==================== chan_merge
chan_merge, clock network drawn from the DEF:
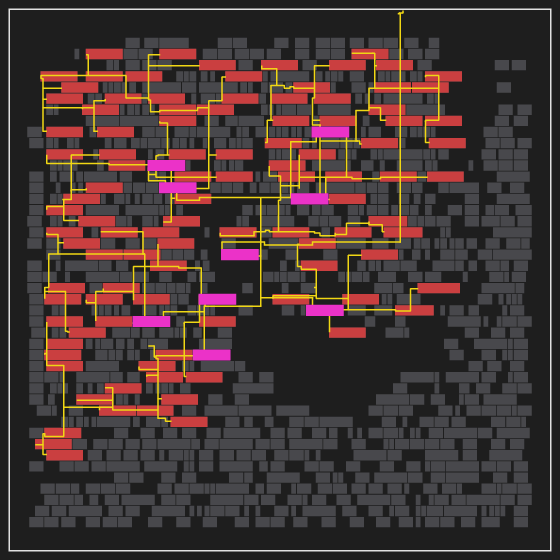

### config.mk
export PLATFORM = sky130hd
export DESIGN_NAME = chan_merge
export DESIGN_NICKNAME = d
export VERILOG_FILES = /design/src/rtl/chan_merge_pkg.sv /design/src/rtl/chan_merge_rr_arbiter.sv /design/src/rtl/chan_merge.sv
export SDC_FILE = /design/constraint.sdc
export NUM_CORES = 1
export LEC_CHECK = 0
export CAP_MARGIN = 30
export CORE_MARGIN = 4
export CORE_UTILIZATION = 41
export DETAILED_ROUTE_END_ITERATION = 6
export PLACE_DENSITY = 0.81
export SLEW_MARGIN = 10
export SYNTH_ARGS = -nofsm -noshare
export SYNTH_HDL_FRONTEND = slang
export SYNTH_HIERARCHICAL = 1
export SYNTH_SLANG_ARGS = --single-unit
export TNS_END_PERCENT = 100
### constraint.sdc
create_clock -name axis_aclk -period 3.3 [get_ports axis_aclk]
set_clock_uncertainty 0.2 [all_clocks]
set_input_delay 0.66 -clock axis_aclk [delete_from_list [all_inputs] [get_ports axis_aclk]]
set_output_delay 0.66 -clock axis_aclk [all_outputs]
set_load 0.01 [all_outputs]
### src/rtl/chan_merge_pkg.sv
// Shared types and constants for the chan_merge packet-level stream merger.
package chan_merge_pkg;

   typedef enum logic [1:0] {
      ST_IDLE   = 2'd0,
      ST_STREAM = 2'd1,
      ST_ABORT  = 2'd2
   } state_e;

   localparam logic [31:0] ABORT_WORD_DEF = 32'hDEAD_BEEF;
   localparam int          PKT_CNT_W_DEF  = 16;
   localparam int          ABORT_CNT_W    = 8;

   function automatic int idx_width(input int n);
      return (n > 1) ? $clog2(n) : 1;
   endfunction

endpackage

### src/rtl/chan_merge_rr_arbiter.sv
// Combinational round-robin finder: first requesting channel after last_grant_i.
module chan_rr_arbiter
   import chan_merge_pkg::*;
#(
   parameter int NUM_CHAN = 4,
   parameter int IDX_W    = idx_width(NUM_CHAN)
) (
   input  logic [NUM_CHAN-1:0] req_i,
   input  logic [IDX_W-1:0]    last_grant_i,
   output logic                hit_o,
   output logic [IDX_W-1:0]    grant_o
);

   // scan last_grant+1 .. last_grant+NUM_CHAN, wrapping, first hit wins
   always_comb begin
      logic [IDX_W-1:0] cand;
      hit_o   = 1'b0;
      grant_o = '0;
      cand    = '0;
      for (int k = 1; k <= NUM_CHAN; k++) begin
         cand = IDX_W'((int'(last_grant_i) + k) % NUM_CHAN);
         if (!hit_o && req_i[cand]) begin
            hit_o   = 1'b1;
            grant_o = cand;
         end else begin
            hit_o   = hit_o;
         end
      end
   end

endmodule

### src/rtl/chan_merge.sv
// Merges NUM_CHAN link channels into one AXI4-stream, packet-level round robin,
// with an abort beat when a granted link drops mid-packet.
module chan_merge
   import chan_merge_pkg::*;
#(
   parameter int          NUM_CHAN   = 4,
   parameter int          DATA_W     = 32,
   parameter int          CNT_W      = PKT_CNT_W_DEF,
   parameter logic [31:0] ABORT_WORD = ABORT_WORD_DEF,
   localparam int         KEEP_W     = DATA_W / 8,
   localparam int         IDX_W      = idx_width(NUM_CHAN)
) (
   input  logic                            axis_aclk,
   input  logic                            axis_aresetn,
   input  logic [NUM_CHAN*DATA_W-1:0]      s_axis_tdata,
   input  logic [NUM_CHAN*KEEP_W-1:0]      s_axis_tkeep,
   input  logic [NUM_CHAN-1:0]             s_axis_tvalid,
   input  logic [NUM_CHAN-1:0]             s_axis_tlast,
   output logic [NUM_CHAN-1:0]             s_axis_tready,
   input  logic [NUM_CHAN-1:0]             channel_up,
   input  logic [NUM_CHAN-1:0]             chan_en,
   input  logic                            cnt_clear,
   output logic [DATA_W-1:0]               m_axis_tdata,
   output logic [KEEP_W-1:0]               m_axis_tkeep,
   output logic                            m_axis_tvalid,
   output logic                            m_axis_tlast,
   output logic [IDX_W-1:0]                m_axis_tdest,
   output logic                            m_axis_tuser,
   input  logic                            m_axis_tready,
   output logic [NUM_CHAN*CNT_W-1:0]       pkt_cnt,
   output logic [NUM_CHAN*ABORT_CNT_W-1:0] abort_cnt,
   output logic                            busy
);

   state_e                 state_q, state_d;
   logic [IDX_W-1:0]       grant_q, grant_d;
   logic [IDX_W-1:0]       last_q, last_d;
   logic [CNT_W-1:0]       pkt_cnt_q   [NUM_CHAN];
   logic [ABORT_CNT_W-1:0] abort_cnt_q [NUM_CHAN];
   logic [NUM_CHAN-1:0]    elig_s;
   logic                   arb_hit_s;
   logic [IDX_W-1:0]       arb_grant_s;
   logic                   hs_s;
   logic                   pkt_inc_s;
   logic                   abort_inc_s;

   assign elig_s = chan_en & channel_up & s_axis_tvalid;

   chan_rr_arbiter #(
      .NUM_CHAN (NUM_CHAN),
      .IDX_W    (IDX_W)
   ) u_arb (
      .req_i        (elig_s),
      .last_grant_i (last_q),
      .hit_o        (arb_hit_s),
      .grant_o      (arb_grant_s)
   );

   // next-state and stream outputs; chan_en is only consulted when choosing a grant
   always_comb begin
      state_d       = state_q;
      grant_d       = grant_q;
      last_d        = last_q;
      pkt_inc_s     = 1'b0;
      abort_inc_s   = 1'b0;
      hs_s          = 1'b0;
      m_axis_tvalid = 1'b0;
      m_axis_tdata  = '0;
      m_axis_tkeep  = '0;
      m_axis_tlast  = 1'b0;
      m_axis_tdest  = '0;
      m_axis_tuser  = 1'b0;
      s_axis_tready = '0;
      case (state_q)
         ST_IDLE: begin
            if (arb_hit_s) begin
               grant_d = arb_grant_s;
               state_d = ST_STREAM;
            end else begin
               state_d = ST_IDLE;
            end
         end
         ST_STREAM: begin
            m_axis_tvalid          = s_axis_tvalid[grant_q];
            m_axis_tdata           = s_axis_tdata[int'(grant_q)*DATA_W +: DATA_W];
            m_axis_tkeep           = s_axis_tkeep[int'(grant_q)*KEEP_W +: KEEP_W];
            m_axis_tlast           = s_axis_tlast[grant_q];
            m_axis_tdest           = grant_q;
            s_axis_tready[grant_q] = m_axis_tready;
            hs_s                   = s_axis_tvalid[grant_q] & m_axis_tready;
            // a completing tlast wins over a link drop in the same cycle
            if (hs_s && s_axis_tlast[grant_q]) begin
               pkt_inc_s = 1'b1;
               last_d    = grant_q;
               state_d   = ST_IDLE;
            end else if (!channel_up[grant_q]) begin
               state_d   = ST_ABORT;
            end else begin
               state_d   = ST_STREAM;
            end
         end
         ST_ABORT: begin
            m_axis_tvalid = 1'b1;
            m_axis_tdata  = DATA_W'(ABORT_WORD);
            m_axis_tkeep  = '1;
            m_axis_tlast  = 1'b1;
            m_axis_tuser  = 1'b1;
            m_axis_tdest  = grant_q;
            if (m_axis_tready) begin
               abort_inc_s = 1'b1;
               last_d      = grant_q;
               state_d     = ST_IDLE;
            end else begin
               state_d     = ST_ABORT;
            end
         end
         default: begin
            state_d = ST_IDLE;
         end
      endcase
   end

   // state, grant and round-robin pointer; pointer resets so channel 0 is searched first
   always_ff @(posedge axis_aclk or negedge axis_aresetn) begin
      if (!axis_aresetn) begin
         state_q <= ST_IDLE;
         grant_q <= '0;
         last_q  <= IDX_W'(NUM_CHAN - 1);
      end else begin
         state_q <= state_d;
         grant_q <= grant_d;
         last_q  <= last_d;
      end
   end

   // per-channel counters; clear beats a same-cycle increment
   always_ff @(posedge axis_aclk or negedge axis_aresetn) begin
      if (!axis_aresetn) begin
         for (int c = 0; c < NUM_CHAN; c++) begin
            pkt_cnt_q[c]   <= '0;
            abort_cnt_q[c] <= '0;
         end
      end else if (cnt_clear) begin
         for (int c = 0; c < NUM_CHAN; c++) begin
            pkt_cnt_q[c]   <= '0;
            abort_cnt_q[c] <= '0;
         end
      end else begin
         if (pkt_inc_s) begin
            pkt_cnt_q[grant_q] <= pkt_cnt_q[grant_q] + CNT_W'(1);
         end
         if (abort_inc_s) begin
            abort_cnt_q[grant_q] <= abort_cnt_q[grant_q] + ABORT_CNT_W'(1);
         end
      end
   end

   for (genvar c = 0; c < NUM_CHAN; c++) begin : g_cnt
      assign pkt_cnt[c*CNT_W +: CNT_W]                 = pkt_cnt_q[c];
      assign abort_cnt[c*ABORT_CNT_W +: ABORT_CNT_W]   = abort_cnt_q[c];
   end

   assign busy = (state_q != ST_IDLE);

endmodule
==================== spi_packet_decoder
### src/rtl/colors_pkg.sv
// Shared colour constants for the drawing pipeline.
// Colours are 3-bit {red, green, blue} codes.
package colors_pkg;

  localparam logic [2:0] BLACK   = 3'b000;
  localparam logic [2:0] BLUE    = 3'b001;
  localparam logic [2:0] GREEN   = 3'b010;
  localparam logic [2:0] CYAN    = 3'b011;
  localparam logic [2:0] RED     = 3'b100;
  localparam logic [2:0] MAGENTA = 3'b101;
  localparam logic [2:0] YELLOW  = 3'b110;
  localparam logic [2:0] WHITE   = 3'b111;

endpackage

### src/rtl/spi_packet_decoder_pkg.sv
// Shared types and header field layout for the SPI packet decoder.
//   pkt_type_e  : decoded header type (CONF, POS, ILLEGAL)
//   state_e     : packet assembly FSM states
//   HDR_* / CONF_* : bit positions inside header and CONF payload bytes
package spi_pkg;

  typedef enum logic [1:0] {
    PKT_CONF,
    PKT_POS,
    PKT_ILLEGAL
  } pkt_type_e;

  typedef enum logic [1:0] {
    IDLE,
    CONF_PAY,
    POS_X,
    POS_Y
  } state_e;

  localparam int HDR_TYPE_MSB = 7;
  localparam int HDR_TYPE_LSB = 6;
  localparam int HDR_CH_MSB   = 3;
  localparam int HDR_CH_LSB   = 0;

  localparam logic [1:0] TYPE_CONF = 2'b11;
  localparam logic [1:0] TYPE_POS  = 2'b10;

  localparam int CONF_BRUSH_BIT = 4;
  localparam int CONF_COLOR_MSB = 2;
  localparam int CONF_COLOR_LSB = 0;

  // Any header whose top bit is clear is illegal.
  function automatic pkt_type_e decode_type(input logic [7:0] hdr);
    case (hdr[HDR_TYPE_MSB:HDR_TYPE_LSB])
      TYPE_CONF: return PKT_CONF;
      TYPE_POS:  return PKT_POS;
      default:   return PKT_ILLEGAL;
    endcase
  endfunction

endpackage

### src/rtl/spi_coord_assemble.sv
// Coordinate assembler: shifts in CB bytes MSB first, truncates the result
// to COORD_W bits and clamps it to MAX.
//   clk, reset_n : clock, async active-low reset
//   shift_en     : byte_in is shifted in at this clock edge
//   byte_in      : payload byte
//   coord        : clamped coordinate; while shift_en is high it already
//                  includes byte_in, so the caller can use the completed
//                  value in the same cycle the last byte arrives
module spi_coord_assemble #(
  parameter int COORD_W = 8,
  parameter int MAX     = 255
) (
  input  logic               clk,
  input  logic               reset_n,
  input  logic               shift_en,
  input  logic [7:0]         byte_in,
  output logic [COORD_W-1:0] coord
);

  localparam int CB = (COORD_W + 7) / 8;
  localparam int AW = CB * 8;

  logic [AW-1:0] acc;
  logic [AW-1:0] acc_next;
  logic [AW-1:0] acc_view;

  // Exactly CB shifts fully replace the old contents, so no explicit clear
  // is needed between packets (aborted partial data gets shifted out).
  always_comb begin
    acc_next = (acc << 8) | AW'(byte_in);
    acc_view = shift_en ? acc_next : acc;
  end

  always_ff @(posedge clk or negedge reset_n) begin
    if (!reset_n) begin
      acc <= '0;
    end else if (shift_en) begin
      acc <= acc_next;
    end
  end

  function automatic logic [COORD_W-1:0] clamp(input logic [AW-1:0] v);
    logic [COORD_W-1:0] t;
    t = COORD_W'(v);
    return (t > COORD_W'(MAX)) ? COORD_W'(MAX) : t;
  endfunction

  assign coord = clamp(acc_view);

endmodule

### src/rtl/spi_packet_decoder.sv
// SPI packet decoder: assembles CONF/POS packets from a received byte
// stream, keeps per-channel brush/colour configuration and presents
// position events through a one-deep valid/ready register.
//   clk, reset_n     : clock, async active-low reset
//   cs_active        : SPI frame in progress
//   byte_valid/data  : received byte strobe and value
//   pos_valid/ready  : position event handshake
//   pos_ch/x/y       : event channel and clamped coordinates
//   cfg_update/cfg_ch: one-cycle config change pulse and its channel
//   brush, color     : per-channel configuration (colour i at [3i+2:3i])
//   pkt_err          : one-cycle pulse on framing/channel/header error
//   drop_count       : saturating count of events lost to backpressure
module spi_packet_decoder
  import spi_pkg::*;
#(
  parameter int         NUM_CH        = 2,
  parameter int         COORD_W       = 8,
  parameter int         X_MAX         = 159,
  parameter int         Y_MAX         = 119,
  parameter logic [2:0] DEFAULT_COLOR = colors_pkg::GREEN,
  localparam int        CH_W          = (NUM_CH > 1) ? $clog2(NUM_CH) : 1
) (
  input  logic                  clk,
  input  logic                  reset_n,
  input  logic                  cs_active,
  input  logic                  byte_valid,
  input  logic [7:0]            byte_data,
  output logic                  pos_valid,
  input  logic                  pos_ready,
  output logic [CH_W-1:0]       pos_ch,
  output logic [COORD_W-1:0]    pos_x,
  output logic [COORD_W-1:0]    pos_y,
  output logic                  cfg_update,
  output logic [CH_W-1:0]       cfg_ch,
  output logic [NUM_CH-1:0]     brush,
  output logic [3*NUM_CH-1:0]   color,
  output logic                  pkt_err,
  output logic [7:0]            drop_count
);

  localparam int CB   = (COORD_W + 7) / 8;
  localparam int CNT_W = (CB > 1) ? $clog2(CB) : 1;

  state_e             state_q, state_d;
  logic [CNT_W-1:0]   cnt_q, cnt_d;
  logic [3:0]         ch_q, ch_d;

  logic               accept;
  logic               ch_ok;
  logic               last_byte;
  logic               err_d;
  logic               conf_done;
  logic               pos_done;
  logic               x_shift;
  logic               y_shift;
  logic [CH_W-1:0]    ch_idx;
  logic [COORD_W-1:0] x_coord;
  logic [COORD_W-1:0] y_coord;

  logic [NUM_CH-1:0][2:0] color_q;

  assign accept    = byte_valid && cs_active;
  assign ch_ok     = (int'(ch_q) < NUM_CH);
  assign ch_idx    = ch_q[CH_W-1:0];
  assign last_byte = (cnt_q == CNT_W'(CB - 1));
  assign color     = color_q;

  always_ff @(posedge clk or negedge reset_n) begin
    if (!reset_n) begin
      state_q <= IDLE;
      cnt_q   <= '0;
      ch_q    <= '0;
    end else begin
      state_q <= state_d;
      cnt_q   <= cnt_d;
      ch_q    <= ch_d;
    end
  end

  // A frame that ends mid-packet takes priority over any byte in the same
  // cycle (that byte is outside the frame anyway). Packets for channels
  // that don't exist are still consumed in full so the stream stays in
  // sync; the error is reported once, after the final payload byte.
  always_comb begin
    state_d   = state_q;
    cnt_d     = cnt_q;
    ch_d      = ch_q;
    err_d     = 1'b0;
    conf_done = 1'b0;
    pos_done  = 1'b0;
    x_shift   = 1'b0;
    y_shift   = 1'b0;

    if (state_q != IDLE && !cs_active) begin
      state_d = IDLE;
      cnt_d   = '0;
      err_d   = 1'b1;
    end else if (accept) begin
      case (state_q)
        IDLE: begin
          ch_d  = byte_data[HDR_CH_MSB:HDR_CH_LSB];
          cnt_d = '0;
          case (decode_type(byte_data))
            PKT_CONF: state_d = CONF_PAY;
            PKT_POS:  state_d = POS_X;
            default:  err_d   = 1'b1;
          endcase
        end
        CONF_PAY: begin
          state_d = IDLE;
          if (ch_ok) conf_done = 1'b1;
          else       err_d     = 1'b1;
        end
        POS_X: begin
          x_shift = 1'b1;
          if (last_byte) begin
            cnt_d   = '0;
            state_d = POS_Y;
          end else begin
            cnt_d = cnt_q + CNT_W'(1);
          end
        end
        POS_Y: begin
          y_shift = 1'b1;
          if (last_byte) begin
            cnt_d   = '0;
            state_d = IDLE;
            if (ch_ok) pos_done = 1'b1;
            else       err_d    = 1'b1;
          end else begin
            cnt_d = cnt_q + CNT_W'(1);
          end
        end
        default: state_d = IDLE;
      endcase
    end
  end

  spi_coord_assemble #(
    .COORD_W (COORD_W),
    .MAX     (X_MAX)
  ) u_x_asm (
    .clk      (clk),
    .reset_n  (reset_n),
    .shift_en (x_shift),
    .byte_in  (byte_data),
    .coord    (x_coord)
  );

  // y_coord already includes the final byte while y_shift is high, so the
  // event can be loaded on the edge that accepts that byte.
  spi_coord_assemble #(
    .COORD_W (COORD_W),
    .MAX     (Y_MAX)
  ) u_y_asm (
    .clk      (clk),
    .reset_n  (reset_n),
    .shift_en (y_shift),
    .byte_in  (byte_data),
    .coord    (y_coord)
  );

  always_ff @(posedge clk or negedge reset_n) begin
    if (!reset_n) begin
      cfg_update <= 1'b0;
      cfg_ch     <= '0;
      brush      <= '0;
      pkt_err    <= 1'b0;
      for (int i = 0; i < NUM_CH; i++) begin
        color_q[i] <= DEFAULT_COLOR;
      end
    end else begin
      cfg_update <= conf_done;
      pkt_err    <= err_d;
      if (conf_done) begin
        brush[ch_idx]   <= byte_data[CONF_BRUSH_BIT];
        color_q[ch_idx] <= byte_data[CONF_COLOR_MSB:CONF_COLOR_LSB];
        cfg_ch          <= ch_idx;
      end
    end
  end

  // Loading is allowed whenever the slot is empty or being emptied this
  // cycle, which gives a seamless handoff. Otherwise the new event is lost
  // and counted; the held event is never overwritten.
  always_ff @(posedge clk or negedge reset_n) begin
    if (!reset_n) begin
      pos_valid  <= 1'b0;
      pos_ch     <= '0;
      pos_x      <= '0;
      pos_y      <= '0;
      drop_count <= '0;
    end else begin
      if (pos_done && (!pos_valid || pos_ready)) begin
        pos_valid <= 1'b1;
        pos_ch    <= ch_idx;
        pos_x     <= x_coord;
        pos_y     <= y_coord;
      end else begin
        if (pos_done && drop_count != 8'hFF) begin
          drop_count <= drop_count + 8'd1;
        end
        if (pos_valid && pos_ready) begin
          pos_valid <= 1'b0;
        end
      end
    end
  end

endmodule

### config.mk
export PLATFORM = sky130hd
export DESIGN_NAME = spi_packet_decoder
export DESIGN_NICKNAME = d
export VERILOG_FILES = /design/src/rtl/colors_pkg.sv /design/src/rtl/spi_packet_decoder_pkg.sv /design/src/rtl/spi_coord_assemble.sv /design/src/rtl/spi_packet_decoder.sv
export SDC_FILE = /design/constraint.sdc
export NUM_CORES = 1
export LEC_CHECK = 0
export CAP_MARGIN = 10
export CELL_PAD_IN_SITES_DETAIL_PLACEMENT = 0
export CELL_PAD_IN_SITES_GLOBAL_PLACEMENT = 1
export CORE_ASPECT_RATIO = 1.75
export CORE_MARGIN = 3
export CORE_UTILIZATION = 40
export CTS_CLUSTER_SIZE = 14
export DETAILED_ROUTE_END_ITERATION = 8
export GPL_ROUTABILITY_DRIVEN = 1
export GPL_TIMING_DRIVEN = 0
export PLACE_DENSITY = 0.79
export SYNTH_ARGS = -nofsm -noshare
export SYNTH_HDL_FRONTEND = slang
export SYNTH_SLANG_ARGS = --single-unit
export TNS_END_PERCENT = 30
### constraint.sdc
create_clock -name clk -period 5.5 [get_ports clk]
set_input_delay 1.1 -clock clk [delete_from_list [all_inputs] [get_ports clk]]
set_output_delay 1.1 -clock clk [all_outputs]
set_load 0.01 [all_outputs]
spi_packet_decoder, PDN straps and rails:
The bar under the picture is 20 um long. Pins as bars on the die edge.
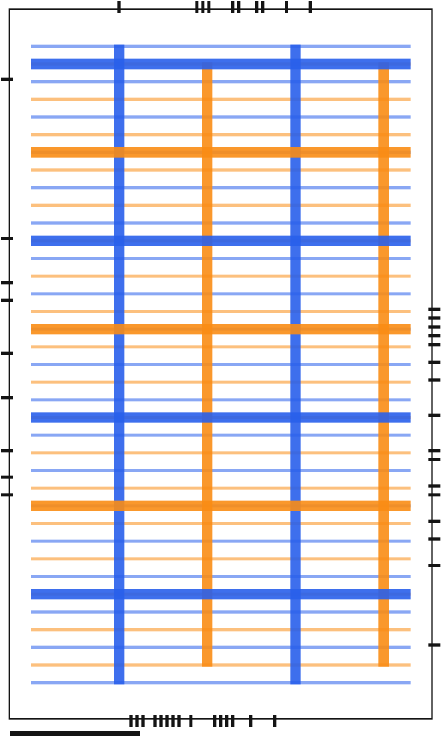
[orange] VDD
[blue] VSS
met1 rails: 37
met4 straps: 4
rows: 36
met5 straps: 7
signal pins: 50
Peak VDD IR: 0.000213 V
Die W: 64.8 um
area of the core: 0.00572 mm2
Die Y: 109 um

==> flow_summary.ini, spi_packet_decoder <==
; synthesis and place-and-route metrics
[worst_setup_path]
crit_required_ns = 5.75
arrival_ns = 3.15
endpoint_kind = flip-flop
path_buffers = 2

[clocking]
cts_inserted_buffers = 9
cts_resized = 0

[pwr]
leakagePower_uw = 0.00151
seq_power_uw = 495
clkPwrFrac = 0.397
netSwitchingFraction = 0.231

[run]
warnings = 26

[yosys]
yosysTopAreaCell = dfrtp_1
ys.flop_type = dfrtp_1
synth_flops = 59
yosysWarnings = 0
syn_area_per_cell_um2 = 12.9
synth-edff-count = 0
fp_nets = 202
topCellsByArea = dfrtp_1, mux2_1, mux2_2

[grt]
antenna_found_initial = 0
grt_first_pass_wirelength_mm = 8.44

[routing]
vias = 1637
first_iter_violations = 35
firstDrtPassIters = 4
wl_per_cell_um = 15.0

[cells_and_area]
num-nets-final = 262
syn_to_final_growth_pct = 33.2
regArea_mm2 = 0.00148
clkCellAreaFrac = 0.0659
final_common_cell = dfrtp_1
layout_top_cells = dfrtp_1, clkdlybuf4s50_1, mux2_1
seq_share = 0.458

[timing]
tns_ns = 0
finalMaxSlewViolations = 0
slew_headroom = 0.602
finalHoldViolCount = 0
max_freq_ghz = 0.345

[worst_hold_path]
min_from = ch_q[1]$_DFFE_PN0P_

[status]
outcome = complete, no violations

[floorplanning]
fp_util = 0.423
tapCellCount = 76

[place]
place_inst = 313
[spi_packet_decoder: cells by family (layout without fill, tap and decap cells)]
kind of cell,after synthesis,after routing,share of synthesized area
adder cells (fa/ha/maj),1,1,0.00516
multiplexers,29,29,0.133
AND-OR/OR-AND,28,28,0.0801
flip-flops,59,59,0.611
AND/OR/NAND/NOR,47,47,0.115
buffers and inverters,18,83,0.0346
XOR/XNOR,6,6,0.0217
[spi_packet_decoder: layer usage]
metal / vias up / share of wire / track usage
met2: 37 / 0.53 / 0.281
li1: 791 / - / -
met3: 9 / 0.029 / 0.0320
met4: 0 / 0.024 / 0.0953
met1: 800 / 0.41 / 0.176
met5: - / 0 / 0
[spi_packet_decoder: stage by stage]
step | utilization | area (um2) | worst slack (ns) | hold slack [ns]
6_report | 0.564 | 3230 | 2.60 | 0.478
5_1_grt | 0.564 | 3230 | 2.42 | 0.499
4_1_cts | 0.564 | 3230 | 2.59 | 0.481
3_5_place_dp | 0.527 | 3010 | 2.21 | 0.466
3_3_place_gp | 0.524 | 3000 | 1.45 | 0.458
2_1_floorplan | - | 2420 | 3.10 | 0.436
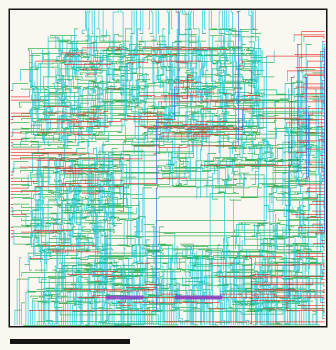
chan_merge: wiring by layer
The bar under the picture is 50 um long.
[cyan] met2 | wire length: 12,300 um
[green] met1 | wire length: 10,900 um
[red] met3 | wire length: 2,560 um
[purple] met5 | wire length: 32.2 um
[blue] met4 | wire length: 546 um
vias post-DR: 6,430
wire per inst: 23.9 um
Total Wirelength: 26.3 mm
Global Route Usage Sum: 0.298

About 'clock network drawn from the DEF' of chan_merge:
[magenta] cells driving clock nets | count: 9
[red] flip-flops | count: 102
[yellow] clock wires | length: 1,250 um
routed clock nets: 10
clock share of power: 0.210
clock latency (worst-skew pair): 0.35 ns
Power Clock: 1050 uW

==> flow_summary.ini, chan_merge <==
; synthesis and place-and-route metrics
[pwr]
seq_power_uw = 1390

[clocking]
cts_root_buf = clkbuf_16
cts_inserted_buffers = 9

[place]
place_area_mm2 = 0.00969
io_buffer_count = 305

[grt]
antenna_found_initial = 4
grt_max_degree = 60

[worst_setup_path]
r2r_end = pkt_cnt[62]$_DFFE_PN0P_
cp_slowest_cell = mux4_1
cpPeakStageDelay_ns = 0.55

[cells_and_area]
final_common_cell = clkdlybuf4s50_1

[floorplanning]
coreArea_mm2 = 0.0148
rows = 44

[timing]
grt_setup_unrepaired = true
finalHoldViolCount = 0
setup_ws_ns = 0.0758

[status]
outcome = complete, no violations

[yosys]
synth_seq_share = 0.407
chan_merge: cell families after synthesis:
| family | synth area share |
|---|---|
| flip-flops | 0.407 |
| multiplexers | 0.239 |
| AND/OR/NAND/NOR | 0.178 |
| buffers and inverters | 0.0337 |
| XOR/XNOR | 0.0293 |
| adder cells (fa/ha/maj) | 0.0119 |
| AND-OR/OR-AND | 0.102 |
chan_merge: per-layer routing:
metal | up-vias | wire length, um | track usage
li1 | 2824 | - | -
met5 | - | 32 | 0
met3 | 38 | 2560 | 0.0786
met2 | 373 | 12300 | 0.467
met1 | 3191 | 10900 | 0.420
met4 | 4 | 546 | 0.0671
chan_merge: registers in the layout, indices dropped and copies added (netlist names):
signal and flops:
last_q 2, pkt_cnt 64, state_q 2, abort_cnt 32, grant_q 2
chan_merge: final cells by class:
type	count	area, um2
Antenna cell	2	5.00
Timing Repair Buffer	340	3420
Tap cell	184	230
Sequential cell	102	2560
Multi-Input combinational cell	450	3530
Clock inverter	5	50.0
Fill cell	1152	4700
Inverter	7	26.3
Clock buffer	10	239

==================== multicycle_control
multicycle_control, PDN straps and rails:
The bar under the picture is 20 um long. Pins as bars on the die edge.
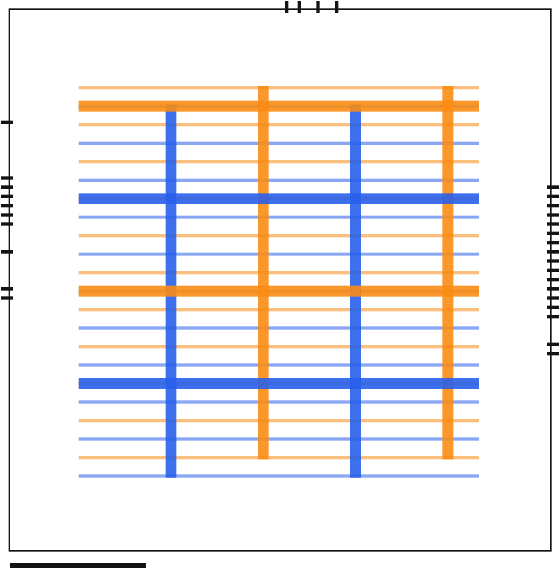

--- src/rtl/multicycle_control.sv ---
// -----------------------------------------------------------------------------
// multicycle_control
//
// Purpose: main control FSM for a multicycle MIPS-style datapath. This is a
// Moore machine: every datapath control decodes from the state register. The
// exceptions are pc_en and IRWrite, which also qualify on mem_ready (FETCH) or
// zero (BRANCH). DECODE latches the opcode, and later states use only that
// latched copy, so the IR may change freely after DECODE.
//
// Optional feature: define MULTICYCLE_JUMP_EN to enable the J instruction
// (opcode 000010 -> JUMP state). When it is undefined, 000010 is illegal and
// PCSource never takes the value 10.
//
// Ports:
//   clk        in   rising-edge clock
//   rst_n      in   asynchronous active-low reset
//   opcode     in   [5:0] IR[31:26], sampled in DECODE
//   zero       in   ALU zero flag, used in BRANCH
//   mem_ready  in   memory done (read data valid / write accepted)
//   pc_en      out  PC load enable
//   IorD       out  memory address select: 0 = PC, 1 = ALUOut
//   MemRead    out  memory read request
//   MemWrite   out  memory write request
//   IRWrite    out  instruction register load
//   RegDest    out  register write address select: 1 = rd, 0 = rt
//   MemtoReg   out  register write data select: 1 = MDR, 0 = ALUOut
//   RegWrite   out  register file write enable
//   ALUSrcA    out  ALU A select: 0 = PC, 1 = rs
//   ALUSrcB    out  [1:0] ALU B select: 00 rt, 01 4, 10 sext imm, 11 shifted imm
//   ALUOp      out  [2:0] 000 add, 001 sub, 010 funct, 100 addi, 101 andi, 111 ori
//   PCSource   out  [1:0] 00 ALU result, 01 ALUOut, 10 jump target
//   state      out  [3:0] current state code (debug)
//   illegal    out  one-cycle pulse in DECODE on an unsupported opcode
// -----------------------------------------------------------------------------
module multicycle_control (
  input  logic       clk,
  input  logic       rst_n,
  input  logic [5:0] opcode,
  input  logic       zero,
  input  logic       mem_ready,
  output logic       pc_en,
  output logic       IorD,
  output logic       MemRead,
  output logic       MemWrite,
  output logic       IRWrite,
  output logic       RegDest,
  output logic       MemtoReg,
  output logic       RegWrite,
  output logic       ALUSrcA,
  output logic [1:0] ALUSrcB,
  output logic [2:0] ALUOp,
  output logic [1:0] PCSource,
  output logic [3:0] state,
  output logic       illegal
);

  typedef enum logic [3:0] {
    StFetch  = 4'd0,
    StDecode = 4'd1,
    StMemAdr = 4'd2,
    StMemRd  = 4'd3,
    StMemWb  = 4'd4,
    StMemWr  = 4'd5,
    StExecR  = 4'd6,
    StRwb    = 4'd7,
    StBranch = 4'd8,
    StExecI  = 4'd9,
    StIwb    = 4'd10,
    StJump   = 4'd11
  } state_e;

  localparam logic [5:0] OpRType = 6'b000000;
  localparam logic [5:0] OpLw    = 6'b100011;
  localparam logic [5:0] OpSw    = 6'b101011;
  localparam logic [5:0] OpBeq   = 6'b000100;
  localparam logic [5:0] OpBne   = 6'b000101;
  localparam logic [5:0] OpAddi  = 6'b001000;
  localparam logic [5:0] OpAndi  = 6'b001100;
  localparam logic [5:0] OpOri   = 6'b001101;
`ifdef MULTICYCLE_JUMP_EN
  localparam logic [5:0] OpJ     = 6'b000010;
`endif

  state_e     r_state;
  logic [5:0] r_opcode;
  // Cleared by reset and set on the first clock after release; keeps every
  // output at 0 until that edge so the first FETCH starts on a clean edge.
  logic       r_active;

  state_e     w_dec_next;
  logic       w_dec_illegal;

  // DECODE dispatch on the live opcode (the latch is loaded on this same edge).
  always_comb begin
    w_dec_next    = StFetch;
    w_dec_illegal = 1'b0;
    case (opcode)
      OpRType:                w_dec_next = StExecR;
      OpLw, OpSw:             w_dec_next = StMemAdr;
      OpBeq, OpBne:           w_dec_next = StBranch;
      OpAddi, OpAndi, OpOri:  w_dec_next = StExecI;
`ifdef MULTICYCLE_JUMP_EN
      OpJ:                    w_dec_next = StJump;
`endif
      default:                w_dec_illegal = 1'b1;
    endcase
  end

  always_ff @(posedge clk or negedge rst_n) begin
    if (!rst_n) begin
      r_state  <= StFetch;
      r_opcode <= 6'd0;
      r_active <= 1'b0;
    end else if (!r_active) begin
      r_active <= 1'b1;
    end else begin
      case (r_state)
        StFetch: begin
          if (mem_ready) r_state <= StDecode;
        end
        StDecode: begin
          r_opcode <= opcode;
          r_state  <= w_dec_next;
        end
        StMemAdr: r_state <= (r_opcode == OpSw) ? StMemWr : StMemRd;
        StMemRd: begin
          if (mem_ready) r_state <= StMemWb;
        end
        StMemWb:  r_state <= StFetch;
        StMemWr: begin
          if (mem_ready) r_state <= StFetch;
        end
        StExecR:  r_state <= StRwb;
        StRwb:    r_state <= StFetch;
        StBranch: r_state <= StFetch;
        StExecI:  r_state <= StIwb;
        StIwb:    r_state <= StFetch;
`ifdef MULTICYCLE_JUMP_EN
        StJump:   r_state <= StFetch;
`endif
        // Unused codes (and JUMP when the feature is off) recover to FETCH.
        default:  r_state <= StFetch;
      endcase
    end
  end

  always_comb begin
    pc_en    = 1'b0;
    IorD     = 1'b0;
    MemRead  = 1'b0;
    MemWrite = 1'b0;
    IRWrite  = 1'b0;
    RegDest  = 1'b0;
    MemtoReg = 1'b0;
    RegWrite = 1'b0;
    ALUSrcA  = 1'b0;
    ALUSrcB  = 2'b00;
    ALUOp    = 3'b000;
    PCSource = 2'b00;
    state    = 4'd0;
    illegal  = 1'b0;
    if (r_active) begin
      state = r_state;
      case (r_state)
        StFetch: begin
          MemRead = 1'b1;
          ALUSrcB = 2'b01;
          IRWrite = mem_ready;
          pc_en   = mem_ready;
        end
        StDecode: begin
          ALUSrcB = 2'b11;
          illegal = w_dec_illegal;
        end
        StMemAdr: begin
          ALUSrcA = 1'b1;
          ALUSrcB = 2'b10;
        end
        StMemRd: begin
          MemRead = 1'b1;
          IorD    = 1'b1;
        end
        StMemWb: begin
          RegWrite = 1'b1;
          MemtoReg = 1'b1;
        end
        StMemWr: begin
          MemWrite = 1'b1;
          IorD     = 1'b1;
        end
        StExecR: begin
          ALUSrcA = 1'b1;
          ALUOp   = 3'b010;
        end
        StRwb: begin
          RegWrite = 1'b1;
          RegDest  = 1'b1;
        end
        StBranch: begin
          ALUSrcA  = 1'b1;
          ALUOp    = 3'b001;
          PCSource = 2'b01;
          pc_en    = (r_opcode == OpBne) ? ~zero : zero;
        end
        StExecI: begin
          ALUSrcA = 1'b1;
          ALUSrcB = 2'b10;
          case (r_opcode)
            OpAndi:  ALUOp = 3'b101;
            OpOri:   ALUOp = 3'b111;
            default: ALUOp = 3'b100;
          endcase
        end
        StIwb: begin
          RegWrite = 1'b1;
        end
`ifdef MULTICYCLE_JUMP_EN
        StJump: begin
          pc_en    = 1'b1;
          PCSource = 2'b10;
        end
`endif
        default: ;
      endcase
    end
  end

endmodule
--- config.mk ---
export PLATFORM = sky130hd
export DESIGN_NAME = multicycle_control
export DESIGN_NICKNAME = d
export VERILOG_FILES = /design/src/rtl/multicycle_control.sv
export SDC_FILE = /design/constraint.sdc
export NUM_CORES = 1
export LEC_CHECK = 0
export ABC_CLOCK_PERIOD_IN_PS = 1700
export CORE_MARGIN = 10
export CORE_UTILIZATION = 25
export CTS_CLUSTER_SIZE = 12
export DETAILED_ROUTE_END_ITERATION = 12
export MAX_ROUTING_LAYER = met4
export PLACE_DENSITY = 0.49
export RECOVER_POWER = 100
export SKIP_LAST_GASP = 1
export SYNTH_ARGS = -nofsm -noshare
export SYNTH_HDL_FRONTEND = slang
export SYNTH_SLANG_ARGS = --single-unit
--- constraint.sdc ---
create_clock -name clk -period 1.7 [get_ports clk]
set_input_delay 0.255 -clock clk [delete_from_list [all_inputs] [get_ports clk]]
set_output_delay 0.255 -clock clk [all_outputs]
set_load 0.01 [all_outputs]
==================== cp_if_stage
File: src/rtl/cp_if_stage.sv
// -----------------------------------------------------------------------------
// cp_if_stage : instruction fetch stage of the cprv32g pipeline.
//
// Owns the PC and issues in-order, word-aligned fetches to the instruction
// memory. Returned words are buffered in a small FIFO and handed to the ID
// stage over a valid/ready handshake. A redirect from EX flushes the FIFO,
// arms a drop counter for responses still in flight, and restarts fetch at
// the (word-aligned) target.
//
// Parameters
//   RESET_PC    first fetch address after reset (bits [1:0] must be 0)
//   FIFO_DEPTH  fetch buffer entries (power of two, >= 2); also caps the
//               number of requests in flight
//
// Ports
//   clk, rst_n          clock, synchronous active-low reset
//   imem_req_*          fetch request channel (valid/ready, byte address)
//   imem_resp_*         in-order fetch responses, no backpressure
//   instr_*_id_*        instruction channel to ID (valid/ready, data)
//   redirect_*          PC redirect from EX
//   instr_pc_id_o       (CP_IF_PC_OUT_EN only) PC of the presented instruction
//
// Build option
//   CP_IF_PC_OUT_EN     when defined, each FIFO entry carries its fetch PC and
//                       the instr_pc_id_o port is present
// -----------------------------------------------------------------------------
module cp_if_stage #(
  parameter logic [31:0] RESET_PC   = 32'h0000_0000,
  parameter int unsigned FIFO_DEPTH = 2
) (
  input  logic        clk,
  input  logic        rst_n,
  output logic        imem_req_valid_o,
  input  logic        imem_req_ready_i,
  output logic [31:0] imem_req_addr_o,
  input  logic        imem_resp_valid_i,
  input  logic [31:0] imem_resp_data_i,
  output logic        instr_valid_id_o,
  input  logic        instr_ready_id_i,
  output logic [31:0] instr_data_id_o,
`ifdef CP_IF_PC_OUT_EN
  output logic [31:0] instr_pc_id_o,
`endif
  input  logic        redirect_valid_i,
  input  logic [31:0] redirect_pc_i
);

  localparam int unsigned PTR_W = (FIFO_DEPTH > 1) ? $clog2(FIFO_DEPTH) : 1;
  localparam int unsigned CNT_W = PTR_W + 1;
  localparam int unsigned SUM_W = CNT_W + 1;

  // One fetch buffer entry; the PC field exists only with the PC output option.
  typedef struct packed {
`ifdef CP_IF_PC_OUT_EN
    logic [31:0] pc;
`endif
    logic [31:0] instr;
  } entry_t;

  // Architectural state
  logic [31:0]      pc_q,       pc_d;
  logic [PTR_W-1:0] wr_ptr_q,   wr_ptr_d;
  logic [PTR_W-1:0] rd_ptr_q,   rd_ptr_d;
  logic [CNT_W-1:0] fifo_cnt_q, fifo_cnt_d;
  logic [CNT_W-1:0] out_cnt_q,  out_cnt_d;
  logic [CNT_W-1:0] drop_cnt_q, drop_cnt_d;
  entry_t           fifo_mem [FIFO_DEPTH];

  // Per-cycle decode
  logic   credit;
  logic   fifo_empty;
  logic   req_fire;
  logic   resp_ok;
  logic   drop_now;
  logic   push;
  logic   pop;
  entry_t push_entry;
  entry_t head_entry;

  // The two low bits of a redirect target are forced to zero.
  logic [1:0] unused_redirect_lsb;
  assign unused_redirect_lsb = redirect_pc_i[1:0];

  // Issue credit: stale (to-be-dropped) requests are still counted in out_cnt.
  assign credit     = (SUM_W'(out_cnt_q) + SUM_W'(fifo_cnt_q)) < SUM_W'(FIFO_DEPTH);
  assign fifo_empty = (fifo_cnt_q == '0);

  // Memory request side
  assign imem_req_valid_o = rst_n & credit & ~redirect_valid_i;
  assign imem_req_addr_o  = pc_q;
  assign req_fire         = imem_req_valid_o & imem_req_ready_i;

  // A response with nothing outstanding is a protocol error and is ignored.
  assign resp_ok  = imem_resp_valid_i & (out_cnt_q != '0);
  assign drop_now = resp_ok & (drop_cnt_q != '0);
  assign push     = resp_ok & ~drop_now & ~redirect_valid_i;

  // ID side: head of FIFO only, no bypass from the response port.
  assign head_entry       = fifo_mem[rd_ptr_q];
  assign instr_valid_id_o = rst_n & ~fifo_empty & ~redirect_valid_i;
  assign instr_data_id_o  = head_entry.instr;
  assign pop              = instr_valid_id_o & instr_ready_id_i;

  // Next-state logic
  always_comb begin
    pc_d       = pc_q;
    wr_ptr_d   = wr_ptr_q;
    rd_ptr_d   = rd_ptr_q;
    fifo_cnt_d = fifo_cnt_q;
    drop_cnt_d = drop_cnt_q;

    // Outstanding count tracks every accepted request and every response.
    out_cnt_d  = out_cnt_q + CNT_W'(req_fire) - CNT_W'(resp_ok);

    if (redirect_valid_i) begin
      // New target; everything still in flight becomes stale.
      pc_d       = {redirect_pc_i[31:2], 2'b00};
      rd_ptr_d   = wr_ptr_q;
      fifo_cnt_d = '0;
      drop_cnt_d = out_cnt_d;
    end else begin
      if (req_fire) begin
        pc_d = pc_q + 32'd4;
      end
      if (drop_now) begin
        drop_cnt_d = drop_cnt_q - CNT_W'(1);
      end
      if (push) begin
        wr_ptr_d = wr_ptr_q + PTR_W'(1);
      end
      if (pop) begin
        rd_ptr_d = rd_ptr_q + PTR_W'(1);
      end
      fifo_cnt_d = fifo_cnt_q + CNT_W'(push) - CNT_W'(pop);
    end
  end

  // State register
  always_ff @(posedge clk) begin
    if (!rst_n) begin
      pc_q       <= RESET_PC;
      wr_ptr_q   <= '0;
      rd_ptr_q   <= '0;
      fifo_cnt_q <= '0;
      out_cnt_q  <= '0;
      drop_cnt_q <= '0;
    end else begin
      pc_q       <= pc_d;
      wr_ptr_q   <= wr_ptr_d;
      rd_ptr_q   <= rd_ptr_d;
      fifo_cnt_q <= fifo_cnt_d;
      out_cnt_q  <= out_cnt_d;
      drop_cnt_q <= drop_cnt_d;
    end
  end

  // FIFO storage; contents are qualified by fifo_cnt_q so no reset is needed.
  always_ff @(posedge clk) begin
    if (rst_n && push) begin
      fifo_mem[wr_ptr_q] <= push_entry;
    end
  end

`ifdef CP_IF_PC_OUT_EN
  // In-flight PC queue: one entry per outstanding request, consumed by every
  // response (kept or dropped), so it stays aligned across redirects.
  logic [31:0]      flight_pc_mem [FIFO_DEPTH];
  logic [PTR_W-1:0] flight_wr_q, flight_wr_d;
  logic [PTR_W-1:0] flight_rd_q, flight_rd_d;

  always_comb begin
    flight_wr_d = flight_wr_q;
    flight_rd_d = flight_rd_q;
    if (req_fire) begin
      flight_wr_d = flight_wr_q + PTR_W'(1);
    end
    if (resp_ok) begin
      flight_rd_d = flight_rd_q + PTR_W'(1);
    end
  end

  always_ff @(posedge clk) begin
    if (!rst_n) begin
      flight_wr_q <= '0;
      flight_rd_q <= '0;
    end else begin
      flight_wr_q <= flight_wr_d;
      flight_rd_q <= flight_rd_d;
    end
  end

  always_ff @(posedge clk) begin
    if (rst_n && req_fire) begin
      flight_pc_mem[flight_wr_q] <= pc_q;
    end
  end

  always_comb begin
    push_entry       = '0;
    push_entry.pc    = flight_pc_mem[flight_rd_q];
    push_entry.instr = imem_resp_data_i;
  end

  assign instr_pc_id_o = head_entry.pc;
`else
  always_comb begin
    push_entry       = '0;
    push_entry.instr = imem_resp_data_i;
  end
`endif

endmodule

File: config.mk
export PLATFORM = sky130hd
export DESIGN_NAME = cp_if_stage
export DESIGN_NICKNAME = d
export VERILOG_FILES = /design/src/rtl/cp_if_stage.sv
export SDC_FILE = /design/constraint.sdc
export NUM_CORES = 1
export LEC_CHECK = 0
export ABC_AREA = 0
export CELL_PAD_IN_SITES_DETAIL_PLACEMENT = 1
export CELL_PAD_IN_SITES_GLOBAL_PLACEMENT = 1
export CORE_ASPECT_RATIO = 0.8
export CORE_MARGIN = 2
export CORE_UTILIZATION = 37
export CTS_BUF_LIST = sky130_fd_sc_hd__clkbuf_16
export CTS_CLUSTER_DIAMETER = 120
export DETAILED_ROUTE_END_ITERATION = 7
export PLACE_DENSITY = 0.8
export SETUP_SLACK_MARGIN = 0.2
export SYNTH_ARGS = -nofsm -noshare
export SYNTH_HDL_FRONTEND = slang
export SYNTH_SLANG_ARGS = --single-unit
File: constraint.sdc
create_clock -name clk -period 4.8 [get_ports clk]
set_input_delay 0.96 -clock clk [delete_from_list [all_inputs] [get_ports clk]]
set_output_delay 0.96 -clock clk [all_outputs]
set_load 0.005 [all_outputs]
==================== register_file_param_flat
### src/rtl/regfile_pkg.sv
// regfile_pkg: dump FSM state encodings and default widths for register_file_param.
package regfile_pkg;
    localparam int DATA_WIDTH_DEF = 16;
    localparam int ADDR_WIDTH_DEF = 3;
    typedef enum logic [1:0] {
        IDLE   = 2'd0,
        STREAM = 2'd1,
        DONE   = 2'd2
    } dump_state_t;
endpackage

### src/rtl/register_file_param_if.sv
// register_file_param_if: write, read and dump port bundle of the register file.
interface register_file_param_if #(
    parameter int DATA_WIDTH = 16,
    parameter int ADDR_WIDTH = 3
);
    logic                  write;
    logic [ADDR_WIDTH-1:0] write_address;
    logic [DATA_WIDTH-1:0] write_data;
    logic [ADDR_WIDTH-1:0] read_address_1;
    logic [DATA_WIDTH-1:0] read_data_1;
    logic [ADDR_WIDTH-1:0] read_address_2;
    logic [DATA_WIDTH-1:0] read_data_2;
    logic                  dump_start;
    logic                  dump_valid;
    logic                  dump_ready;
    logic [ADDR_WIDTH-1:0] dump_index;
    logic [DATA_WIDTH-1:0] dump_data;
    logic                  dump_done;
    logic                  busy;
    modport master (
        output write, write_address, write_data, read_address_1, read_address_2,
               dump_start, dump_ready,
        input  read_data_1, read_data_2, dump_valid, dump_index, dump_data, dump_done, busy
    );
    modport slave (
        input  write, write_address, write_data, read_address_1, read_address_2,
               dump_start, dump_ready,
        output read_data_1, read_data_2, dump_valid, dump_index, dump_data, dump_done, busy
    );
endinterface

### src/rtl/regfile_dump_ctrl.sv
// regfile_dump_ctrl: dump FSM and index counter; tells the top which entry to load and when.
module regfile_dump_ctrl
    import regfile_pkg::*;
#(
    parameter int ADDR_WIDTH = ADDR_WIDTH_DEF
) (
    input  logic                  clk,
    input  logic                  reset,
    input  logic                  start,
    input  logic                  ready,
    output logic                  valid,
    output logic                  done,
    output logic                  busy,
    output logic                  load,
    output logic [ADDR_WIDTH-1:0] index,
    output logic [ADDR_WIDTH-1:0] load_index
);
    localparam logic [ADDR_WIDTH-1:0] LAST = '1;
    dump_state_t           state, state_next;
    logic [ADDR_WIDTH-1:0] index_next;
    always_ff @(posedge clk or posedge reset) begin
        if (reset) begin
            state <= IDLE;
            index <= '0;
        end else begin
            state <= state_next;
            index <= index_next;
        end
    end
    // Exiting STREAM at LAST keeps the counter from ever wrapping.
    always_comb begin
        state_next = state;
        index_next = index;
        load       = 1'b0;
        load_index = index + ADDR_WIDTH'(1);
        case (state)
            IDLE: if (start) begin
                state_next = STREAM;
                index_next = '0;
                load       = 1'b1;
                load_index = '0;
            end
            STREAM: if (ready) begin
                if (index == LAST) state_next = DONE;
                else begin
                    index_next = index + ADDR_WIDTH'(1);
                    load       = 1'b1;
                end
            end
            DONE:    state_next = IDLE;
            default: state_next = IDLE;
        endcase
    end
    assign valid = state == STREAM;
    assign done  = state == DONE;
    assign busy  = state != IDLE;
endmodule

### src/rtl/register_file_param.sv
// register_file_param: parametrised 2-read/1-write register file with optional zero
// register, write bypass and a handshaked dump port.
module register_file_param
    import regfile_pkg::*;
#(
    parameter int DATA_WIDTH = DATA_WIDTH_DEF,
    parameter int ADDR_WIDTH = ADDR_WIDTH_DEF,
    parameter int ZERO_REG   = 0,
    parameter int BYPASS     = 1
) (
    input logic                  clk,
    input logic                  reset,
    register_file_param_if.slave bus
);
    localparam int DEPTH = 2 ** ADDR_WIDTH;
    logic [DATA_WIDTH-1:0] entry [DEPTH];
    logic                  wr_en, load;
    logic [ADDR_WIDTH-1:0] load_index;
    assign wr_en = bus.write && !(ZERO_REG != 0 && bus.write_address == '0);
    always_ff @(posedge clk or posedge reset) begin
        if (reset) begin
            for (int i = 0; i < DEPTH; i++) entry[i] <= '0;
        end else if (wr_en) begin
            entry[bus.write_address] <= bus.write_data;
        end
    end
    // Zero register wins over bypass; bypass only when the write is actually taken.
    assign bus.read_data_1 = (ZERO_REG != 0 && bus.read_address_1 == '0) ? '0 :
                             (BYPASS != 0 && wr_en && bus.read_address_1 == bus.write_address) ?
                             bus.write_data : entry[bus.read_address_1];
    assign bus.read_data_2 = (ZERO_REG != 0 && bus.read_address_2 == '0) ? '0 :
                             (BYPASS != 0 && wr_en && bus.read_address_2 == bus.write_address) ?
                             bus.write_data : entry[bus.read_address_2];
    regfile_dump_ctrl #(.ADDR_WIDTH(ADDR_WIDTH)) ctrl (
        .clk        (clk),
        .reset      (reset),
        .start      (bus.dump_start),
        .ready      (bus.dump_ready),
        .valid      (bus.dump_valid),
        .done       (bus.dump_done),
        .busy       (bus.busy),
        .load       (load),
        .index      (bus.dump_index),
        .load_index (load_index)
    );
    // Beats capture the stored (pre-edge) value, so a same-cycle write is not seen.
    always_ff @(posedge clk or posedge reset) begin
        if (reset) bus.dump_data <= '0;
        else if (load) bus.dump_data <= entry[load_index];
    end
endmodule

### src/flat_wrapper.sv
// flat-port wrapper written by rule: the top's interface ports become plain ports
module register_file_param_flat import regfile_pkg::*;
#(
    parameter int DATA_WIDTH = DATA_WIDTH_DEF,
    parameter int ADDR_WIDTH = ADDR_WIDTH_DEF,
    parameter int ZERO_REG   = 0,
    parameter int BYPASS     = 1
)
  (clk, reset, bus_write, bus_write_address, bus_write_data, bus_read_address_1, bus_read_address_2, bus_dump_start, bus_dump_ready, bus_read_data_1, bus_read_data_2, bus_dump_valid, bus_dump_index, bus_dump_data, bus_dump_done, bus_busy);
  register_file_param_if #(.DATA_WIDTH(DATA_WIDTH), .ADDR_WIDTH(ADDR_WIDTH)) bus_i ();
  input logic clk;
  input logic reset;
  input wire logic [$bits(bus_i.write)-1:0] bus_write;
  input wire logic [$bits(bus_i.write_address)-1:0] bus_write_address;
  input wire logic [$bits(bus_i.write_data)-1:0] bus_write_data;
  input wire logic [$bits(bus_i.read_address_1)-1:0] bus_read_address_1;
  input wire logic [$bits(bus_i.read_address_2)-1:0] bus_read_address_2;
  input wire logic [$bits(bus_i.dump_start)-1:0] bus_dump_start;
  input wire logic [$bits(bus_i.dump_ready)-1:0] bus_dump_ready;
  output wire logic [$bits(bus_i.read_data_1)-1:0] bus_read_data_1;
  output wire logic [$bits(bus_i.read_data_2)-1:0] bus_read_data_2;
  output wire logic [$bits(bus_i.dump_valid)-1:0] bus_dump_valid;
  output wire logic [$bits(bus_i.dump_index)-1:0] bus_dump_index;
  output wire logic [$bits(bus_i.dump_data)-1:0] bus_dump_data;
  output wire logic [$bits(bus_i.dump_done)-1:0] bus_dump_done;
  output wire logic [$bits(bus_i.busy)-1:0] bus_busy;
  assign bus_i.write = bus_write;
  assign bus_i.write_address = bus_write_address;
  assign bus_i.write_data = bus_write_data;
  assign bus_i.read_address_1 = bus_read_address_1;
  assign bus_i.read_address_2 = bus_read_address_2;
  assign bus_i.dump_start = bus_dump_start;
  assign bus_i.dump_ready = bus_dump_ready;
  assign bus_read_data_1 = bus_i.read_data_1;
  assign bus_read_data_2 = bus_i.read_data_2;
  assign bus_dump_valid = bus_i.dump_valid;
  assign bus_dump_index = bus_i.dump_index;
  assign bus_dump_data = bus_i.dump_data;
  assign bus_dump_done = bus_i.dump_done;
  assign bus_busy = bus_i.busy;
  register_file_param #(.DATA_WIDTH(DATA_WIDTH), .ADDR_WIDTH(ADDR_WIDTH), .ZERO_REG(ZERO_REG), .BYPASS(BYPASS)) u_core (.clk(clk), .reset(reset), .bus(bus_i));
endmodule
### config.mk
export PLATFORM = sky130hd
export DESIGN_NAME = register_file_param_flat
export DESIGN_NICKNAME = d
export VERILOG_FILES = /design/src/rtl/regfile_pkg.sv /design/src/rtl/register_file_param_if.sv /design/src/rtl/regfile_dump_ctrl.sv /design/src/rtl/register_file_param.sv /design/src/flat_wrapper.sv
export SDC_FILE = /design/constraint.sdc
export NUM_CORES = 1
export LEC_CHECK = 0
export CORE_UTILIZATION = 35
export CTS_CLUSTER_DIAMETER = 80
export CTS_CLUSTER_SIZE = 20
export DETAILED_ROUTE_END_ITERATION = 8
export SLEW_MARGIN = 20
export SYNTH_ARGS = -nofsm -noshare
export SYNTH_HDL_FRONTEND = slang
export SYNTH_SLANG_ARGS = --single-unit
### constraint.sdc
create_clock -name clk -period 7.08 [get_ports clk]
set_input_delay 2.124 -clock clk [delete_from_list [all_inputs] [get_ports clk]]
set_output_delay 2.124 -clock clk [all_outputs]
set_load 0.005 [all_outputs]

## Gallery

Clock network drawn from the DEF.
picture 1
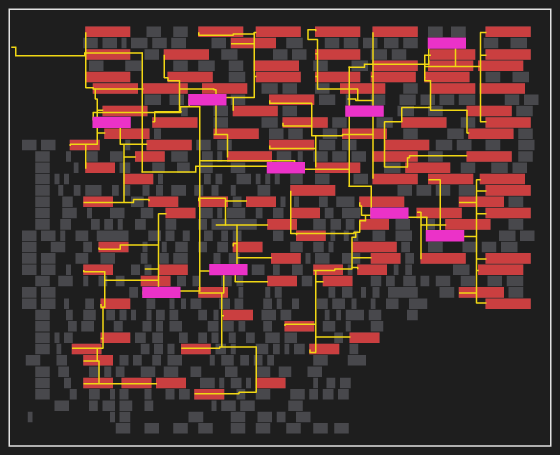
picture 2
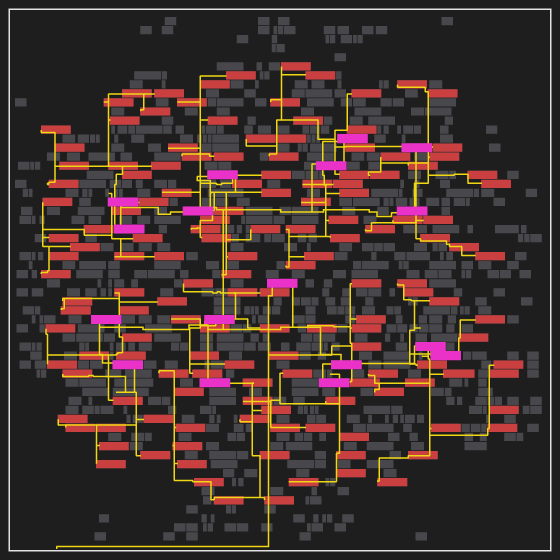
picture 3
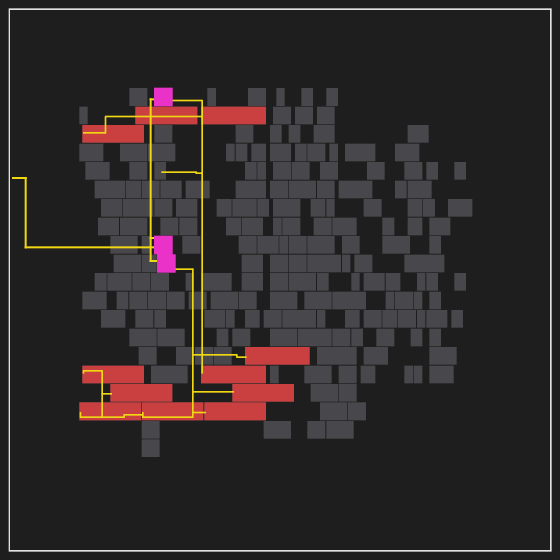
- picture 3 = multicycle_control
- picture 1 = cp_if_stage
- picture 2 = register_file_param_flat
- fewest sequential cells: picture 3
- most sequential cells: picture 2

cp_if_stage, wiring by layer:
The bar under the picture is 50 um long.
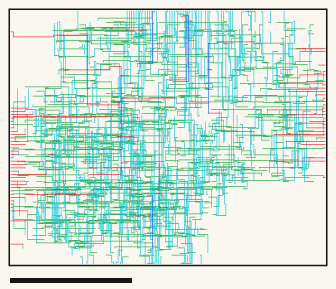
[blue] met4 | wire length: 229 um
[red] met3 | wire length: 812 um
[cyan] met2 | wire length: 6,590 um
[green] met1 | wire length: 5,990 um
vias post-DR: 3,738
wire per inst: 19.6 um
Total Wirelength: 13.6 mm
Global Route Usage Sum: 0.205

==> flow_summary.ini, cp_if_stage <==
; synthesis and place-and-route metrics
[worst_setup_path]
cp_common_cell = clkdlybuf4s50_1
rr_startpoint = out_cnt_q[0]$_SDFF_PN0_
critical_path_cell_count = 5
arrival_ns = 2.70
rrSetupSlack_ns = 1.58
crit_chain = clkdlybuf4s50_1 > buf_4 > nor2b_1 > and2_1 > clkdlybuf4s50_1

[timing]
setup_ws_ns = 1.14
whs_ns = 0.542
period_used_share = 0.762
finalHoldViolCount = 0
grt_setup_unrepaired = false

[pwr]
clk-power_uw = 701
powerDensity_mw_per_mm2 = 328
total_power_uw = 2120
leakagePower_uw = 0.00218

[floorplanning]
tapCellCount = 171
rows = 36
die_w_um = 130

[routing]
first_iter_violations = 224

[grt]
busiest_layer = met2
grt_max_degree = 39

[cells_and_area]
antennaDiodeCount = 0
num-fill-cells = 1300
layout_top_cells = clkdlybuf4s50_1, edfxtp_1, dfxtp_1
logic_area_mm2 = 0.00183
nonClockBufferCount = 139

[place]
place_inst = 679
place_ws_ns = 0.943
io_buffer_count = 131

[status]
outcome = complete, no violations

[yosys]
synthArstFlopShare = 0
syn_area_per_cell_um2 = 11.9
netlist_logic_family_top = simple AND/OR/NAND/NOR gates
ys.flop_type = edfxtp_1
ys_sh_simple = 0.161
ys_cells = 391

[clocking]
clk_pin_slew_ns = 0.07
clockBufferDepth = 2

[run]
warnings = 28
cp_if_stage: registers in the layout (all words and copies together), names as in the netlist, named ones only:
| signal | count |
|---|---|
| fifo_cnt_q | 2 |
| wr_ptr_q | 1 |
| rd_ptr_q | 1 |
| out_cnt_q | 2 |
| drop_cnt_q | 2 |
| imem_req_addr_o | 30 |
| fifo_mem | 64 |
cp_if_stage: cell usage after synthesis (5+ instances only):
cell	count	area (um2)
mux2_2	33	372
and3_1	7	43.8
a211oi_1	7	52.6
ha_1	6	75.1
nor4_1	5	31.3
or4_1	7	52.6
xor2_1	5	43.8
a31oi_1	12	75.1
nor3_1	7	35.0
edfxtp_1	64	1920
dfxtp_1	39	781
o211ai_1	7	52.6
nor2_1	15	56.3
o21ai_0	11	55.1
a21oi_1	6	30.0
xnor2_1	8	70.1
inv_1	13	48.8
and2_1	8	50.1
nand3_1	12	60.1
nand4_1	15	93.8
nand2_1	26	97.6
clkbuf_1	16	60.1
cp_if_stage: per-layer routing:
layer  vias up  part of all wire
met5         -                 0
met4         0             0.017
met3        20             0.060
met2       106              0.48
met1      1853              0.44
li1       1759                 -
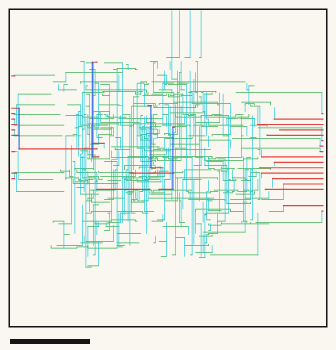
multicycle_control: wiring by layer
The bar under the picture is 20 um long.
[green] met1 | wire length: 1,440 um
[blue] met4 | wire length: 65.3 um
[red] met3 | wire length: 228 um
[cyan] met2 | wire length: 1,700 um
vias post-DR: 1,125
Global Route Usage Sum: 0.107

About 'PDN straps and rails' of multicycle_control:
[blue] VSS
[orange] VDD
met4 straps: 4
met5 straps: 4
met1 rails: 22
Die Y: 79.4 um
area of the core: 0.00336 mm2
Die W: 79.4 um
Peak VDD IR: 0.000597 V

==> flow_summary.ini, multicycle_control <==
; synthesis and place-and-route metrics
[pwr]
total_power_uw = 2140
powerComb_uw = 1500
seq_power_uw = 444
power.group.top = combinational cells
netSwitchingFraction = 0.389
p_int_uw = 1310
clk-power_uw = 192

[yosys]
aoi_share = 0.193
synthCells = 108
synthArstFlopShare = 1.00
fp_nets = 118
ys_sh_mux = 0.0878
ys_top_cells_by_count = dfrtp_1, nand2_1, nor2_1

[cells_and_area]
buffer_area_frac = 0.404
num-nets-final = 206
ff_count = 11
nonClockBufferCount = 92
antennaDiodeCount = 0
comb.multi_input.count = 84
logic_area_um2 = 673

[clocking]
cts_resized = 81
clk_pin_slew_ns = 0.08
cts_inserted_buffers = 3

[worst_setup_path]
crit_chain = nor4b_2 > buf_4 > nand3b_1 > xnor2_1 > a21o_1 > buf_2
worstSetupStartpoint = r_opcode[1]$_DFFE_PN0P_
critPathLaunchType = flip-flop

[grt]
grt_pass1_vias = 1162
grt_max_degree = 12
grt_first_pass_wirelength_mm = 5.46

[timing]
setup_violations = 9
period_used_share = 1.12
setup_ws_ns = -0.204

[status]
violations = negative setup slack
outcome = finished with violations

[floorplanning]
die_area_mm2 = 0.00631

[place]
io_buffer_count = 29

[routing]
firstDrtPassIters = 4
multicycle_control: layer usage:
| metal | up-vias | track usage |
|---|---|---|
| li1 | 561 | - |
| met1 | 517 | 0.115 |
| met2 | 38 | 0.191 |
| met3 | 9 | 0.0236 |
| met4 | 0 | 0.0341 |
| met5 | - | - |
multicycle_control: layout by cell type (no fill, tap or decap), drive strengths merged, types with 2 or more instances in the layout:
cell type,count
and2,7
conb,2
mux2,6
nor2b,4
nor4,3
nand2b,3
nand2,9
dlygate4sd2,4
nand3,2
nand3b,2
buf,70
nor2,9
a21oi,3
a31oi,2
clkinv,2
inv,3
clkbuf,13
nor3,7
nor4b,2
a21o,2
clkdlybuf4s50,5
dfrtp,11
multicycle_control: flip-flops by register name, summed over array words and instances (netlist names):
name / flops
r_opcode: 6
r_state: 4
r_active: 1
multicycle_control: cell families (layout without fill, tap and decap cells):
kind of cell | count (synthesis) | in the layout
and+or+nand+nor | 51 | 51
AOI/OAI and AO/OA | 22 | 22
buffers and inverters | 13 | 100
DFF | 11 | 11
muxes | 7 | 7
other | 2 | 2
xor gates and xnor gates | 2 | 2
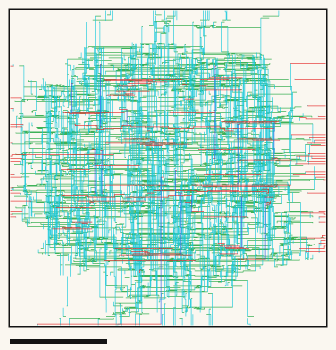
register_file_param_flat: wiring by layer
The bar under the picture is 50 um long.
[red] met3 | wire length: 1,760 um
[cyan] met2 | wire length: 13,100 um
[green] met1 | wire length: 12,000 um
[blue] met4 | wire length: 382 um
Total Wirelength: 27.3 mm
Global Route Usage Sum: 0.216
wire per inst: 24.4 um
vias post-DR: 6,390

==> flow_summary.ini, register_file_param_flat <==
; synthesis and place-and-route metrics
[grt]
grt_max_degree = 68
antenna_found_initial = 1

[cells_and_area]
num-nets-final = 807
syn_to_final_growth_pct = 19.0
final_common_cell = dfrtp_1
final_layout_size_suffix_gt1_frac = 0.360

[yosys]
ys_cells = 718
synthMostInstantiatedCell = dfrtp_1
ys_top_cells_by_count = dfrtp_1, mux2_2, mux4_2

[clocking]
cts_resized = 0
htreeDepth = 4

[timing]
tns_ns = 0
grt_setup_unrepaired = false
min_period_ns = 6.78

[pwr]
power.group.top = combinational cells
powerComb_uw = 1600
clk-power_uw = 886
power_frac_comb = 0.424

[status]
outcome = complete, no violations

[worst_setup_path]
cpPeakStageDelay_ns = 0.75
r2r_end = u_core.bus.dump_data[9]$_DFFE_PP0P_
reg2reg_depth = 6
crit_fanout = 10

[floorplanning]
pin_count = 84
==> register_file_param_flat: final cells by class <==
class                           count  area [um2]
Fill cell                        2328       14500
Multi-Input combinational cell    492        4930
Sequential cell                   149        3730
Timing Repair Buffer              114        1080
Clock buffer                       22         454
Tap cell                          330         413
Clock inverter                      9         105
Inverter                            1        8.76
Antenna cell                        2        5.00
==> register_file_param_flat: worst max-delay path by stage <==
stage / cells past startpoint / end / slack, ns / startpoint
finish: 6 / bus_read_data_1[8] / 0.30 / bus_write_address[1]
global route: 6 / bus_read_data_1[5] / 0.19 / bus_write_address[1]
CTS: 6 / bus_read_data_1[7] / 0.34 / bus_write_address[1]
detailed placement: 6 / bus_read_data_1[7] / 0.36 / bus_write_address[0]
global placement: 6 / bus_read_data_1[7] / 0.40 / bus_write_address[1]
floorplan: 1 / u_core.bus.dump_data[0]$_DFFE_PP0P_ / 0.95 / reset
==> register_file_param_flat: metal layers <==
metal  global-route usage  vias up  routed length (um)
li1                     -     2840                   -
met1                0.298     3300               12000
met2                0.341      219               13100
met3               0.0448       31                1760
met4               0.0605        0                 381
met5                    0        -                   0

==================== tx_frame_scheduler
tx_frame_scheduler, placed cells, one color a class:
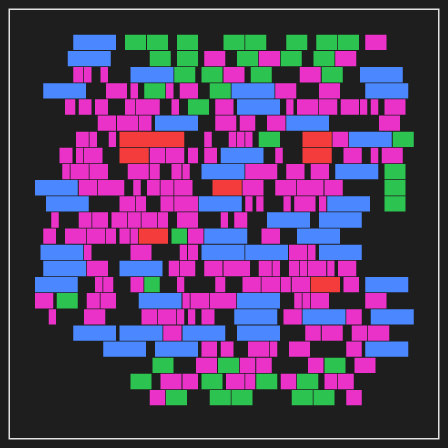

## config.mk

```make
export PLATFORM = sky130hd
export DESIGN_NAME = tx_frame_scheduler
export DESIGN_NICKNAME = d
export VERILOG_FILES = /design/src/rtl/tx_sched_pkg.sv /design/src/rtl/baud_tick_gen.sv /design/src/rtl/tx_frame_scheduler.sv
export SDC_FILE = /design/constraint.sdc
export NUM_CORES = 1
export LEC_CHECK = 0
export CORE_MARGIN = 4
export CORE_UTILIZATION = 52
export DETAILED_ROUTE_END_ITERATION = 10
export PLACE_DENSITY = 0.79
export SYNTH_ARGS = -nofsm -noshare
export SYNTH_HDL_FRONTEND = slang
export SYNTH_HIERARCHICAL = 1
export SYNTH_SLANG_ARGS = --single-unit
```

## constraint.sdc

```tcl
create_clock -name clk -period 3.1 [get_ports clk]
set_clock_uncertainty 0.15 [all_clocks]
set_input_delay 0.31 -clock clk [delete_from_list [all_inputs] [get_ports clk]]
set_output_delay 0.31 -clock clk [all_outputs]
set_load 0.05 [all_outputs]
```

## src/rtl/tx_sched_pkg.sv

```systemverilog
// Shared types and constants for the transmit frame scheduler.
//  state_t      : frame FSM states
//  *_DEF        : default flag/abort patterns and inter-frame gap length
//  BIT_CNT_W    : width of the bit-within-byte index
package tx_sched_pkg;

   localparam int unsigned BYTE_W       = 8;
   localparam int unsigned BAUD_W       = 8;
   localparam int unsigned BIT_CNT_W    = 3;
   localparam int unsigned GAP_BITS_DEF = 2;

   localparam logic [BYTE_W-1:0] FLAG_BYTE_DEF  = 8'h7E;
   localparam logic [BYTE_W-1:0] ABORT_BYTE_DEF = 8'hFF;

   typedef enum logic [2:0] {
      IDLE,
      OPEN_FLAG,
      DATA,
      ABORT,
      CLOSE_FLAG,
      GAP
   } state_t;

   // States in which a byte is being shifted onto the line.
   function automatic logic sends_byte(input state_t s);
      return (s == OPEN_FLAG) || (s == DATA) || (s == ABORT) || (s == CLOSE_FLAG);
   endfunction

   // States whose byte bypasses the bit stuffer.
   function automatic logic is_flag_byte(input state_t s);
      return (s == OPEN_FLAG) || (s == ABORT) || (s == CLOSE_FLAG);
   endfunction

endpackage

```

## src/rtl/baud_tick_gen.sv

```systemverilog
// Bit-period tick generator.
//  clk, reset : system clock, synchronous active-high reset
//  run        : count while high; held at 1 otherwise so the first bit is a full period
//  baudrate   : clocks per bit (0 treated as 1), sampled at each reload
//  bit_tick   : high on the last clock of each bit period (combinational)
module baud_tick_gen
   import tx_sched_pkg::*;
(
   input  logic              clk,
   input  logic              reset,
   input  logic              run,
   input  logic [BAUD_W-1:0] baudrate,
   output logic              bit_tick
);

   logic [BAUD_W-1:0] cnt_q, cnt_d;
   logic [BAUD_W-1:0] limit_q, limit_d;
   logic [BAUD_W-1:0] limit_eff;

   assign limit_eff = (baudrate == '0) ? BAUD_W'(1) : baudrate;

   // Limit is latched at reload so a rate change never truncates the current bit.
   assign bit_tick = run && (cnt_q == limit_q);

   always_comb begin
      cnt_d   = cnt_q;
      limit_d = limit_q;
      if (!run || bit_tick) begin
         cnt_d   = BAUD_W'(1);
         limit_d = limit_eff;
      end else begin
         cnt_d = cnt_q + BAUD_W'(1);
      end
   end

   always_ff @(posedge clk) begin
      if (reset) begin
         cnt_q   <= BAUD_W'(1);
         limit_q <= BAUD_W'(1);
      end else begin
         cnt_q   <= cnt_d;
         limit_q <= limit_d;
      end
   end

endmodule

```

## src/rtl/tx_frame_scheduler.sv

```systemverilog
// Frame-level transmit controller: round-robin arbitration of two byte requesters,
// flag framing, abort on underrun and LSB-first serialisation towards the bit stuffer.
//  clk, reset   : system clock, synchronous active-high reset
//  baudrate     : clocks per bit (0 treated as 1)
//  req_valid/req_data/req_last : per-requester byte stream
//  req_ready    : one-cycle accept pulse to the granted requester
//  grant        : one-hot frame owner, 0 when idle
//  txin         : serial bit (idle 1);  tx_enable : stuffer enable during flag/data/abort bytes
//  flag_active  : current bit is part of a flag/abort byte
//  busy         : not idle;  underrun : one-cycle pulse on frame abort
module tx_frame_scheduler
   import tx_sched_pkg::*;
#(
   parameter int unsigned       GAP_BITS   = GAP_BITS_DEF,
   parameter logic [BYTE_W-1:0] FLAG_BYTE  = FLAG_BYTE_DEF,
   parameter logic [BYTE_W-1:0] ABORT_BYTE = ABORT_BYTE_DEF
) (
   input  logic                   clk,
   input  logic                   reset,
   input  logic [BAUD_W-1:0]      baudrate,
   input  logic [1:0]             req_valid,
   input  logic [1:0][BYTE_W-1:0] req_data,
   input  logic [1:0]             req_last,
   output logic [1:0]             req_ready,
   output logic [1:0]             grant,
   output logic                   txin,
   output logic                   tx_enable,
   output logic                   flag_active,
   output logic                   busy,
   output logic                   underrun
);

   localparam int unsigned GAP_W = (GAP_BITS > 1) ? $clog2(GAP_BITS) : 1;

   state_t                 state_q, state_d;
   logic [1:0]             grant_q, grant_d;
   logic                   rr_q, rr_d;
   logic [BYTE_W-1:0]      shifter_q, shifter_d;
   logic [BIT_CNT_W-1:0]   bit_idx_q, bit_idx_d;
   logic                   last_q, last_d;
   logic [GAP_W-1:0]       gap_cnt_q, gap_cnt_d;
   logic [1:0]             req_ready_q, req_ready_d;
   logic                   txin_q, txin_d;
   logic                   tx_enable_q, tx_enable_d;
   logic                   flag_active_q, flag_active_d;
   logic                   busy_q, busy_d;
   logic                   underrun_q, underrun_d;

   logic                   bit_tick;
   logic                   byte_end;
   logic                   gidx;
   logic                   pick;

   baud_tick_gen u_baud (
      .clk      (clk),
      .reset    (reset),
      .run      (busy_q),
      .baudrate (baudrate),
      .bit_tick (bit_tick)
   );

   assign gidx     = grant_q[1];
   assign byte_end = bit_tick && (bit_idx_q == BIT_CNT_W'(BYTE_W - 1));

   // Next-state, shifter and output decode.
   always_comb begin
      state_d     = state_q;
      grant_d     = grant_q;
      rr_d        = rr_q;
      shifter_d   = shifter_q;
      bit_idx_d   = bit_idx_q;
      last_d      = last_q;
      gap_cnt_d   = gap_cnt_q;
      req_ready_d = '0;
      underrun_d  = 1'b0;
      pick        = 1'b0;

      if (bit_tick && sends_byte(state_q)) begin
         shifter_d = shifter_q >> 1;
         bit_idx_d = bit_idx_q + BIT_CNT_W'(1);
      end

      case (state_q)
         IDLE: begin
            if (|req_valid) begin
               pick      = req_valid[rr_q] ? rr_q : ~rr_q;
               grant_d   = pick ? 2'b10 : 2'b01;
               rr_d      = ~pick;
               shifter_d = FLAG_BYTE;
               bit_idx_d = '0;
               state_d   = OPEN_FLAG;
            end
         end
         OPEN_FLAG, DATA: begin
            // Next byte is taken exactly on the tick that ends the current one.
            if (byte_end) begin
               if ((state_q == DATA) && last_q) begin
                  shifter_d = FLAG_BYTE;
                  state_d   = CLOSE_FLAG;
               end else if (req_valid[gidx]) begin
                  shifter_d         = req_data[gidx];
                  req_ready_d[gidx] = 1'b1;
                  last_d            = req_last[gidx];
                  state_d           = DATA;
               end else begin
                  shifter_d  = ABORT_BYTE;
                  underrun_d = 1'b1;
                  state_d    = ABORT;
               end
            end
         end
         ABORT, CLOSE_FLAG: begin
            if (byte_end) begin
               gap_cnt_d = '0;
               state_d   = GAP;
            end
         end
         GAP: begin
            if (bit_tick) begin
               if (gap_cnt_q == GAP_W'(GAP_BITS - 1)) begin
                  grant_d = '0;
                  state_d = IDLE;
               end else begin
                  gap_cnt_d = gap_cnt_q + GAP_W'(1);
               end
            end
         end
         default: state_d = IDLE;
      endcase

      // Line outputs follow the next state so txin tracks the shifter without lag.
      tx_enable_d   = sends_byte(state_d);
      txin_d        = tx_enable_d ? shifter_d[0] : 1'b1;
      flag_active_d = is_flag_byte(state_d);
      busy_d        = (state_d != IDLE);
   end

   always_ff @(posedge clk) begin
      if (reset) begin
         state_q       <= IDLE;
         grant_q       <= '0;
         rr_q          <= 1'b0;
         shifter_q     <= '1;
         bit_idx_q     <= '0;
         last_q        <= 1'b0;
         gap_cnt_q     <= '0;
         req_ready_q   <= '0;
         txin_q        <= 1'b1;
         tx_enable_q   <= 1'b0;
         flag_active_q <= 1'b0;
         busy_q        <= 1'b0;
         underrun_q    <= 1'b0;
      end else begin
         state_q       <= state_d;
         grant_q       <= grant_d;
         rr_q          <= rr_d;
         shifter_q     <= shifter_d;
         bit_idx_q     <= bit_idx_d;
         last_q        <= last_d;
         gap_cnt_q     <= gap_cnt_d;
         req_ready_q   <= req_ready_d;
         txin_q        <= txin_d;
         tx_enable_q   <= tx_enable_d;
         flag_active_q <= flag_active_d;
         busy_q        <= busy_d;
         underrun_q    <= underrun_d;
      end
   end

   assign req_ready   = req_ready_q;
   assign grant       = grant_q;
   assign txin        = txin_q;
   assign tx_enable   = tx_enable_q;
   assign flag_active = flag_active_q;
   assign busy        = busy_q;
   assign underrun    = underrun_q;

endmodule
```

==================== des_key_sched_ctrl
`config.mk`:
```
export PLATFORM = sky130hd
export DESIGN_NAME = des_key_sched_ctrl
export DESIGN_NICKNAME = d
export VERILOG_FILES = /design/src/rtl/des_key_sched_ctrl.sv
export SDC_FILE = /design/constraint.sdc
export NUM_CORES = 1
export LEC_CHECK = 0
export ABC_AREA = 0
export CAP_MARGIN = 10
export CORE_MARGIN = 2
export CORE_UTILIZATION = 45
export DETAILED_ROUTE_END_ITERATION = 16
export HOLD_SLACK_MARGIN = 0.05
export PLACE_DENSITY = 0.73
export SYNTH_ARGS = -nofsm -noshare
export SYNTH_HDL_FRONTEND = slang
export SYNTH_SLANG_ARGS = --single-unit
```
`constraint.sdc`:
```
create_clock -name clk -period 2.25 [get_ports clk]
set_input_delay 0.45 -clock clk [delete_from_list [all_inputs] [get_ports clk]]
set_output_delay 0.45 -clock clk [all_outputs]
set_load 0.1 [all_outputs]
```
`src/rtl/des_key_sched_ctrl.sv`:
```
// Iterative DES key scheduler and round sequencer.
// Ports: clk/rst, start/decrypt/key request, hold backpressure;
//   busy/load_block/done strobes, round index, subkey, final_round.
module des_key_sched_ctrl (
    input  logic        clk,
    input  logic        rst,
    input  logic        start,
    input  logic        decrypt,
    input  logic [63:0] key,
    input  logic        hold,
    output logic        busy,
    output logic        load_block,
    output logic        subkey_valid,
    output logic [3:0]  round,
    output logic [47:0] subkey,
    output logic        final_round,
    output logic        done
);

    typedef enum logic [1:0] {
        S_IDLE,
        S_LOAD,
        S_ROUND,
        S_DONE
    } state_t;

    // FIPS 46-3 PC-1, bit 1 = key[63]
    localparam int PC1 [0:55] = '{
        57, 49, 41, 33, 25, 17,  9,  1,
        58, 50, 42, 34, 26, 18, 10,  2,
        59, 51, 43, 35, 27, 19, 11,  3,
        60, 52, 44, 36,
        63, 55, 47, 39, 31, 23, 15,  7,
        62, 54, 46, 38, 30, 22, 14,  6,
        61, 53, 45, 37, 29, 21, 13,  5,
        28, 20, 12,  4
    };

    // FIPS 46-3 PC-2, bit 1 = C[27]
    localparam int PC2 [0:47] = '{
        14, 17, 11, 24,  1,  5,  3, 28,
        15,  6, 21, 10, 23, 19, 12,  4,
        26,  8, 16,  7, 27, 20, 13,  2,
        41, 52, 31, 37, 47, 55, 30, 40,
        51, 45, 33, 48, 44, 49, 39, 56,
        34, 53, 46, 42, 50, 36, 29, 32
    };

    // Bit r set when the shift schedule entry S[r] is 2, else 1
    localparam logic [15:0] SHIFT2 = 16'h7EFC;

    state_t      r_state;
    state_t      w_state_nxt;
    logic [27:0] r_c;
    logic [27:0] r_d;
    logic [27:0] w_c_nxt;
    logic [27:0] w_d_nxt;
    logic        r_dir;
    logic        w_dir_nxt;
    logic [3:0]  r_rnd;
    logic [3:0]  w_rnd_nxt;
    logic [3:0]  w_rnd_inc;
    logic        w_sh_enc;
    logic        w_sh_dec;
    logic [55:0] w_pc1;
    logic [55:0] w_cd;
    logic [47:0] w_pc2;

    function automatic logic [27:0] f_rotl(input logic [27:0] v,
                                           input logic two);
        return two ? {v[25:0], v[27:26]} : {v[26:0], v[27]};
    endfunction

    function automatic logic [27:0] f_rotr(input logic [27:0] v,
                                           input logic two);
        return two ? {v[1:0], v[27:2]} : {v[0], v[27:1]};
    endfunction

    for (genvar g = 0; g < 56; g++) begin : g_pc1
        assign w_pc1[55-g] = key[64-PC1[g]];
    end

    assign w_cd = {r_c, r_d};

    for (genvar g = 0; g < 48; g++) begin : g_pc2
        assign w_pc2[47-g] = w_cd[56-PC2[g]];
    end

    assign w_rnd_inc = r_rnd + 4'd1;
    // Encrypt steps forward through the table, decrypt walks it backwards
    assign w_sh_enc  = SHIFT2[w_rnd_inc];
    assign w_sh_dec  = SHIFT2[4'd15 - r_rnd];

    always_ff @(posedge clk) begin
        if (rst) begin
            r_state <= S_IDLE;
            r_c     <= '0;
            r_d     <= '0;
            r_dir   <= 1'b0;
            r_rnd   <= '0;
        end else begin
            r_state <= w_state_nxt;
            r_c     <= w_c_nxt;
            r_d     <= w_d_nxt;
            r_dir   <= w_dir_nxt;
            r_rnd   <= w_rnd_nxt;
        end
    end

    always_comb begin
        w_state_nxt = r_state;
        w_c_nxt     = r_c;
        w_d_nxt     = r_d;
        w_dir_nxt   = r_dir;
        w_rnd_nxt   = r_rnd;
        unique case (r_state)
            S_IDLE: begin
                if (start) begin
                    w_c_nxt     = w_pc1[55:28];
                    w_d_nxt     = w_pc1[27:0];
                    w_dir_nxt   = decrypt;
                    w_rnd_nxt   = '0;
                    w_state_nxt = S_LOAD;
                end
            end
            S_LOAD: begin
                // Decrypt starts from C0/D0, which equals C16/D16
                if (!r_dir) begin
                    w_c_nxt = f_rotl(r_c, 1'b0);
                    w_d_nxt = f_rotl(r_d, 1'b0);
                end
                w_state_nxt = S_ROUND;
            end
            S_ROUND: begin
                if (!hold) begin
                    if (r_rnd == 4'd15) begin
                        w_state_nxt = S_DONE;
                    end else begin
                        w_rnd_nxt = w_rnd_inc;
                        if (r_dir) begin
                            w_c_nxt = f_rotr(r_c, w_sh_dec);
                            w_d_nxt = f_rotr(r_d, w_sh_dec);
                        end else begin
                            w_c_nxt = f_rotl(r_c, w_sh_enc);
                            w_d_nxt = f_rotl(r_d, w_sh_enc);
                        end
                    end
                end
            end
            S_DONE: begin
                w_state_nxt = S_IDLE;
            end
            default: begin
                w_state_nxt = S_IDLE;
            end
        endcase
    end

    assign busy         = (r_state == S_LOAD) || (r_state == S_ROUND);
    assign load_block   = (r_state == S_LOAD);
    assign subkey_valid = (r_state == S_ROUND);
    assign done         = (r_state == S_DONE);
    assign round        = subkey_valid ? r_rnd : 4'd0;
    assign subkey       = subkey_valid ? w_pc2 : 48'd0;
    assign final_round  = subkey_valid && (r_rnd == 4'd15);

endmodule

```
==================== marco_initiator
`config.mk`:
```
export PLATFORM = sky130hd
export DESIGN_NAME = marco_initiator
export DESIGN_NICKNAME = d
export VERILOG_FILES = /design/src/rtl/marco_initiator.sv
export SDC_FILE = /design/constraint.sdc
export NUM_CORES = 1
export LEC_CHECK = 0
export ABC_AREA = 1
export CAP_MARGIN = 20
export CORE_UTILIZATION = 53
export CTS_CLUSTER_DIAMETER = 40
export DETAILED_ROUTE_END_ITERATION = 8
export HOLD_SLACK_MARGIN = 0.06
export PLACE_DENSITY = 0.76
export SETUP_SLACK_MARGIN = 0.15
export SLEW_MARGIN = 5
export SYNTH_ARGS = -nofsm -noshare
export SYNTH_HDL_FRONTEND = slang
export SYNTH_SLANG_ARGS = --single-unit
```
`constraint.sdc`:
```
create_clock -name clk -period 1.7 [get_ports clk]
set_input_delay 0.255 -clock clk [delete_from_list [all_inputs] [get_ports clk]]
set_output_delay 0.255 -clock clk [all_outputs]
set_load 0.03 [all_outputs]
```
`src/rtl/marco_initiator.sv`:
```
// MARCO/POLO handshake initiator: sends "MARCO" as 8N1 frames on tx, then
// waits a bounded number of bit periods for "POLO" on the received byte stream.
module marco_initiator #(
   parameter int TIMEOUT_TICKS = 9600
) (
   input  logic       clk,
   input  logic       rst_n,
   input  logic       baud_tick,
   input  logic       start,
   input  logic [7:0] rx_data,
   input  logic       rx_valid,
   output logic       tx,
   output logic       busy,
   output logic       done,
   output logic       pass,
   output logic       timeout
);

   localparam int TW = $clog2(TIMEOUT_TICKS + 1);
   localparam logic [TW-1:0] TICK_LAST = TW'(TIMEOUT_TICKS - 1);

   typedef enum logic [1:0] {IDLE, SEND, WAIT} state_t;

   state_t          state;
   logic [2:0]      char_idx;
   logic [3:0]      bit_idx;
   logic [2:0]      match_idx;
   logic [TW-1:0]   tick_cnt;
   logic [7:0]      tx_byte;
   logic [7:0]      exp_byte;
   logic [2:0]      match_next;

   always_comb begin
      tx_byte = 8'h4D;
      case (char_idx)
         3'd0:    tx_byte = 8'h4D;
         3'd1:    tx_byte = 8'h41;
         3'd2:    tx_byte = 8'h52;
         3'd3:    tx_byte = 8'h43;
         3'd4:    tx_byte = 8'h4F;
         default: tx_byte = 8'h4D;
      endcase
   end

   always_comb begin
      exp_byte = 8'h50;
      case (match_idx)
         3'd0:    exp_byte = 8'h50;
         3'd1:    exp_byte = 8'h4F;
         3'd2:    exp_byte = 8'h4C;
         3'd3:    exp_byte = 8'h4F;
         default: exp_byte = 8'h50;
      endcase
   end

   // A stray 'P' can always begin a fresh "POLO", so it restarts the match at 1.
   always_comb begin
      match_next = 3'd0;
      if (rx_data == exp_byte)
         match_next = match_idx + 3'd1;
      else if (rx_data == 8'h50)
         match_next = 3'd1;
   end

   // bit_idx: 0 = start bit pending, 1..8 = data bits, 9 = stop bit, 10 = stop bit on the line.
   always_ff @(posedge clk or negedge rst_n) begin
      if (!rst_n) begin
         state     <= IDLE;
         tx        <= 1'b1;
         busy      <= 1'b0;
         done      <= 1'b0;
         pass      <= 1'b0;
         timeout   <= 1'b0;
         char_idx  <= 3'd0;
         bit_idx   <= 4'd0;
         match_idx <= 3'd0;
         tick_cnt  <= '0;
      end else begin
         done <= 1'b0;
         case (state)
            IDLE: begin
               tx <= 1'b1;
               if (start) begin
                  state    <= SEND;
                  char_idx <= 3'd0;
                  bit_idx  <= 4'd0;
                  pass     <= 1'b0;
                  timeout  <= 1'b0;
                  busy     <= 1'b1;
               end
            end
            SEND: begin
               if (baud_tick) begin
                  if (bit_idx == 4'd0) begin
                     tx      <= 1'b0;
                     bit_idx <= 4'd1;
                  end else if (bit_idx <= 4'd8) begin
                     tx      <= tx_byte[3'(bit_idx - 4'd1)];
                     bit_idx <= bit_idx + 4'd1;
                  end else if (bit_idx == 4'd9) begin
                     tx      <= 1'b1;
                     bit_idx <= 4'd10;
                  end else if (char_idx == 3'd4) begin
                     state     <= WAIT;
                     tx        <= 1'b1;
                     match_idx <= 3'd0;
                     tick_cnt  <= '0;
                  end else begin
                     char_idx <= char_idx + 3'd1;
                     tx       <= 1'b0;
                     bit_idx  <= 4'd1;
                  end
               end
            end
            WAIT: begin
               tx <= 1'b1;
               if (rx_valid && match_next == 3'd4) begin
                  state <= IDLE;
                  done  <= 1'b1;
                  pass  <= 1'b1;
                  busy  <= 1'b0;
               end else if (baud_tick && tick_cnt == TICK_LAST) begin
                  state   <= IDLE;
                  done    <= 1'b1;
                  timeout <= 1'b1;
                  busy    <= 1'b0;
               end else begin
                  if (rx_valid)
                     match_idx <= match_next;
                  if (baud_tick)
                     tick_cnt <= tick_cnt + 1'b1;
               end
            end
            default: state <= IDLE;
         endcase
      end
   end

endmodule

```

==> screenshots <==
Clock network drawn from the DEF.
image #1
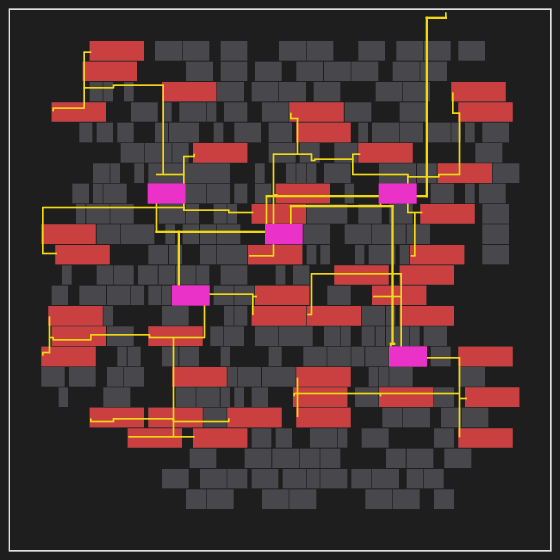
image #2
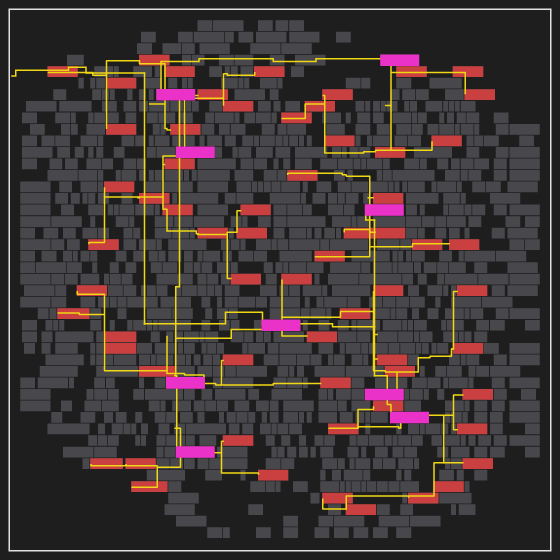
image #3
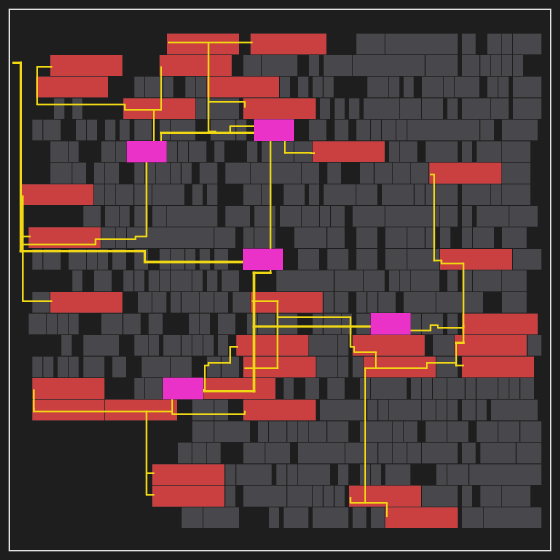
image #1 -> tx_frame_scheduler
image #2 -> des_key_sched_ctrl
image #3 -> marco_initiator
- fewest sequential cells: image #3
- most sequential cells: image #2

Key to image #1:
[magenta] cells driving clock nets | count: 5
[red] flip-flops | count: 42
[yellow] clock wires | length: 456 um
routed clock nets: 6

tx_frame_scheduler, wiring by layer:
The bar under the picture is 20 um long.
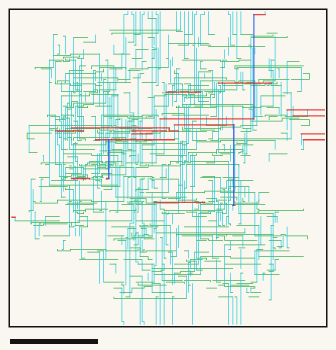
[cyan] met2 | wire length: 2,130 um
[blue] met4 | wire length: 51.0 um
[red] met3 | wire length: 162 um
[green] met1 | wire length: 2,000 um
vias post-DR: 1,698
Global Route Usage Sum: 0.177

About 'placed cells, one color a class' of tx_frame_scheduler:
[blue] flip-flops | cells: 42 | share of their area: 33%
[red] clock drivers and dummy loads | cells: 7 | share of their area: 4.4%
[magenta] all other logic | cells: 174 | share of their area: 48%
[green] other buffers and delay cells | cells: 40 | share of their area: 15%
area of the core: 0.00400 mm2
post-layout util: 0.662
Seq area share: 0.317

==> flow_summary.ini, tx_frame_scheduler <==
; synthesis and place-and-route metrics
[worst_hold_path]
holdPathStages = 2
hold_end = grant[0]$_SDFFE_PP0P_

[grt]
grt_pass1_vias = 1682
overflow = 0

[yosys]
synth_flops = 42
top_area_frac = 0.393
yosys_area_mm2 = 0.00214
ys.flop_type = dfxtp_1
yosysTopAreaCell = dfxtp_1
topCellsByArea = dfxtp_1, mux2i_1, xnor2_1
fp_nets = 260

[cells_and_area]
num-nets-final = 296
nonClockBufferCount = 40
layout_top_cells = dfxtp_1, clkdlybuf4s50_1, mux2i_1
final_cells = 313
clkCellAreaFrac = 0.0425

[run]
maxCapViolCount = 0
warnings = 26

[clocking]
cts_inserted_buffers = 5
cts_resized = 0
htreeDepth = 2
post_cts_buffers = 0

[timing]
whs_ns = 0.311
max_slew.worst_pin.slew_ns = 0.775
slew_headroom = 0.482
min_period_ns = 2.57

[worst_setup_path]
critPathLaunchType = flip-flop
rr_startpoint = u_baud/cnt_q[5]$_SDFF_PP0_
endpoint_kind = flip-flop
crit_fanout = 11

[status]
outcome = complete, no violations

[place]
dp_hpwl_mm = 3.13
io_buffer_count = 38
place_area_mm2 = 0.00254

[floorplanning]
fp_util = 0.534
die_h_um = 72.1

[pwr]
vdd_ir_drop_max_v = 0.000245
clkPwrFrac = 0.352

[routing]
wl_per_cell_um = 13.9
drc = 0
## tx_frame_scheduler: worst max-delay path: stages, from the launching register on
cell and delay (ns):
dfxtp_1 0.40, xnor2_1 0.15, nand4_1 0.20, nor3_1 0.22
buf_4 0.20, and3_4 0.32, mux2_4 0.33, a211o_1 0.33
o21bai_1 0.16
## tx_frame_scheduler: cells by family after synthesis
kind of cell | Yosys count | share of synthesized area
flops | 42 | 0.393
compound gates | 39 | 0.143
simple gates | 84 | 0.212
xor+xnor | 16 | 0.0656
mux | 28 | 0.134
buf+inv | 15 | 0.0345
fa+ha+maj | 3 | 0.0176
## tx_frame_scheduler: power groups by stage
stage | clock network (uW) | registers [uW] | logic [uW]
after detailed placement | 0 | 602 | 209
final | 434 | 590 | 210
after floorplan | 0 | 617 | 118
after global placement | 0 | 602 | 206
after global routing | 458 | 593 | 228
after CTS | 443 | 590 | 211
## tx_frame_scheduler: routing by layer
layer | part of all wire | vias up | track usage
met2 | 0.49 | 30 | 0.282
met1 | 0.46 | 795 | 0.237
met3 | 0.037 | 6 | 0.0388
met4 | 0.012 | 0 | 0.0626
met5 | 0 | - | 0
li1 | - | 867 | -
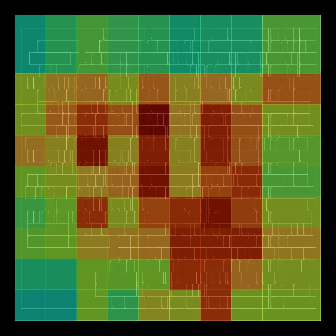
marco_initiator: routing congestion map
post-layout util: 0.779
M1 GR Usage: 0.322
Global Route Usage Sum: 0.259
met3 usage: 0.0567

==> flow_summary.ini, marco_initiator <==
; synthesis and place-and-route metrics
[yosys]
aoi_share = 0.103
ys.flop_type = dfrtp_1
synth_flops = 31
ys_top_cells_by_count = nand2_1, inv_1, dfrtp_1
yosys_area_mm2 = 0.00232
synth_seq_share = 0.334
syn_area_per_cell_um2 = 7.38
synth_area_mm2 = 0.00232
synthCells = 315
yosysTopAreaCell = dfrtp_1

[timing]
setup_ws_ns = -0.298
setup_violations = 29
finalMaxSlewViolations = 0

[floorplanning]
die_area_mm2 = 0.00465

[clocking]
cts_inserted_buffers = 5
cts.sink_count = 31
cts_root_buf = clkbuf_8

[cells_and_area]
buffer_area_frac = 0.181
num-fill-cells = 272
final_cells = 434
final_layout_size_suffix_gt1_frac = 0.318

[grt]
grt_max_degree = 25

[run]
maxCapViolCount = 0

[worst_setup_path]
critPathLaunchType = flip-flop
crit_required_ns = 1.87
crit_family = simple AND/OR/NAND/NOR gates
cp_slowest_cell = dfrtp_2
r2r_end = match_idx[1]$_DFFE_PN0P_
cp_common_cell = nand2_2

[pwr]
switchingPower_uw = 1240
power.group.top = combinational cells
clk-power_uw = 733
powerComb_uw = 1540

[status]
outcome = finished with violations
violations = negative setup slack
[marco_initiator: layout by cell type (no fill, tap or decap), drive strengths merged, types with 2 or more instances in the layout]
cell / netlist / routed
nand2: 88 / 89
clkdlybuf4s50: 0 / 12
xor2: 2 / 2
nor3: 11 / 11
nand3: 18 / 19
nor2: 34 / 34
clkbuf: 1 / 5
dfrtp: 30 / 30
buf: 6 / 49
a21oi: 16 / 16
ha: 13 / 13
inv: 44 / 44
o21ai: 15 / 15
a211oi: 2 / 2
dlygate4sd2: 0 / 4
nand4: 23 / 23
clkinv: 0 / 2
xnor2: 2 / 2
[marco_initiator: per-stage QoR]
stage          TNS (ns)  worst slack (ns)  hold slack [ns]  area (um2)  utilization
3_5_place_dp      -6.52            -0.302            0.458        2770        0.672
2_1_floorplan     -1.31           -0.0803          -0.0406        2370            -
4_1_cts           -4.62            -0.235            0.262        3030        0.736
5_1_grt           -8.19            -0.397            0.279        3210        0.779
6_report          -5.90            -0.298            0.257        3210        0.779
3_3_place_gp      -5.31            -0.254            0.457        2770        0.672
[marco_initiator: flip-flops by register name (all words and copies together) (netlist names)]
signal	count
tx	1
bit_idx	4
busy	1
state	2
done	1
char_idx	3
tick_cnt	14
pass	1
timeout	1
match_idx	3
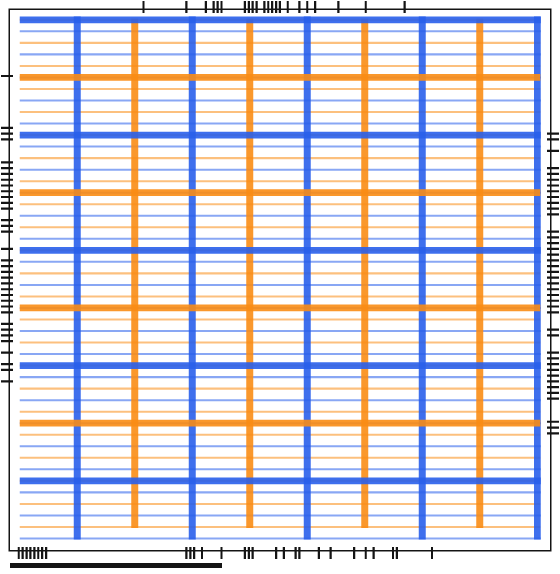
des_key_sched_ctrl: PDN straps and rails
The bar under the picture is 50 um long. Pins as bars on the die edge.
[blue] VSS
[orange] VDD
met5 straps: 9
met1 rails: 46
met4 straps: 9
rows: 45
signal pins: 126
Die W: 127 um
area of the core: 0.0150 mm2

==> flow_summary.ini, des_key_sched_ctrl <==
; synthesis and place-and-route metrics
[status]
outcome = finished with violations
violations = negative setup slack

[pwr]
seq_power_uw = 2640
power_frac_seq = 0.198
power_frac_comb = 0.699
power.group.top = combinational cells
switchingPower_uw = 6620

[routing]
ant_nets = 0
wl_per_cell_um = 20.6
routed_via_density = 6.56
drt-total-wl_mm = 24.0

[yosys]
ys_sh_mux = 0.00894
synth_seq_share = 0.184
netlist_logic_family_top = simple AND/OR/NAND/NOR gates
yosysWarnings = 0
synth-edff-count = 0
synth_flops = 63
synth_cell_types = 60
syn_area_per_cell_um2 = 7.98

[place]
place_inst = 1119

[cells_and_area]
num-nets-final = 1050
syn_to_final_growth_pct = 44.8
final_common_cell = nor2_1
layout_top_cells = nor2_1, buf_12, a21oi_1

[clocking]
cts_root_buf = clkbuf_16
htreeDepth = 3

[worst_setup_path]
r2r_end = r_c[4]$_SDFFE_PP0P_
cp_slowest_cell = dfxtp_4
crit_fanout = 5
rrSetupSlack_ns = -0.09
reg2reg_depth = 11
rr_startpoint = r_rnd[1]$_SDFFE_PP0P_

[timing]
tns_ns = -0.644
min_period_ns = 2.34
setup_ws_ns = -0.0914
max_freq_ghz = 0.427
setup_violations = 24
period_used_share = 1.04
fin_skew_ns = 0.00883
[des_key_sched_ctrl: registers in the layout, summed over array words and instances, names as in the netlist]
register,flops
r_state,2
r_rnd,4
r_c,28
r_d,28
r_dir,1
[des_key_sched_ctrl: metal layers]
layer	global-route usage	vias up	wire, um
li1	-	3490	-
met1	0.361	3571	9600
met2	0.440	506	11300
met3	0.0448	74	2350
met4	0.109	0	791
met5	0	-	0
[des_key_sched_ctrl: cell type report]
class	instances	area, um2	share of cell area
Multi-Input combinational cell	693	5240	0.528
Timing Repair Buffer	200	2880	0.290
Clock inverter	3	17.5	0.00176
Tap cell	188	235	0.0237
Sequential cell	63	1270	0.128
Clock buffer	13	260	0.0262
Inverter	5	21.3	0.00214
[des_key_sched_ctrl: what timing repair did]
item                       in CTS  in global routing
resized                        15                 67
setup endpoints to repair      96                 92
buffers inserted                9                  8
pin swaps                       6                 67
cloned                          2                 13
[des_key_sched_ctrl: stage by stage]
stage                util  cell area [um2]  total power (uW)
floorplan               -             7070              8700
global placement    0.585             8800             10500
detailed placement  0.585             8800             10700
CTS                 0.618             9300             12200
global route        0.660             9930             14000
finish              0.660             9930             13300

==================== i2c_reg_slave
i2c_reg_slave, routing congestion map:
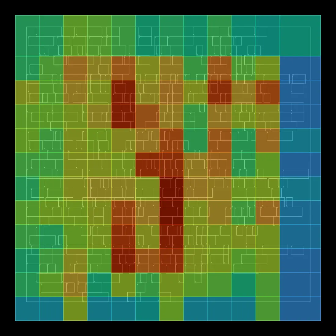

[config.mk]
export PLATFORM = sky130hd
export DESIGN_NAME = i2c_reg_slave
export DESIGN_NICKNAME = d
export VERILOG_FILES = /design/src/rtl/i2c_pkg.sv /design/src/rtl/i2c_line_filter.sv /design/src/rtl/i2c_reg_slave.sv
export SDC_FILE = /design/constraint.sdc
export NUM_CORES = 1
export LEC_CHECK = 0
export CORE_MARGIN = 3
export CORE_UTILIZATION = 44
export CTS_BUF_LIST = sky130_fd_sc_hd__clkbuf_4 sky130_fd_sc_hd__clkbuf_8 sky130_fd_sc_hd__clkbuf_16
export DETAILED_ROUTE_END_ITERATION = 7
export MAX_ROUTING_LAYER = met4
export PLACE_DENSITY = 0.65
export SLEW_MARGIN = 20
export SYNTH_ARGS = -nofsm -noshare
export SYNTH_HDL_FRONTEND = slang
export SYNTH_HIERARCHICAL = 1
export SYNTH_SLANG_ARGS = --single-unit
[constraint.sdc]
create_clock -name clk -period 2.3 [get_ports clk]
set_input_delay 0.69 -clock clk [delete_from_list [all_inputs] [get_ports clk]]
set_output_delay 0.69 -clock clk [all_outputs]
set_load 0.02 [all_outputs]
[src/rtl/i2c_pkg.sv]
// Shared types and constants for the I2C register-bank target.
package i2c_pkg;

   typedef enum logic [3:0] {
      IDLE,
      DEV_ADDR,
      DEV_ACK,
      REG_ADDR,
      REG_ACK,
      WR_DATA,
      WR_ACK,
      RD_DATA,
      RD_ACK,
      IGNORE
   } i2c_state_e;

   localparam logic I2C_ACK   = 1'b0;
   localparam logic I2C_NACK  = 1'b1;
   localparam int   BYTE_BITS = 8;

endpackage

[src/rtl/i2c_line_filter.sv]
// Synchronizes one open-drain bus line into clk, rejects glitches shorter
// than FILTER_LEN samples and flags accepted rising/falling edges.
module i2c_line_filter #(
   parameter int FILTER_LEN = 3
) (
   input  logic clk,
   input  logic rst,
   input  logic line_i,
   output logic level_o,
   output logic rise_o,
   output logic fall_o
);

   localparam int CW = (FILTER_LEN > 2) ? $clog2(FILTER_LEN) : 1;

   logic [1:0]    sync_q;
   logic          level_q, level_d;
   logic          rise_q, rise_d;
   logic          fall_q, fall_d;
   logic [CW-1:0] cnt_q, cnt_d;

   // Two-flop synchronizer; idle bus level is high.
   always_ff @(posedge clk) begin
      if (rst) sync_q <= 2'b11;
      else     sync_q <= {sync_q[0], line_i};
   end

   // Count consecutive samples that disagree with the accepted level; flip
   // the level once FILTER_LEN of them have been seen in a row.
   always_comb begin
      level_d = level_q;
      cnt_d   = '0;
      rise_d  = 1'b0;
      fall_d  = 1'b0;
      if (sync_q[1] != level_q) begin
         if (cnt_q == CW'(FILTER_LEN - 1)) begin
            level_d = sync_q[1];
            rise_d  = sync_q[1];
            fall_d  = ~sync_q[1];
         end else begin
            cnt_d = cnt_q + 1'b1;
         end
      end
   end

   // Filter state and one-cycle edge strobes.
   always_ff @(posedge clk) begin
      if (rst) begin
         level_q <= 1'b1;
         cnt_q   <= '0;
         rise_q  <= 1'b0;
         fall_q  <= 1'b0;
      end else begin
         level_q <= level_d;
         cnt_q   <= cnt_d;
         rise_q  <= rise_d;
         fall_q  <= fall_d;
      end
   end

   assign level_o = level_q;
   assign rise_o  = rise_q;
   assign fall_o  = fall_q;

endmodule

[src/rtl/i2c_reg_slave.sv]
// I2C target exposing an 8-bit register bank: device address, register
// pointer, then data bytes with auto-increment for both writes and reads.
// The DEV_ADDR parameter shares its name with a state, so states are
// referenced through the package scope.
module i2c_reg_slave #(
   parameter logic [6:0] DEV_ADDR   = 7'h1A,
   parameter int         FILTER_LEN = 3
) (
   input  logic       clk,
   input  logic       rst,
   input  logic       scl_in,
   input  logic       sda_in,
   output logic       sda_oe,
   output logic [7:0] reg_addr,
   output logic       reg_wr_en,
   output logic [7:0] reg_wdata,
   output logic       reg_rd_en,
   input  logic [7:0] reg_rdata,
   output logic       busy
);

   logic scl_lvl, scl_rise, scl_fall;
   logic sda_lvl, sda_rise, sda_fall;

   i2c_line_filter #(.FILTER_LEN(FILTER_LEN)) u_scl (
      .clk(clk), .rst(rst), .line_i(scl_in),
      .level_o(scl_lvl), .rise_o(scl_rise), .fall_o(scl_fall)
   );

   i2c_line_filter #(.FILTER_LEN(FILTER_LEN)) u_sda (
      .clk(clk), .rst(rst), .line_i(sda_in),
      .level_o(sda_lvl), .rise_o(sda_rise), .fall_o(sda_fall)
   );

   i2c_pkg::i2c_state_e state_q, state_d;
   logic [3:0] bit_cnt_q, bit_cnt_d;
   logic [7:0] shift_q, shift_d;
   logic [7:0] addr_q, addr_d;
   logic [7:0] wdata_q, wdata_d;
   logic       sda_oe_q, sda_oe_d;
   logic       wr_en_q, wr_en_d;
   logic       rd_en_q, rd_en_d;
   logic       busy_q, busy_d;
   logic       rw_q, rw_d;

   logic start_c, stop_c, rx_state, byte_done;

   assign start_c   = sda_fall & scl_lvl;
   assign stop_c    = sda_rise & scl_lvl;
   assign rx_state  = (state_q == i2c_pkg::DEV_ADDR) || (state_q == i2c_pkg::REG_ADDR) ||
                      (state_q == i2c_pkg::WR_DATA);
   assign byte_done = scl_fall && (bit_cnt_q == 4'(i2c_pkg::BYTE_BITS));

   // Next-state logic: bus conditions first, then per-state bit handling.
   // SDA drive only ever changes on an SCL falling edge.
   always_comb begin
      state_d   = state_q;
      bit_cnt_d = bit_cnt_q;
      shift_d   = shift_q;
      addr_d    = addr_q;
      wdata_d   = wdata_q;
      sda_oe_d  = sda_oe_q;
      wr_en_d   = 1'b0;
      rd_en_d   = 1'b0;
      busy_d    = busy_q;
      rw_d      = rw_q;

      if (stop_c) begin
         state_d   = i2c_pkg::IDLE;
         bit_cnt_d = '0;
         sda_oe_d  = 1'b0;
         busy_d    = 1'b0;
      end else if (start_c) begin
         state_d   = i2c_pkg::DEV_ADDR;
         bit_cnt_d = '0;
         sda_oe_d  = 1'b0;
      end else begin
         if (rx_state && scl_rise) begin
            shift_d   = {shift_q[6:0], sda_lvl};
            bit_cnt_d = bit_cnt_q + 4'd1;
         end

         case (state_q)
            i2c_pkg::DEV_ADDR: begin
               if (byte_done) begin
                  bit_cnt_d = '0;
                  if (shift_q[7:1] == DEV_ADDR) begin
                     state_d  = i2c_pkg::DEV_ACK;
                     sda_oe_d = 1'b1;
                     busy_d   = 1'b1;
                     rw_d     = shift_q[0];
                  end else begin
                     state_d  = i2c_pkg::IGNORE;
                     sda_oe_d = 1'b0;
                  end
               end
            end
            i2c_pkg::DEV_ACK: begin
               if (scl_rise && rw_q) rd_en_d = 1'b1;
               if (scl_fall) begin
                  bit_cnt_d = '0;
                  if (rw_q) begin
                     shift_d  = reg_rdata;
                     sda_oe_d = ~reg_rdata[7];
                     state_d  = i2c_pkg::RD_DATA;
                  end else begin
                     sda_oe_d = 1'b0;
                     state_d  = i2c_pkg::REG_ADDR;
                  end
               end
            end
            i2c_pkg::REG_ADDR: begin
               if (byte_done) begin
                  bit_cnt_d = '0;
                  addr_d    = shift_q;
                  sda_oe_d  = 1'b1;
                  state_d   = i2c_pkg::REG_ACK;
               end
            end
            i2c_pkg::REG_ACK: begin
               if (scl_fall) begin
                  sda_oe_d = 1'b0;
                  state_d  = i2c_pkg::WR_DATA;
               end
            end
            i2c_pkg::WR_DATA: begin
               if (byte_done) begin
                  bit_cnt_d = '0;
                  wdata_d   = shift_q;
                  wr_en_d   = 1'b1;
                  sda_oe_d  = 1'b1;
                  state_d   = i2c_pkg::WR_ACK;
               end
            end
            i2c_pkg::WR_ACK: begin
               if (scl_fall) begin
                  sda_oe_d = 1'b0;
                  addr_d   = addr_q + 8'd1;
                  state_d  = i2c_pkg::WR_DATA;
               end
            end
            i2c_pkg::RD_DATA: begin
               if (scl_rise) bit_cnt_d = bit_cnt_q + 4'd1;
               if (byte_done) begin
                  bit_cnt_d = '0;
                  sda_oe_d  = 1'b0;
                  state_d   = i2c_pkg::RD_ACK;
               end else if (scl_fall) begin
                  shift_d  = {shift_q[6:0], 1'b0};
                  sda_oe_d = ~shift_q[6];
               end
            end
            i2c_pkg::RD_ACK: begin
               if (scl_rise) begin
                  if (sda_lvl == i2c_pkg::I2C_ACK) begin
                     addr_d  = addr_q + 8'd1;
                     rd_en_d = 1'b1;
                  end else begin
                     state_d = i2c_pkg::IGNORE;
                  end
               end else if (scl_fall) begin
                  // Only reachable after the master acknowledged.
                  bit_cnt_d = '0;
                  shift_d   = reg_rdata;
                  sda_oe_d  = ~reg_rdata[7];
                  state_d   = i2c_pkg::RD_DATA;
               end
            end
            i2c_pkg::IGNORE: sda_oe_d = 1'b0;
            i2c_pkg::IDLE:   sda_oe_d = 1'b0;
            default:         state_d  = i2c_pkg::IDLE;
         endcase
      end
   end

   // State and output registers; reset releases SDA immediately.
   always_ff @(posedge clk) begin
      if (rst) begin
         state_q   <= i2c_pkg::IDLE;
         bit_cnt_q <= '0;
         shift_q   <= '0;
         addr_q    <= '0;
         wdata_q   <= '0;
         sda_oe_q  <= 1'b0;
         wr_en_q   <= 1'b0;
         rd_en_q   <= 1'b0;
         busy_q    <= 1'b0;
         rw_q      <= 1'b0;
      end else begin
         state_q   <= state_d;
         bit_cnt_q <= bit_cnt_d;
         shift_q   <= shift_d;
         addr_q    <= addr_d;
         wdata_q   <= wdata_d;
         sda_oe_q  <= sda_oe_d;
         wr_en_q   <= wr_en_d;
         rd_en_q   <= rd_en_d;
         busy_q    <= busy_d;
         rw_q      <= rw_d;
      end
   end

   assign sda_oe    = sda_oe_q;
   assign reg_addr  = addr_q;
   assign reg_wr_en = wr_en_q;
   assign reg_wdata = wdata_q;
   assign reg_rd_en = rd_en_q;
   assign busy      = busy_q;

endmodule

==================== imem_loader_flat
===== src/rtl/imem_loader_if.sv =====
// imem_loader_if
//   Byte-stream handshake and instruction-memory write bus of the boot loader.
//   master : loader side (consumes bytes, drives memory writes)
//   slave  : environment side (produces bytes, observes memory writes)
//   i_byteValid / i_byteData / o_byteReady : valid/ready byte stream
//   o_wrEnable / o_wrAddress / o_wrData    : one-cycle instruction-memory write
interface imem_loader_if #(
  parameter int ADDR_W = 32
);
  logic              i_byteValid;
  logic [7:0]        i_byteData;
  logic              o_byteReady;
  logic              o_wrEnable;
  logic [ADDR_W-1:0] o_wrAddress;
  logic [31:0]       o_wrData;

  modport master (
    input  i_byteValid, i_byteData,
    output o_byteReady, o_wrEnable, o_wrAddress, o_wrData
  );

  modport slave (
    output i_byteValid, i_byteData,
    input  o_byteReady, o_wrEnable, o_wrAddress, o_wrData
  );
endinterface


===== src/rtl/imem_loader.sv =====
// imem_loader
//   Boot-time instruction loader. Receives a 4-byte little-endian word count N
//   followed by N little-endian payload words over a valid/ready byte stream,
//   writes each word to instruction memory at byte address 4*index, and keeps
//   the core in synchronous reset until the image is complete.
//
//   Optional feature macro: IMEM_LOADER_CHECKSUM_EN
//     When defined, one extra byte follows the payload and must equal the XOR
//     of all payload bytes; a mismatch ends in ERROR with the core held.
//
// Ports
//   i_clk, i_arstn : clock, asynchronous active-low reset
//   i_start        : one-cycle pulse, starts a load from IDLE/DONE/ERROR
//   bus            : imem_loader_if.master (byte stream in, memory write out)
//   o_coreSrst     : synchronous reset to the core, low only in DONE
//   o_done         : image loaded
//   o_error        : load aborted (count too large or checksum mismatch)
module imem_loader #(
  parameter int MAX_WORDS = 64,
  parameter int ADDR_W    = 32
) (
  input  logic          i_clk,
  input  logic          i_arstn,
  input  logic          i_start,
  imem_loader_if.master bus,
  output logic          o_coreSrst,
  output logic          o_done,
  output logic          o_error
);

  localparam int CNT_W = $clog2(MAX_WORDS + 1);

  typedef enum logic [2:0] {
    S_IDLE,
    S_HEADER,
    S_PAYLOAD,
`ifdef IMEM_LOADER_CHECKSUM_EN
    S_CHECK,
`endif
    S_DONE,
    S_ERROR
  } state_t;

  state_t            state_q, state_d;
  logic [1:0]        byte_idx_q, byte_idx_d;
  logic [31:0]       shreg_q, shreg_d;
  logic [CNT_W-1:0]  word_cnt_q, word_cnt_d;
  logic [CNT_W-1:0]  word_idx_q, word_idx_d;
  logic              ready_q, ready_d;
  logic              wr_en_q, wr_en_d;
  logic [ADDR_W-1:0] wr_addr_q, wr_addr_d;
  logic [31:0]       wr_data_q, wr_data_d;
  logic              core_srst_q, core_srst_d;
  logic              done_q, done_d;
  logic              error_q, error_d;
`ifdef IMEM_LOADER_CHECKSUM_EN
  logic [7:0]        csum_q, csum_d;
`endif

  logic              accept;
  logic [31:0]       nxt_word;
  logic [CNT_W-1:0]  word_idx_inc;

  // ready is registered, so acceptance depends only on flop state
  assign accept       = bus.i_byteValid && ready_q;
  // New byte enters the top; after four shifts byte 0 sits in [7:0]
  assign nxt_word     = {bus.i_byteData, shreg_q[31:8]};
  assign word_idx_inc = word_idx_q + 1'b1;

  always_comb begin
    state_d    = state_q;
    byte_idx_d = byte_idx_q;
    shreg_d    = shreg_q;
    word_cnt_d = word_cnt_q;
    word_idx_d = word_idx_q;
    wr_en_d    = 1'b0;
    wr_addr_d  = wr_addr_q;
    wr_data_d  = wr_data_q;
`ifdef IMEM_LOADER_CHECKSUM_EN
    csum_d     = csum_q;
`endif

    case (state_q)
      S_IDLE, S_DONE, S_ERROR: begin
        if (i_start) begin
          state_d    = S_HEADER;
          byte_idx_d = '0;
          shreg_d    = '0;
          word_cnt_d = '0;
          word_idx_d = '0;
          wr_addr_d  = '0;
`ifdef IMEM_LOADER_CHECKSUM_EN
          csum_d     = '0;
`endif
        end
      end

      S_HEADER: begin
        if (accept) begin
          shreg_d    = nxt_word;
          byte_idx_d = byte_idx_q + 1'b1;
          if (byte_idx_q == 2'd3) begin
            if (nxt_word == '0) begin
              state_d = S_DONE;
            end else if (nxt_word > 32'(MAX_WORDS)) begin
              state_d = S_ERROR;
            end else begin
              state_d    = S_PAYLOAD;
              // Safe truncation: nxt_word <= MAX_WORDS here
              word_cnt_d = CNT_W'(nxt_word);
            end
          end
        end
      end

      S_PAYLOAD: begin
        if (accept) begin
          shreg_d    = nxt_word;
          byte_idx_d = byte_idx_q + 1'b1;
`ifdef IMEM_LOADER_CHECKSUM_EN
          csum_d     = csum_q ^ bus.i_byteData;
`endif
          if (byte_idx_q == 2'd3) begin
            wr_en_d    = 1'b1;
            wr_data_d  = nxt_word;
            wr_addr_d  = ADDR_W'({word_idx_q, 2'b00});
            word_idx_d = word_idx_inc;
            if (word_idx_inc == word_cnt_q) begin
`ifdef IMEM_LOADER_CHECKSUM_EN
              state_d = S_CHECK;
`else
              state_d = S_DONE;
`endif
            end
          end
        end
      end

`ifdef IMEM_LOADER_CHECKSUM_EN
      S_CHECK: begin
        if (accept) begin
          state_d = (bus.i_byteData == csum_q) ? S_DONE : S_ERROR;
        end
      end
`endif

      default: state_d = S_IDLE;
    endcase
  end

  // Registered status: ready follows the next state; done/error assert only
  // once the state register already holds DONE/ERROR (the cycle after entry)
  // and drop on the same edge that a restart leaves those states.
  always_comb begin
`ifdef IMEM_LOADER_CHECKSUM_EN
    ready_d = (state_d == S_HEADER) || (state_d == S_PAYLOAD) ||
              (state_d == S_CHECK);
`else
    ready_d = (state_d == S_HEADER) || (state_d == S_PAYLOAD);
`endif
    done_d      = (state_q == S_DONE)  && (state_d == S_DONE);
    error_d     = (state_q == S_ERROR) && (state_d == S_ERROR);
    core_srst_d = !done_d;
  end

  always_ff @(posedge i_clk or negedge i_arstn) begin
    if (!i_arstn) begin
      state_q     <= S_IDLE;
      byte_idx_q  <= '0;
      shreg_q     <= '0;
      word_cnt_q  <= '0;
      word_idx_q  <= '0;
      ready_q     <= 1'b0;
      wr_en_q     <= 1'b0;
      wr_addr_q   <= '0;
      wr_data_q   <= '0;
      core_srst_q <= 1'b1;
      done_q      <= 1'b0;
      error_q     <= 1'b0;
`ifdef IMEM_LOADER_CHECKSUM_EN
      csum_q      <= '0;
`endif
    end else begin
      state_q     <= state_d;
      byte_idx_q  <= byte_idx_d;
      shreg_q     <= shreg_d;
      word_cnt_q  <= word_cnt_d;
      word_idx_q  <= word_idx_d;
      ready_q     <= ready_d;
      wr_en_q     <= wr_en_d;
      wr_addr_q   <= wr_addr_d;
      wr_data_q   <= wr_data_d;
      core_srst_q <= core_srst_d;
      done_q      <= done_d;
      error_q     <= error_d;
`ifdef IMEM_LOADER_CHECKSUM_EN
      csum_q      <= csum_d;
`endif
    end
  end

  assign bus.o_byteReady = ready_q;
  assign bus.o_wrEnable  = wr_en_q;
  assign bus.o_wrAddress = wr_addr_q;
  assign bus.o_wrData    = wr_data_q;
  assign o_coreSrst      = core_srst_q;
  assign o_done          = done_q;
  assign o_error         = error_q;

endmodule


===== src/flat_wrapper.sv =====
// flat-port wrapper written by rule: the top's interface ports become plain ports
module imem_loader_flat 
#(
  parameter int MAX_WORDS = 64,
  parameter int ADDR_W    = 32
)
  (i_clk, i_arstn, i_start, o_coreSrst, o_done, o_error, bus_i_byteValid, bus_i_byteData, bus_o_byteReady, bus_o_wrEnable, bus_o_wrAddress, bus_o_wrData);
  imem_loader_if #(.ADDR_W(ADDR_W)) bus_i ();
  input  logic i_clk;
  input  logic i_arstn;
  input  logic i_start;
  output logic o_coreSrst;
  output logic o_done;
  output logic o_error;
  input wire logic [$bits(bus_i.i_byteValid)-1:0] bus_i_byteValid;
  input wire logic [$bits(bus_i.i_byteData)-1:0] bus_i_byteData;
  output wire logic [$bits(bus_i.o_byteReady)-1:0] bus_o_byteReady;
  output wire logic [$bits(bus_i.o_wrEnable)-1:0] bus_o_wrEnable;
  output wire logic [$bits(bus_i.o_wrAddress)-1:0] bus_o_wrAddress;
  output wire logic [$bits(bus_i.o_wrData)-1:0] bus_o_wrData;
  assign bus_i.i_byteValid = bus_i_byteValid;
  assign bus_i.i_byteData = bus_i_byteData;
  assign bus_o_byteReady = bus_i.o_byteReady;
  assign bus_o_wrEnable = bus_i.o_wrEnable;
  assign bus_o_wrAddress = bus_i.o_wrAddress;
  assign bus_o_wrData = bus_i.o_wrData;
  imem_loader #(.MAX_WORDS(MAX_WORDS), .ADDR_W(ADDR_W)) u_core (.i_clk(i_clk), .i_arstn(i_arstn), .i_start(i_start), .bus(bus_i), .o_coreSrst(o_coreSrst), .o_done(o_done), .o_error(o_error));
endmodule

===== config.mk =====
export PLATFORM = sky130hd
export DESIGN_NAME = imem_loader_flat
export DESIGN_NICKNAME = d
export VERILOG_FILES = /design/src/rtl/imem_loader_if.sv /design/src/rtl/imem_loader.sv /design/src/flat_wrapper.sv
export SDC_FILE = /design/constraint.sdc
export NUM_CORES = 1
export LEC_CHECK = 0
export CELL_PAD_IN_SITES_DETAIL_PLACEMENT = 1
export CELL_PAD_IN_SITES_GLOBAL_PLACEMENT = 1
export CORE_MARGIN = 1
export CORE_UTILIZATION = 35
export CTS_CLUSTER_SIZE = 20
export DETAILED_ROUTE_END_ITERATION = 8
export PLACE_DENSITY = 0.72
export SYNTH_ARGS = -nofsm -noshare
export SYNTH_HDL_FRONTEND = slang
export SYNTH_SLANG_ARGS = --single-unit

===== constraint.sdc =====
create_clock -name i_clk -period 1.7 [get_ports i_clk]
set_input_delay 0.255 -clock i_clk [delete_from_list [all_inputs] [get_ports i_clk]]
set_output_delay 0.255 -clock i_clk [all_outputs]
set_load 0.02 [all_outputs]

==================== muldiv_seq
==> config.mk <==
export PLATFORM = sky130hd
export DESIGN_NAME = muldiv_seq
export DESIGN_NICKNAME = d
export VERILOG_FILES = /design/src/rtl/muldiv_pkg.sv /design/src/rtl/muldiv_div_step.sv /design/src/rtl/muldiv_seq.sv
export SDC_FILE = /design/constraint.sdc
export NUM_CORES = 1
export LEC_CHECK = 0
export CAP_MARGIN = 20
export CELL_PAD_IN_SITES_DETAIL_PLACEMENT = 0
export CELL_PAD_IN_SITES_GLOBAL_PLACEMENT = 2
export CORE_UTILIZATION = 29
export CTS_CLUSTER_DIAMETER = 30
export DETAILED_ROUTE_END_ITERATION = 7
export GPL_ROUTABILITY_DRIVEN = 0
export PLACE_DENSITY_LB_ADDON = 0.08
export SETUP_SLACK_MARGIN = 0.3
export SYNTH_ARGS = -nofsm -noshare
export SYNTH_HDL_FRONTEND = slang
export SYNTH_SLANG_ARGS = --single-unit
==> constraint.sdc <==
create_clock -name clk -period 7.83 [get_ports clk]
set_clock_uncertainty 0.15 [all_clocks]
set_input_delay 1.1745 -clock clk [delete_from_list [all_inputs] [get_ports clk]]
set_output_delay 1.1745 -clock clk [all_outputs]
set_load 0.02 [all_outputs]
==> src/rtl/muldiv_pkg.sv <==
// Shared op codes and state encodings for the integer ALU and the
// sequential multiply/divide unit.
package muldiv_pkg;

  typedef enum logic [3:0] {
    ALU_ADD, ALU_SUB, ALU_SLL, ALU_SLT, ALU_SLTU,
    ALU_XOR, ALU_SRL, ALU_SRA, ALU_OR,  ALU_AND
  } alu_op_e;

  typedef enum logic [2:0] {
    OP_MUL    = 3'd0,
    OP_MULH   = 3'd1,
    OP_MULHSU = 3'd2,
    OP_MULHU  = 3'd3,
    OP_DIV    = 3'd4,
    OP_DIVU   = 3'd5,
    OP_REM    = 3'd6,
    OP_REMU   = 3'd7
  } md_op_e;

  typedef enum logic [1:0] {
    IDLE = 2'd0,
    CALC = 2'd1,
    FIX  = 2'd2,
    DONE = 2'd3
  } md_state_e;

  function automatic logic is_div(input md_op_e op);
    return op[2];
  endfunction

  function automatic logic op_a_signed(input md_op_e op);
    return op inside {OP_MULH, OP_MULHSU, OP_DIV, OP_REM};
  endfunction

  function automatic logic op_b_signed(input md_op_e op);
    return op inside {OP_MULH, OP_DIV, OP_REM};
  endfunction

endpackage

==> src/rtl/muldiv_div_step.sv <==
// One restoring-division iteration: shift the next dividend bit into the
// partial remainder, subtract the divisor if it fits, emit one quotient bit.
module muldiv_div_step #(
  parameter int XLEN = 32
) (
  input  logic [XLEN-1:0] rem,
  input  logic [XLEN-1:0] quo,
  input  logic [XLEN-1:0] divisor,
  output logic [XLEN-1:0] rem_nxt,
  output logic [XLEN-1:0] quo_nxt
);

  logic [XLEN:0] shifted;
  logic [XLEN:0] diff;

  // NOTE: every output is assigned on every path so no latch is inferred.
  always_comb begin
    shifted = {rem, quo[XLEN-1]};
    diff    = shifted - {1'b0, divisor};
    if (!diff[XLEN]) begin
      rem_nxt = diff[XLEN-1:0];
      quo_nxt = {quo[XLEN-2:0], 1'b1};
    end else begin
      rem_nxt = shifted[XLEN-1:0];
      quo_nxt = {quo[XLEN-2:0], 1'b0};
    end
  end

endmodule

==> src/rtl/muldiv_seq.sv <==
// Sequential RV32M-style multiply/divide unit: iterates on operand magnitudes
// in CALC, applies the result sign in FIX, holds the result in DONE.
module muldiv_seq
  import muldiv_pkg::*;
#(
  parameter int XLEN     = 32,
  parameter int FAST_MUL = 0
) (
  input  logic            clk,
  input  logic            rst_n,
  input  logic            in_valid,
  output logic            in_ready,
  input  logic [2:0]      func3,
  input  logic [XLEN-1:0] a,
  input  logic [XLEN-1:0] b,
  input  logic            flush,
  output logic            out_valid,
  input  logic            out_ready,
  output logic [XLEN-1:0] r,
  output logic            busy
);

  localparam int              CW       = $clog2(XLEN);
  localparam logic [CW-1:0]   LAST     = CW'(XLEN - 1);
  localparam logic [XLEN-1:0] MOST_NEG = {1'b1, {(XLEN-1){1'b0}}};

  md_state_e       state, state_nxt;
  logic [CW-1:0]   cnt;
  md_op_e          op;
  logic            neg;
  logic [XLEN-1:0] hi, lo, opb, res;

  md_op_e            op_in;
  logic              accept, div_zero, div_ovf, neg_in;
  logic [XLEN-1:0]   a_mag, b_mag, bypass_res, fix_res;
  logic [XLEN-1:0]   div_rem, div_quo;
  logic [XLEN:0]     mul_sum;
  logic [2*XLEN-1:0] prod_fast, prod_signed;

  assign op_in     = md_op_e'(func3);
  assign in_ready  = (state == IDLE);
  assign busy      = (state != IDLE);
  assign out_valid = (state == DONE);
  assign r         = out_valid ? res : '0;
  assign accept    = in_valid && in_ready && !flush;

  // Request decode: magnitudes, result sign and the CALC-bypass cases.
  always_comb begin
    a_mag    = (op_a_signed(op_in) && a[XLEN-1]) ? -a : a;
    b_mag    = (op_b_signed(op_in) && b[XLEN-1]) ? -b : b;
    div_zero = is_div(op_in) && (b == '0);
    div_ovf  = (op_in == OP_DIV || op_in == OP_REM) && (a == MOST_NEG) && (b == '1);
    case (op_in)
      OP_MULH, OP_DIV:   neg_in = a[XLEN-1] ^ b[XLEN-1];
      OP_MULHSU, OP_REM: neg_in = a[XLEN-1];
      default:           neg_in = 1'b0;
    endcase
    if (div_zero) bypass_res = (op_in == OP_DIV || op_in == OP_DIVU) ? '1 : a;
    else          bypass_res = (op_in == OP_DIV) ? a : '0;
  end

  if (FAST_MUL != 0) begin : g_fast
    assign prod_fast = {{XLEN{1'b0}}, a_mag} * {{XLEN{1'b0}}, b_mag};
  end else begin : g_iter
    assign prod_fast = '0;
  end

  muldiv_div_step #(.XLEN(XLEN)) u_div_step (
    .rem     (hi),
    .quo     (lo),
    .divisor (opb),
    .rem_nxt (div_rem),
    .quo_nxt (div_quo)
  );

  // Shift-add: multiplier in lo drains out the bottom as product bits enter.
  assign mul_sum = {1'b0, hi} + {1'b0, opb & {XLEN{lo[0]}}};

  always_comb begin
    prod_signed = neg ? -{hi, lo} : {hi, lo};
    case (op)
      OP_MUL:                       fix_res = lo;
      OP_MULH, OP_MULHSU, OP_MULHU: fix_res = prod_signed[2*XLEN-1:XLEN];
      OP_DIV, OP_DIVU:              fix_res = neg ? -lo : lo;
      default:                      fix_res = neg ? -hi : hi;
    endcase
  end

  always_comb begin
    state_nxt = state;
    case (state)
      IDLE: if (accept) begin
        if (div_zero || div_ovf)              state_nxt = DONE;
        else if (FAST_MUL != 0 && !is_div(op_in)) state_nxt = FIX;
        else                                  state_nxt = CALC;
      end
      CALC:    if (cnt == LAST) state_nxt = FIX;
      FIX:     state_nxt = DONE;
      DONE:    if (out_ready) state_nxt = IDLE;
      default: state_nxt = IDLE;
    endcase
    if (flush) state_nxt = IDLE;
  end

  // NOTE: sequential state uses non-blocking assignments so every register
  // samples the pre-edge values of the others.
  always_ff @(posedge clk or negedge rst_n) begin
    if (!rst_n) begin
      state <= IDLE;
      cnt   <= '0;
      op    <= OP_MUL;
      neg   <= 1'b0;
      hi    <= '0;
      lo    <= '0;
      opb   <= '0;
      res   <= '0;
    end else begin
      state <= state_nxt;
      cnt   <= (state == CALC && state_nxt == CALC) ? cnt + CW'(1) : '0;
      case (state)
        IDLE: if (accept) begin
          op  <= op_in;
          neg <= neg_in;
          res <= bypass_res;
          if (is_div(op_in)) begin
            hi  <= '0;
            lo  <= a_mag;
            opb <= b_mag;
          end else if (FAST_MUL != 0) begin
            {hi, lo} <= prod_fast;
            opb      <= b_mag;
          end else begin
            hi  <= '0;
            lo  <= b_mag;
            opb <= a_mag;
          end
        end
        CALC: begin
          if (is_div(op)) {hi, lo} <= {div_rem, div_quo};
          else            {hi, lo} <= {mul_sum, lo[XLEN-1:1]};
        end
        FIX:     res <= fix_res;
        default: ;
      endcase
    end
  end

endmodule

==================== barrier_check
## src/rtl/barrier_check.sv

```systemverilog
// Bird-column collision checker: samples the column at the bird, latches crashes,
// and keeps a saturating two-digit BCD score of cleanly passed barrier columns.
module barrier_check #(
  parameter int unsigned ROWS      = 8,
  parameter int unsigned SCORE_MAX = 99
) (
  input  logic            clk,
  input  logic            reset,
  input  logic            start,
  input  logic            advance,
  input  logic [ROWS-1:0] col_in,
  input  logic [ROWS-1:0] bird,
  output logic            playing,
  output logic            crash,
  output logic [3:0]      score_tens,
  output logic [3:0]      score_ones
);

  localparam logic [3:0] MAX_TENS = 4'(SCORE_MAX / 10);
  localparam logic [3:0] MAX_ONES = 4'(SCORE_MAX % 10);

  typedef enum logic [1:0] {S_IDLE, S_RUN, S_PASS, S_OVER} state_t;

  state_t          state_q, state_d;
  logic [ROWS-1:0] cur_col_q, cur_col_d;
  logic [3:0]      tens_d, ones_d;
  logic            hit;
  logic            at_max;

  // A bird that has left the field counts as a collision.
  assign hit    = (|(cur_col_q & bird)) || !(|bird);
  assign at_max = (score_tens == MAX_TENS) && (score_ones == MAX_ONES);

  // Next-state, column capture and BCD score update.
  always_comb begin
    state_d   = state_q;
    cur_col_d = cur_col_q;
    tens_d    = score_tens;
    ones_d    = score_ones;
    case (state_q)
      S_IDLE, S_OVER: begin
        if (start) begin
          state_d   = S_RUN;
          cur_col_d = '0;
          tens_d    = 4'd0;
          ones_d    = 4'd0;
        end
      end
      S_RUN, S_PASS: begin
        if (hit) begin
          state_d = S_OVER;
        end else if (advance) begin
          cur_col_d = col_in;
          state_d   = (|col_in) ? S_PASS : S_RUN;
          if (state_q == S_PASS && !at_max) begin
            if (score_ones == 4'd9) begin
              ones_d = 4'd0;
              tens_d = score_tens + 4'd1;
            end else begin
              ones_d = score_ones + 4'd1;
            end
          end
        end else if (start) begin
          state_d   = S_RUN;
          cur_col_d = '0;
          tens_d    = 4'd0;
          ones_d    = 4'd0;
        end
      end
      default: state_d = S_IDLE;
    endcase
  end

  // State, column and registered outputs.
  always_ff @(posedge clk or negedge reset) begin
    if (!reset) begin
      state_q    <= S_IDLE;
      cur_col_q  <= '0;
      score_tens <= 4'd0;
      score_ones <= 4'd0;
      playing    <= 1'b0;
      crash      <= 1'b0;
    end else begin
      state_q    <= state_d;
      cur_col_q  <= cur_col_d;
      score_tens <= tens_d;
      score_ones <= ones_d;
      playing    <= (state_d == S_RUN) || (state_d == S_PASS);
      crash      <= (state_d == S_OVER);
    end
  end

endmodule

```

## config.mk

```make
export PLATFORM = sky130hd
export DESIGN_NAME = barrier_check
export DESIGN_NICKNAME = d
export VERILOG_FILES = /design/src/rtl/barrier_check.sv
export SDC_FILE = /design/constraint.sdc
export NUM_CORES = 1
export LEC_CHECK = 0
export CORE_AREA = 2 2 53 55
export DETAILED_ROUTE_END_ITERATION = 16
export DIE_AREA = 0 0 55 57
export PLACE_DENSITY = 0.7
export SLEW_MARGIN = 20
export SYNTH_ARGS = -nofsm -noshare
export SYNTH_HDL_FRONTEND = slang
export SYNTH_SLANG_ARGS = --single-unit
```

## constraint.sdc

```tcl
create_clock -name clk -period 2.5 [get_ports clk]
set_input_delay 0.25 -clock clk [delete_from_list [all_inputs] [get_ports clk]]
set_output_delay 0.25 -clock clk [all_outputs]
set_load 0.05 [all_outputs]
```

muldiv_seq, PDN straps and rails:
The bar under the picture is 50 um long. Pins as bars on the die edge.
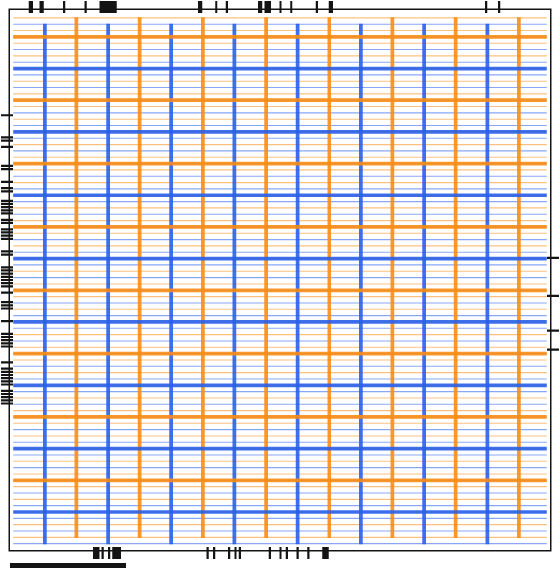
[orange] VDD
[blue] VSS
signal pins: 107
rows: 83
Die W: 232 um
area of the core: 0.0517 mm2
Die Y: 232 um

==> flow_summary.ini, muldiv_seq <==
; synthesis and place-and-route metrics
[routing]
drt-total-wl_mm = 66.9

[run]
maxCapViolCount = 0

[cells_and_area]
clkCellAreaFrac = 0.0350
num-nets-final = 2191
buffer_area_frac = 0.0736
sh_comb_area = 0.629
utilization = 0.338
seq_share = 0.199

[yosys]
syn_area_per_cell_um2 = 7.47
ys_cells = 2050
synthCells = 2050
synthMostInstantiatedCell = a21oi_1

[status]
outcome = complete, no violations

[pwr]
power_frac_seq = 0.245
clkPwrFrac = 0.163
power_frac_comb = 0.592
vdd_ir_drop_max_v = 0.000171
power.group.top = combinational cells

[grt]
global_route.usage.total = 0.251
grt_max_degree = 87

[clocking]
post_cts_buffers = 0
clockBufferDepth = 2

[timing]
tns_ns = 0
slew_headroom = 0.258
setup_violations = 0
max_freq_ghz = 0.206
min_period_ns = 4.86

[floorplanning]
fp_util = 0.296
rows = 83

[worst_hold_path]
hold_class = reg2reg
-- muldiv_seq: final timing paths --
| check | from | end | cells after the start |
|---|---|---|---|
| max | b[4] | res[28]$_DFFE_PN0P_ | 11 |
| min | cnt[0]$_DFF_PN0_ | cnt[0]$_DFF_PN0_ | 1 |
| max reg2reg | lo[31]$_DFFE_PN0P_ | hi[24]$_DFFE_PN0P_ | 13 |
| min reg2reg | cnt[0]$_DFF_PN0_ | cnt[0]$_DFF_PN0_ | 1 |
| max in group asynchronous | rst_n | op[2]$_DFFE_PN0P_ | 2 |
| min in group asynchronous | rst_n | hi[25]$_DFFE_PN0P_ | 1 |
-- muldiv_seq: logic make-up (layout without fill, tap and decap cells) --
logic type               count (synthesis)  count (layout)  share of synthesized area
XOR/XNOR                               173             173                     0.0989
multiplexers                            77              77                     0.0523
adder cells (fa/ha/maj)                 73              73                     0.0606
flip-flops                             139             139                      0.227
buffers and inverters                  227             234                     0.0577
AND/OR/NAND/NOR                        639             639                      0.204
AND-OR/OR-AND                          722             722                      0.300
-- muldiv_seq: registers in the layout (all words and copies together) (netlist names) --
name   cells
cnt        5
hi        32
lo        32
neg        1
op         3
opb       32
res       32
state      2
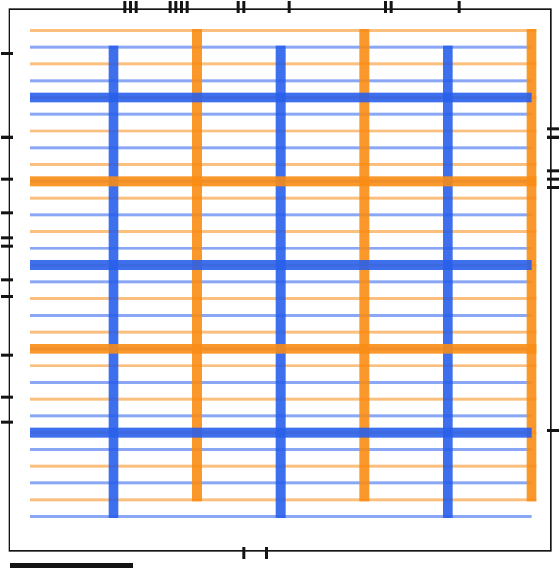
i2c_reg_slave: PDN straps and rails
The bar under the picture is 20 um long. Pins as bars on the die edge.
[orange] VDD
[blue] VSS
met5 straps: 5
rows: 29
signal pins: 32
met1 rails: 30
met4 straps: 6
Peak VDD IR: 0.000255 V
Die Y: 87.6 um
Die W: 87.6 um

Notes on 'routing congestion map' of i2c_reg_slave above:
met3 usage: 0.0310
Global Route Usage Sum: 0.217
wire per inst: 16.0 um

==> flow_summary.ini, i2c_reg_slave <==
; synthesis and place-and-route metrics
[status]
outcome = complete, no violations

[timing]
setup_violations = 0
grt_setup_unrepaired = false
finalHoldViolCount = 0
max_freq_ghz = 0.468

[worst_setup_path]
crit_family = AND-OR/OR-AND gates
critPathLaunchType = flip-flop
path_buffers = 2
cpPeakStageDelay_ns = 0.57
endpoint_kind = flip-flop

[cells_and_area]
clkCellAreaFrac = 0.0278
seq_share = 0.287
final_area_mm2 = 0.00356
clkbuf_count = 6
comb.multi_input.count = 281
layout_top_cells = dfxtp_1, nor2_1, nand2_1
utilization = 0.554
antennaDiodeCount = 0

[yosys]
netlist_logic_family_top = simple AND/OR/NAND/NOR gates
synth_area_mm2 = 0.00293
yosysWarnings = 6
top_area_frac = 0.348
synth_cell_types = 62
synth_seq_share = 0.348

[pwr]
switchingPower_uw = 350
p_int_uw = 1160
leakagePower_uw = 0.00126
seq_power_uw = 890
clkPwrFrac = 0.378

[grt]
antenna_found_initial = 0
grt_pass1_vias = 2710
overflow = 0

[run]
maxCapViolCount = 0

[place]
place_area_mm2 = 0.00346
io_buffer_count = 31

[floorplanning]
tapCellCount = 77

[routing]
routed_via_density = 6.02

[clocking]
cts_root_buf = clkbuf_8
cts_resized = 0
insertion_delay_ns = 0.31
==> i2c_reg_slave: path summary, 6_finish.rpt <==
check / startpoint / endpoint / cells past startpoint
worst min register to register: u_scl/sync_q[0]$_SDFF_PP1_ / u_scl/sync_q[1]$_SDFF_PP1_ / 1
worst max-delay path: state_q[1]$_SDFFE_PP0P_ / shift_q[0]$_SDFFE_PP0P_ / 7
worst max register to register: state_q[1]$_SDFFE_PP0P_ / shift_q[0]$_SDFFE_PP0P_ / 7
worst min-delay path: u_scl/sync_q[0]$_SDFF_PP1_ / u_scl/sync_q[1]$_SDFF_PP1_ / 1
==> i2c_reg_slave: per-stage QoR <==
stage          worst slack [ns]  instances  hold WS [ns]
2_1_floorplan             0.477        360         0.389
6_report                  0.164        483         0.421
3_3_place_gp              0.244        475         0.398
5_1_grt                 0.00736        483         0.433
3_5_place_dp              0.214        475         0.399
4_1_cts                   0.190        483         0.426
==> i2c_reg_slave: cell families after synthesis <==
logic type               Yosys count
adder cells (fa/ha/maj)            5
AND-OR/OR-AND                    108
AND/OR/NAND/NOR                  153
flip-flops                        51
XOR/XNOR                           3
buffers and inverters             28
multiplexers                      12
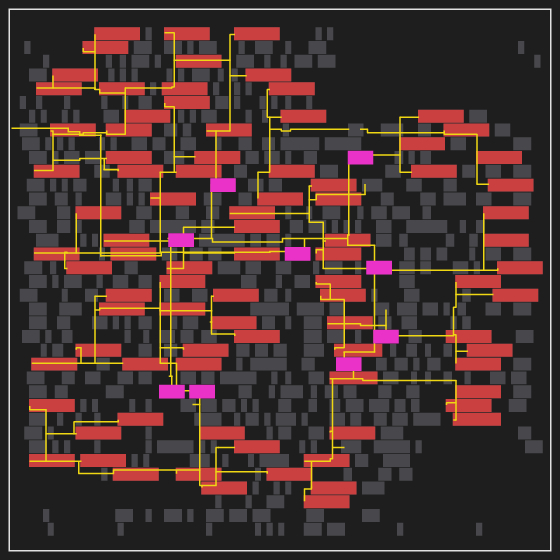
imem_loader_flat: clock network drawn from the DEF
[magenta] cells driving clock nets | count: 9
[yellow] clock wires | length: 1,090 um
[red] flip-flops | count: 87
flops lie: all over the die
routed clock nets: 10
clk_skew: 0.0175 ns
clock latency (worst-skew pair): 0.36 ns
Power Clock: 1400 uW

==> flow_summary.ini, imem_loader_flat <==
; synthesis and place-and-route metrics
[yosys]
synth-edff-count = 0
ys.flop_type = dfrtp_1
yosys_area_mm2 = 0.00383

[pwr]
power_frac_seq = 0.413
power_frac_comb = 0.378
seq_power_uw = 2750
p_int_uw = 4290

[timing]
finalMaxSlewViolations = 0
setup_ws_ns = -0.197
setup_violations = 12
min_period_ns = 1.90
period_used_share = 1.12

[cells_and_area]
largest_register_ffs = 32
syn_to_final_growth_pct = 37.8
num-nets-final = 499
final_common_cell = nand2_1

[floorplanning]
die_h_um = 107
pin_count = 81

[worst_setup_path]
cp_common_cell = nand3_2
r2r_end = u_core.bus.o_byteReady$_DFF_PN0_

[clocking]
cts_root_buf = clkbuf_8
cts.sink_count = 87

[routing]
top_layer = met4

[grt]
busiest_layer = met2
met2_usage = 0.304

[place]
dp_hpwl_mm = 7.02

[status]
violations = negative setup slack
outcome = finished with violations
-- imem_loader_flat: final cells by class --
cell class | instances | area (um2)
clock inverters | 7 | 63.8
clock buffers | 9 | 124
flip-flops and latches | 87 | 2180
inverters | 10 | 45.0
fillers | 1192 | 5180
repair buffers | 124 | 1160
multi-input cells | 253 | 1540
well taps | 136 | 170
-- imem_loader_flat: worst min path at each step --
stage                           start  slack, ns                             endpoint
floorplan                     i_arstn      -0.04     u_core.bus.o_byteReady$_DFF_PN0_
global placement              i_arstn       0.25             u_core.o_error$_DFF_PN0_
detailed placement            i_arstn       0.25             u_core.o_error$_DFF_PN0_
CTS                 bus_i_byteData[2]       0.34  u_core.bus.o_wrData[26]$_DFFE_PN0P_
global route        bus_i_byteData[2]       0.38  u_core.bus.o_wrData[26]$_DFFE_PN0P_
finish              bus_i_byteData[2]       0.38  u_core.bus.o_wrData[26]$_DFFE_PN0P_
-- imem_loader_flat: cell families after synthesis --
family,count (synthesis),synth area share
compound gates,53,0.111
mux,8,0.0212
xor+xnor,13,0.0333
simple gates,152,0.178
other cells,1,0.000978
buf+inv,51,0.0809
flops,87,0.568
fa+ha+maj,2,0.00652
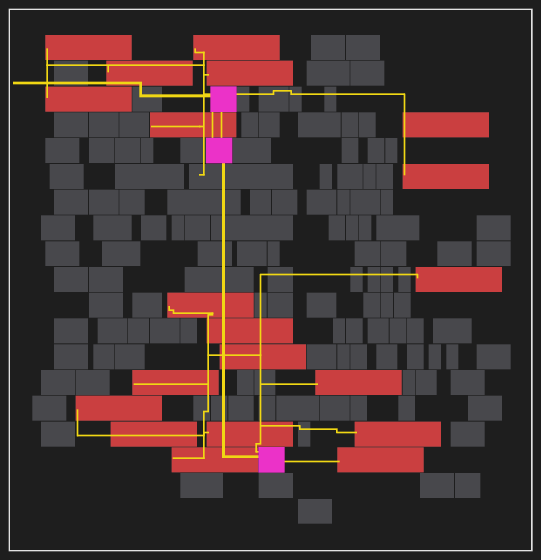
barrier_check: clock network drawn from the DEF
[yellow] clock wires | length: 261 um
[magenta] cells driving clock nets | count: 3
[red] flip-flops | count: 20
flops lie: all over the die
Power Clock: 270 uW
clock latency (worst-skew pair): 0.32 ns

==> flow_summary.ini, barrier_check <==
; synthesis and place-and-route metrics
[grt]
overflow = 0
grt_max_degree = 21
global_route.usage.total = 0.198
grt_first_pass_wirelength_mm = 4.53

[yosys]
fp_nets = 137
synthArstFlopShare = 1.00
synthMostInstantiatedCell = dfrtp_1
yosys_area_mm2 = 0.00114
top_area_frac = 0.439
ys_top_cells_by_count = dfrtp_1, a21oi_1, a22o_1, nand2_1, inv_1

[cells_and_area]
logic_area_um2 = 602
comb.multi_input.count = 81
clkCellAreaFrac = 0.0335
inverters_excl_clock = 9
final_layout_size_suffix_gt1_frac = 0.147
seq_share = 0.319

[worst_setup_path]
arrival_ns = 2.23
critPathLaunchType = flip-flop
worstSetupPathType = reg2reg
endpoint_kind = flip-flop

[pwr]
switchingPower_uw = 819
power_frac_comb = 0.564

[routing]
ant_nets = 0
vias = 1062
top_layer = met4

[timing]
finalMaxSlewViolations = 0
max_freq_ghz = 0.494

[status]
outcome = complete, no violations

[clocking]
cts_root_buf = clkbuf_4
clk_pin_slew_ns = 0.13

[floorplanning]
rows = 19
coreArea_mm2 = 0.00262
==> barrier_check: final timing paths <==
| path | start | end | depth (start not counted) |
|---|---|---|---|
| worst max-delay path | score_tens[0]$_DFFE_PN0P_ | score_tens[3]$_DFFE_PN0P_ | 6 |
| worst min-delay path | reset | score_ones[0]$_DFFE_PN0P_ | 2 |
| worst max register to register | score_tens[0]$_DFFE_PN0P_ | score_tens[3]$_DFFE_PN0P_ | 6 |
| worst min register to register | cur_col_q[2]$_DFFE_PN0P_ | cur_col_q[2]$_DFFE_PN0P_ | 1 |
| max in group asynchronous | reset | score_tens[0]$_DFFE_PN0P_ | 2 |
| min in group clk | cur_col_q[2]$_DFFE_PN0P_ | cur_col_q[2]$_DFFE_PN0P_ | 1 |
==> barrier_check: through the flow <==
stage	utilization	hold WS, ns	TNS [ns]	setup slack, ns	area, um2
2_1_floorplan	-	-0.0456	0	0.377	1140
3_3_place_gp	0.577	0.502	0	0.0467	1510
3_5_place_dp	0.577	0.501	-0.0427	-0.0412	1510
4_1_cts	0.597	0.253	0	0.194	1560
5_1_grt	0.600	0.283	0	0.280	1570
6_report	0.600	0.248	0	0.477	1570

==================== multiplier_scheduler_flat
multiplier_scheduler_flat, routing congestion map:
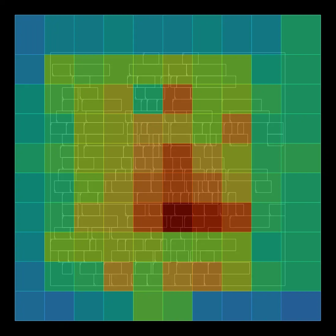

## config.mk

```make
export PLATFORM = sky130hd
export DESIGN_NAME = multiplier_scheduler_flat
export DESIGN_NICKNAME = d
export VERILOG_FILES = /design/src/rtl/multiplier_scheduler_pkg.sv /design/src/rtl/multiplier_scheduler_if.sv /design/src/rtl/multiplier_combinational.sv /design/src/rtl/multiplier_scheduler.sv /design/src/flat_wrapper.sv
export SDC_FILE = /design/constraint.sdc
export NUM_CORES = 1
export LEC_CHECK = 0
export CAP_MARGIN = 25
export CORE_MARGIN = 8
export CORE_UTILIZATION = 45
export CTS_CLUSTER_SIZE = 24
export DETAILED_ROUTE_END_ITERATION = 12
export GPL_TIMING_DRIVEN = 0
export PLACE_DENSITY = 0.85
export RECOVER_POWER = 50
export SLEW_MARGIN = 10
export SYNTH_ARGS = -nofsm -noshare
export SYNTH_HDL_FRONTEND = slang
export SYNTH_SLANG_ARGS = --single-unit
```

## constraint.sdc

```tcl
create_clock -name clk_i -period 7.8 [get_ports clk_i]
set_clock_uncertainty 0.05 [all_clocks]
set_input_delay 1.17 -clock clk_i [delete_from_list [all_inputs] [get_ports clk_i]]
set_output_delay 1.17 -clock clk_i [all_outputs]
set_load 0.05 [all_outputs]
```

## src/rtl/multiplier_scheduler_pkg.sv

```systemverilog
// mult_sched_pkg: shared types and constants for the multiplier scheduler.
package mult_sched_pkg;
    localparam int DEF_WIDTH = 4;
    localparam int COUNT_WIDTH = 8;
    localparam logic [COUNT_WIDTH-1:0] COUNT_MAX = {COUNT_WIDTH{1'b1}};
    typedef enum logic [1:0] {
        IDLE    = 2'd0,
        COMPUTE = 2'd1,
        RESPOND = 2'd2
    } state_e;
endpackage

```

## src/rtl/multiplier_scheduler_if.sv

```systemverilog
// multiplier_scheduler_if: request/response handshake bundle for two requesters.
interface multiplier_scheduler_if #(parameter int WIDTH = mult_sched_pkg::DEF_WIDTH);
    logic [1:0]         req_valid;
    logic [1:0]         req_ready;
    logic [2*WIDTH-1:0] req_alpha;
    logic [2*WIDTH-1:0] req_beta;
    logic [1:0]         rsp_valid;
    logic [1:0]         rsp_ready;
    logic [2*WIDTH-1:0] rsp_product;
    modport master (output req_valid, req_alpha, req_beta, rsp_ready,
                    input  req_ready, rsp_valid, rsp_product);
    modport slave  (input  req_valid, req_alpha, req_beta, rsp_ready,
                    output req_ready, rsp_valid, rsp_product);
endinterface

```

## src/rtl/multiplier_combinational.sv

```systemverilog
// multiplier_combinational: unsigned WIDTH x WIDTH multiplier with full-width product.
module multiplier_combinational #(parameter int WIDTH = 4) (
    input  logic [WIDTH-1:0]   a_i,
    input  logic [WIDTH-1:0]   b_i,
    output logic [2*WIDTH-1:0] p_o
);
    assign p_o = {{WIDTH{1'b0}}, a_i} * {{WIDTH{1'b0}}, b_i};
endmodule

```

## src/rtl/multiplier_scheduler.sv

```systemverilog
// multiplier_scheduler: round-robin sharing of one multiplier between two requesters.
// Optional per-requester completion counters with MULT_SCHED_STATS_EN.
module multiplier_scheduler
    import mult_sched_pkg::*;
#(parameter int WIDTH = DEF_WIDTH) (
    input  logic                   clk_i,
    input  logic                   rst_ni,
    multiplier_scheduler_if.slave  bus,
    output logic                   busy_o
`ifdef MULT_SCHED_STATS_EN
    ,
    output logic [COUNT_WIDTH-1:0] count_0_o,
    output logic [COUNT_WIDTH-1:0] count_1_o
`endif
);
    state_e             state_q, state_d;
    logic               last_q, grant_q;
    logic [WIDTH-1:0]   a_q, b_q;
    logic [2*WIDTH-1:0] prod_q, prod_w;
    logic               win, hs, done;

    // On a tie the requester that was not served last wins
    assign win  = (bus.req_valid == 2'b11) ? ~last_q : bus.req_valid[1];
    assign bus.req_ready = (rst_ni && state_q == IDLE && |bus.req_valid) ? {win, ~win} : 2'b00;
    assign hs   = |bus.req_ready;
    assign done = (state_q == RESPOND) && bus.rsp_ready[grant_q];
    assign bus.rsp_valid   = (state_q == RESPOND) ? {grant_q, ~grant_q} : 2'b00;
    assign bus.rsp_product = prod_q;
    assign busy_o = (state_q != IDLE);

    always_comb begin
        state_d = (state_q == IDLE)    ? (hs ? COMPUTE : IDLE) :
                  (state_q == COMPUTE) ? RESPOND :
                  (done ? IDLE : RESPOND);
    end

    multiplier_combinational #(.WIDTH(WIDTH)) u_mul (
        .a_i (a_q),
        .b_i (b_q),
        .p_o (prod_w)
    );

    always_ff @(posedge clk_i or negedge rst_ni) begin
        if (!rst_ni) begin
            state_q <= IDLE;
            last_q  <= 1'b1;
            grant_q <= 1'b0;
            a_q     <= '0;
            b_q     <= '0;
            prod_q  <= '0;
        end else begin
            state_q <= state_d;
            if (hs) begin
                grant_q <= win;
                a_q     <= win ? bus.req_alpha[2*WIDTH-1:WIDTH] : bus.req_alpha[WIDTH-1:0];
                b_q     <= win ? bus.req_beta[2*WIDTH-1:WIDTH] : bus.req_beta[WIDTH-1:0];
            end
            if (state_q == COMPUTE) prod_q <= prod_w;
            if (done) last_q <= grant_q;
        end
    end

`ifdef MULT_SCHED_STATS_EN
    logic [COUNT_WIDTH-1:0] cnt0_q, cnt1_q;

    always_ff @(posedge clk_i or negedge rst_ni) begin
        if (!rst_ni) begin
            cnt0_q <= '0;
            cnt1_q <= '0;
        end else begin
            if (done && !grant_q && cnt0_q != COUNT_MAX) cnt0_q <= cnt0_q + 1'b1;
            if (done && grant_q && cnt1_q != COUNT_MAX) cnt1_q <= cnt1_q + 1'b1;
        end
    end

    assign count_0_o = cnt0_q;
    assign count_1_o = cnt1_q;
`endif
endmodule

```

## src/flat_wrapper.sv

```systemverilog
// flat-port wrapper written by rule: the top's interface ports become plain ports
module multiplier_scheduler_flat import mult_sched_pkg::*;
#(parameter int WIDTH = DEF_WIDTH)
  (clk_i, rst_ni, busy_o, bus_req_valid, bus_req_alpha, bus_req_beta, bus_rsp_ready, bus_req_ready, bus_rsp_valid, bus_rsp_product);
  multiplier_scheduler_if #(.WIDTH(WIDTH)) bus_i ();
  input  logic clk_i;
  input  logic rst_ni;
  output logic busy_o;
  input wire logic [$bits(bus_i.req_valid)-1:0] bus_req_valid;
  input wire logic [$bits(bus_i.req_alpha)-1:0] bus_req_alpha;
  input wire logic [$bits(bus_i.req_beta)-1:0] bus_req_beta;
  input wire logic [$bits(bus_i.rsp_ready)-1:0] bus_rsp_ready;
  output wire logic [$bits(bus_i.req_ready)-1:0] bus_req_ready;
  output wire logic [$bits(bus_i.rsp_valid)-1:0] bus_rsp_valid;
  output wire logic [$bits(bus_i.rsp_product)-1:0] bus_rsp_product;
  assign bus_i.req_valid = bus_req_valid;
  assign bus_i.req_alpha = bus_req_alpha;
  assign bus_i.req_beta = bus_req_beta;
  assign bus_i.rsp_ready = bus_rsp_ready;
  assign bus_req_ready = bus_i.req_ready;
  assign bus_rsp_valid = bus_i.rsp_valid;
  assign bus_rsp_product = bus_i.rsp_product;
  multiplier_scheduler #(.WIDTH(WIDTH)) u_core (.clk_i(clk_i), .rst_ni(rst_ni), .bus(bus_i), .busy_o(busy_o));
endmodule
```

==================== mul_shift_add
### src/rtl/mul_shift_add_pkg.sv
// Shared definitions for the shift-and-add multiplier.
//   state_t : FSM state encoding (IDLE / RUN / DONE)
//   W_DEF   : default operand width
package mul_shift_add_pkg;

  localparam int W_DEF = 4;

  typedef enum logic [1:0] {
    S_IDLE = 2'd0,
    S_RUN  = 2'd1,
    S_DONE = 2'd2
  } state_t;

endpackage

### src/rtl/mul_shift_add_adder_wc.sv
// W-bit ripple-carry adder with carry-out, built from full_adder cells.
// Ports:
//   x, y  [W-1:0] in  : addends
//   cin           in  : carry-in
//   s     [W-1:0] out : sum
//   cout          out : carry-out of the top bit
module full_adder (
  input  logic a,
  input  logic b,
  input  logic ci,
  output logic s,
  output logic co
);
  assign s  = a ^ b ^ ci;
  assign co = (a & b) | (ci & (a ^ b));
endmodule

module adder_wc #(
  parameter int W = 4
) (
  input  logic [W-1:0] x,
  input  logic [W-1:0] y,
  input  logic         cin,
  output logic [W-1:0] s,
  output logic         cout
);
  logic [W:0] c;

  assign c[0] = cin;

  for (genvar i = 0; i < W; i++) begin : g_fa
    full_adder u_fa (
      .a  (x[i]),
      .b  (y[i]),
      .ci (c[i]),
      .s  (s[i]),
      .co (c[i+1])
    );
  end

  assign cout = c[W];
endmodule

### src/rtl/mul_shift_add.sv
// Sequential unsigned shift-and-add multiplier, one multiplier bit per clock.
// Ports:
//   clk            in  : clock, rising edge
//   rst_n          in  : asynchronous active-low reset
//   start          in  : request a multiply (ignored while busy)
//   a     [W-1:0]  in  : multiplicand, latched on accept
//   b     [W-1:0]  in  : multiplier, latched on accept
//   busy           out : iterations in progress
//   done           out : one-cycle pulse, p valid from here on
//   p     [2W-1:0] out : product, held until the next result
//
// state  | meaning
// -------+----------------------------------------------------------
// IDLE   | waiting for start
// RUN    | one multiplier bit consumed per edge, W edges total
// DONE   | result just written to p; start here re-launches with no bubble
module mul_shift_add
  import mul_shift_add_pkg::*;
#(
  parameter int W = W_DEF
) (
  input  logic           clk,
  input  logic           rst_n,
  input  logic           start,
  input  logic [W-1:0]   a,
  input  logic [W-1:0]   b,
  output logic           busy,
  output logic           done,
  output logic [2*W-1:0] p
);

  localparam int CNT_W = (W > 2) ? $clog2(W) : 1;
  localparam logic [CNT_W-1:0] CNT_LAST = CNT_W'(W - 1);

  state_t           state_q,  state_d;
  logic [CNT_W-1:0] cnt_q,    cnt_d;
  logic [W-1:0]     mcand_q,  mcand_d;
  logic [W-1:0]     mplier_q, mplier_d;
  logic [W-1:0]     acc_hi_q, acc_hi_d;
  logic [2*W-1:0]   p_q,      p_d;

  logic [W-1:0]     add_s;
  logic             add_c;
  logic [W:0]       step_sum;
  logic [2*W-1:0]   shifted;

  adder_wc #(.W(W)) u_adder (
    .x    (acc_hi_q),
    .y    (mcand_q),
    .cin  (1'b0),
    .s    (add_s),
    .cout (add_c)
  );

  // Carry is kept as the (2W+1)-th bit so the right shift pulls it into acc_hi.
  assign step_sum = mplier_q[0] ? {add_c, add_s} : {1'b0, acc_hi_q};
  assign shifted  = {step_sum, mplier_q[W-1:1]};

  always_comb begin
    state_d  = state_q;
    cnt_d    = cnt_q;
    mcand_d  = mcand_q;
    mplier_d = mplier_q;
    acc_hi_d = acc_hi_q;
    p_d      = p_q;

    case (state_q)
      S_IDLE, S_DONE: begin
        if (start) begin
          mcand_d  = a;
          mplier_d = b;
          acc_hi_d = '0;
          cnt_d    = '0;
          state_d  = S_RUN;
        end else begin
          state_d  = S_IDLE;
        end
      end
      S_RUN: begin
        acc_hi_d = shifted[2*W-1:W];
        mplier_d = shifted[W-1:0];
        cnt_d    = cnt_q + CNT_W'(1);
        if (cnt_q == CNT_LAST) begin
          p_d     = shifted;
          state_d = S_DONE;
        end
      end
      default: state_d = S_IDLE;
    endcase
  end

  always_ff @(posedge clk or negedge rst_n) begin
    if (!rst_n) begin
      state_q  <= S_IDLE;
      cnt_q    <= '0;
      mcand_q  <= '0;
      mplier_q <= '0;
      acc_hi_q <= '0;
      p_q      <= '0;
    end else begin
      state_q  <= state_d;
      cnt_q    <= cnt_d;
      mcand_q  <= mcand_d;
      mplier_q <= mplier_d;
      acc_hi_q <= acc_hi_d;
      p_q      <= p_d;
    end
  end

  assign busy = (state_q == S_RUN);
  assign done = (state_q == S_DONE);
  assign p    = p_q;

endmodule

### config.mk
export PLATFORM = sky130hd
export DESIGN_NAME = mul_shift_add
export DESIGN_NICKNAME = d
export VERILOG_FILES = /design/src/rtl/mul_shift_add_pkg.sv /design/src/rtl/mul_shift_add_adder_wc.sv /design/src/rtl/mul_shift_add.sv
export SDC_FILE = /design/constraint.sdc
export NUM_CORES = 1
export LEC_CHECK = 0
export CAP_MARGIN = 0
export CORE_MARGIN = 8
export CORE_UTILIZATION = 25
export CTS_BUF_LIST = sky130_fd_sc_hd__clkbuf_16
export DETAILED_ROUTE_END_ITERATION = 10
export DONT_BUFFER_PORTS = 1
export PLACE_DENSITY = 0.35
export SYNTH_ARGS = -nofsm -noshare
export SYNTH_HDL_FRONTEND = slang
export SYNTH_HIERARCHICAL = 1
export SYNTH_SLANG_ARGS = --single-unit
### constraint.sdc
create_clock -name clk -period 3.1 [get_ports clk]
set_clock_uncertainty 0.05 [all_clocks]
set_input_delay 0.62 -clock clk [delete_from_list [all_inputs] [get_ports clk]]
set_output_delay 0.62 -clock clk [all_outputs]
set_load 0.05 [all_outputs]
==================== peripheral_mpi_wb_driver
$ cat src/rtl/peripheral_mpi_pkg.sv
// Shared definitions for the MPI peripheral Wishbone driver: register map,
// status bits, command opcodes and the sequencing FSM states.
package peripheral_mpi_pkg;

  localparam logic [31:0] MPI_REG_DATA   = 32'h0;
  localparam logic [31:0] MPI_REG_STATUS = 32'h4;

  localparam int MPI_STAT_RX_PEND  = 0;
  localparam int MPI_STAT_TX_SPACE = 1;

  localparam logic MPI_OP_SEND = 1'b0;
  localparam logic MPI_OP_RECV = 1'b1;

  typedef enum logic [2:0] {
    ST_IDLE,
    ST_POLL,
    ST_HDR,
    ST_DATA,
    ST_FIN
  } mpi_state_e;

endpackage

$ cat src/rtl/peripheral_mpi_wb_cycle.sv
// Single-transfer Wishbone engine: launches one classic cycle on start and
// terminates it on ack, err or after TIMEOUT cycles without a response.
module peripheral_mpi_wb_cycle #(
  parameter int TIMEOUT = 255
) (
  input  logic        clk,
  input  logic        rst,
  input  logic        start,
  input  logic        we,
  input  logic [31:0] adr,
  input  logic [31:0] dat,
  output logic        busy,
  output logic        done,
  output logic        err,
  output logic [31:0] rdata,
  output logic [31:0] wb_adr_o,
  output logic [31:0] wb_dat_o,
  output logic        wb_we_o,
  output logic        wb_cyc_o,
  output logic        wb_stb_o,
  input  logic [31:0] wb_dat_i,
  input  logic        wb_ack_i,
  input  logic        wb_err_i
);

  localparam int TW = $clog2(TIMEOUT + 1);

  logic          cyc_q, cyc_d;
  logic          we_q, we_d;
  logic [31:0]   adr_q, adr_d;
  logic [31:0]   dat_q, dat_d;
  logic [TW-1:0] tcnt_q, tcnt_d;
  logic          tmo;

  // Abort on the cycle where the count of cycles with stb high reaches TIMEOUT.
  assign tmo   = cyc_q & ~wb_ack_i & ~wb_err_i & (tcnt_q == TW'(TIMEOUT - 1));
  assign done  = (cyc_q & (wb_ack_i | wb_err_i)) | tmo;
  assign err   = (cyc_q & wb_err_i) | tmo;
  assign rdata = wb_dat_i;
  assign busy  = cyc_q;

  assign wb_cyc_o = cyc_q;
  assign wb_stb_o = cyc_q;
  assign wb_we_o  = we_q;
  assign wb_adr_o = adr_q;
  assign wb_dat_o = dat_q;

  always_comb begin
    cyc_d  = cyc_q;
    we_d   = we_q;
    adr_d  = adr_q;
    dat_d  = dat_q;
    tcnt_d = tcnt_q;
    if (!cyc_q) begin
      if (start) begin
        cyc_d  = 1'b1;
        we_d   = we;
        adr_d  = adr;
        dat_d  = dat;
        tcnt_d = '0;
      end
    end else if (done) begin
      cyc_d = 1'b0;
      we_d  = 1'b0;
      adr_d = '0;
      dat_d = '0;
    end else begin
      tcnt_d = tcnt_q + TW'(1);
    end
  end

  always_ff @(posedge clk or negedge rst) begin
    if (!rst) begin
      cyc_q  <= 1'b0;
      we_q   <= 1'b0;
      adr_q  <= '0;
      dat_q  <= '0;
      tcnt_q <= '0;
    end else begin
      cyc_q  <= cyc_d;
      we_q   <= we_d;
      adr_q  <= adr_d;
      dat_q  <= dat_d;
      tcnt_q <= tcnt_d;
    end
  end

endmodule

$ cat src/rtl/peripheral_mpi_wb_driver.sv
// Wishbone initiator for the MPI peripheral: turns send/receive commands into
// STATUS polling, header and payload transfers through the cycle engine.
module peripheral_mpi_wb_driver
  import peripheral_mpi_pkg::*;
#(
  parameter int          SIZE      = 16,
  parameter int          TIMEOUT   = 255,
  parameter logic [31:0] ADDR_BASE = 32'h0
) (
  input  logic                       clk,
  input  logic                       rst,
  input  logic                       cmd_valid,
  output logic                       cmd_ready,
  input  logic                       cmd_op,
  input  logic [$clog2(SIZE+1)-1:0]  cmd_len,
  input  logic [31:0]                tx_data,
  input  logic                       tx_valid,
  output logic                       tx_ready,
  output logic [31:0]                rx_data,
  output logic                       rx_valid,
  output logic                       rx_last,
  input  logic                       rx_ready,
  output logic                       done,
  output logic                       err,
  output logic [31:0]                wb_adr_o,
  output logic [31:0]                wb_dat_o,
  output logic                       wb_we_o,
  output logic                       wb_cyc_o,
  output logic                       wb_stb_o,
  input  logic [31:0]                wb_dat_i,
  input  logic                       wb_ack_i,
  input  logic                       wb_err_i
);

  localparam int          LW       = $clog2(SIZE + 1);
  localparam logic [31:0] ADR_DATA = ADDR_BASE + MPI_REG_DATA;
  localparam logic [31:0] ADR_STAT = ADDR_BASE + MPI_REG_STATUS;

  mpi_state_e    state_q, state_d;
  logic          op_q, op_d;
  logic [LW-1:0] len_q, len_d;
  logic [LW-1:0] cnt_q, cnt_d;
  logic          eflag_q, eflag_d;
  logic          init_q;
  logic [31:0]   rx_data_q, rx_data_d;
  logic          rx_valid_q, rx_valid_d;
  logic          rx_last_q, rx_last_d;

  logic          eng_start, eng_we, eng_busy, eng_done, eng_err;
  logic [31:0]   eng_adr, eng_dat, eng_rdata;

  peripheral_mpi_wb_cycle #(.TIMEOUT(TIMEOUT)) u_cycle (
    .clk      (clk),
    .rst      (rst),
    .start    (eng_start),
    .we       (eng_we),
    .adr      (eng_adr),
    .dat      (eng_dat),
    .busy     (eng_busy),
    .done     (eng_done),
    .err      (eng_err),
    .rdata    (eng_rdata),
    .wb_adr_o (wb_adr_o),
    .wb_dat_o (wb_dat_o),
    .wb_we_o  (wb_we_o),
    .wb_cyc_o (wb_cyc_o),
    .wb_stb_o (wb_stb_o),
    .wb_dat_i (wb_dat_i),
    .wb_ack_i (wb_ack_i),
    .wb_err_i (wb_err_i)
  );

  // init_q keeps cmd_ready low through the first cycle after reset release.
  assign cmd_ready = (state_q == ST_IDLE) & init_q;
  assign done      = (state_q == ST_FIN);
  assign err       = (state_q == ST_FIN) & eflag_q;
  assign rx_data   = rx_data_q;
  assign rx_valid  = rx_valid_q;
  assign rx_last   = rx_last_q;

  always_comb begin
    state_d    = state_q;
    op_d       = op_q;
    len_d      = len_q;
    cnt_d      = cnt_q;
    eflag_d    = eflag_q;
    rx_data_d  = rx_data_q;
    rx_valid_d = rx_valid_q;
    rx_last_d  = rx_last_q;
    eng_start  = 1'b0;
    eng_we     = 1'b0;
    eng_adr    = ADR_STAT;
    eng_dat    = '0;
    tx_ready   = 1'b0;
    case (state_q)
      ST_IDLE: begin
        if (cmd_valid && init_q) begin
          op_d    = cmd_op;
          len_d   = cmd_len;
          cnt_d   = '0;
          eflag_d = 1'b0;
          state_d = ST_POLL;
        end
      end
      ST_POLL: begin
        eng_start = ~eng_busy;
        if (eng_done) begin
          if (eng_err) begin
            eflag_d = 1'b1;
            state_d = ST_FIN;
          end else if ((op_q == MPI_OP_SEND) ? eng_rdata[MPI_STAT_TX_SPACE]
                                             : eng_rdata[MPI_STAT_RX_PEND]) begin
            state_d = ST_HDR;
          end
        end
      end
      ST_HDR: begin
        eng_start = ~eng_busy;
        eng_adr   = ADR_DATA;
        eng_we    = (op_q == MPI_OP_SEND);
        eng_dat   = 32'(len_q);
        cnt_d     = '0;
        if (eng_done) begin
          if (eng_err) begin
            eflag_d = 1'b1;
            state_d = ST_FIN;
          end else if (op_q == MPI_OP_SEND) begin
            state_d = (len_q == '0) ? ST_FIN : ST_DATA;
          end else if (eng_rdata == '0) begin
            state_d = ST_FIN;
          end else if (eng_rdata > 32'(SIZE)) begin
            eflag_d = 1'b1;
            state_d = ST_FIN;
          end else begin
            len_d   = LW'(eng_rdata);
            state_d = ST_DATA;
          end
        end
      end
      ST_DATA: begin
        eng_adr = ADR_DATA;
        if (op_q == MPI_OP_SEND) begin
          eng_we    = 1'b1;
          eng_dat   = tx_data;
          eng_start = ~eng_busy & tx_valid;
          if (eng_done) begin
            if (eng_err) begin
              eflag_d = 1'b1;
              state_d = ST_FIN;
            end else begin
              tx_ready = 1'b1;
              cnt_d    = cnt_q + LW'(1);
              if (cnt_q == len_q - LW'(1)) state_d = ST_FIN;
            end
          end
        end else begin
          // Skid register: no new read while a beat is still waiting on rx.
          eng_start = ~eng_busy & ~rx_valid_q & (cnt_q != len_q);
          if (rx_valid_q && rx_ready) begin
            rx_valid_d = 1'b0;
            rx_last_d  = 1'b0;
            if (rx_last_q) state_d = ST_FIN;
          end
          if (eng_done) begin
            if (eng_err) begin
              eflag_d = 1'b1;
              state_d = ST_FIN;
            end else begin
              rx_data_d  = eng_rdata;
              rx_valid_d = 1'b1;
              rx_last_d  = (cnt_q == len_q - LW'(1));
              cnt_d      = cnt_q + LW'(1);
            end
          end
        end
      end
      ST_FIN: begin
        state_d = ST_IDLE;
      end
      default: begin
        state_d = ST_IDLE;
      end
    endcase
  end

  always_ff @(posedge clk or negedge rst) begin
    if (!rst) begin
      state_q    <= ST_IDLE;
      op_q       <= MPI_OP_SEND;
      len_q      <= '0;
      cnt_q      <= '0;
      eflag_q    <= 1'b0;
      init_q     <= 1'b0;
      rx_data_q  <= '0;
      rx_valid_q <= 1'b0;
      rx_last_q  <= 1'b0;
    end else begin
      state_q    <= state_d;
      op_q       <= op_d;
      len_q      <= len_d;
      cnt_q      <= cnt_d;
      eflag_q    <= eflag_d;
      init_q     <= 1'b1;
      rx_data_q  <= rx_data_d;
      rx_valid_q <= rx_valid_d;
      rx_last_q  <= rx_last_d;
    end
  end

endmodule
$ cat config.mk
export PLATFORM = sky130hd
export DESIGN_NAME = peripheral_mpi_wb_driver
export DESIGN_NICKNAME = d
export VERILOG_FILES = /design/src/rtl/peripheral_mpi_pkg.sv /design/src/rtl/peripheral_mpi_wb_cycle.sv /design/src/rtl/peripheral_mpi_wb_driver.sv
export SDC_FILE = /design/constraint.sdc
export NUM_CORES = 1
export LEC_CHECK = 0
export CORE_MARGIN = 5
export CORE_UTILIZATION = 44
export DETAILED_ROUTE_END_ITERATION = 8
export PLACE_DENSITY = 0.81
export SETUP_SLACK_MARGIN = 0.15
export SLEW_MARGIN = 20
export SYNTH_ARGS = -nofsm -noshare
export SYNTH_HDL_FRONTEND = slang
export SYNTH_SLANG_ARGS = --single-unit
$ cat constraint.sdc
create_clock -name clk -period 2.78 [get_ports clk]
set_input_delay 0.556 -clock clk [delete_from_list [all_inputs] [get_ports clk]]
set_output_delay 0.556 -clock clk [all_outputs]
set_load 0.01 [all_outputs]
==================== v_pipe_sched
==> src/rtl/v_pipe_sched.sv <==
// Front-end scheduler for the shared state-table read port: arbitrates queries against a
// small in-order update FIFO, holds queries that collide with pending or in-flight updates.
module v_pipe_sched #(
    parameter int ID_W       = 8,
    parameter int LEVEL_W    = 3,
    parameter int PAYLOAD_W  = 32,
    parameter int FIFO_DEPTH = 4,
    parameter int HAZ_N      = 5,
    parameter int STARVE_N   = 8
) (
    input  logic                            clk,
    input  logic                            rst,
    input  logic                            i_qry_vld,
    input  logic [ID_W-1:0]                 i_qry_prod_id,
    input  logic [LEVEL_W-1:0]              i_qry_level,
    output logic                            o_qry_rdy,
    input  logic                            i_upd_vld,
    input  logic [ID_W-1:0]                 i_upd_prod_id,
    input  logic [PAYLOAD_W-1:0]            i_upd_payload,
    output logic                            o_upd_rdy,
    output logic                            o_lut_vld_r,
    output logic [ID_W-1:0]                 o_lut_prod_id_r,
    output logic [LEVEL_W-1:0]              o_lut_level_r,
    output logic                            o_upd_vld_r,
    output logic [ID_W-1:0]                 o_upd_prod_id_r,
    output logic [PAYLOAD_W-1:0]            o_upd_payload_r,
    output logic [$clog2(FIFO_DEPTH):0]     o_upd_cnt_r
);

    localparam int PTR_W = $clog2(FIFO_DEPTH);
    localparam int CNT_W = PTR_W + 1;
    localparam int SC_W  = $clog2(STARVE_N + 1);

    logic [ID_W-1:0]      fifo_id [FIFO_DEPTH];
    logic [PAYLOAD_W-1:0] fifo_pl [FIFO_DEPTH];
    logic [PTR_W-1:0]     wr_ptr;
    logic [PTR_W-1:0]     rd_ptr;

    logic [HAZ_N-1:0]     shadow_vld;
    logic [ID_W-1:0]      shadow_id [HAZ_N];
    logic [SC_W-1:0]      starve_cnt;

    logic push;
    logic qry_haz;
    logic q_ok;
    logic u_ok;
    logic force_u;
    logic grant_q;
    logic grant_u;

    assign o_upd_rdy = (o_upd_cnt_r != CNT_W'(FIFO_DEPTH));
    assign push      = i_upd_vld & o_upd_rdy;

    // A FIFO slot is live when its distance from the read pointer is below the occupancy.
    always_comb begin : haz_p
        logic [PTR_W-1:0] offset;
        // NOTE: every always_comb output gets a default first so no path can infer a latch.
        qry_haz = 1'b0;
        offset  = '0;
        for (int i = 0; i < FIFO_DEPTH; i++) begin
            offset = PTR_W'(i) - rd_ptr;
            if ((CNT_W'(offset) < o_upd_cnt_r) && (fifo_id[i] == i_qry_prod_id))
                qry_haz = 1'b1;
        end
        for (int i = 0; i < HAZ_N; i++) begin
            if (shadow_vld[i] && (shadow_id[i] == i_qry_prod_id))
                qry_haz = 1'b1;
        end
    end

    always_comb begin
        q_ok    = i_qry_vld & ~qry_haz;
        u_ok    = (o_upd_cnt_r != '0);
        force_u = u_ok & (starve_cnt >= SC_W'(STARVE_N));
        grant_q = q_ok & ~force_u & ~rst;
        grant_u = u_ok & (~q_ok | force_u) & ~rst;
    end

    assign o_qry_rdy = grant_q;

    // NOTE: FIFO storage is not reset; only the pointers and count define which entries are live.
    always_ff @(posedge clk) begin
        if (push) begin
            fifo_id[wr_ptr] <= i_upd_prod_id;
            fifo_pl[wr_ptr] <= i_upd_payload;
        end
    end

    // NOTE: all sequential state uses non-blocking assignments so every register samples pre-edge values.
    always_ff @(posedge clk) begin
        if (rst) begin
            wr_ptr          <= '0;
            rd_ptr          <= '0;
            o_upd_cnt_r     <= '0;
            starve_cnt      <= '0;
            shadow_vld      <= '0;
            for (int i = 0; i < HAZ_N; i++) shadow_id[i] <= '0;
            o_lut_vld_r     <= 1'b0;
            o_lut_prod_id_r <= '0;
            o_lut_level_r   <= '0;
            o_upd_vld_r     <= 1'b0;
            o_upd_prod_id_r <= '0;
            o_upd_payload_r <= '0;
        end else begin
            if (push)    wr_ptr <= wr_ptr + 1'b1;
            if (grant_u) rd_ptr <= rd_ptr + 1'b1;

            case ({push, grant_u})
                2'b10:   o_upd_cnt_r <= o_upd_cnt_r + 1'b1;
                2'b01:   o_upd_cnt_r <= o_upd_cnt_r - 1'b1;
                default: o_upd_cnt_r <= o_upd_cnt_r;
            endcase

            if (grant_u || !u_ok)
                starve_cnt <= '0;
            else if (starve_cnt != SC_W'(STARVE_N))
                starve_cnt <= starve_cnt + 1'b1;

            // Shadow tracks the issued update through the output register and the update pipe.
            shadow_vld   <= {shadow_vld[HAZ_N-2:0], grant_u};
            shadow_id[0] <= fifo_id[rd_ptr];
            for (int i = 1; i < HAZ_N; i++) shadow_id[i] <= shadow_id[i-1];

            o_lut_vld_r <= grant_q;
            if (grant_q) begin
                o_lut_prod_id_r <= i_qry_prod_id;
                o_lut_level_r   <= i_qry_level;
            end

            o_upd_vld_r <= grant_u;
            if (grant_u) begin
                o_upd_prod_id_r <= fifo_id[rd_ptr];
                o_upd_payload_r <= fifo_pl[rd_ptr];
            end
        end
    end

endmodule

==> config.mk <==
export PLATFORM = sky130hd
export DESIGN_NAME = v_pipe_sched
export DESIGN_NICKNAME = d
export VERILOG_FILES = /design/src/rtl/v_pipe_sched.sv
export SDC_FILE = /design/constraint.sdc
export NUM_CORES = 1
export LEC_CHECK = 0
export CAP_MARGIN = 10
export CORE_UTILIZATION = 45
export CTS_CLUSTER_DIAMETER = 120
export DETAILED_ROUTE_END_ITERATION = 10
export PLACE_DENSITY = 0.63
export SLEW_MARGIN = 25
export SYNTH_ARGS = -nofsm -noshare
export SYNTH_HDL_FRONTEND = slang
export SYNTH_SLANG_ARGS = --single-unit
==> constraint.sdc <==
create_clock -name clk -period 5.7 [get_ports clk]
set_input_delay 0.855 -clock clk [delete_from_list [all_inputs] [get_ports clk]]
set_output_delay 0.855 -clock clk [all_outputs]
set_load 0.02 [all_outputs]
multiplier_scheduler_flat, PDN straps and rails:
The bar under the picture is 20 um long. Pins as bars on the die edge.
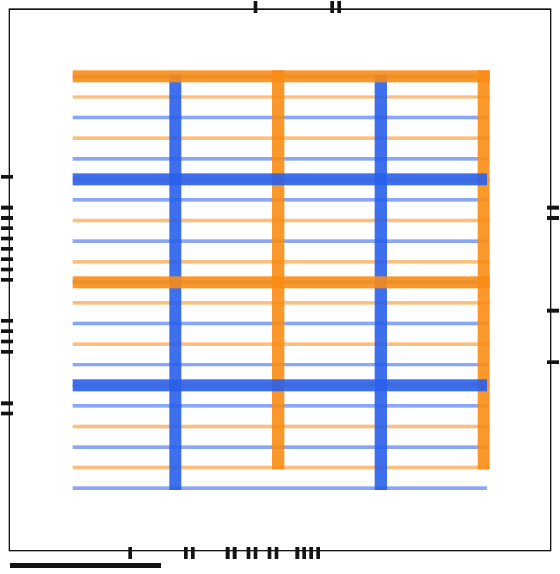
[orange] VDD
[blue] VSS
met5 straps: 4
rows: 20
signal pins: 35
Peak VDD IR: 0.000173 V
Die Y: 71.3 um
area of the core: 0.00298 mm2
Die W: 71.3 um

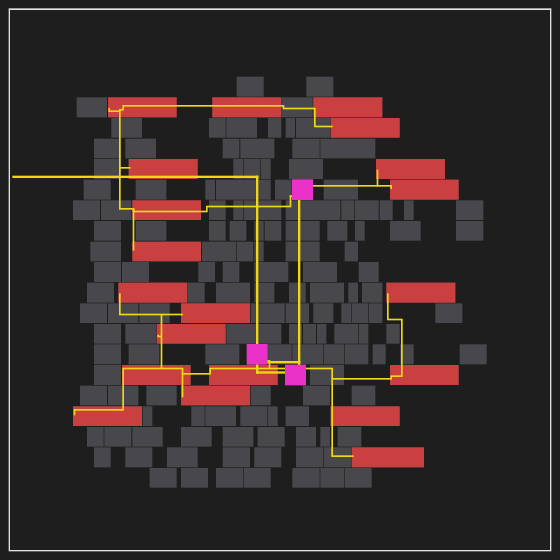
multiplier_scheduler_flat: clock network drawn from the DEF
[yellow] clock wires | length: 290 um
[red] flip-flops | count: 20
[magenta] cells driving clock nets | count: 3
routed clock nets: 4
clock latency (worst-skew pair): 0.31 ns
clock share of power: 0.078
Power Clock: 62.5 uW

About 'routing congestion map' of multiplier_scheduler_flat:
GRT Max-Usage Layer: met2
wire per inst: 15.5 um
Global Route Usage Sum: 0.123
post-layout util: 0.600
met2 Use GR: 0.231

==> flow_summary.ini, multiplier_scheduler_flat <==
; synthesis and place-and-route metrics
[status]
outcome = complete, no violations

[floorplanning]
fp_util = 0.463

[cells_and_area]
ff_count = 20
num-nets-final = 198
syn_to_final_growth_pct = 29.7
buffer_area_frac = 0.204
final_layout_size_suffix_gt1_frac = 0.201
sh_comb_area = 0.459
num-fill-cells = 262
clkbuf_count = 4

[routing]
drt-total-wl_mm = 2.97
drc = 0
routed_via_density = 5.53

[place]
place.gp.congestion = 0.870

[worst_setup_path]
critPathLaunchType = primary input
endpoint_kind = primary output
worstSetupStartpoint = rst_ni
path_buffers = 4
crit_path_end = bus_req_ready[0]

[yosys]
yosysWarnings = 0
synth-edff-count = 0
yosysTopAreaCell = dfrtp_1
fp_nets = 158

[timing]
tns_ns = 0
grt_setup_unrepaired = false
finalMaxSlewViolations = 0
finalHoldViolCount = 0
min_period_ns = 5.43

[worst_hold_path]
hold_end = u_core.bus.rsp_product[4]$_DFFE_PN0N_

[clocking]
cts_hold_buf = 0

[grt]
grt_use_met3 = 0.0418
grt_first_pass_wirelength_mm = 5.04
overflow = 0
[multiplier_scheduler_flat: registers in the layout, indices dropped and copies added, names as in the netlist]
| signal | flops |
|---|---|
| u_core.b_q | 4 |
| u_core.grant_q | 1 |
| u_core.bus.rsp_product | 8 |
| u_core.a_q | 4 |
| u_core.state_q | 2 |
| u_core.last_q | 1 |
[multiplier_scheduler_flat: through the flow]
step	power (uW)	util	setup WS, ns	hold slack (ns)
floorplan	593	-	4.24	0.466
global placement	715	0.591	2.80	0.411
detailed placement	745	0.591	2.75	0.432
finish	802	0.600	2.37	0.447
global route	872	0.600	2.09	0.484
CTS	815	0.603	2.73	0.459
[multiplier_scheduler_flat: logic make-up after synthesis]
group	Yosys count	share of synthesized area
adder cells (fa/ha/maj)	16	0.167
buffers and inverters	9	0.0318
XOR/XNOR	1	0.00636
flip-flops	20	0.364
AND/OR/NAND/NOR	37	0.178
multiplexers	21	0.171
AND-OR/OR-AND	16	0.0818
[multiplier_scheduler_flat: report_power, final]
| group | switching [uW] | total (uW) | internal [uW] |
|---|---|---|---|
| clock network | 34.0 | 62.5 | 28.5 |
| registers | 46.6 | 202 | 155 |
| logic | 300 | 538 | 238 |
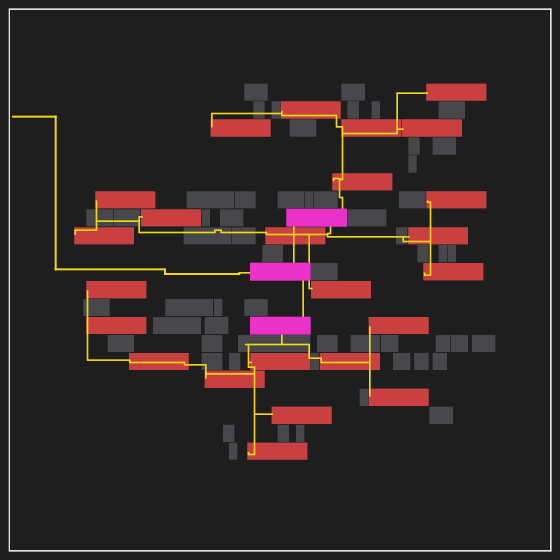
mul_shift_add: clock network drawn from the DEF
[magenta] cells driving clock nets | count: 3
[yellow] clock wires | length: 329 um
[red] flip-flops | count: 24
routed clock nets: 4
Power Clock: 368 uW
clock latency (worst-skew pair): 0.26 ns
clock share of power: 0.231

==> flow_summary.ini, mul_shift_add <==
; synthesis and place-and-route metrics
[worst_setup_path]
path_buffers = 0
worstSetupStartpoint = acc_hi_q[0]$_DFFE_PN0P_
reg2reg_depth = 6
crit_family = adder cells
r2r_end = p[6]$_DFFE_PN0P_
endpoint_kind = flip-flop

[timing]
max_slew.worst_pin.slew_ns = 0.954
whs_ns = 0.442

[grt]
grt_pass1_vias = 572
busiest_layer = met1
met2_usage = 0.0884

[yosys]
ys_sh_simple = 0.0694
synth_area_mm2 = 0.00108
synth-edff-count = 0

[cells_and_area]
nonClockBufferCount = 3
num-nets-final = 101
clkCellAreaFrac = 0.0840
final_layout_size_suffix_gt1_frac = 0.143

[routing]
first_iter_violations = 22
drt-total-wl_mm = 2.22

[place]
place.gp.congestion = 0.664
place_area_mm2 = 0.00113

[status]
outcome = complete, no violations

[clocking]
cts.sink_count = 24

[pwr]
vdd_ir_drop_max_v = 0.000398
[mul_shift_add: timing repair]
action                                  CTS  global route
hold endpoints to repair                 14            10
hold buffers                              1             1
endpoints found under the setup margin    0             0
[mul_shift_add: layer usage]
| layer | part of all wire | up-vias | wire [um] |
|---|---|---|---|
| li1 | - | 286 | - |
| met1 | 0.48 | 296 | 1070 |
| met2 | 0.43 | 13 | 951 |
| met3 | 0.078 | 2 | 172 |
| met4 | 0.010 | 0 | 23 |
| met5 | 0 | - | 0 |
[mul_shift_add: synthesized netlist by cell type, drive strengths merged, types with 2 or more instances]
master / n
dfrtp: 24
nand2: 9
mux2: 8
o21ai: 8
mux2i: 7
buf: 4
fa: 4
o2bb2ai: 4
inv: 2
nor2: 2
nor2b: 2
[mul_shift_add: where the power goes]
group / switching [uW] / total [uW] / internal, uW
Sequential: 283 / 735 / 452
Clock: 112 / 368 / 257
Combinational: 279 / 488 / 208
Total: 674 / 1590 / 917
[mul_shift_add: flip-flops by register name (all words and copies together), names as in the netlist]
| signal | cells |
|---|---|
| cnt_q | 2 |
| acc_hi_q | 4 |
| mplier_q | 4 |
| mcand_q | 4 |
| state_q | 2 |
| p | 8 |
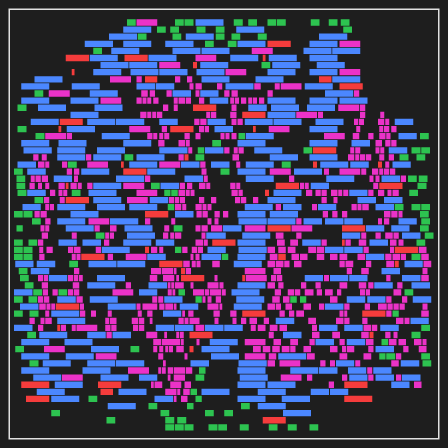
v_pipe_sched: placed cells, one color a class
[blue] flip-flops | cells: 270 | share of their area: 52%
[magenta] all other logic | cells: 549 | share of their area: 32%
[green] other buffers and delay cells | cells: 130 | share of their area: 9.3%
[red] clock drivers and dummy loads | cells: 54 | share of their area: 6.8%
Site Rows: 58
post-layout util: 0.545
fin area: 0.0139 mm2
area of the core: 0.0255 mm2

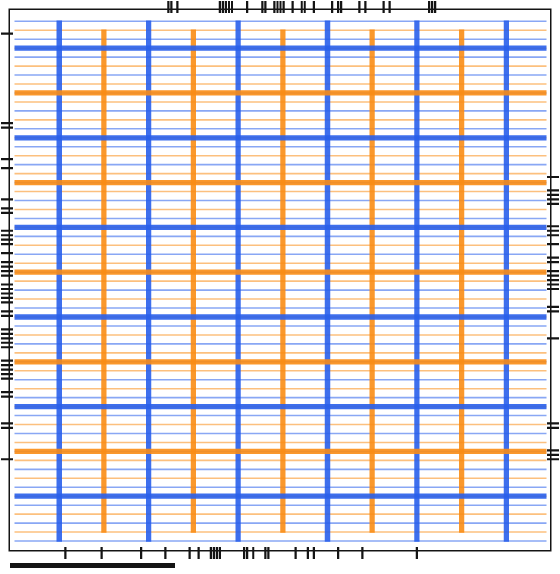
v_pipe_sched: PDN straps and rails
The bar under the picture is 50 um long. Pins as bars on the die edge.
[blue] VSS
[orange] VDD
met4 straps: 11
met5 straps: 11
rows: 58
met1 rails: 59
Peak VDD IR: 0.000272 V
Die Y: 164 um

==> flow_summary.ini, v_pipe_sched <==
; synthesis and place-and-route metrics
[status]
outcome = complete, no violations

[clocking]
cts_inserted_buffers = 29
htreeDepth = 1

[timing]
max_slew.worst_pin.slew_ns = 1.04

[worst_setup_path]
crit_family = buffers and inverters
worstSetupStartpoint = i_qry_prod_id[5]

[place]
place.gp.congestion = 0.884
dp_hpwl_mm = 16.8

[yosys]
synthCells = 893
aoi_share = 0.0630
topCellsByArea = edfxtp_1, dfxtp_1, mux4_2
ys_top_cells_by_count = edfxtp_1, dfxtp_1, nor2b_1

[pwr]
switchingPower_uw = 1580

[routing]
drt-total-wl_mm = 27.3
ant_nets = 0

[cells_and_area]
regMostFlops = fifo_pl

[worst_hold_path]
hold_end = shadow_vld[2]$_SDFF_PP0_

[grt]
grt_pass1_vias = 7380
-- v_pipe_sched: per-layer routing --
metal | part of all wire | routed length (um) | up-vias | global-route usage
met2 | 0.48 | 13100 | 228 | 0.339
met5 | 0 | 0 | - | 0
met4 | 0.024 | 659 | 0 | 0.0623
met1 | 0.43 | 11800 | 3691 | 0.277
met3 | 0.063 | 1710 | 47 | 0.0376
li1 | - | - | 3506 | -
-- v_pipe_sched: through the flow --
step / instances / util / setup slack (ns) / cell area, um2 / total power [uW]
2_1_floorplan: 893 / - / 2.14 / 11800 / 3340
4_1_cts: 1333 / 0.545 / 1.11 / 13900 / 5650
6_report: 1333 / 0.545 / 1.10 / 13900 / 5580
3_3_place_gp: 1279 / 0.508 / 1.17 / 12900 / 3820
5_1_grt: 1333 / 0.545 / 0.931 / 13900 / 5840
3_5_place_dp: 1279 / 0.508 / 1.13 / 12900 / 3830
-- v_pipe_sched: final cells by class --
class,count,area [um2]
clock buffer,39,793
clock inverter,15,126
fill,2120,11600
inverter,11,41.3
multi-input combinational,538,4230
sequential,270,7010
tap,330,413
timing repair buffer,130,1250
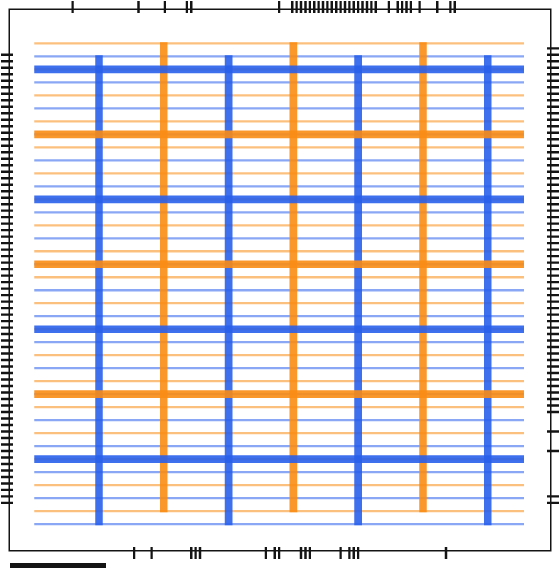
peripheral_mpi_wb_driver: PDN straps and rails
The bar under the picture is 20 um long. Pins as bars on the die edge.
[orange] VDD
[blue] VSS
met1 rails: 38
met5 straps: 7
rows: 37
Peak VDD IR: 0.000484 V
area of the core: 0.0103 mm2
Die Y: 113 um
Die W: 113 um

==> flow_summary.ini, peripheral_mpi_wb_driver <==
; synthesis and place-and-route metrics
[timing]
tns_ns = 0

[place]
place.gp.congestion = 0.914
place_ws_ns = 0.0898

[pwr]
power_frac_comb = 0.472

[yosys]
ys_sh_xor = 0.0262
ys_sh_simple = 0.132
synth_flops = 93

[status]
outcome = complete, no violations

[cells_and_area]
num-nets-final = 655
syn_to_final_growth_pct = 38.3
regArea_mm2 = 0.00233

[worst_setup_path]
crit_required_ns = 2.22
cp_slowest_cell = clkdlybuf4s50_1
path_buffers = 2

[clocking]
cts_root_buf = clkbuf_8
clockBufferDepth = 2
cts.sink_count = 93

[grt]
grt_pass1_vias = 3985
grt_first_pass_wirelength_mm = 19.7

[routing]
ant_nets = 0
==> peripheral_mpi_wb_driver: state kept, by name, summed over array words and instances (netlist names), 3 cells and up <==
register / cells
rx_data: 32
u_cycle.wb_dat_o: 32
u_cycle.tcnt_q: 8
cnt_q: 5
len_q: 5
state_q: 3
==> peripheral_mpi_wb_driver: synth_stat cells, drive strengths merged, types with 8 or more instances <==
library cell  instances  area, um2
nor3                 11       65.1
nor4                 10       75.1
nor2                 18       70.1
o21ai                13       65.1
xor2                  9       78.8
inv                   9       33.8
buf                  47        344
nand3                12       60.1
dfrtp                93       2330
mux2                 39        439
nand2                36        135
a22o                 27        255
a31oi                 8       50.1
==> peripheral_mpi_wb_driver: layout make-up <==
| cell class | instances | share of cell area |
|---|---|---|
| tap | 136 | 0.0263 |
| inverter | 9 | 0.00522 |
| sequential | 93 | 0.360 |
| clock buffer | 9 | 0.0192 |
| clock inverter | 7 | 0.00929 |
| multi-input combinational | 290 | 0.320 |
| timing repair buffer | 171 | 0.260 |
==> peripheral_mpi_wb_driver: repair_timing <==
action / CTS / global route
setup buffers: 2 / 0
cloned: 0 / 0
endpoints found under the setup margin: 1 / 2
gates resized: 2 / 1
hold endpoints to repair: 0 / 0

==================== minterm_extractor
minterm_extractor, wiring by layer:
The bar under the picture is 20 um long.
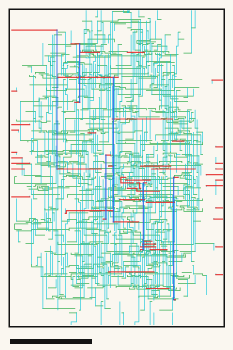

<file path="config.mk">
export PLATFORM = sky130hd
export DESIGN_NAME = minterm_extractor
export DESIGN_NICKNAME = d
export VERILOG_FILES = /design/src/rtl/minterm_extractor.sv
export SDC_FILE = /design/constraint.sdc
export NUM_CORES = 1
export LEC_CHECK = 0
export ABC_AREA = 1
export CAP_MARGIN = 10
export CORE_ASPECT_RATIO = 1.5
export CORE_UTILIZATION = 54
export CTS_BUF_LIST = sky130_fd_sc_hd__clkbuf_4 sky130_fd_sc_hd__clkbuf_8
export DETAILED_ROUTE_END_ITERATION = 7
export PLACE_DENSITY = 0.87
export SETUP_SLACK_MARGIN = 0.02
export SLEW_MARGIN = 5
export SYNTH_ARGS = -nofsm -noshare
export SYNTH_HDL_FRONTEND = slang
export SYNTH_SLANG_ARGS = --single-unit
</file>
<file path="constraint.sdc">
create_clock -name clk -period 1.9 [get_ports clk]
set_input_delay 0.57 -clock clk [delete_from_list [all_inputs] [get_ports clk]]
set_output_delay 0.57 -clock clk [all_outputs]
set_load 0.02 [all_outputs]
</file>
<file path="src/rtl/minterm_extractor.sv">
// minterm_extractor: sweeps every input code of an N-input function under test,
// captures its truth table and streams the true minterm indices in ascending order.
// Optional feature macro MINTERM_SETTLE_EN: hold each code for two cycles and
// sample f_in only on the second one, so the function has a cycle to settle.
module minterm_extractor #(
    parameter int unsigned N = 4
) (
    input  logic              clk,
    input  logic              rst,
    input  logic              start,
    output logic [N-1:0]      vars,
    input  logic              f_in,
    output logic              m_valid,
    output logic [N-1:0]      m_idx,
    input  logic              m_ready,
    output logic [(1<<N)-1:0] mask,
    output logic [N:0]        count,
    output logic              busy,
    output logic              done
);

    localparam int unsigned M        = 1 << N;
    localparam logic [N:0]  LAST_IDX = (N+1)'(M - 1);

    typedef enum logic [1:0] {
        S_IDLE,
        S_SWEEP,
        S_EMIT,
        S_DONE
    } state_t;

    state_t         state_q;
    logic [N:0]     idx_q;
    logic [N:0]     ptr_q;
    logic [N-1:0]   vars_q;
    logic [M-1:0]   mask_q;
    logic [N:0]     count_q;
    logic           m_valid_q;
    logic [N-1:0]   m_idx_q;
    logic           busy_q;
    logic           done_q;

    logic [N:0]     idx_d;
    logic [N:0]     ptr_d;
    logic           sample_c;

    // Sweep and emit pointers advance by one; widened so the last code never aliases to 0.
    assign idx_d = idx_q + (N+1)'(1);
    assign ptr_d = ptr_q + (N+1)'(1);

`ifdef MINTERM_SETTLE_EN
    logic phase_q;
    // Sample only on the second cycle a code is presented.
    assign sample_c = phase_q;
`else
    assign sample_c = 1'b1;
`endif

    // Sweep/emit sequencer with all outputs registered.
    always_ff @(posedge clk) begin
        if (rst) begin
            state_q   <= S_IDLE;
            idx_q     <= '0;
            ptr_q     <= '0;
            vars_q    <= '0;
            mask_q    <= '0;
            count_q   <= '0;
            m_valid_q <= 1'b0;
            m_idx_q   <= '0;
            busy_q    <= 1'b0;
            done_q    <= 1'b0;
`ifdef MINTERM_SETTLE_EN
            phase_q   <= 1'b0;
`endif
        end else begin
            done_q <= 1'b0;
            case (state_q)
                S_IDLE: begin
                    if (start) begin
                        state_q <= S_SWEEP;
                        idx_q   <= '0;
                        vars_q  <= '0;
                        mask_q  <= '0;
                        count_q <= '0;
                        busy_q  <= 1'b1;
`ifdef MINTERM_SETTLE_EN
                        phase_q <= 1'b0;
`endif
                    end
                end
                S_SWEEP: begin
`ifdef MINTERM_SETTLE_EN
                    phase_q <= ~phase_q;
`endif
                    if (sample_c) begin
                        mask_q[idx_q[N-1:0]] <= f_in;
                        count_q <= count_q + (N+1)'(f_in);
                        if (idx_q == LAST_IDX) begin
                            // Entry into EMIT preloads the verdict for index 0.
                            state_q   <= S_EMIT;
                            ptr_q     <= '0;
                            m_valid_q <= mask_q[0];
                            m_idx_q   <= '0;
                        end else begin
                            idx_q  <= idx_d;
                            vars_q <= idx_d[N-1:0];
                        end
                    end
                end
                S_EMIT: begin
                    // Advance on a skipped zero or an accepted minterm; otherwise hold.
                    if (!m_valid_q || m_ready) begin
                        if (ptr_q == LAST_IDX) begin
                            state_q   <= S_DONE;
                            m_valid_q <= 1'b0;
                            done_q    <= 1'b1;
                        end else begin
                            ptr_q     <= ptr_d;
                            m_valid_q <= mask_q[ptr_d[N-1:0]];
                            m_idx_q   <= ptr_d[N-1:0];
                        end
                    end
                end
                S_DONE: begin
                    state_q <= S_IDLE;
                    busy_q  <= 1'b0;
                end
                default: begin
                    state_q <= S_IDLE;
                    busy_q  <= 1'b0;
                end
            endcase
        end
    end

    assign vars    = vars_q;
    assign mask    = mask_q;
    assign count   = count_q;
    assign m_valid = m_valid_q;
    assign m_idx   = m_idx_q;
    assign busy    = busy_q;
    assign done    = done_q;

endmodule

</file>
==================== slot_sensor_filter
<file path="config.mk">
export PLATFORM = sky130hd
export DESIGN_NAME = slot_sensor_filter
export DESIGN_NICKNAME = d
export VERILOG_FILES = /design/src/rtl/parking_pkg.sv /design/src/rtl/slot_debounce_cell.sv /design/src/rtl/slot_sensor_filter.sv
export SDC_FILE = /design/constraint.sdc
export NUM_CORES = 1
export LEC_CHECK = 0
export CORE_UTILIZATION = 45
export DETAILED_ROUTE_END_ITERATION = 7
export MAX_ROUTING_LAYER = met4
export PLACE_DENSITY_LB_ADDON = 0.1
export SLEW_MARGIN = 20
export SYNTH_ARGS = -nofsm -noshare
export SYNTH_HDL_FRONTEND = slang
export SYNTH_SLANG_ARGS = --single-unit
</file>
<file path="constraint.sdc">
create_clock -name clk -period 2.61 [get_ports clk]
set_input_delay 0.261 -clock clk [delete_from_list [all_inputs] [get_ports clk]]
set_output_delay 0.261 -clock clk [all_outputs]
set_load 0.02 [all_outputs]
</file>
<file path="src/rtl/parking_pkg.sv">
// Shared parking-lot definitions: slot count, default timing and the
// slot-vector type used by the filter, counter and display stages.
package parking_pkg;

    localparam int N_SLOTS          = 15;
    localparam int TICK_DIV_DEF     = 100_000;
    localparam int STABLE_TICKS_DEF = 10;

    function automatic int cnt_width(input int stable_ticks);
        return $clog2(stable_ticks + 1);
    endfunction

    localparam int PRESC_W = $clog2(TICK_DIV_DEF);
    localparam int CNT_W   = cnt_width(STABLE_TICKS_DEF);

    typedef logic [N_SLOTS-1:0] slot_vec_t;

endpackage

</file>
<file path="src/rtl/slot_debounce_cell.sv">
// One sensor channel: 2-flop synchronizer, agreement counter, debounced
// occupancy bit and arrive/depart pulse generation.
module slot_debounce_cell import parking_pkg::*; #(
    parameter int STABLE_TICKS = STABLE_TICKS_DEF,
    parameter int CNT_W        = cnt_width(STABLE_TICKS)
) (
    input  logic clk,
    input  logic rst_n,
    input  logic tick,
    input  logic raw,
    output logic car,
    output logic arrive,
    output logic depart,
    output logic fire
);

    logic [1:0]       sync_ff;
    logic             sync;
    logic [CNT_W-1:0] cnt;

    assign sync = sync_ff[1];

    // Acceptance happens on the edge that consumes this tick.
    assign fire = tick && (sync != car)
               && (cnt == CNT_W'(STABLE_TICKS - 1));

    always_ff @(posedge clk or negedge rst_n) begin
        if (!rst_n) begin
            sync_ff <= '0;
            cnt     <= '0;
            car     <= 1'b0;
            arrive  <= 1'b0;
            depart  <= 1'b0;
        end else begin
            sync_ff <= {sync_ff[0], raw};
            arrive  <= 1'b0;
            depart  <= 1'b0;
            if (tick) begin
                if (sync == car) begin
                    cnt <= '0;
                end else if (fire) begin
                    car    <= sync;
                    cnt    <= '0;
                    arrive <= sync;
                    depart <= ~sync;
                end else begin
                    cnt <= cnt + CNT_W'(1);
                end
            end
        end
    end

endmodule

</file>
<file path="src/rtl/slot_sensor_filter.sv">
// Slot sensor front end: shared sample prescaler, one debounce cell per
// slot, and a registered OR of all arrive/depart pulses.
module slot_sensor_filter #(
    parameter int N_SLOTS      = parking_pkg::N_SLOTS,
    parameter int TICK_DIV     = parking_pkg::TICK_DIV_DEF,
    parameter int STABLE_TICKS = parking_pkg::STABLE_TICKS_DEF
) (
    input  logic               clk,
    input  logic               rst_n,
    input  logic [N_SLOTS-1:0] car_raw,
    output logic [N_SLOTS-1:0] car,
    output logic [N_SLOTS-1:0] arrive,
    output logic [N_SLOTS-1:0] depart,
    output logic               any_event
);

    localparam int PW = $clog2(TICK_DIV);
    localparam int CW = parking_pkg::cnt_width(STABLE_TICKS);

    logic [PW-1:0]      presc;
    logic               tick;
    logic [N_SLOTS-1:0] fire;

    assign tick = (presc == PW'(TICK_DIV - 1));

    always_ff @(posedge clk or negedge rst_n) begin
        if (!rst_n) begin
            presc <= '0;
        end else if (tick) begin
            presc <= '0;
        end else begin
            presc <= presc + PW'(1);
        end
    end

    for (genvar i = 0; i < N_SLOTS; i++) begin : g_slot
        slot_debounce_cell #(
            .STABLE_TICKS (STABLE_TICKS),
            .CNT_W        (CW)
        ) u_cell (
            .clk    (clk),
            .rst_n  (rst_n),
            .tick   (tick),
            .raw    (car_raw[i]),
            .car    (car[i]),
            .arrive (arrive[i]),
            .depart (depart[i]),
            .fire   (fire[i])
        );
    end

    // Registered from the same acceptance condition so it lines up with
    // the pulses rather than trailing them.
    always_ff @(posedge clk or negedge rst_n) begin
        if (!rst_n) begin
            any_event <= 1'b0;
        end else begin
            any_event <= |fire;
        end
    end

endmodule

</file>
==================== tff_counter_seq
File: src/rtl/tff_counter_seq.sv
// Command sequencer turning an external T flip-flop bank into an up/down counter.
// Optional `TFF_SEQ_HOLD_EN adds a hold_i input that pauses counting.
module tff_counter_seq #(
  parameter int WIDTH = 4
) (
  input  logic             clk,
  input  logic             rst_n,
`ifdef TFF_SEQ_HOLD_EN
  input  logic             hold_i,
`endif
  input  logic             cmd_valid_i,
  output logic             cmd_ready_o,
  input  logic [1:0]       cmd_op_i,
  input  logic [WIDTH-1:0] cmd_data_i,
  input  logic [WIDTH-1:0] q_in_i,
  output logic [WIDTH-1:0] t_out_o,
  output logic             busy_o,
  output logic             done_o,
  output logic             wrap_o
);

  typedef enum logic [1:0] {
    S_IDLE,
    S_LOAD,
    S_COUNT,
    S_DONE
  } state_e;

  localparam logic [1:0] OP_LOAD  = 2'b00;
  localparam logic [1:0] OP_UP    = 2'b01;
  localparam logic [1:0] OP_DOWN  = 2'b10;
  localparam logic [1:0] OP_CLEAR = 2'b11;

  state_e           state_q;
  logic [WIDTH-1:0] dreg_q;
  logic [WIDTH-1:0] rem_q;
  logic             dir_up_q;
  logic             ready_q;
  logic             busy_q;
  logic             done_q;
  logic             wrap_q;

  logic             step_en;
  logic             wrap_hit;
  logic             accept;
  logic [WIDTH-1:0] up_t;
  logic [WIDTH-1:0] dn_t;

`ifdef TFF_SEQ_HOLD_EN
  assign step_en = ~hold_i;
`else
  assign step_en = 1'b1;
`endif

  assign accept   = cmd_valid_i & ready_q;
  assign wrap_hit = dir_up_q ? (&q_in_i) : ~(|q_in_i);

  // Ripple-carry / ripple-borrow toggle chains from the bank feedback
  always_comb begin
    up_t    = '0;
    dn_t    = '0;
    up_t[0] = 1'b1;
    dn_t[0] = 1'b1;
    for (int i = 1; i < WIDTH; i++) begin
      up_t[i] = up_t[i-1] & q_in_i[i-1];
      dn_t[i] = dn_t[i-1] & ~q_in_i[i-1];
    end
  end

  always_comb begin
    t_out_o = '0;
    case (state_q)
      S_LOAD:  t_out_o = q_in_i ^ dreg_q;
      S_COUNT: begin
        if (step_en) begin
          t_out_o = dir_up_q ? up_t : dn_t;
        end
      end
      default: t_out_o = '0;
    endcase
  end

  always_ff @(posedge clk or negedge rst_n) begin
    if (!rst_n) begin
      state_q  <= S_IDLE;
      dreg_q   <= '0;
      rem_q    <= '0;
      dir_up_q <= 1'b0;
      ready_q  <= 1'b1;
      busy_q   <= 1'b0;
      done_q   <= 1'b0;
      wrap_q   <= 1'b0;
    end else begin
      done_q <= 1'b0;
      wrap_q <= 1'b0;
      unique case (state_q)
        S_IDLE: begin
          if (accept) begin
            ready_q <= 1'b0;
            busy_q  <= 1'b1;
            dreg_q  <= cmd_data_i;
            unique case (cmd_op_i)
              OP_LOAD: begin
                state_q <= S_LOAD;
              end
              OP_CLEAR: begin
                dreg_q  <= '0;
                state_q <= S_LOAD;
              end
              OP_UP, OP_DOWN: begin
                dir_up_q <= (cmd_op_i == OP_UP);
                if (cmd_data_i == '0) begin
                  state_q <= S_DONE;
                  done_q  <= 1'b1;
                end else begin
                  rem_q   <= cmd_data_i;
                  state_q <= S_COUNT;
                end
              end
            endcase
          end
        end
        S_LOAD: begin
          state_q <= S_DONE;
          done_q  <= 1'b1;
        end
        S_COUNT: begin
          if (step_en) begin
            rem_q  <= rem_q - 1'b1;
            wrap_q <= wrap_hit;
            if (rem_q == WIDTH'(1)) begin
              state_q <= S_DONE;
              done_q  <= 1'b1;
            end
          end
        end
        S_DONE: begin
          state_q <= S_IDLE;
          ready_q <= 1'b1;
          busy_q  <= 1'b0;
        end
      endcase
    end
  end

  assign cmd_ready_o = ready_q;
  assign busy_o      = busy_q;
  assign done_o      = done_q;
  assign wrap_o      = wrap_q;

endmodule

File: config.mk
export PLATFORM = sky130hd
export DESIGN_NAME = tff_counter_seq
export DESIGN_NICKNAME = d
export VERILOG_FILES = /design/src/rtl/tff_counter_seq.sv
export SDC_FILE = /design/constraint.sdc
export NUM_CORES = 1
export LEC_CHECK = 0
export CAP_MARGIN = 5
export CORE_MARGIN = 2
export CORE_UTILIZATION = 50
export DETAILED_ROUTE_END_ITERATION = 8
export GPL_ROUTABILITY_DRIVEN = 0
export PLACE_DENSITY = 0.8
export SLEW_MARGIN = 30
export SYNTH_ARGS = -nofsm -noshare
export SYNTH_HDL_FRONTEND = slang
export SYNTH_SLANG_ARGS = --single-unit
File: constraint.sdc
create_clock -name clk -period 2.1 [get_ports clk]
set_clock_uncertainty 0.15 [all_clocks]
set_input_delay 0.315 -clock clk [delete_from_list [all_inputs] [get_ports clk]]
set_output_delay 0.315 -clock clk [all_outputs]
set_load 0.005 [all_outputs]
==================== multicycle_control_unit_flat
`src/rtl/multicycle_control_unit_if.sv`:
```
// rtl/multicycle_control_unit_if.sv - memory handshake and datapath control bundle for the RV32I multicycle sequencer
interface multicycle_control_unit_if #(
  parameter int DATA_WIDTH = 32
);
  logic [DATA_WIDTH-1:0] i_MemRdata;
  logic                  i_MemReady;
  logic                  i_Zero;
  logic [DATA_WIDTH-1:0] o_Instruction;
  logic                  o_MemRead;
  logic                  o_MemWrite;
  logic                  o_IorD;
  logic                  o_PCWrite;
  logic                  o_OldPCWrite;
  logic                  o_RegWrite;
  logic                  o_MemToReg;
  logic [1:0]            o_ALUSrcA;
  logic [1:0]            o_ALUSrcB;
  logic [1:0]            o_ALUOp;
  logic                  o_Illegal;
  logic [3:0]            o_State;

  modport master (
    input  i_MemRdata, i_MemReady, i_Zero,
    output o_Instruction, o_MemRead, o_MemWrite, o_IorD, o_PCWrite, o_OldPCWrite,
           o_RegWrite, o_MemToReg, o_ALUSrcA, o_ALUSrcB, o_ALUOp, o_Illegal, o_State
  );

  modport slave (
    output i_MemRdata, i_MemReady, i_Zero,
    input  o_Instruction, o_MemRead, o_MemWrite, o_IorD, o_PCWrite, o_OldPCWrite,
           o_RegWrite, o_MemToReg, o_ALUSrcA, o_ALUSrcB, o_ALUOp, o_Illegal, o_State
  );
endinterface

```
`src/rtl/multicycle_control_unit.sv`:
```
// rtl/multicycle_control_unit.sv - RV32I multicycle sequencer: fetch, decode, execute, memory, writeback, trap
module multicycle_control_unit #(
  parameter int DATA_WIDTH  = 32,
  parameter int MEM_TIMEOUT = 16
) (
  input  logic                   i_clk,
  input  logic                   i_rst,
  multicycle_control_unit_if.master bus
);

  localparam int CW = (MEM_TIMEOUT > 2) ? $clog2(MEM_TIMEOUT) : 1;
  localparam logic [CW-1:0] WAIT_LIMIT = CW'(MEM_TIMEOUT - 1);

  localparam logic [6:0] OP_R      = 7'b0110011;
  localparam logic [6:0] OP_I      = 7'b0010011;
  localparam logic [6:0] OP_LOAD   = 7'b0000011;
  localparam logic [6:0] OP_STORE  = 7'b0100011;
  localparam logic [6:0] OP_BRANCH = 7'b1100011;
  localparam logic [6:0] OP_LUI    = 7'b0110111;
  localparam logic [6:0] OP_AUIPC  = 7'b0010111;

  localparam logic [1:0] SRC_A_OLDPC = 2'd0;
  localparam logic [1:0] SRC_A_RS1   = 2'd1;
  localparam logic [1:0] SRC_A_ZERO  = 2'd2;
  localparam logic [1:0] SRC_B_RS2   = 2'd0;
  localparam logic [1:0] SRC_B_FOUR  = 2'd1;
  localparam logic [1:0] SRC_B_IMM   = 2'd2;
  localparam logic [1:0] ALU_ADD     = 2'd0;
  localparam logic [1:0] ALU_SUB     = 2'd1;
  localparam logic [1:0] ALU_FUNCT   = 2'd2;

  typedef enum logic [3:0] {
    S_FETCH    = 4'd0,
    S_DECODE   = 4'd1,
    S_EXEC_R   = 4'd2,
    S_EXEC_I   = 4'd3,
    S_LUI      = 4'd4,
    S_AUIPC    = 4'd5,
    S_WB_ALU   = 4'd6,
    S_MEM_ADDR = 4'd7,
    S_MEM_RD   = 4'd8,
    S_MEM_WR   = 4'd9,
    S_WB_MEM   = 4'd10,
    S_BRANCH   = 4'd11,
    S_TRAP     = 4'd12
  } state_t;

  state_t                state;
  state_t                next_state;
  logic [DATA_WIDTH-1:0] instr;
  logic [CW-1:0]         wait_cnt;
  logic [1:0]            src_a_q;
  logic [1:0]            src_b_q;
  logic [1:0]            alu_op_q;

  logic       mem_read;
  logic       mem_write;
  logic       iord;
  logic       pc_write;
  logic       old_pc_write;
  logic       reg_write;
  logic       mem_to_reg;
  logic [1:0] src_a;
  logic [1:0] src_b;
  logic [1:0] alu_op;
  logic       cnt_inc;
  logic       ir_load;

  logic [6:0] opcode;
  logic [2:0] funct3;
  logic       timed_out;

  assign opcode    = instr[6:0];
  assign funct3    = instr[14:12];
  assign timed_out = (wait_cnt == WAIT_LIMIT);

  always_ff @(posedge i_clk or posedge i_rst) begin
    if (i_rst) begin
      state <= S_FETCH;
    end else begin
      state <= next_state;
    end
  end

  // Select history lets writeback and memory-access states replay the previous cycle's ALU routing.
  always_ff @(posedge i_clk or posedge i_rst) begin
    if (i_rst) begin
      instr    <= '0;
      wait_cnt <= '0;
      src_a_q  <= 2'd0;
      src_b_q  <= 2'd0;
      alu_op_q <= 2'd0;
    end else begin
      if (ir_load) begin
        instr <= bus.i_MemRdata;
      end
      wait_cnt <= cnt_inc ? wait_cnt + 1'b1 : '0;
      src_a_q  <= src_a;
      src_b_q  <= src_b;
      alu_op_q <= alu_op;
    end
  end

  always_comb begin
    next_state   = state;
    mem_read     = 1'b0;
    mem_write    = 1'b0;
    iord         = 1'b0;
    pc_write     = 1'b0;
    old_pc_write = 1'b0;
    reg_write    = 1'b0;
    mem_to_reg   = 1'b0;
    src_a        = SRC_A_OLDPC;
    src_b        = SRC_B_RS2;
    alu_op       = ALU_ADD;
    cnt_inc      = 1'b0;
    ir_load      = 1'b0;

    unique case (state)
      S_FETCH: begin
        mem_read = 1'b1;
        src_b    = SRC_B_FOUR;
        if (bus.i_MemReady) begin
          ir_load      = 1'b1;
          pc_write     = 1'b1;
          old_pc_write = 1'b1;
          next_state   = S_DECODE;
        end else if (timed_out) begin
          next_state = S_TRAP;
        end else begin
          cnt_inc = 1'b1;
        end
      end

      S_DECODE: begin
        unique case (opcode)
          OP_R:               next_state = S_EXEC_R;
          OP_I:               next_state = S_EXEC_I;
          OP_LOAD, OP_STORE:  next_state = S_MEM_ADDR;
          OP_BRANCH:          next_state = S_BRANCH;
          OP_LUI:             next_state = S_LUI;
          OP_AUIPC:           next_state = S_AUIPC;
          default:            next_state = S_TRAP;
        endcase
      end

      S_EXEC_R: begin
        src_a      = SRC_A_RS1;
        src_b      = SRC_B_RS2;
        alu_op     = ALU_FUNCT;
        next_state = S_WB_ALU;
      end

      S_EXEC_I: begin
        src_a      = SRC_A_RS1;
        src_b      = SRC_B_IMM;
        alu_op     = ALU_FUNCT;
        next_state = S_WB_ALU;
      end

      S_LUI: begin
        src_a      = SRC_A_ZERO;
        src_b      = SRC_B_IMM;
        alu_op     = ALU_ADD;
        next_state = S_WB_ALU;
      end

      S_AUIPC: begin
        src_a      = SRC_A_OLDPC;
        src_b      = SRC_B_IMM;
        alu_op     = ALU_ADD;
        next_state = S_WB_ALU;
      end

      S_WB_ALU: begin
        reg_write  = 1'b1;
        mem_to_reg = 1'b0;
        src_a      = src_a_q;
        src_b      = src_b_q;
        alu_op     = alu_op_q;
        next_state = S_FETCH;
      end

      S_MEM_ADDR: begin
        src_a      = SRC_A_RS1;
        src_b      = SRC_B_IMM;
        alu_op     = ALU_ADD;
        next_state = opcode[5] ? S_MEM_WR : S_MEM_RD;
      end

      S_MEM_RD, S_MEM_WR: begin
        mem_read  = (state == S_MEM_RD);
        mem_write = (state == S_MEM_WR);
        iord      = 1'b1;
        src_a     = src_a_q;
        src_b     = src_b_q;
        alu_op    = alu_op_q;
        if (bus.i_MemReady) begin
          next_state = (state == S_MEM_RD) ? S_WB_MEM : S_FETCH;
        end else if (timed_out) begin
          next_state = S_TRAP;
        end else begin
          cnt_inc = 1'b1;
        end
      end

      S_WB_MEM: begin
        reg_write  = 1'b1;
        mem_to_reg = 1'b1;
        next_state = S_FETCH;
      end

      S_BRANCH: begin
        src_a  = SRC_A_RS1;
        src_b  = SRC_B_RS2;
        alu_op = ALU_SUB;
        unique case (funct3)
          3'b000:  pc_write = bus.i_Zero;
          3'b001:  pc_write = ~bus.i_Zero;
          default: pc_write = 1'b0;
        endcase
        next_state = S_FETCH;
      end

      S_TRAP: begin
        next_state = S_TRAP;
      end

      default: begin
        next_state = S_TRAP;
      end
    endcase
  end

  // Reset masks every request combinationally so an access in flight is dropped at once.
  assign bus.o_Instruction = instr;
  assign bus.o_MemRead     = mem_read     & ~i_rst;
  assign bus.o_MemWrite    = mem_write    & ~i_rst;
  assign bus.o_IorD        = iord         & ~i_rst;
  assign bus.o_PCWrite     = pc_write     & ~i_rst;
  assign bus.o_OldPCWrite  = old_pc_write & ~i_rst;
  assign bus.o_RegWrite    = reg_write    & ~i_rst;
  assign bus.o_MemToReg    = mem_to_reg   & ~i_rst;
  assign bus.o_ALUSrcA     = i_rst ? 2'd0 : src_a;
  assign bus.o_ALUSrcB     = i_rst ? 2'd0 : src_b;
  assign bus.o_ALUOp       = i_rst ? 2'd0 : alu_op;
  assign bus.o_Illegal     = (state == S_TRAP);
  assign bus.o_State       = state;

endmodule
```
`src/flat_wrapper.sv`:
```
// flat-port wrapper written by rule: the top's interface ports become plain ports
module multicycle_control_unit_flat 
#(
  parameter int DATA_WIDTH  = 32,
  parameter int MEM_TIMEOUT = 16
)
  (i_clk, i_rst, bus_i_MemRdata, bus_i_MemReady, bus_i_Zero, bus_o_Instruction, bus_o_MemRead, bus_o_MemWrite, bus_o_IorD, bus_o_PCWrite, bus_o_OldPCWrite, bus_o_RegWrite, bus_o_MemToReg, bus_o_ALUSrcA, bus_o_ALUSrcB, bus_o_ALUOp, bus_o_Illegal, bus_o_State);
  multicycle_control_unit_if #(.DATA_WIDTH(DATA_WIDTH)) bus_i ();
  input  logic i_clk;
  input  logic i_rst;
  input wire logic [$bits(bus_i.i_MemRdata)-1:0] bus_i_MemRdata;
  input wire logic [$bits(bus_i.i_MemReady)-1:0] bus_i_MemReady;
  input wire logic [$bits(bus_i.i_Zero)-1:0] bus_i_Zero;
  output wire logic [$bits(bus_i.o_Instruction)-1:0] bus_o_Instruction;
  output wire logic [$bits(bus_i.o_MemRead)-1:0] bus_o_MemRead;
  output wire logic [$bits(bus_i.o_MemWrite)-1:0] bus_o_MemWrite;
  output wire logic [$bits(bus_i.o_IorD)-1:0] bus_o_IorD;
  output wire logic [$bits(bus_i.o_PCWrite)-1:0] bus_o_PCWrite;
  output wire logic [$bits(bus_i.o_OldPCWrite)-1:0] bus_o_OldPCWrite;
  output wire logic [$bits(bus_i.o_RegWrite)-1:0] bus_o_RegWrite;
  output wire logic [$bits(bus_i.o_MemToReg)-1:0] bus_o_MemToReg;
  output wire logic [$bits(bus_i.o_ALUSrcA)-1:0] bus_o_ALUSrcA;
  output wire logic [$bits(bus_i.o_ALUSrcB)-1:0] bus_o_ALUSrcB;
  output wire logic [$bits(bus_i.o_ALUOp)-1:0] bus_o_ALUOp;
  output wire logic [$bits(bus_i.o_Illegal)-1:0] bus_o_Illegal;
  output wire logic [$bits(bus_i.o_State)-1:0] bus_o_State;
  assign bus_i.i_MemRdata = bus_i_MemRdata;
  assign bus_i.i_MemReady = bus_i_MemReady;
  assign bus_i.i_Zero = bus_i_Zero;
  assign bus_o_Instruction = bus_i.o_Instruction;
  assign bus_o_MemRead = bus_i.o_MemRead;
  assign bus_o_MemWrite = bus_i.o_MemWrite;
  assign bus_o_IorD = bus_i.o_IorD;
  assign bus_o_PCWrite = bus_i.o_PCWrite;
  assign bus_o_OldPCWrite = bus_i.o_OldPCWrite;
  assign bus_o_RegWrite = bus_i.o_RegWrite;
  assign bus_o_MemToReg = bus_i.o_MemToReg;
  assign bus_o_ALUSrcA = bus_i.o_ALUSrcA;
  assign bus_o_ALUSrcB = bus_i.o_ALUSrcB;
  assign bus_o_ALUOp = bus_i.o_ALUOp;
  assign bus_o_Illegal = bus_i.o_Illegal;
  assign bus_o_State = bus_i.o_State;
  multicycle_control_unit #(.DATA_WIDTH(DATA_WIDTH), .MEM_TIMEOUT(MEM_TIMEOUT)) u_core (.i_clk(i_clk), .i_rst(i_rst), .bus(bus_i));
endmodule
```
`config.mk`:
```
export PLATFORM = sky130hd
export DESIGN_NAME = multicycle_control_unit_flat
export DESIGN_NICKNAME = d
export VERILOG_FILES = /design/src/rtl/multicycle_control_unit_if.sv /design/src/rtl/multicycle_control_unit.sv /design/src/flat_wrapper.sv
export SDC_FILE = /design/constraint.sdc
export NUM_CORES = 1
export LEC_CHECK = 0
export CORE_UTILIZATION = 43
export CTS_CLUSTER_DIAMETER = 200
export DETAILED_ROUTE_END_ITERATION = 8
export HOLD_SLACK_MARGIN = 0.03
export MAX_ROUTING_LAYER = met4
export PLACE_DENSITY = 0.82
export RECOVER_POWER = 25
export SYNTH_ARGS = -nofsm -noshare
export SYNTH_HDL_FRONTEND = slang
export SYNTH_SLANG_ARGS = --single-unit
export TNS_END_PERCENT = 20
```
`constraint.sdc`:
```
create_clock -name i_clk -period 4.1 [get_ports i_clk]
set_clock_uncertainty 0.05 [all_clocks]
set_input_delay 1.23 -clock i_clk [delete_from_list [all_inputs] [get_ports i_clk]]
set_output_delay 1.23 -clock i_clk [all_outputs]
set_load 0.01 [all_outputs]
```

==> screenshots <==
Placed cells, one color a class.
(a)
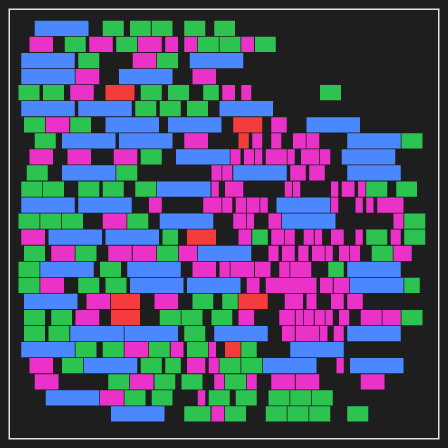
(b)
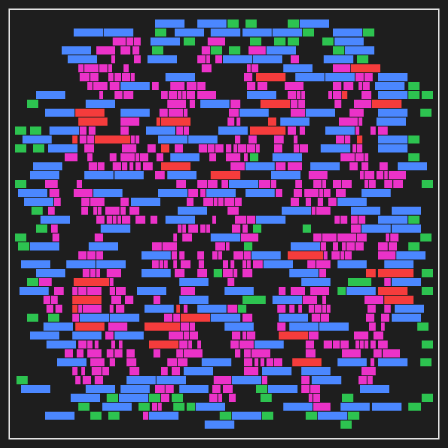
(c)
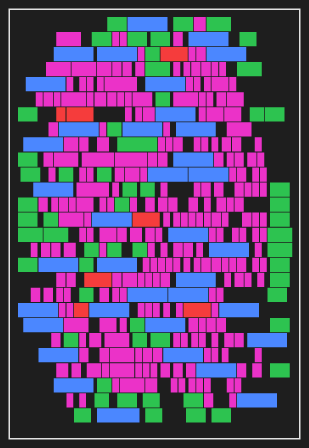
(d)
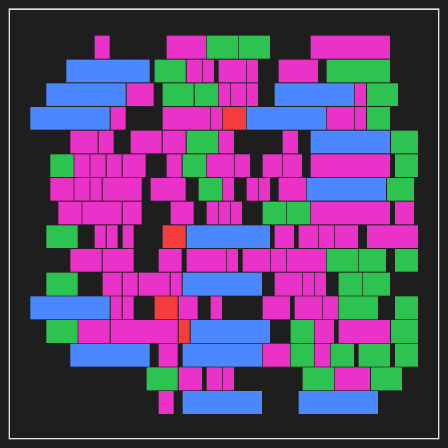
- most cells: (b)
slot_sensor_filter is (b).
minterm_extractor is (c).
tff_counter_seq is (d).
multicycle_control_unit_flat is (a).

multicycle_control_unit_flat, clock network drawn from the DEF:
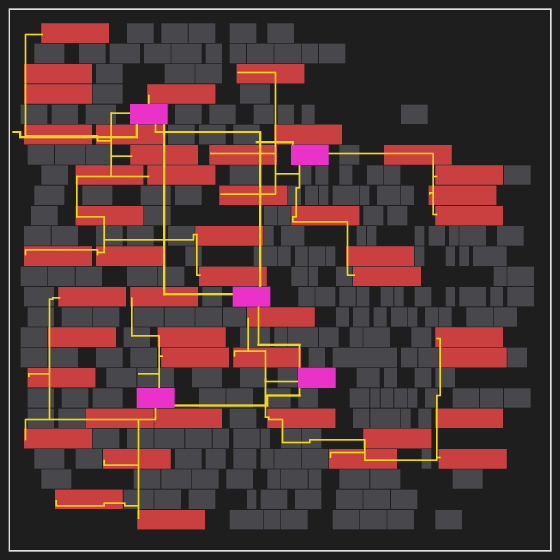
[red] flip-flops | count: 46
[yellow] clock wires | length: 519 um
[magenta] cells driving clock nets | count: 5
routed clock nets: 6
clock share of power: 0.127
clock latency (worst-skew pair): 0.29 ns
Power Clock: 284 uW

==> flow_summary.ini, multicycle_control_unit_flat <==
; synthesis and place-and-route metrics
[yosys]
synthArstFlopShare = 1.00
synth-edff-count = 0

[place]
io_buffer_count = 85

[status]
outcome = complete, no violations

[clocking]
cts_inserted_buffers = 5
cts_resized = 0

[timing]
tns_ns = 0

[floorplanning]
pin_count = 86
rows = 25

[cells_and_area]
final_cells = 338
buffer_area_frac = 0.289
final_layout_size_suffix_gt1_frac = 0.173

[pwr]
power_frac_comb = 0.504
netSwitchingFraction = 0.350

[routing]
wl_per_cell_um = 14.5
wl_met2_mm = 2.43
multicycle_control_unit_flat: stage by stage:
stage | hold WS, ns | area, um2 | setup WS [ns]
3_5_place_dp | 0.423 | 3060 | 0.0762
3_3_place_gp | 0.406 | 3060 | 0.0943
6_report | 0.429 | 3160 | 0.0786
2_1_floorplan | 0.383 | 2140 | 0.263
5_1_grt | 0.456 | 3160 | -0.00629
4_1_cts | 0.434 | 3150 | 0.0686
multicycle_control_unit_flat: worst max-delay path by stage:
stage | start | to | slack, ns | depth (start not counted)
floorplan | i_rst | bus_o_ALUOp[0] | 0.26 | 2
global placement | bus_i_MemReady | bus_o_PCWrite | 0.09 | 5
detailed placement | bus_i_MemReady | bus_o_PCWrite | 0.08 | 5
CTS | bus_i_MemReady | bus_o_PCWrite | 0.07 | 5
global route | i_rst | bus_o_ALUSrcA[1] | -0.006 | 4
finish | bus_i_MemReady | bus_o_OldPCWrite | 0.08 | 4
multicycle_control_unit_flat: kinds of logic after synthesis:
family / Yosys count
XOR/XNOR: 3
buffers and inverters: 16
AND/OR/NAND/NOR: 51
multiplexers: 33
AND-OR/OR-AND: 30
adder cells (fa/ha/maj): 1
flip-flops: 46
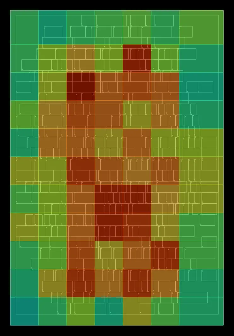
minterm_extractor: routing congestion map
M1 GR Usage: 0.283
met3 usage: 0.0490

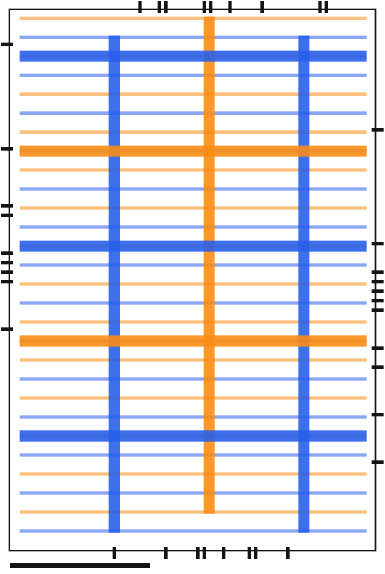
minterm_extractor: PDN straps and rails
The bar under the picture is 20 um long. Pins as bars on the die edge.
[blue] VSS
[orange] VDD
met1 rails: 28
met4 straps: 3
rows: 27
met5 straps: 5
area of the core: 0.00365 mm2
Die Y: 77.3 um
Peak VDD IR: 0.000832 V

Notes on 'wiring by layer' of minterm_extractor above:
[green] met1 | wire length: 1,970 um
[cyan] met2 | wire length: 2,690 um
[red] met3 | wire length: 221 um
[blue] met4 | wire length: 146 um
Global Route Usage Sum: 0.260
Total Wirelength: 5.03 mm
vias post-DR: 2,120
wire per inst: 12.8 um

==> flow_summary.ini, minterm_extractor <==
; synthesis and place-and-route metrics
[worst_setup_path]
crit_required_ns = 1.33
path_buffers = 1
critical_path_cell_count = 1

[yosys]
fp_nets = 319
synth_flops = 36
ys_cells = 301
synth_area_mm2 = 0.00204
synth-edff-count = 0
yosys_area_mm2 = 0.00204
synth_seq_share = 0.353
synthArstFlopShare = 0
ys_sh_mux = 0
ys_sh_adder = 0.0796

[cells_and_area]
final_area_mm2 = 0.00267
utilization = 0.731
final_layout_size_suffix_gt1_frac = 0.115
logic_area_mm2 = 0.00111

[timing]
grt_setup_unrepaired = true
max_slew.worst_pin.slew_ns = 0.524
fin_skew_ns = 0.00668
min_period_ns = 1.85
setup_violations = 0
whs_ns = 0.460
slew_headroom = 0.649

[place]
place_inst = 384

[clocking]
insertion_delay_ns = 0.29
cts_resized = 5
clk_pin_slew_ns = 0.07
cts_inserted_buffers = 5

[routing]
routed_via_density = 5.41

[grt]
grt_max_degree = 17

[floorplanning]
die_w_um = 52.2

[run]
maxCapViolCount = 0

[status]
outcome = complete, no violations
minterm_extractor: state kept, by name (all words and copies together), names as in the netlist:
name / count
m_valid: 1
idx_q: 5
ptr_q: 5
busy: 1
count: 5
done: 1
state_q: 2
mask: 16
minterm_extractor: layout make-up:
class,count,area share
Clock buffer,6,0.0286
Multi-Input combinational cell,208,0.418
Sequential cell,36,0.271
Tap cell,43,0.0202
Inverter,41,0.0577
Clock inverter,1,0.00188
Timing Repair Buffer,57,0.203
minterm_extractor: power by group:
part | internal (uW) | switching [uW] | leakage, uW
sequential | 818 | 52.5 | 0.000292
combinational | 453 | 734 | 0.000842
clock | 263 | 262 | 0.0000445
minterm_extractor: layer usage:
metal,part of all wire,wire length [um]
met1,0.39,1970
met2,0.53,2690
met3,0.044,220
met4,0.029,145
met5,0,0
minterm_extractor: cell usage after synthesis, drive strengths merged (2+ instances only):
cell type,count,area (um2)
a21oi,31,155
a211oi,3,22.5
buf,13,83.8
ha,13,163
clkbuf,3,11.3
nand3,32,160
inv,41,154
nand4,2,12.5
a31oi,2,12.5
nand2,76,285
nor3,5,30.0
o21ai,8,55.1
xor2,4,35.0
dfxtp,36,721
nor2,27,104
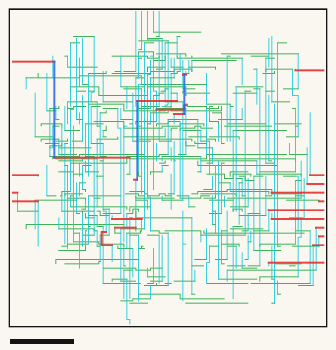
tff_counter_seq: wiring by layer
The bar under the picture is 10 um long.
[green] met1 | wire length: 1,070 um
[cyan] met2 | wire length: 1,300 um
[red] met3 | wire length: 98.6 um
[blue] met4 | wire length: 33.3 um
vias post-DR: 962
wire per inst: 14.2 um
Global Route Usage Sum: 0.238
Total Wirelength: 2.50 mm

==> flow_summary.ini, tff_counter_seq <==
; synthesis and place-and-route metrics
[worst_setup_path]
critPathLaunchType = flip-flop
crit_fanout = 6
rr_startpoint = state_q[0]$_DFFE_PN0P_
rrSetupSlack_ns = 0.30

[clocking]
cts_inserted_buffers = 3

[place]
place_ws_ns = -0.288

[status]
outcome = complete, no violations

[cells_and_area]
layout_top_cells = buf_4, nand2_1, dfrtp_1, clkdlybuf4s50_1
utilization = 0.758
reg_top3 = dreg_q (4), rem_q (4), state_q (2)

[yosys]
yosysTopAreaCell = dfrtp_1
synthMostInstantiatedCell = dfrtp_1
syn_area_per_cell_um2 = 9.19
synth_cell_types = 34

[pwr]
seq_power_uw = 556

[routing]
wl_met2_mm = 1.30
top_layer = met4
first_iter_violations = 21
met3_length_um = 98
firstDrtPassIters = 4

[timing]
grt_setup_unrepaired = false
slew_headroom = 0.770
whs_ns = 0.182

[floorplanning]
die_h_um = 49.2
coreArea_mm2 = 0.00194

[grt]
grt_max_degree = 16
antenna_found_initial = 0
==> tff_counter_seq: area by class of cell <==
type / instances / area, um2
multi-input cells: 85 / 671
fillers: 130 / 470
flip-flops and latches: 15 / 378
repair buffers: 36 / 329
inverters: 9 / 33.8
well taps: 27 / 33.8
clock buffers: 4 / 26.3
==> tff_counter_seq: critical path, cell delays in order (launching register included) <==
cell and delay, ns:
dfrtp_1 0.38, inv_2 0.07, buf_12 0.12, ha_4 0.27, a21boi_1 0.17, dlygate4sd2_1 0.26
==> tff_counter_seq: cell families after synthesis <==
kind of cell               count (synthesis)  synth area share
adders and majority gates                  8            0.0982
buffers and inverters                     11            0.0417
and+or+nand+nor                           39             0.222
muxes                                      4            0.0393
DFF                                       15             0.369
AOI/OAI and AO/OA                         28             0.178
xor gates and xnor gates                   6            0.0515
==> tff_counter_seq: timing repair <==
item | CTS | global route
pin swaps | 0 | 3
setup buffers | 2 | 1
endpoints found under the setup margin | 4 | 3
resized | 17 | 8
endpoints found under the hold margin | 0 | 0
hold buffers | 0 | 0
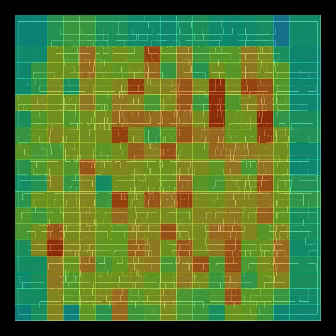
slot_sensor_filter: routing congestion map
met3 usage: 0.0452
GRT Max-Usage Layer: met2
met2 Use GR: 0.288

==> flow_summary.ini, slot_sensor_filter <==
; synthesis and place-and-route metrics
[status]
outcome = complete, no violations

[worst_setup_path]
crit_fanout = 25
cpPeakStageDelay_ns = 0.40
reg2reg_depth = 6

[yosys]
synthArstFlopShare = 1.00
yosys_area_mm2 = 0.00745
synth_area_mm2 = 0.00745

[pwr]
switchingPower_uw = 1060

[timing]
max_freq_ghz = 0.469
grt_setup_unrepaired = false
whs_ns = 0.279

[run]
maxCapViolCount = 0

[clocking]
cts_root_buf = clkbuf_16

[routing]
firstDrtPassIters = 4

[worst_hold_path]
min_from = car_raw[10]
slot_sensor_filter: layer usage:
layer,vias up,wire (um)
met1,2473,6820
met5,-,0
met2,63,6600
met3,8,363
li1,2385,-
met4,0,135
slot_sensor_filter: state kept, by name, indices dropped and copies added (netlist names):
| register | count |
|---|---|
| g_slot.u_cell.cnt | 60 |
| g_slot.u_cell.sync_ff | 30 |
| presc | 17 |
| g_slot.u_cell.arrive | 15 |
| g_slot.u_cell.car | 15 |
| g_slot.u_cell.depart | 15 |
| any_event | 1 |
slot_sensor_filter: layout make-up:
cell class	instances	area share
Clock buffer	19	0.0502
Clock inverter	13	0.0259
Inverter	43	0.0187
Multi-Input combinational cell	383	0.346
Sequential cell	153	0.444
Tap cell	216	0.0313
Timing Repair Buffer	73	0.0848
slot_sensor_filter: stage by stage:
stage / worst slack (ns) / instance area, um2 / power [uW] / utilization
after floorplan: 0.731 / 7450 / 2510 / -
after global placement: 0.577 / 7970 / 2590 / 0.498
after detailed placement: 0.461 / 7970 / 2600 / 0.498
after CTS: 0.452 / 8630 / 5380 / 0.539
after global routing: 0.340 / 8630 / 5490 / 0.539
final: 0.479 / 8630 / 5300 / 0.539

==================== led_panel_scan
led_panel_scan, routing congestion map:
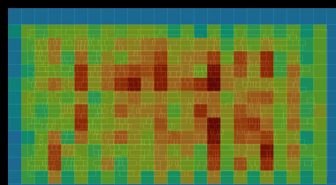

File: src/rtl/led_panel_scan.sv
// led_panel_scan: HUB75-style row scan engine driven from a 3-bit-per-pixel framebuffer
// that an on-chip 8N1 UART receiver loads; optional diagonal test pattern.
module led_panel_scan #(
  parameter int COLS         = 8,
  parameter int ROW_BITS     = 2,
  parameter int HOLD_CYCLES  = 16,
  parameter int CLKS_PER_BIT = 4
) (
  input  logic                clk,
  input  logic                reset,
  input  logic                uart_data,
  input  logic                mode,
  output logic                red_out,
  output logic                green_out,
  output logic                blue_out,
  output logic                blank_out,
  output logic [ROW_BITS-1:0] row_out,
  output logic                sclk_out,
  output logic                latch_out,
  output logic                rx_err
);
  localparam int NPIX   = (2 ** ROW_BITS) * COLS;
  localparam int PTR_W  = (NPIX > 1) ? $clog2(NPIX) : 1;
  localparam int COL_W  = $clog2(COLS);
  localparam int HOLD_W = $clog2(HOLD_CYCLES + 1);
  localparam int BAUD_W = $clog2(CLKS_PER_BIT);

  // SHIFT: clock one row out, 2 cycles/column | BLANK: panel off, row address update
  // LATCH: strobe shifted row into drivers    | SHOW: panel on for HOLD_CYCLES
  typedef enum logic [1:0] {S_SHIFT, S_BLANK, S_LATCH, S_SHOW} scan_t;
  typedef enum logic [2:0] {U_IDLE, U_START, U_DATA, U_STOP, U_WAIT} uart_t;

  scan_t               state_q, state_d;
  logic [COL_W-1:0]    col_q, col_d;
  logic                ph_q, ph_d;
  logic [ROW_BITS-1:0] row_q, row_d;
  logic [HOLD_W-1:0]   hold_q, hold_d;
  logic                mode_row_q, mode_row_d;

  logic [2:0]          rgb_q, rgb_d;
  logic                sclk_q, sclk_d, latch_q, latch_d, blank_q, blank_d;
  logic [ROW_BITS-1:0] row_out_q, row_out_d;

  logic [2:0]          fb_q [NPIX];
  logic [PTR_W-1:0]    wr_ptr_q, rd_idx;
  logic [31:0]         diag;
  logic [2:0]          pix;

  uart_t               ust_q, ust_d;
  logic                rx_s1_q, rx_s2_q, rx_prev_q;
  logic [BAUD_W-1:0]   bcnt_q, bcnt_d;
  logic [2:0]          bit_q, bit_d;
  logic [7:0]          sh_q, sh_d;
  logic                byte_vld_q, byte_vld_d, rx_err_q, err_d;

  always_ff @(posedge clk) begin
    if (reset) begin
      state_q    <= S_SHIFT;
      col_q      <= '0;
      ph_q       <= 1'b0;
      row_q      <= '0;
      hold_q     <= '0;
      mode_row_q <= 1'b0;
    end else begin
      state_q    <= state_d;
      col_q      <= col_d;
      ph_q       <= ph_d;
      row_q      <= row_d;
      hold_q     <= hold_d;
      mode_row_q <= mode_row_d;
    end
  end

  always_comb begin
    state_d    = state_q;
    col_d      = col_q;
    ph_d       = ph_q;
    row_d      = row_q;
    hold_d     = hold_q;
    mode_row_d = mode_row_q;
    unique case (state_q)
      S_SHIFT: begin
        if (!ph_q) begin
          ph_d = 1'b1;
          if (col_q == '0) mode_row_d = mode;
        end else begin
          ph_d = 1'b0;
          if (col_q == COL_W'(COLS - 1)) begin
            col_d   = '0;
            state_d = S_BLANK;
          end else begin
            col_d = col_q + COL_W'(1);
          end
        end
      end
      S_BLANK: state_d = S_LATCH;
      S_LATCH: begin
        state_d = S_SHOW;
        hold_d  = HOLD_W'(HOLD_CYCLES - 1);
      end
      S_SHOW: begin
        if (hold_q == '0) begin
          state_d = S_SHIFT;
          row_d   = row_q + ROW_BITS'(1);
        end else begin
          hold_d = hold_q - HOLD_W'(1);
        end
      end
    endcase
  end

  // Column 0 uses the live mode input; the rest of the row uses the value captured there.
  assign rd_idx = PTR_W'(32'(row_q) * COLS + 32'(col_q));
  assign diag   = 32'(row_q) + 32'(col_q);
  assign pix    = ((col_q == '0) ? mode : mode_row_q) ? diag[2:0] : fb_q[rd_idx];

  always_comb begin
    rgb_d     = 3'b000;
    sclk_d    = 1'b0;
    latch_d   = 1'b0;
    blank_d   = 1'b1;
    row_out_d = row_out_q;
    unique case (state_q)
      S_SHIFT: begin
        if (!ph_q) begin
          rgb_d = pix;
        end else begin
          rgb_d  = rgb_q;
          sclk_d = 1'b1;
        end
      end
      S_BLANK: row_out_d = row_q;
      S_LATCH: latch_d = 1'b1;
      S_SHOW:  blank_d = 1'b0;
    endcase
  end

  always_ff @(posedge clk) begin
    if (reset) begin
      rgb_q     <= 3'b000;
      sclk_q    <= 1'b0;
      latch_q   <= 1'b0;
      blank_q   <= 1'b1;
      row_out_q <= '0;
    end else begin
      rgb_q     <= rgb_d;
      sclk_q    <= sclk_d;
      latch_q   <= latch_d;
      blank_q   <= blank_d;
      row_out_q <= row_out_d;
    end
  end

  always_ff @(posedge clk) begin
    if (reset) begin
      ust_q      <= U_IDLE;
      rx_s1_q    <= 1'b1;
      rx_s2_q    <= 1'b1;
      rx_prev_q  <= 1'b1;
      bcnt_q     <= '0;
      bit_q      <= '0;
      sh_q       <= '0;
      byte_vld_q <= 1'b0;
      rx_err_q   <= 1'b0;
    end else begin
      ust_q      <= ust_d;
      rx_s1_q    <= uart_data;
      rx_s2_q    <= rx_s1_q;
      rx_prev_q  <= rx_s2_q;
      bcnt_q     <= bcnt_d;
      bit_q      <= bit_d;
      sh_q       <= sh_d;
      byte_vld_q <= byte_vld_d;
      rx_err_q   <= err_d;
    end
  end

  always_comb begin
    ust_d  = ust_q;
    bcnt_d = bcnt_q;
    bit_d  = bit_q;
    sh_d   = sh_q;
    case (ust_q)
      U_IDLE: begin
        if (rx_prev_q && !rx_s2_q) begin
          ust_d  = U_START;
          bcnt_d = BAUD_W'(CLKS_PER_BIT / 2 - 1);
        end
      end
      U_START: begin
        if (bcnt_q != '0) begin
          bcnt_d = bcnt_q - BAUD_W'(1);
        end else if (!rx_s2_q) begin
          ust_d  = U_DATA;
          bcnt_d = BAUD_W'(CLKS_PER_BIT - 1);
          bit_d  = '0;
        end else begin
          ust_d = U_IDLE;
        end
      end
      U_DATA: begin
        if (bcnt_q != '0) begin
          bcnt_d = bcnt_q - BAUD_W'(1);
        end else begin
          sh_d   = {rx_s2_q, sh_q[7:1]};
          bcnt_d = BAUD_W'(CLKS_PER_BIT - 1);
          if (bit_q == 3'd7) ust_d = U_STOP;
          else               bit_d = bit_q + 3'd1;
        end
      end
      U_STOP: begin
        if (bcnt_q != '0) bcnt_d = bcnt_q - BAUD_W'(1);
        else              ust_d  = rx_s2_q ? U_IDLE : U_WAIT;
      end
      U_WAIT:  if (rx_s2_q) ust_d = U_IDLE;
      default: ust_d = U_IDLE;
    endcase
  end

  always_comb begin
    byte_vld_d = 1'b0;
    err_d      = 1'b0;
    if (ust_q == U_STOP && bcnt_q == '0) begin
      if (rx_s2_q) byte_vld_d = 1'b1;
      else         err_d      = 1'b1;
    end
  end

  always_ff @(posedge clk) begin
    if (reset) begin
      for (int i = 0; i < NPIX; i++) fb_q[i] <= 3'b000;
      wr_ptr_q <= '0;
    end else if (byte_vld_q) begin
      if (sh_q == 8'hFF) begin
        wr_ptr_q <= '0;
      end else begin
        fb_q[wr_ptr_q] <= sh_q[2:0];
        wr_ptr_q       <= (wr_ptr_q == PTR_W'(NPIX - 1)) ? '0 : wr_ptr_q + PTR_W'(1);
      end
    end
  end

  assign red_out   = rgb_q[0];
  assign green_out = rgb_q[1];
  assign blue_out  = rgb_q[2];
  assign sclk_out  = sclk_q;
  assign latch_out = latch_q;
  assign blank_out = blank_q;
  assign row_out   = row_out_q;
  assign rx_err    = rx_err_q;

endmodule
File: config.mk
export PLATFORM = sky130hd
export DESIGN_NAME = led_panel_scan
export DESIGN_NICKNAME = d
export VERILOG_FILES = /design/src/rtl/led_panel_scan.sv
export SDC_FILE = /design/constraint.sdc
export NUM_CORES = 1
export LEC_CHECK = 0
export CORE_ASPECT_RATIO = 0.5
export CORE_MARGIN = 10
export CORE_UTILIZATION = 56
export DETAILED_ROUTE_END_ITERATION = 7
export HOLD_SLACK_MARGIN = 0.02
export PLACE_DENSITY_LB_ADDON = 0.08
export SLEW_MARGIN = 15
export SYNTH_ARGS = -nofsm -noshare
export SYNTH_HDL_FRONTEND = slang
export SYNTH_SLANG_ARGS = --single-unit
export TNS_END_PERCENT = 10
File: constraint.sdc
create_clock -name clk -period 2.5 [get_ports clk]
set_input_delay 0.5 -clock clk [delete_from_list [all_inputs] [get_ports clk]]
set_output_delay 0.5 -clock clk [all_outputs]
set_load 0.1 [all_outputs]
==================== path_follower
File: config.mk
export PLATFORM = sky130hd
export DESIGN_NAME = path_follower
export DESIGN_NICKNAME = d
export VERILOG_FILES = /design/src/rtl/path_follower.sv
export SDC_FILE = /design/constraint.sdc
export NUM_CORES = 1
export LEC_CHECK = 0
export CAP_MARGIN = 20
export CORE_UTILIZATION = 25
export DETAILED_ROUTE_END_ITERATION = 10
export PLACE_DENSITY = 0.42
export SYNTH_ARGS = -nofsm -noshare
export SYNTH_HDL_FRONTEND = slang
export SYNTH_SLANG_ARGS = --single-unit
File: constraint.sdc
create_clock -name clk -period 3.26 [get_ports clk]
set_clock_uncertainty 0.15 [all_clocks]
set_input_delay 0.652 -clock clk [delete_from_list [all_inputs] [get_ports clk]]
set_output_delay 0.652 -clock clk [all_outputs]
set_load 0.05 [all_outputs]
File: src/rtl/path_follower.sv
// path_follower
//   Consumer end of the planner's final_path bus. On path_valid (IDLE only) the
//   packed path is copied into a local buffer, scanned one entry per cycle for
//   the sentinel to find its length, then replayed start-first as waypoints
//   over a valid/ready handshake. An unacknowledged waypoint times out into an
//   error, and abort drops the path silently.
//
// Ports
//   clk          in   system clock, all logic on posedge
//   rst_n        in   synchronous active-low reset
//   path_valid   in   capture strobe, honoured in IDLE only
//   path_in      in   MAX_WP entries, entry i at [i*NODE_W +: NODE_W];
//                     entry 0 is the end node, entry k+1 precedes entry k
//   abort        in   cancel the path in SCAN/EMIT (no done, no err)
//   wp_ready     in   downstream accepts the presented waypoint
//   wp_valid     out  wp_node/wp_index/wp_last are valid
//   wp_node      out  current waypoint node ID
//   wp_index     out  0 = start node, +1 per waypoint
//   wp_last      out  current waypoint is the end node
//   path_len     out  length found by the last successful scan
//   busy         out  state != IDLE
//   follow_done  out  one-cycle pulse after the last waypoint is accepted
//   err          out  one-cycle pulse on error
//   err_code     out  01 empty, 10 bad node, 11 timeout; held until next err
//
// state  | meaning
// IDLE   | waiting for path_valid
// SCAN   | checking buffer entry idx for sentinel / illegal ID
// EMIT   | presenting waypoint buf[ptr], counting unacknowledged cycles
// DONE   | follow_done pulse
// ERR    | err pulse with err_code
module path_follower #(
  parameter int NODE_W   = 5,
  parameter int MAX_WP   = 10,
  parameter int SENTINEL = 27,
  parameter int MAX_NODE = 25,
  parameter int TIMEOUT  = 1000
) (
  input  logic                     clk,
  input  logic                     rst_n,
  input  logic                     path_valid,
  input  logic [MAX_WP*NODE_W-1:0] path_in,
  input  logic                     abort,
  input  logic                     wp_ready,
  output logic                     wp_valid,
  output logic [NODE_W-1:0]        wp_node,
  output logic [3:0]               wp_index,
  output logic                     wp_last,
  output logic [3:0]               path_len,
  output logic                     busy,
  output logic                     follow_done,
  output logic                     err,
  output logic [1:0]               err_code
);

  localparam int                TW       = $clog2(TIMEOUT + 1);
  localparam logic [3:0]        LAST_IDX = 4'(MAX_WP - 1);
  localparam logic [NODE_W-1:0] SENT_ID  = NODE_W'(SENTINEL);
  localparam logic [NODE_W-1:0] MAX_ID   = NODE_W'(MAX_NODE);
  localparam logic [TW-1:0]     TC_LAST  = TW'(TIMEOUT - 1);

  typedef enum logic [2:0] {
    S_IDLE,
    S_SCAN,
    S_EMIT,
    S_DONE,
    S_ERR
  } state_t;

  state_t            state_q, state_d;
  logic [NODE_W-1:0] path_buf [MAX_WP];
  logic [3:0]        idx_q, idx_d;
  logic [3:0]        ptr_q, ptr_d;
  logic [TW-1:0]     tcnt_q, tcnt_d;

  logic              wp_valid_d;
  logic [NODE_W-1:0] wp_node_d;
  logic [3:0]        wp_index_d;
  logic              wp_last_d;
  logic [3:0]        path_len_d;
  logic              follow_done_d;
  logic              err_d;
  logic [1:0]        err_code_d;

  logic              load_buf;
  logic [NODE_W-1:0] entry;
  logic              is_sent;
  logic [3:0]        scan_len;

  assign busy = (state_q != S_IDLE);

  always_comb begin
    state_d       = state_q;
    idx_d         = idx_q;
    ptr_d         = ptr_q;
    tcnt_d        = tcnt_q;
    wp_valid_d    = 1'b0;
    wp_node_d     = '0;
    wp_index_d    = '0;
    wp_last_d     = 1'b0;
    path_len_d    = path_len;
    follow_done_d = 1'b0;
    err_d         = 1'b0;
    err_code_d    = err_code;
    load_buf      = 1'b0;
    entry         = path_buf[idx_q];
    is_sent       = (entry == SENT_ID);
    // Sentinel at idx means idx entries precede it; a legal entry in the last
    // slot means the path fills the whole bus.
    scan_len      = is_sent ? idx_q : idx_q + 4'd1;

    case (state_q)
      S_IDLE: begin
        if (path_valid) begin
          load_buf = 1'b1;
          idx_d    = '0;
          state_d  = S_SCAN;
        end
      end

      S_SCAN: begin
        if (abort) begin
          state_d = S_IDLE;
        end else if (is_sent && idx_q == '0) begin
          state_d    = S_ERR;
          err_d      = 1'b1;
          err_code_d = 2'b01;
        end else if (!is_sent && entry > MAX_ID) begin
          state_d    = S_ERR;
          err_d      = 1'b1;
          err_code_d = 2'b10;
        end else if (is_sent || idx_q == LAST_IDX) begin
          // First waypoint is registered on the same edge as entering EMIT.
          state_d    = S_EMIT;
          path_len_d = scan_len;
          ptr_d      = scan_len - 4'd1;
          tcnt_d     = '0;
          wp_valid_d = 1'b1;
          wp_node_d  = path_buf[scan_len - 4'd1];
          wp_index_d = '0;
          wp_last_d  = (scan_len == 4'd1);
        end else begin
          idx_d = idx_q + 4'd1;
        end
      end

      S_EMIT: begin
        if (abort) begin
          state_d = S_IDLE;
        end else if (wp_ready) begin
          if (ptr_q == '0) begin
            state_d       = S_DONE;
            follow_done_d = 1'b1;
          end else begin
            ptr_d      = ptr_q - 4'd1;
            tcnt_d     = '0;
            wp_valid_d = 1'b1;
            wp_node_d  = path_buf[ptr_q - 4'd1];
            wp_index_d = wp_index + 4'd1;
            wp_last_d  = (ptr_q == 4'd1);
          end
        end else if (tcnt_q == TC_LAST) begin
          state_d    = S_ERR;
          err_d      = 1'b1;
          err_code_d = 2'b11;
        end else begin
          tcnt_d     = tcnt_q + TW'(1);
          wp_valid_d = 1'b1;
          wp_node_d  = wp_node;
          wp_index_d = wp_index;
          wp_last_d  = wp_last;
        end
      end

      S_DONE: state_d = S_IDLE;

      S_ERR: state_d = S_IDLE;

      default: state_d = S_IDLE;
    endcase
  end

  always_ff @(posedge clk) begin
    if (!rst_n) begin
      state_q     <= S_IDLE;
      idx_q       <= '0;
      ptr_q       <= '0;
      tcnt_q      <= '0;
      wp_valid    <= 1'b0;
      wp_node     <= '0;
      wp_index    <= '0;
      wp_last     <= 1'b0;
      path_len    <= '0;
      follow_done <= 1'b0;
      err         <= 1'b0;
      err_code    <= '0;
      for (int i = 0; i < MAX_WP; i++) path_buf[i] <= '0;
    end else begin
      state_q     <= state_d;
      idx_q       <= idx_d;
      ptr_q       <= ptr_d;
      tcnt_q      <= tcnt_d;
      wp_valid    <= wp_valid_d;
      wp_node     <= wp_node_d;
      wp_index    <= wp_index_d;
      wp_last     <= wp_last_d;
      path_len    <= path_len_d;
      follow_done <= follow_done_d;
      err         <= err_d;
      err_code    <= err_code_d;
      if (load_buf) begin
        for (int i = 0; i < MAX_WP; i++)
          path_buf[i] <= path_in[i*NODE_W +: NODE_W];
      end
    end
  end

endmodule

led_panel_scan, wiring by layer:
The bar under the picture is 50 um long.
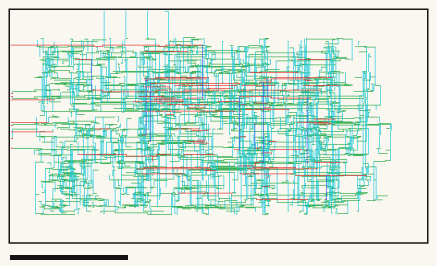
[green] met1 | wire length: 6,660 um
[red] met3 | wire length: 1,120 um
[blue] met4 | wire length: 195 um
[cyan] met2 | wire length: 6,340 um
wire per inst: 17.4 um
Global Route Usage Sum: 0.171
Total Wirelength: 14.3 mm
vias post-DR: 4,721

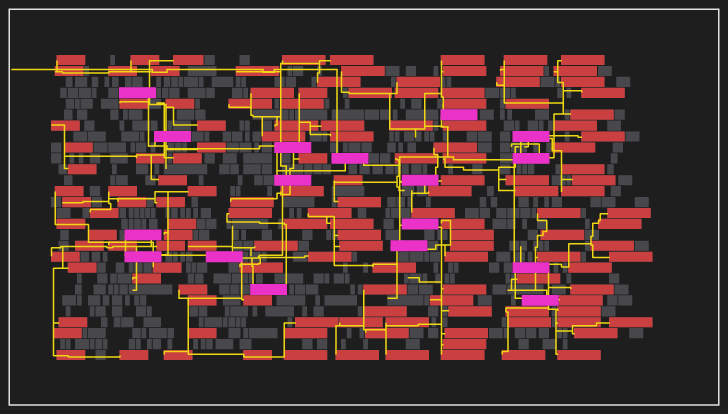
led_panel_scan: clock network drawn from the DEF
[yellow] clock wires | length: 1,720 um
[red] flip-flops | count: 144
[magenta] cells driving clock nets | count: 17
routed clock nets: 18
clock share of power: 0.409
Power Clock: 2710 uW

Notes on 'routing congestion map' of led_panel_scan above:
met2 Use GR: 0.250
M1 GR Usage: 0.241
met3 usage: 0.0419
post-layout util: 0.656
GRT Max-Usage Layer: met2

==> flow_summary.ini, led_panel_scan <==
; synthesis and place-and-route metrics
[status]
outcome = complete, no violations

[timing]
max_slew.worst_pin.slew_ns = 0.793
setup_ws_ns = 0.247
slew_headroom = 0.469
finalMaxSlewViolations = 0

[yosys]
synthCells = 640
ys_sh_adder = 0.0359
syn_area_per_cell_um2 = 10.7
synth_area_mm2 = 0.00684
synthArstFlopShare = 0
ys.flop_type = edfxtp_1
aoi_share = 0.105
synth-edff-count = 96
fp_nets = 663
netlist_logic_family_top = simple AND/OR/NAND/NOR gates
yosysWarnings = 0

[cells_and_area]
comb.multi_input.count = 440
final_common_cell = nor2_1
ff_count = 144
regMostFlops = fb_q
num-fill-cells = 924
final_area_mm2 = 0.00779
clkCellAreaFrac = 0.0829
antennaDiodeCount = 0

[worst_setup_path]
crit_fanout = 5
crit_family = simple AND/OR/NAND/NOR gates
worstSetupPathType = reg2reg
crit_required_ns = 2.83
cp_slowest_cell = or4_1
crit_chain = inv_1 > ha_1 > nor2b_1 > mux2_4 > or3_1 > or4_1 > o22ai_1
r2r_end = rgb_q[1]$_SDFFE_PP0N_

[grt]
overflow = 0

[place]
place_ws_ns = 0.121
place_inst = 789

[floorplanning]
fp_util = 0.576
die_w_um = 176

[clocking]
cts_root_buf = clkbuf_16
cts.sink_count = 144
clk_pin_slew_ns = 0.06

[worst_hold_path]
min_from = rx_s1_q$_SDFF_PP1_
## led_panel_scan: per-layer routing
| layer | global-route usage | wire (um) | up-vias |
|---|---|---|---|
| met2 | 0.250 | 6340 | 158 |
| met1 | 0.241 | 6660 | 2263 |
| met4 | 0.0615 | 195 | 0 |
| li1 | - | - | 2277 |
| met3 | 0.0419 | 1120 | 23 |
| met5 | 0 | 0 | - |
## led_panel_scan: worst max-delay path by stage
stage | startpoint | end | slack [ns]
6_report | col_q[1]$_SDFFE_PP0P_ | rgb_q[1]$_SDFFE_PP0N_ | 0.25
5_1_grt | col_q[1]$_SDFFE_PP0P_ | rgb_q[1]$_SDFFE_PP0N_ | 0.15
4_1_cts | col_q[1]$_SDFFE_PP0P_ | rgb_q[1]$_SDFFE_PP0N_ | 0.24
3_5_place_dp | mode | rgb_q[0]$_SDFFE_PP0N_ | 0.12
3_3_place_gp | mode | rgb_q[1]$_SDFFE_PP0N_ | 0.15
2_1_floorplan | col_q[1]$_SDFFE_PP0P_ | rgb_q[0]$_SDFFE_PP0N_ | 0.006
## led_panel_scan: report_power, final
group          leakage (uW)  switching, uW  internal (uW)  total [uW]
clock              0.000322            996           1710        2710
combinational      0.000927            718            469        1190
sequential          0.00138           78.4           2660        2740
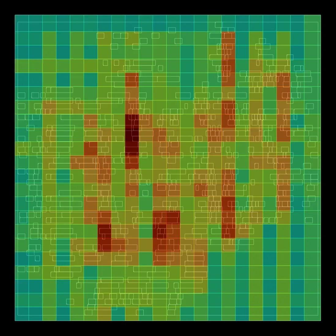
path_follower: routing congestion map
met3 usage: 0.0261
met2 Use GR: 0.220

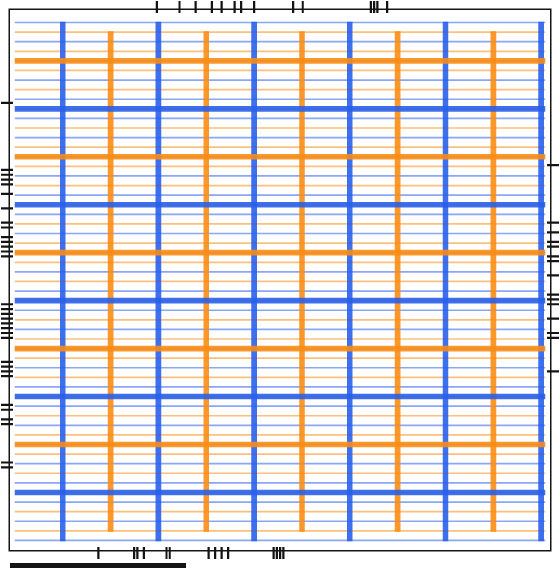
path_follower: PDN straps and rails
The bar under the picture is 50 um long. Pins as bars on the die edge.
[orange] VDD
[blue] VSS
met5 straps: 10
met1 rails: 55
rows: 54
area of the core: 0.0221 mm2
Peak VDD IR: 0.000172 V
Die W: 153 um
Die Y: 153 um

==> flow_summary.ini, path_follower <==
; synthesis and place-and-route metrics
[pwr]
p_int_uw = 2100
clk-power_uw = 1060
switchingPower_uw = 684
power_frac_seq = 0.489

[yosys]
ys_sh_adder = 0.0153
syn_area_per_cell_um2 = 11.0
synth_seq_share = 0.417

[clocking]
clockBufferDepth = 2
insertion_delay_ns = 0.36
clk_pin_slew_ns = 0.07

[timing]
finalMaxSlewViolations = 0
setup_violations = 0
max_freq_ghz = 0.325

[worst_setup_path]
cpPeakStageDelay_ns = 0.55
crit_required_ns = 3.35
endpoint_kind = flip-flop
crit_fanout = 28
arrival_ns = 3.17
worstSetupPathType = reg2reg

[routing]
drc = 0
ant_nets = 0
wl_per_cell_um = 16.9
vias = 4267

[grt]
global_route.usage.total = 0.135
overflow = 0

[run]
warnings = 29

[place]
place_ws_ns = 0.102

[cells_and_area]
final_area_mm2 = 0.00719
utilization = 0.325
num-nets-final = 661

[status]
outcome = complete, no violations
-- path_follower: worst paths after layout --
check	slack (ns)	end	start	depth (start not counted)
worst min-delay path	0.34	wp_index[3]$_SDFFE_PP0P_	wp_index[3]$_SDFFE_PP0P_	1
worst min register to register	0.34	wp_index[3]$_SDFFE_PP0P_	wp_index[3]$_SDFFE_PP0P_	1
worst max-delay path	0.18	wp_node[3]$_SDFFE_PN0N_	flip-flop	11
worst max register to register	0.18	wp_node[3]$_SDFFE_PN0N_	flip-flop	11
-- path_follower: final cells by class --
class	instances	area share
Multi-Input combinational cell	380	0.436
Sequential cell	94	0.331
Timing Repair Buffer	103	0.137
Tap cell	280	0.0487
Clock buffer	12	0.0372
Inverter	11	0.00574
Clock inverter	4	0.00383
-- path_follower: sequential cells by signal (all words and copies together) (netlist names), 3 cells and up, named ones only --
register,count
state_q,3
tcnt_q,10
ptr_q,4
wp_node,5
path_len,4
idx_q,4
path_buf,50
wp_index,4
-- path_follower: timing repair --
action                                  in CTS  in global routing
resized                                      0                  2
buffers inserted                             0                  1
endpoints found under the setup margin       0                 10
hold buffers                                 0                  0

## Gallery

Placed cells, one color a class.
Plate I
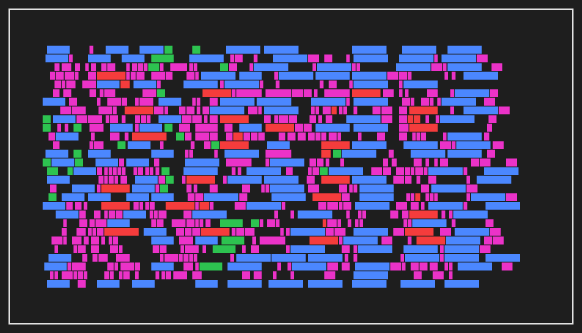
Plate II
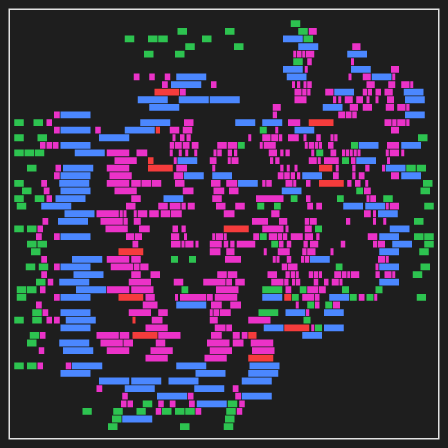
- Plate I = led_panel_scan
- Plate II = path_follower
The one with the most sequential cells is Plate I.

Key to Plate II:
[magenta] all other logic | cells: 391 | share of their area: 46%
[green] other buffers and delay cells | cells: 103 | share of their area: 14%
[blue] flip-flops | cells: 94 | share of their area: 35%
[red] clock drivers and dummy loads | cells: 16 | share of their area: 4.3%



==> screenshots <==
Wiring by layer.
shot_01.png
The bar under the picture is 20 um long.
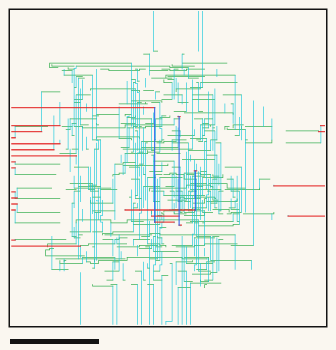
shot_02.png
The bar under the picture is 20 um long.
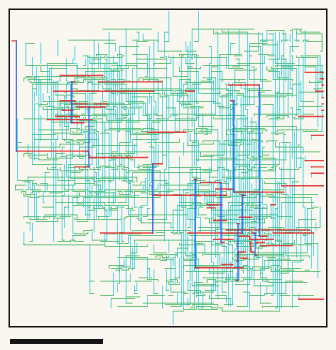
shot_03.png
The bar under the picture is 20 um long.
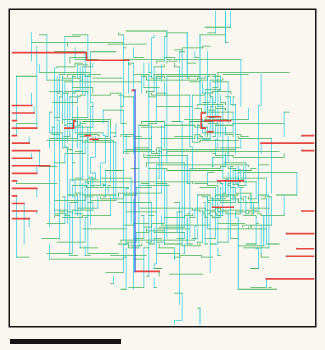
shot_04.png
The bar under the picture is 50 um long.
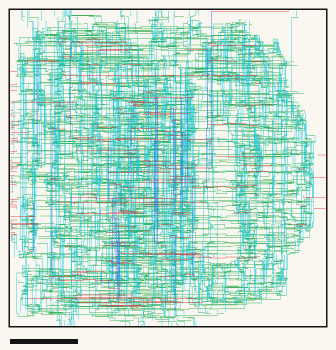
shot_05.png
The bar under the picture is 50 um long.
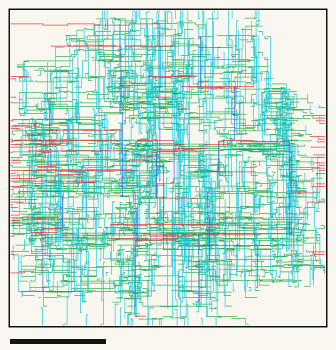
shot_06.png
The bar under the picture is 20 um long.
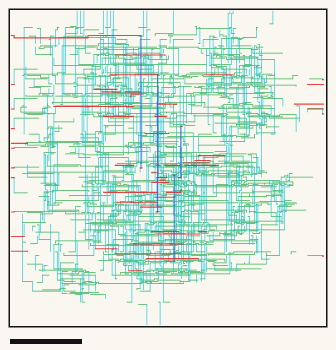
The one with the most wire is shot_04.png.
The one with the smallest die is shot_03.png.
shot_02.png -> marco_initiator
shot_04.png -> muldiv_seq
shot_03.png -> barrier_check
shot_05.png -> v_pipe_sched
shot_01.png -> multiplier_scheduler_flat
shot_06.png -> i2c_reg_slave


==> screenshots <==
Placed cells, one color a class.
panel A
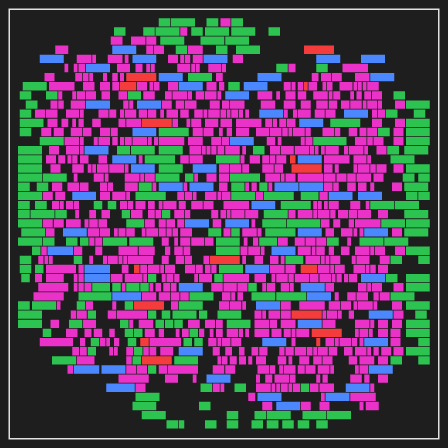
panel B
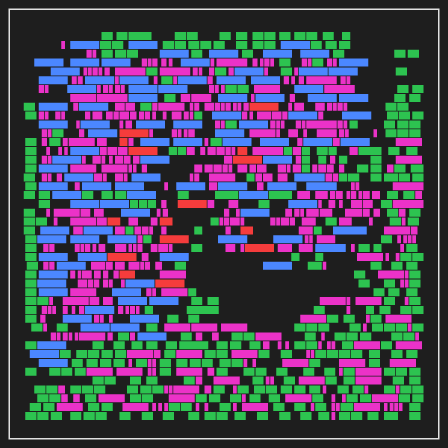
panel C
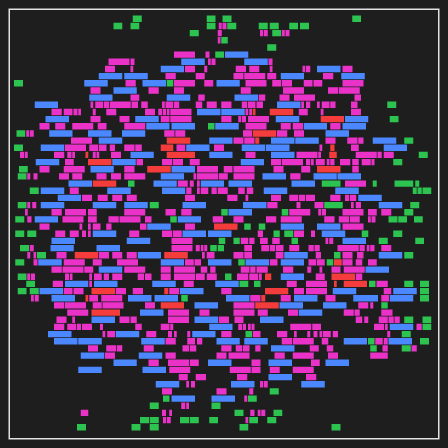
panel D
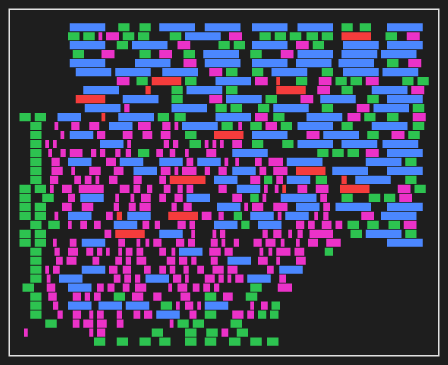
panel E
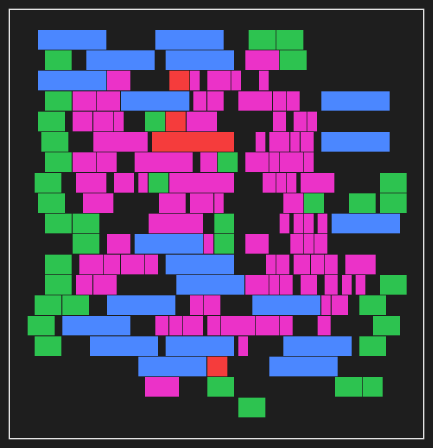
panel F
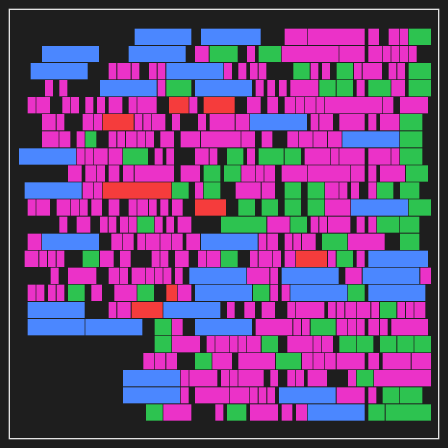
| picture | from |
|---|---|
| panel A | des_key_sched_ctrl |
| panel F | marco_initiator |
| panel E | barrier_check |
| panel C | register_file_param_flat |
| panel B | chan_merge |
| panel D | cp_if_stage |
The one with the fewest cells is panel E.
The one with the lowest utilization is panel C.

No activity file was given, so power comes from the tool's default toggle rates.
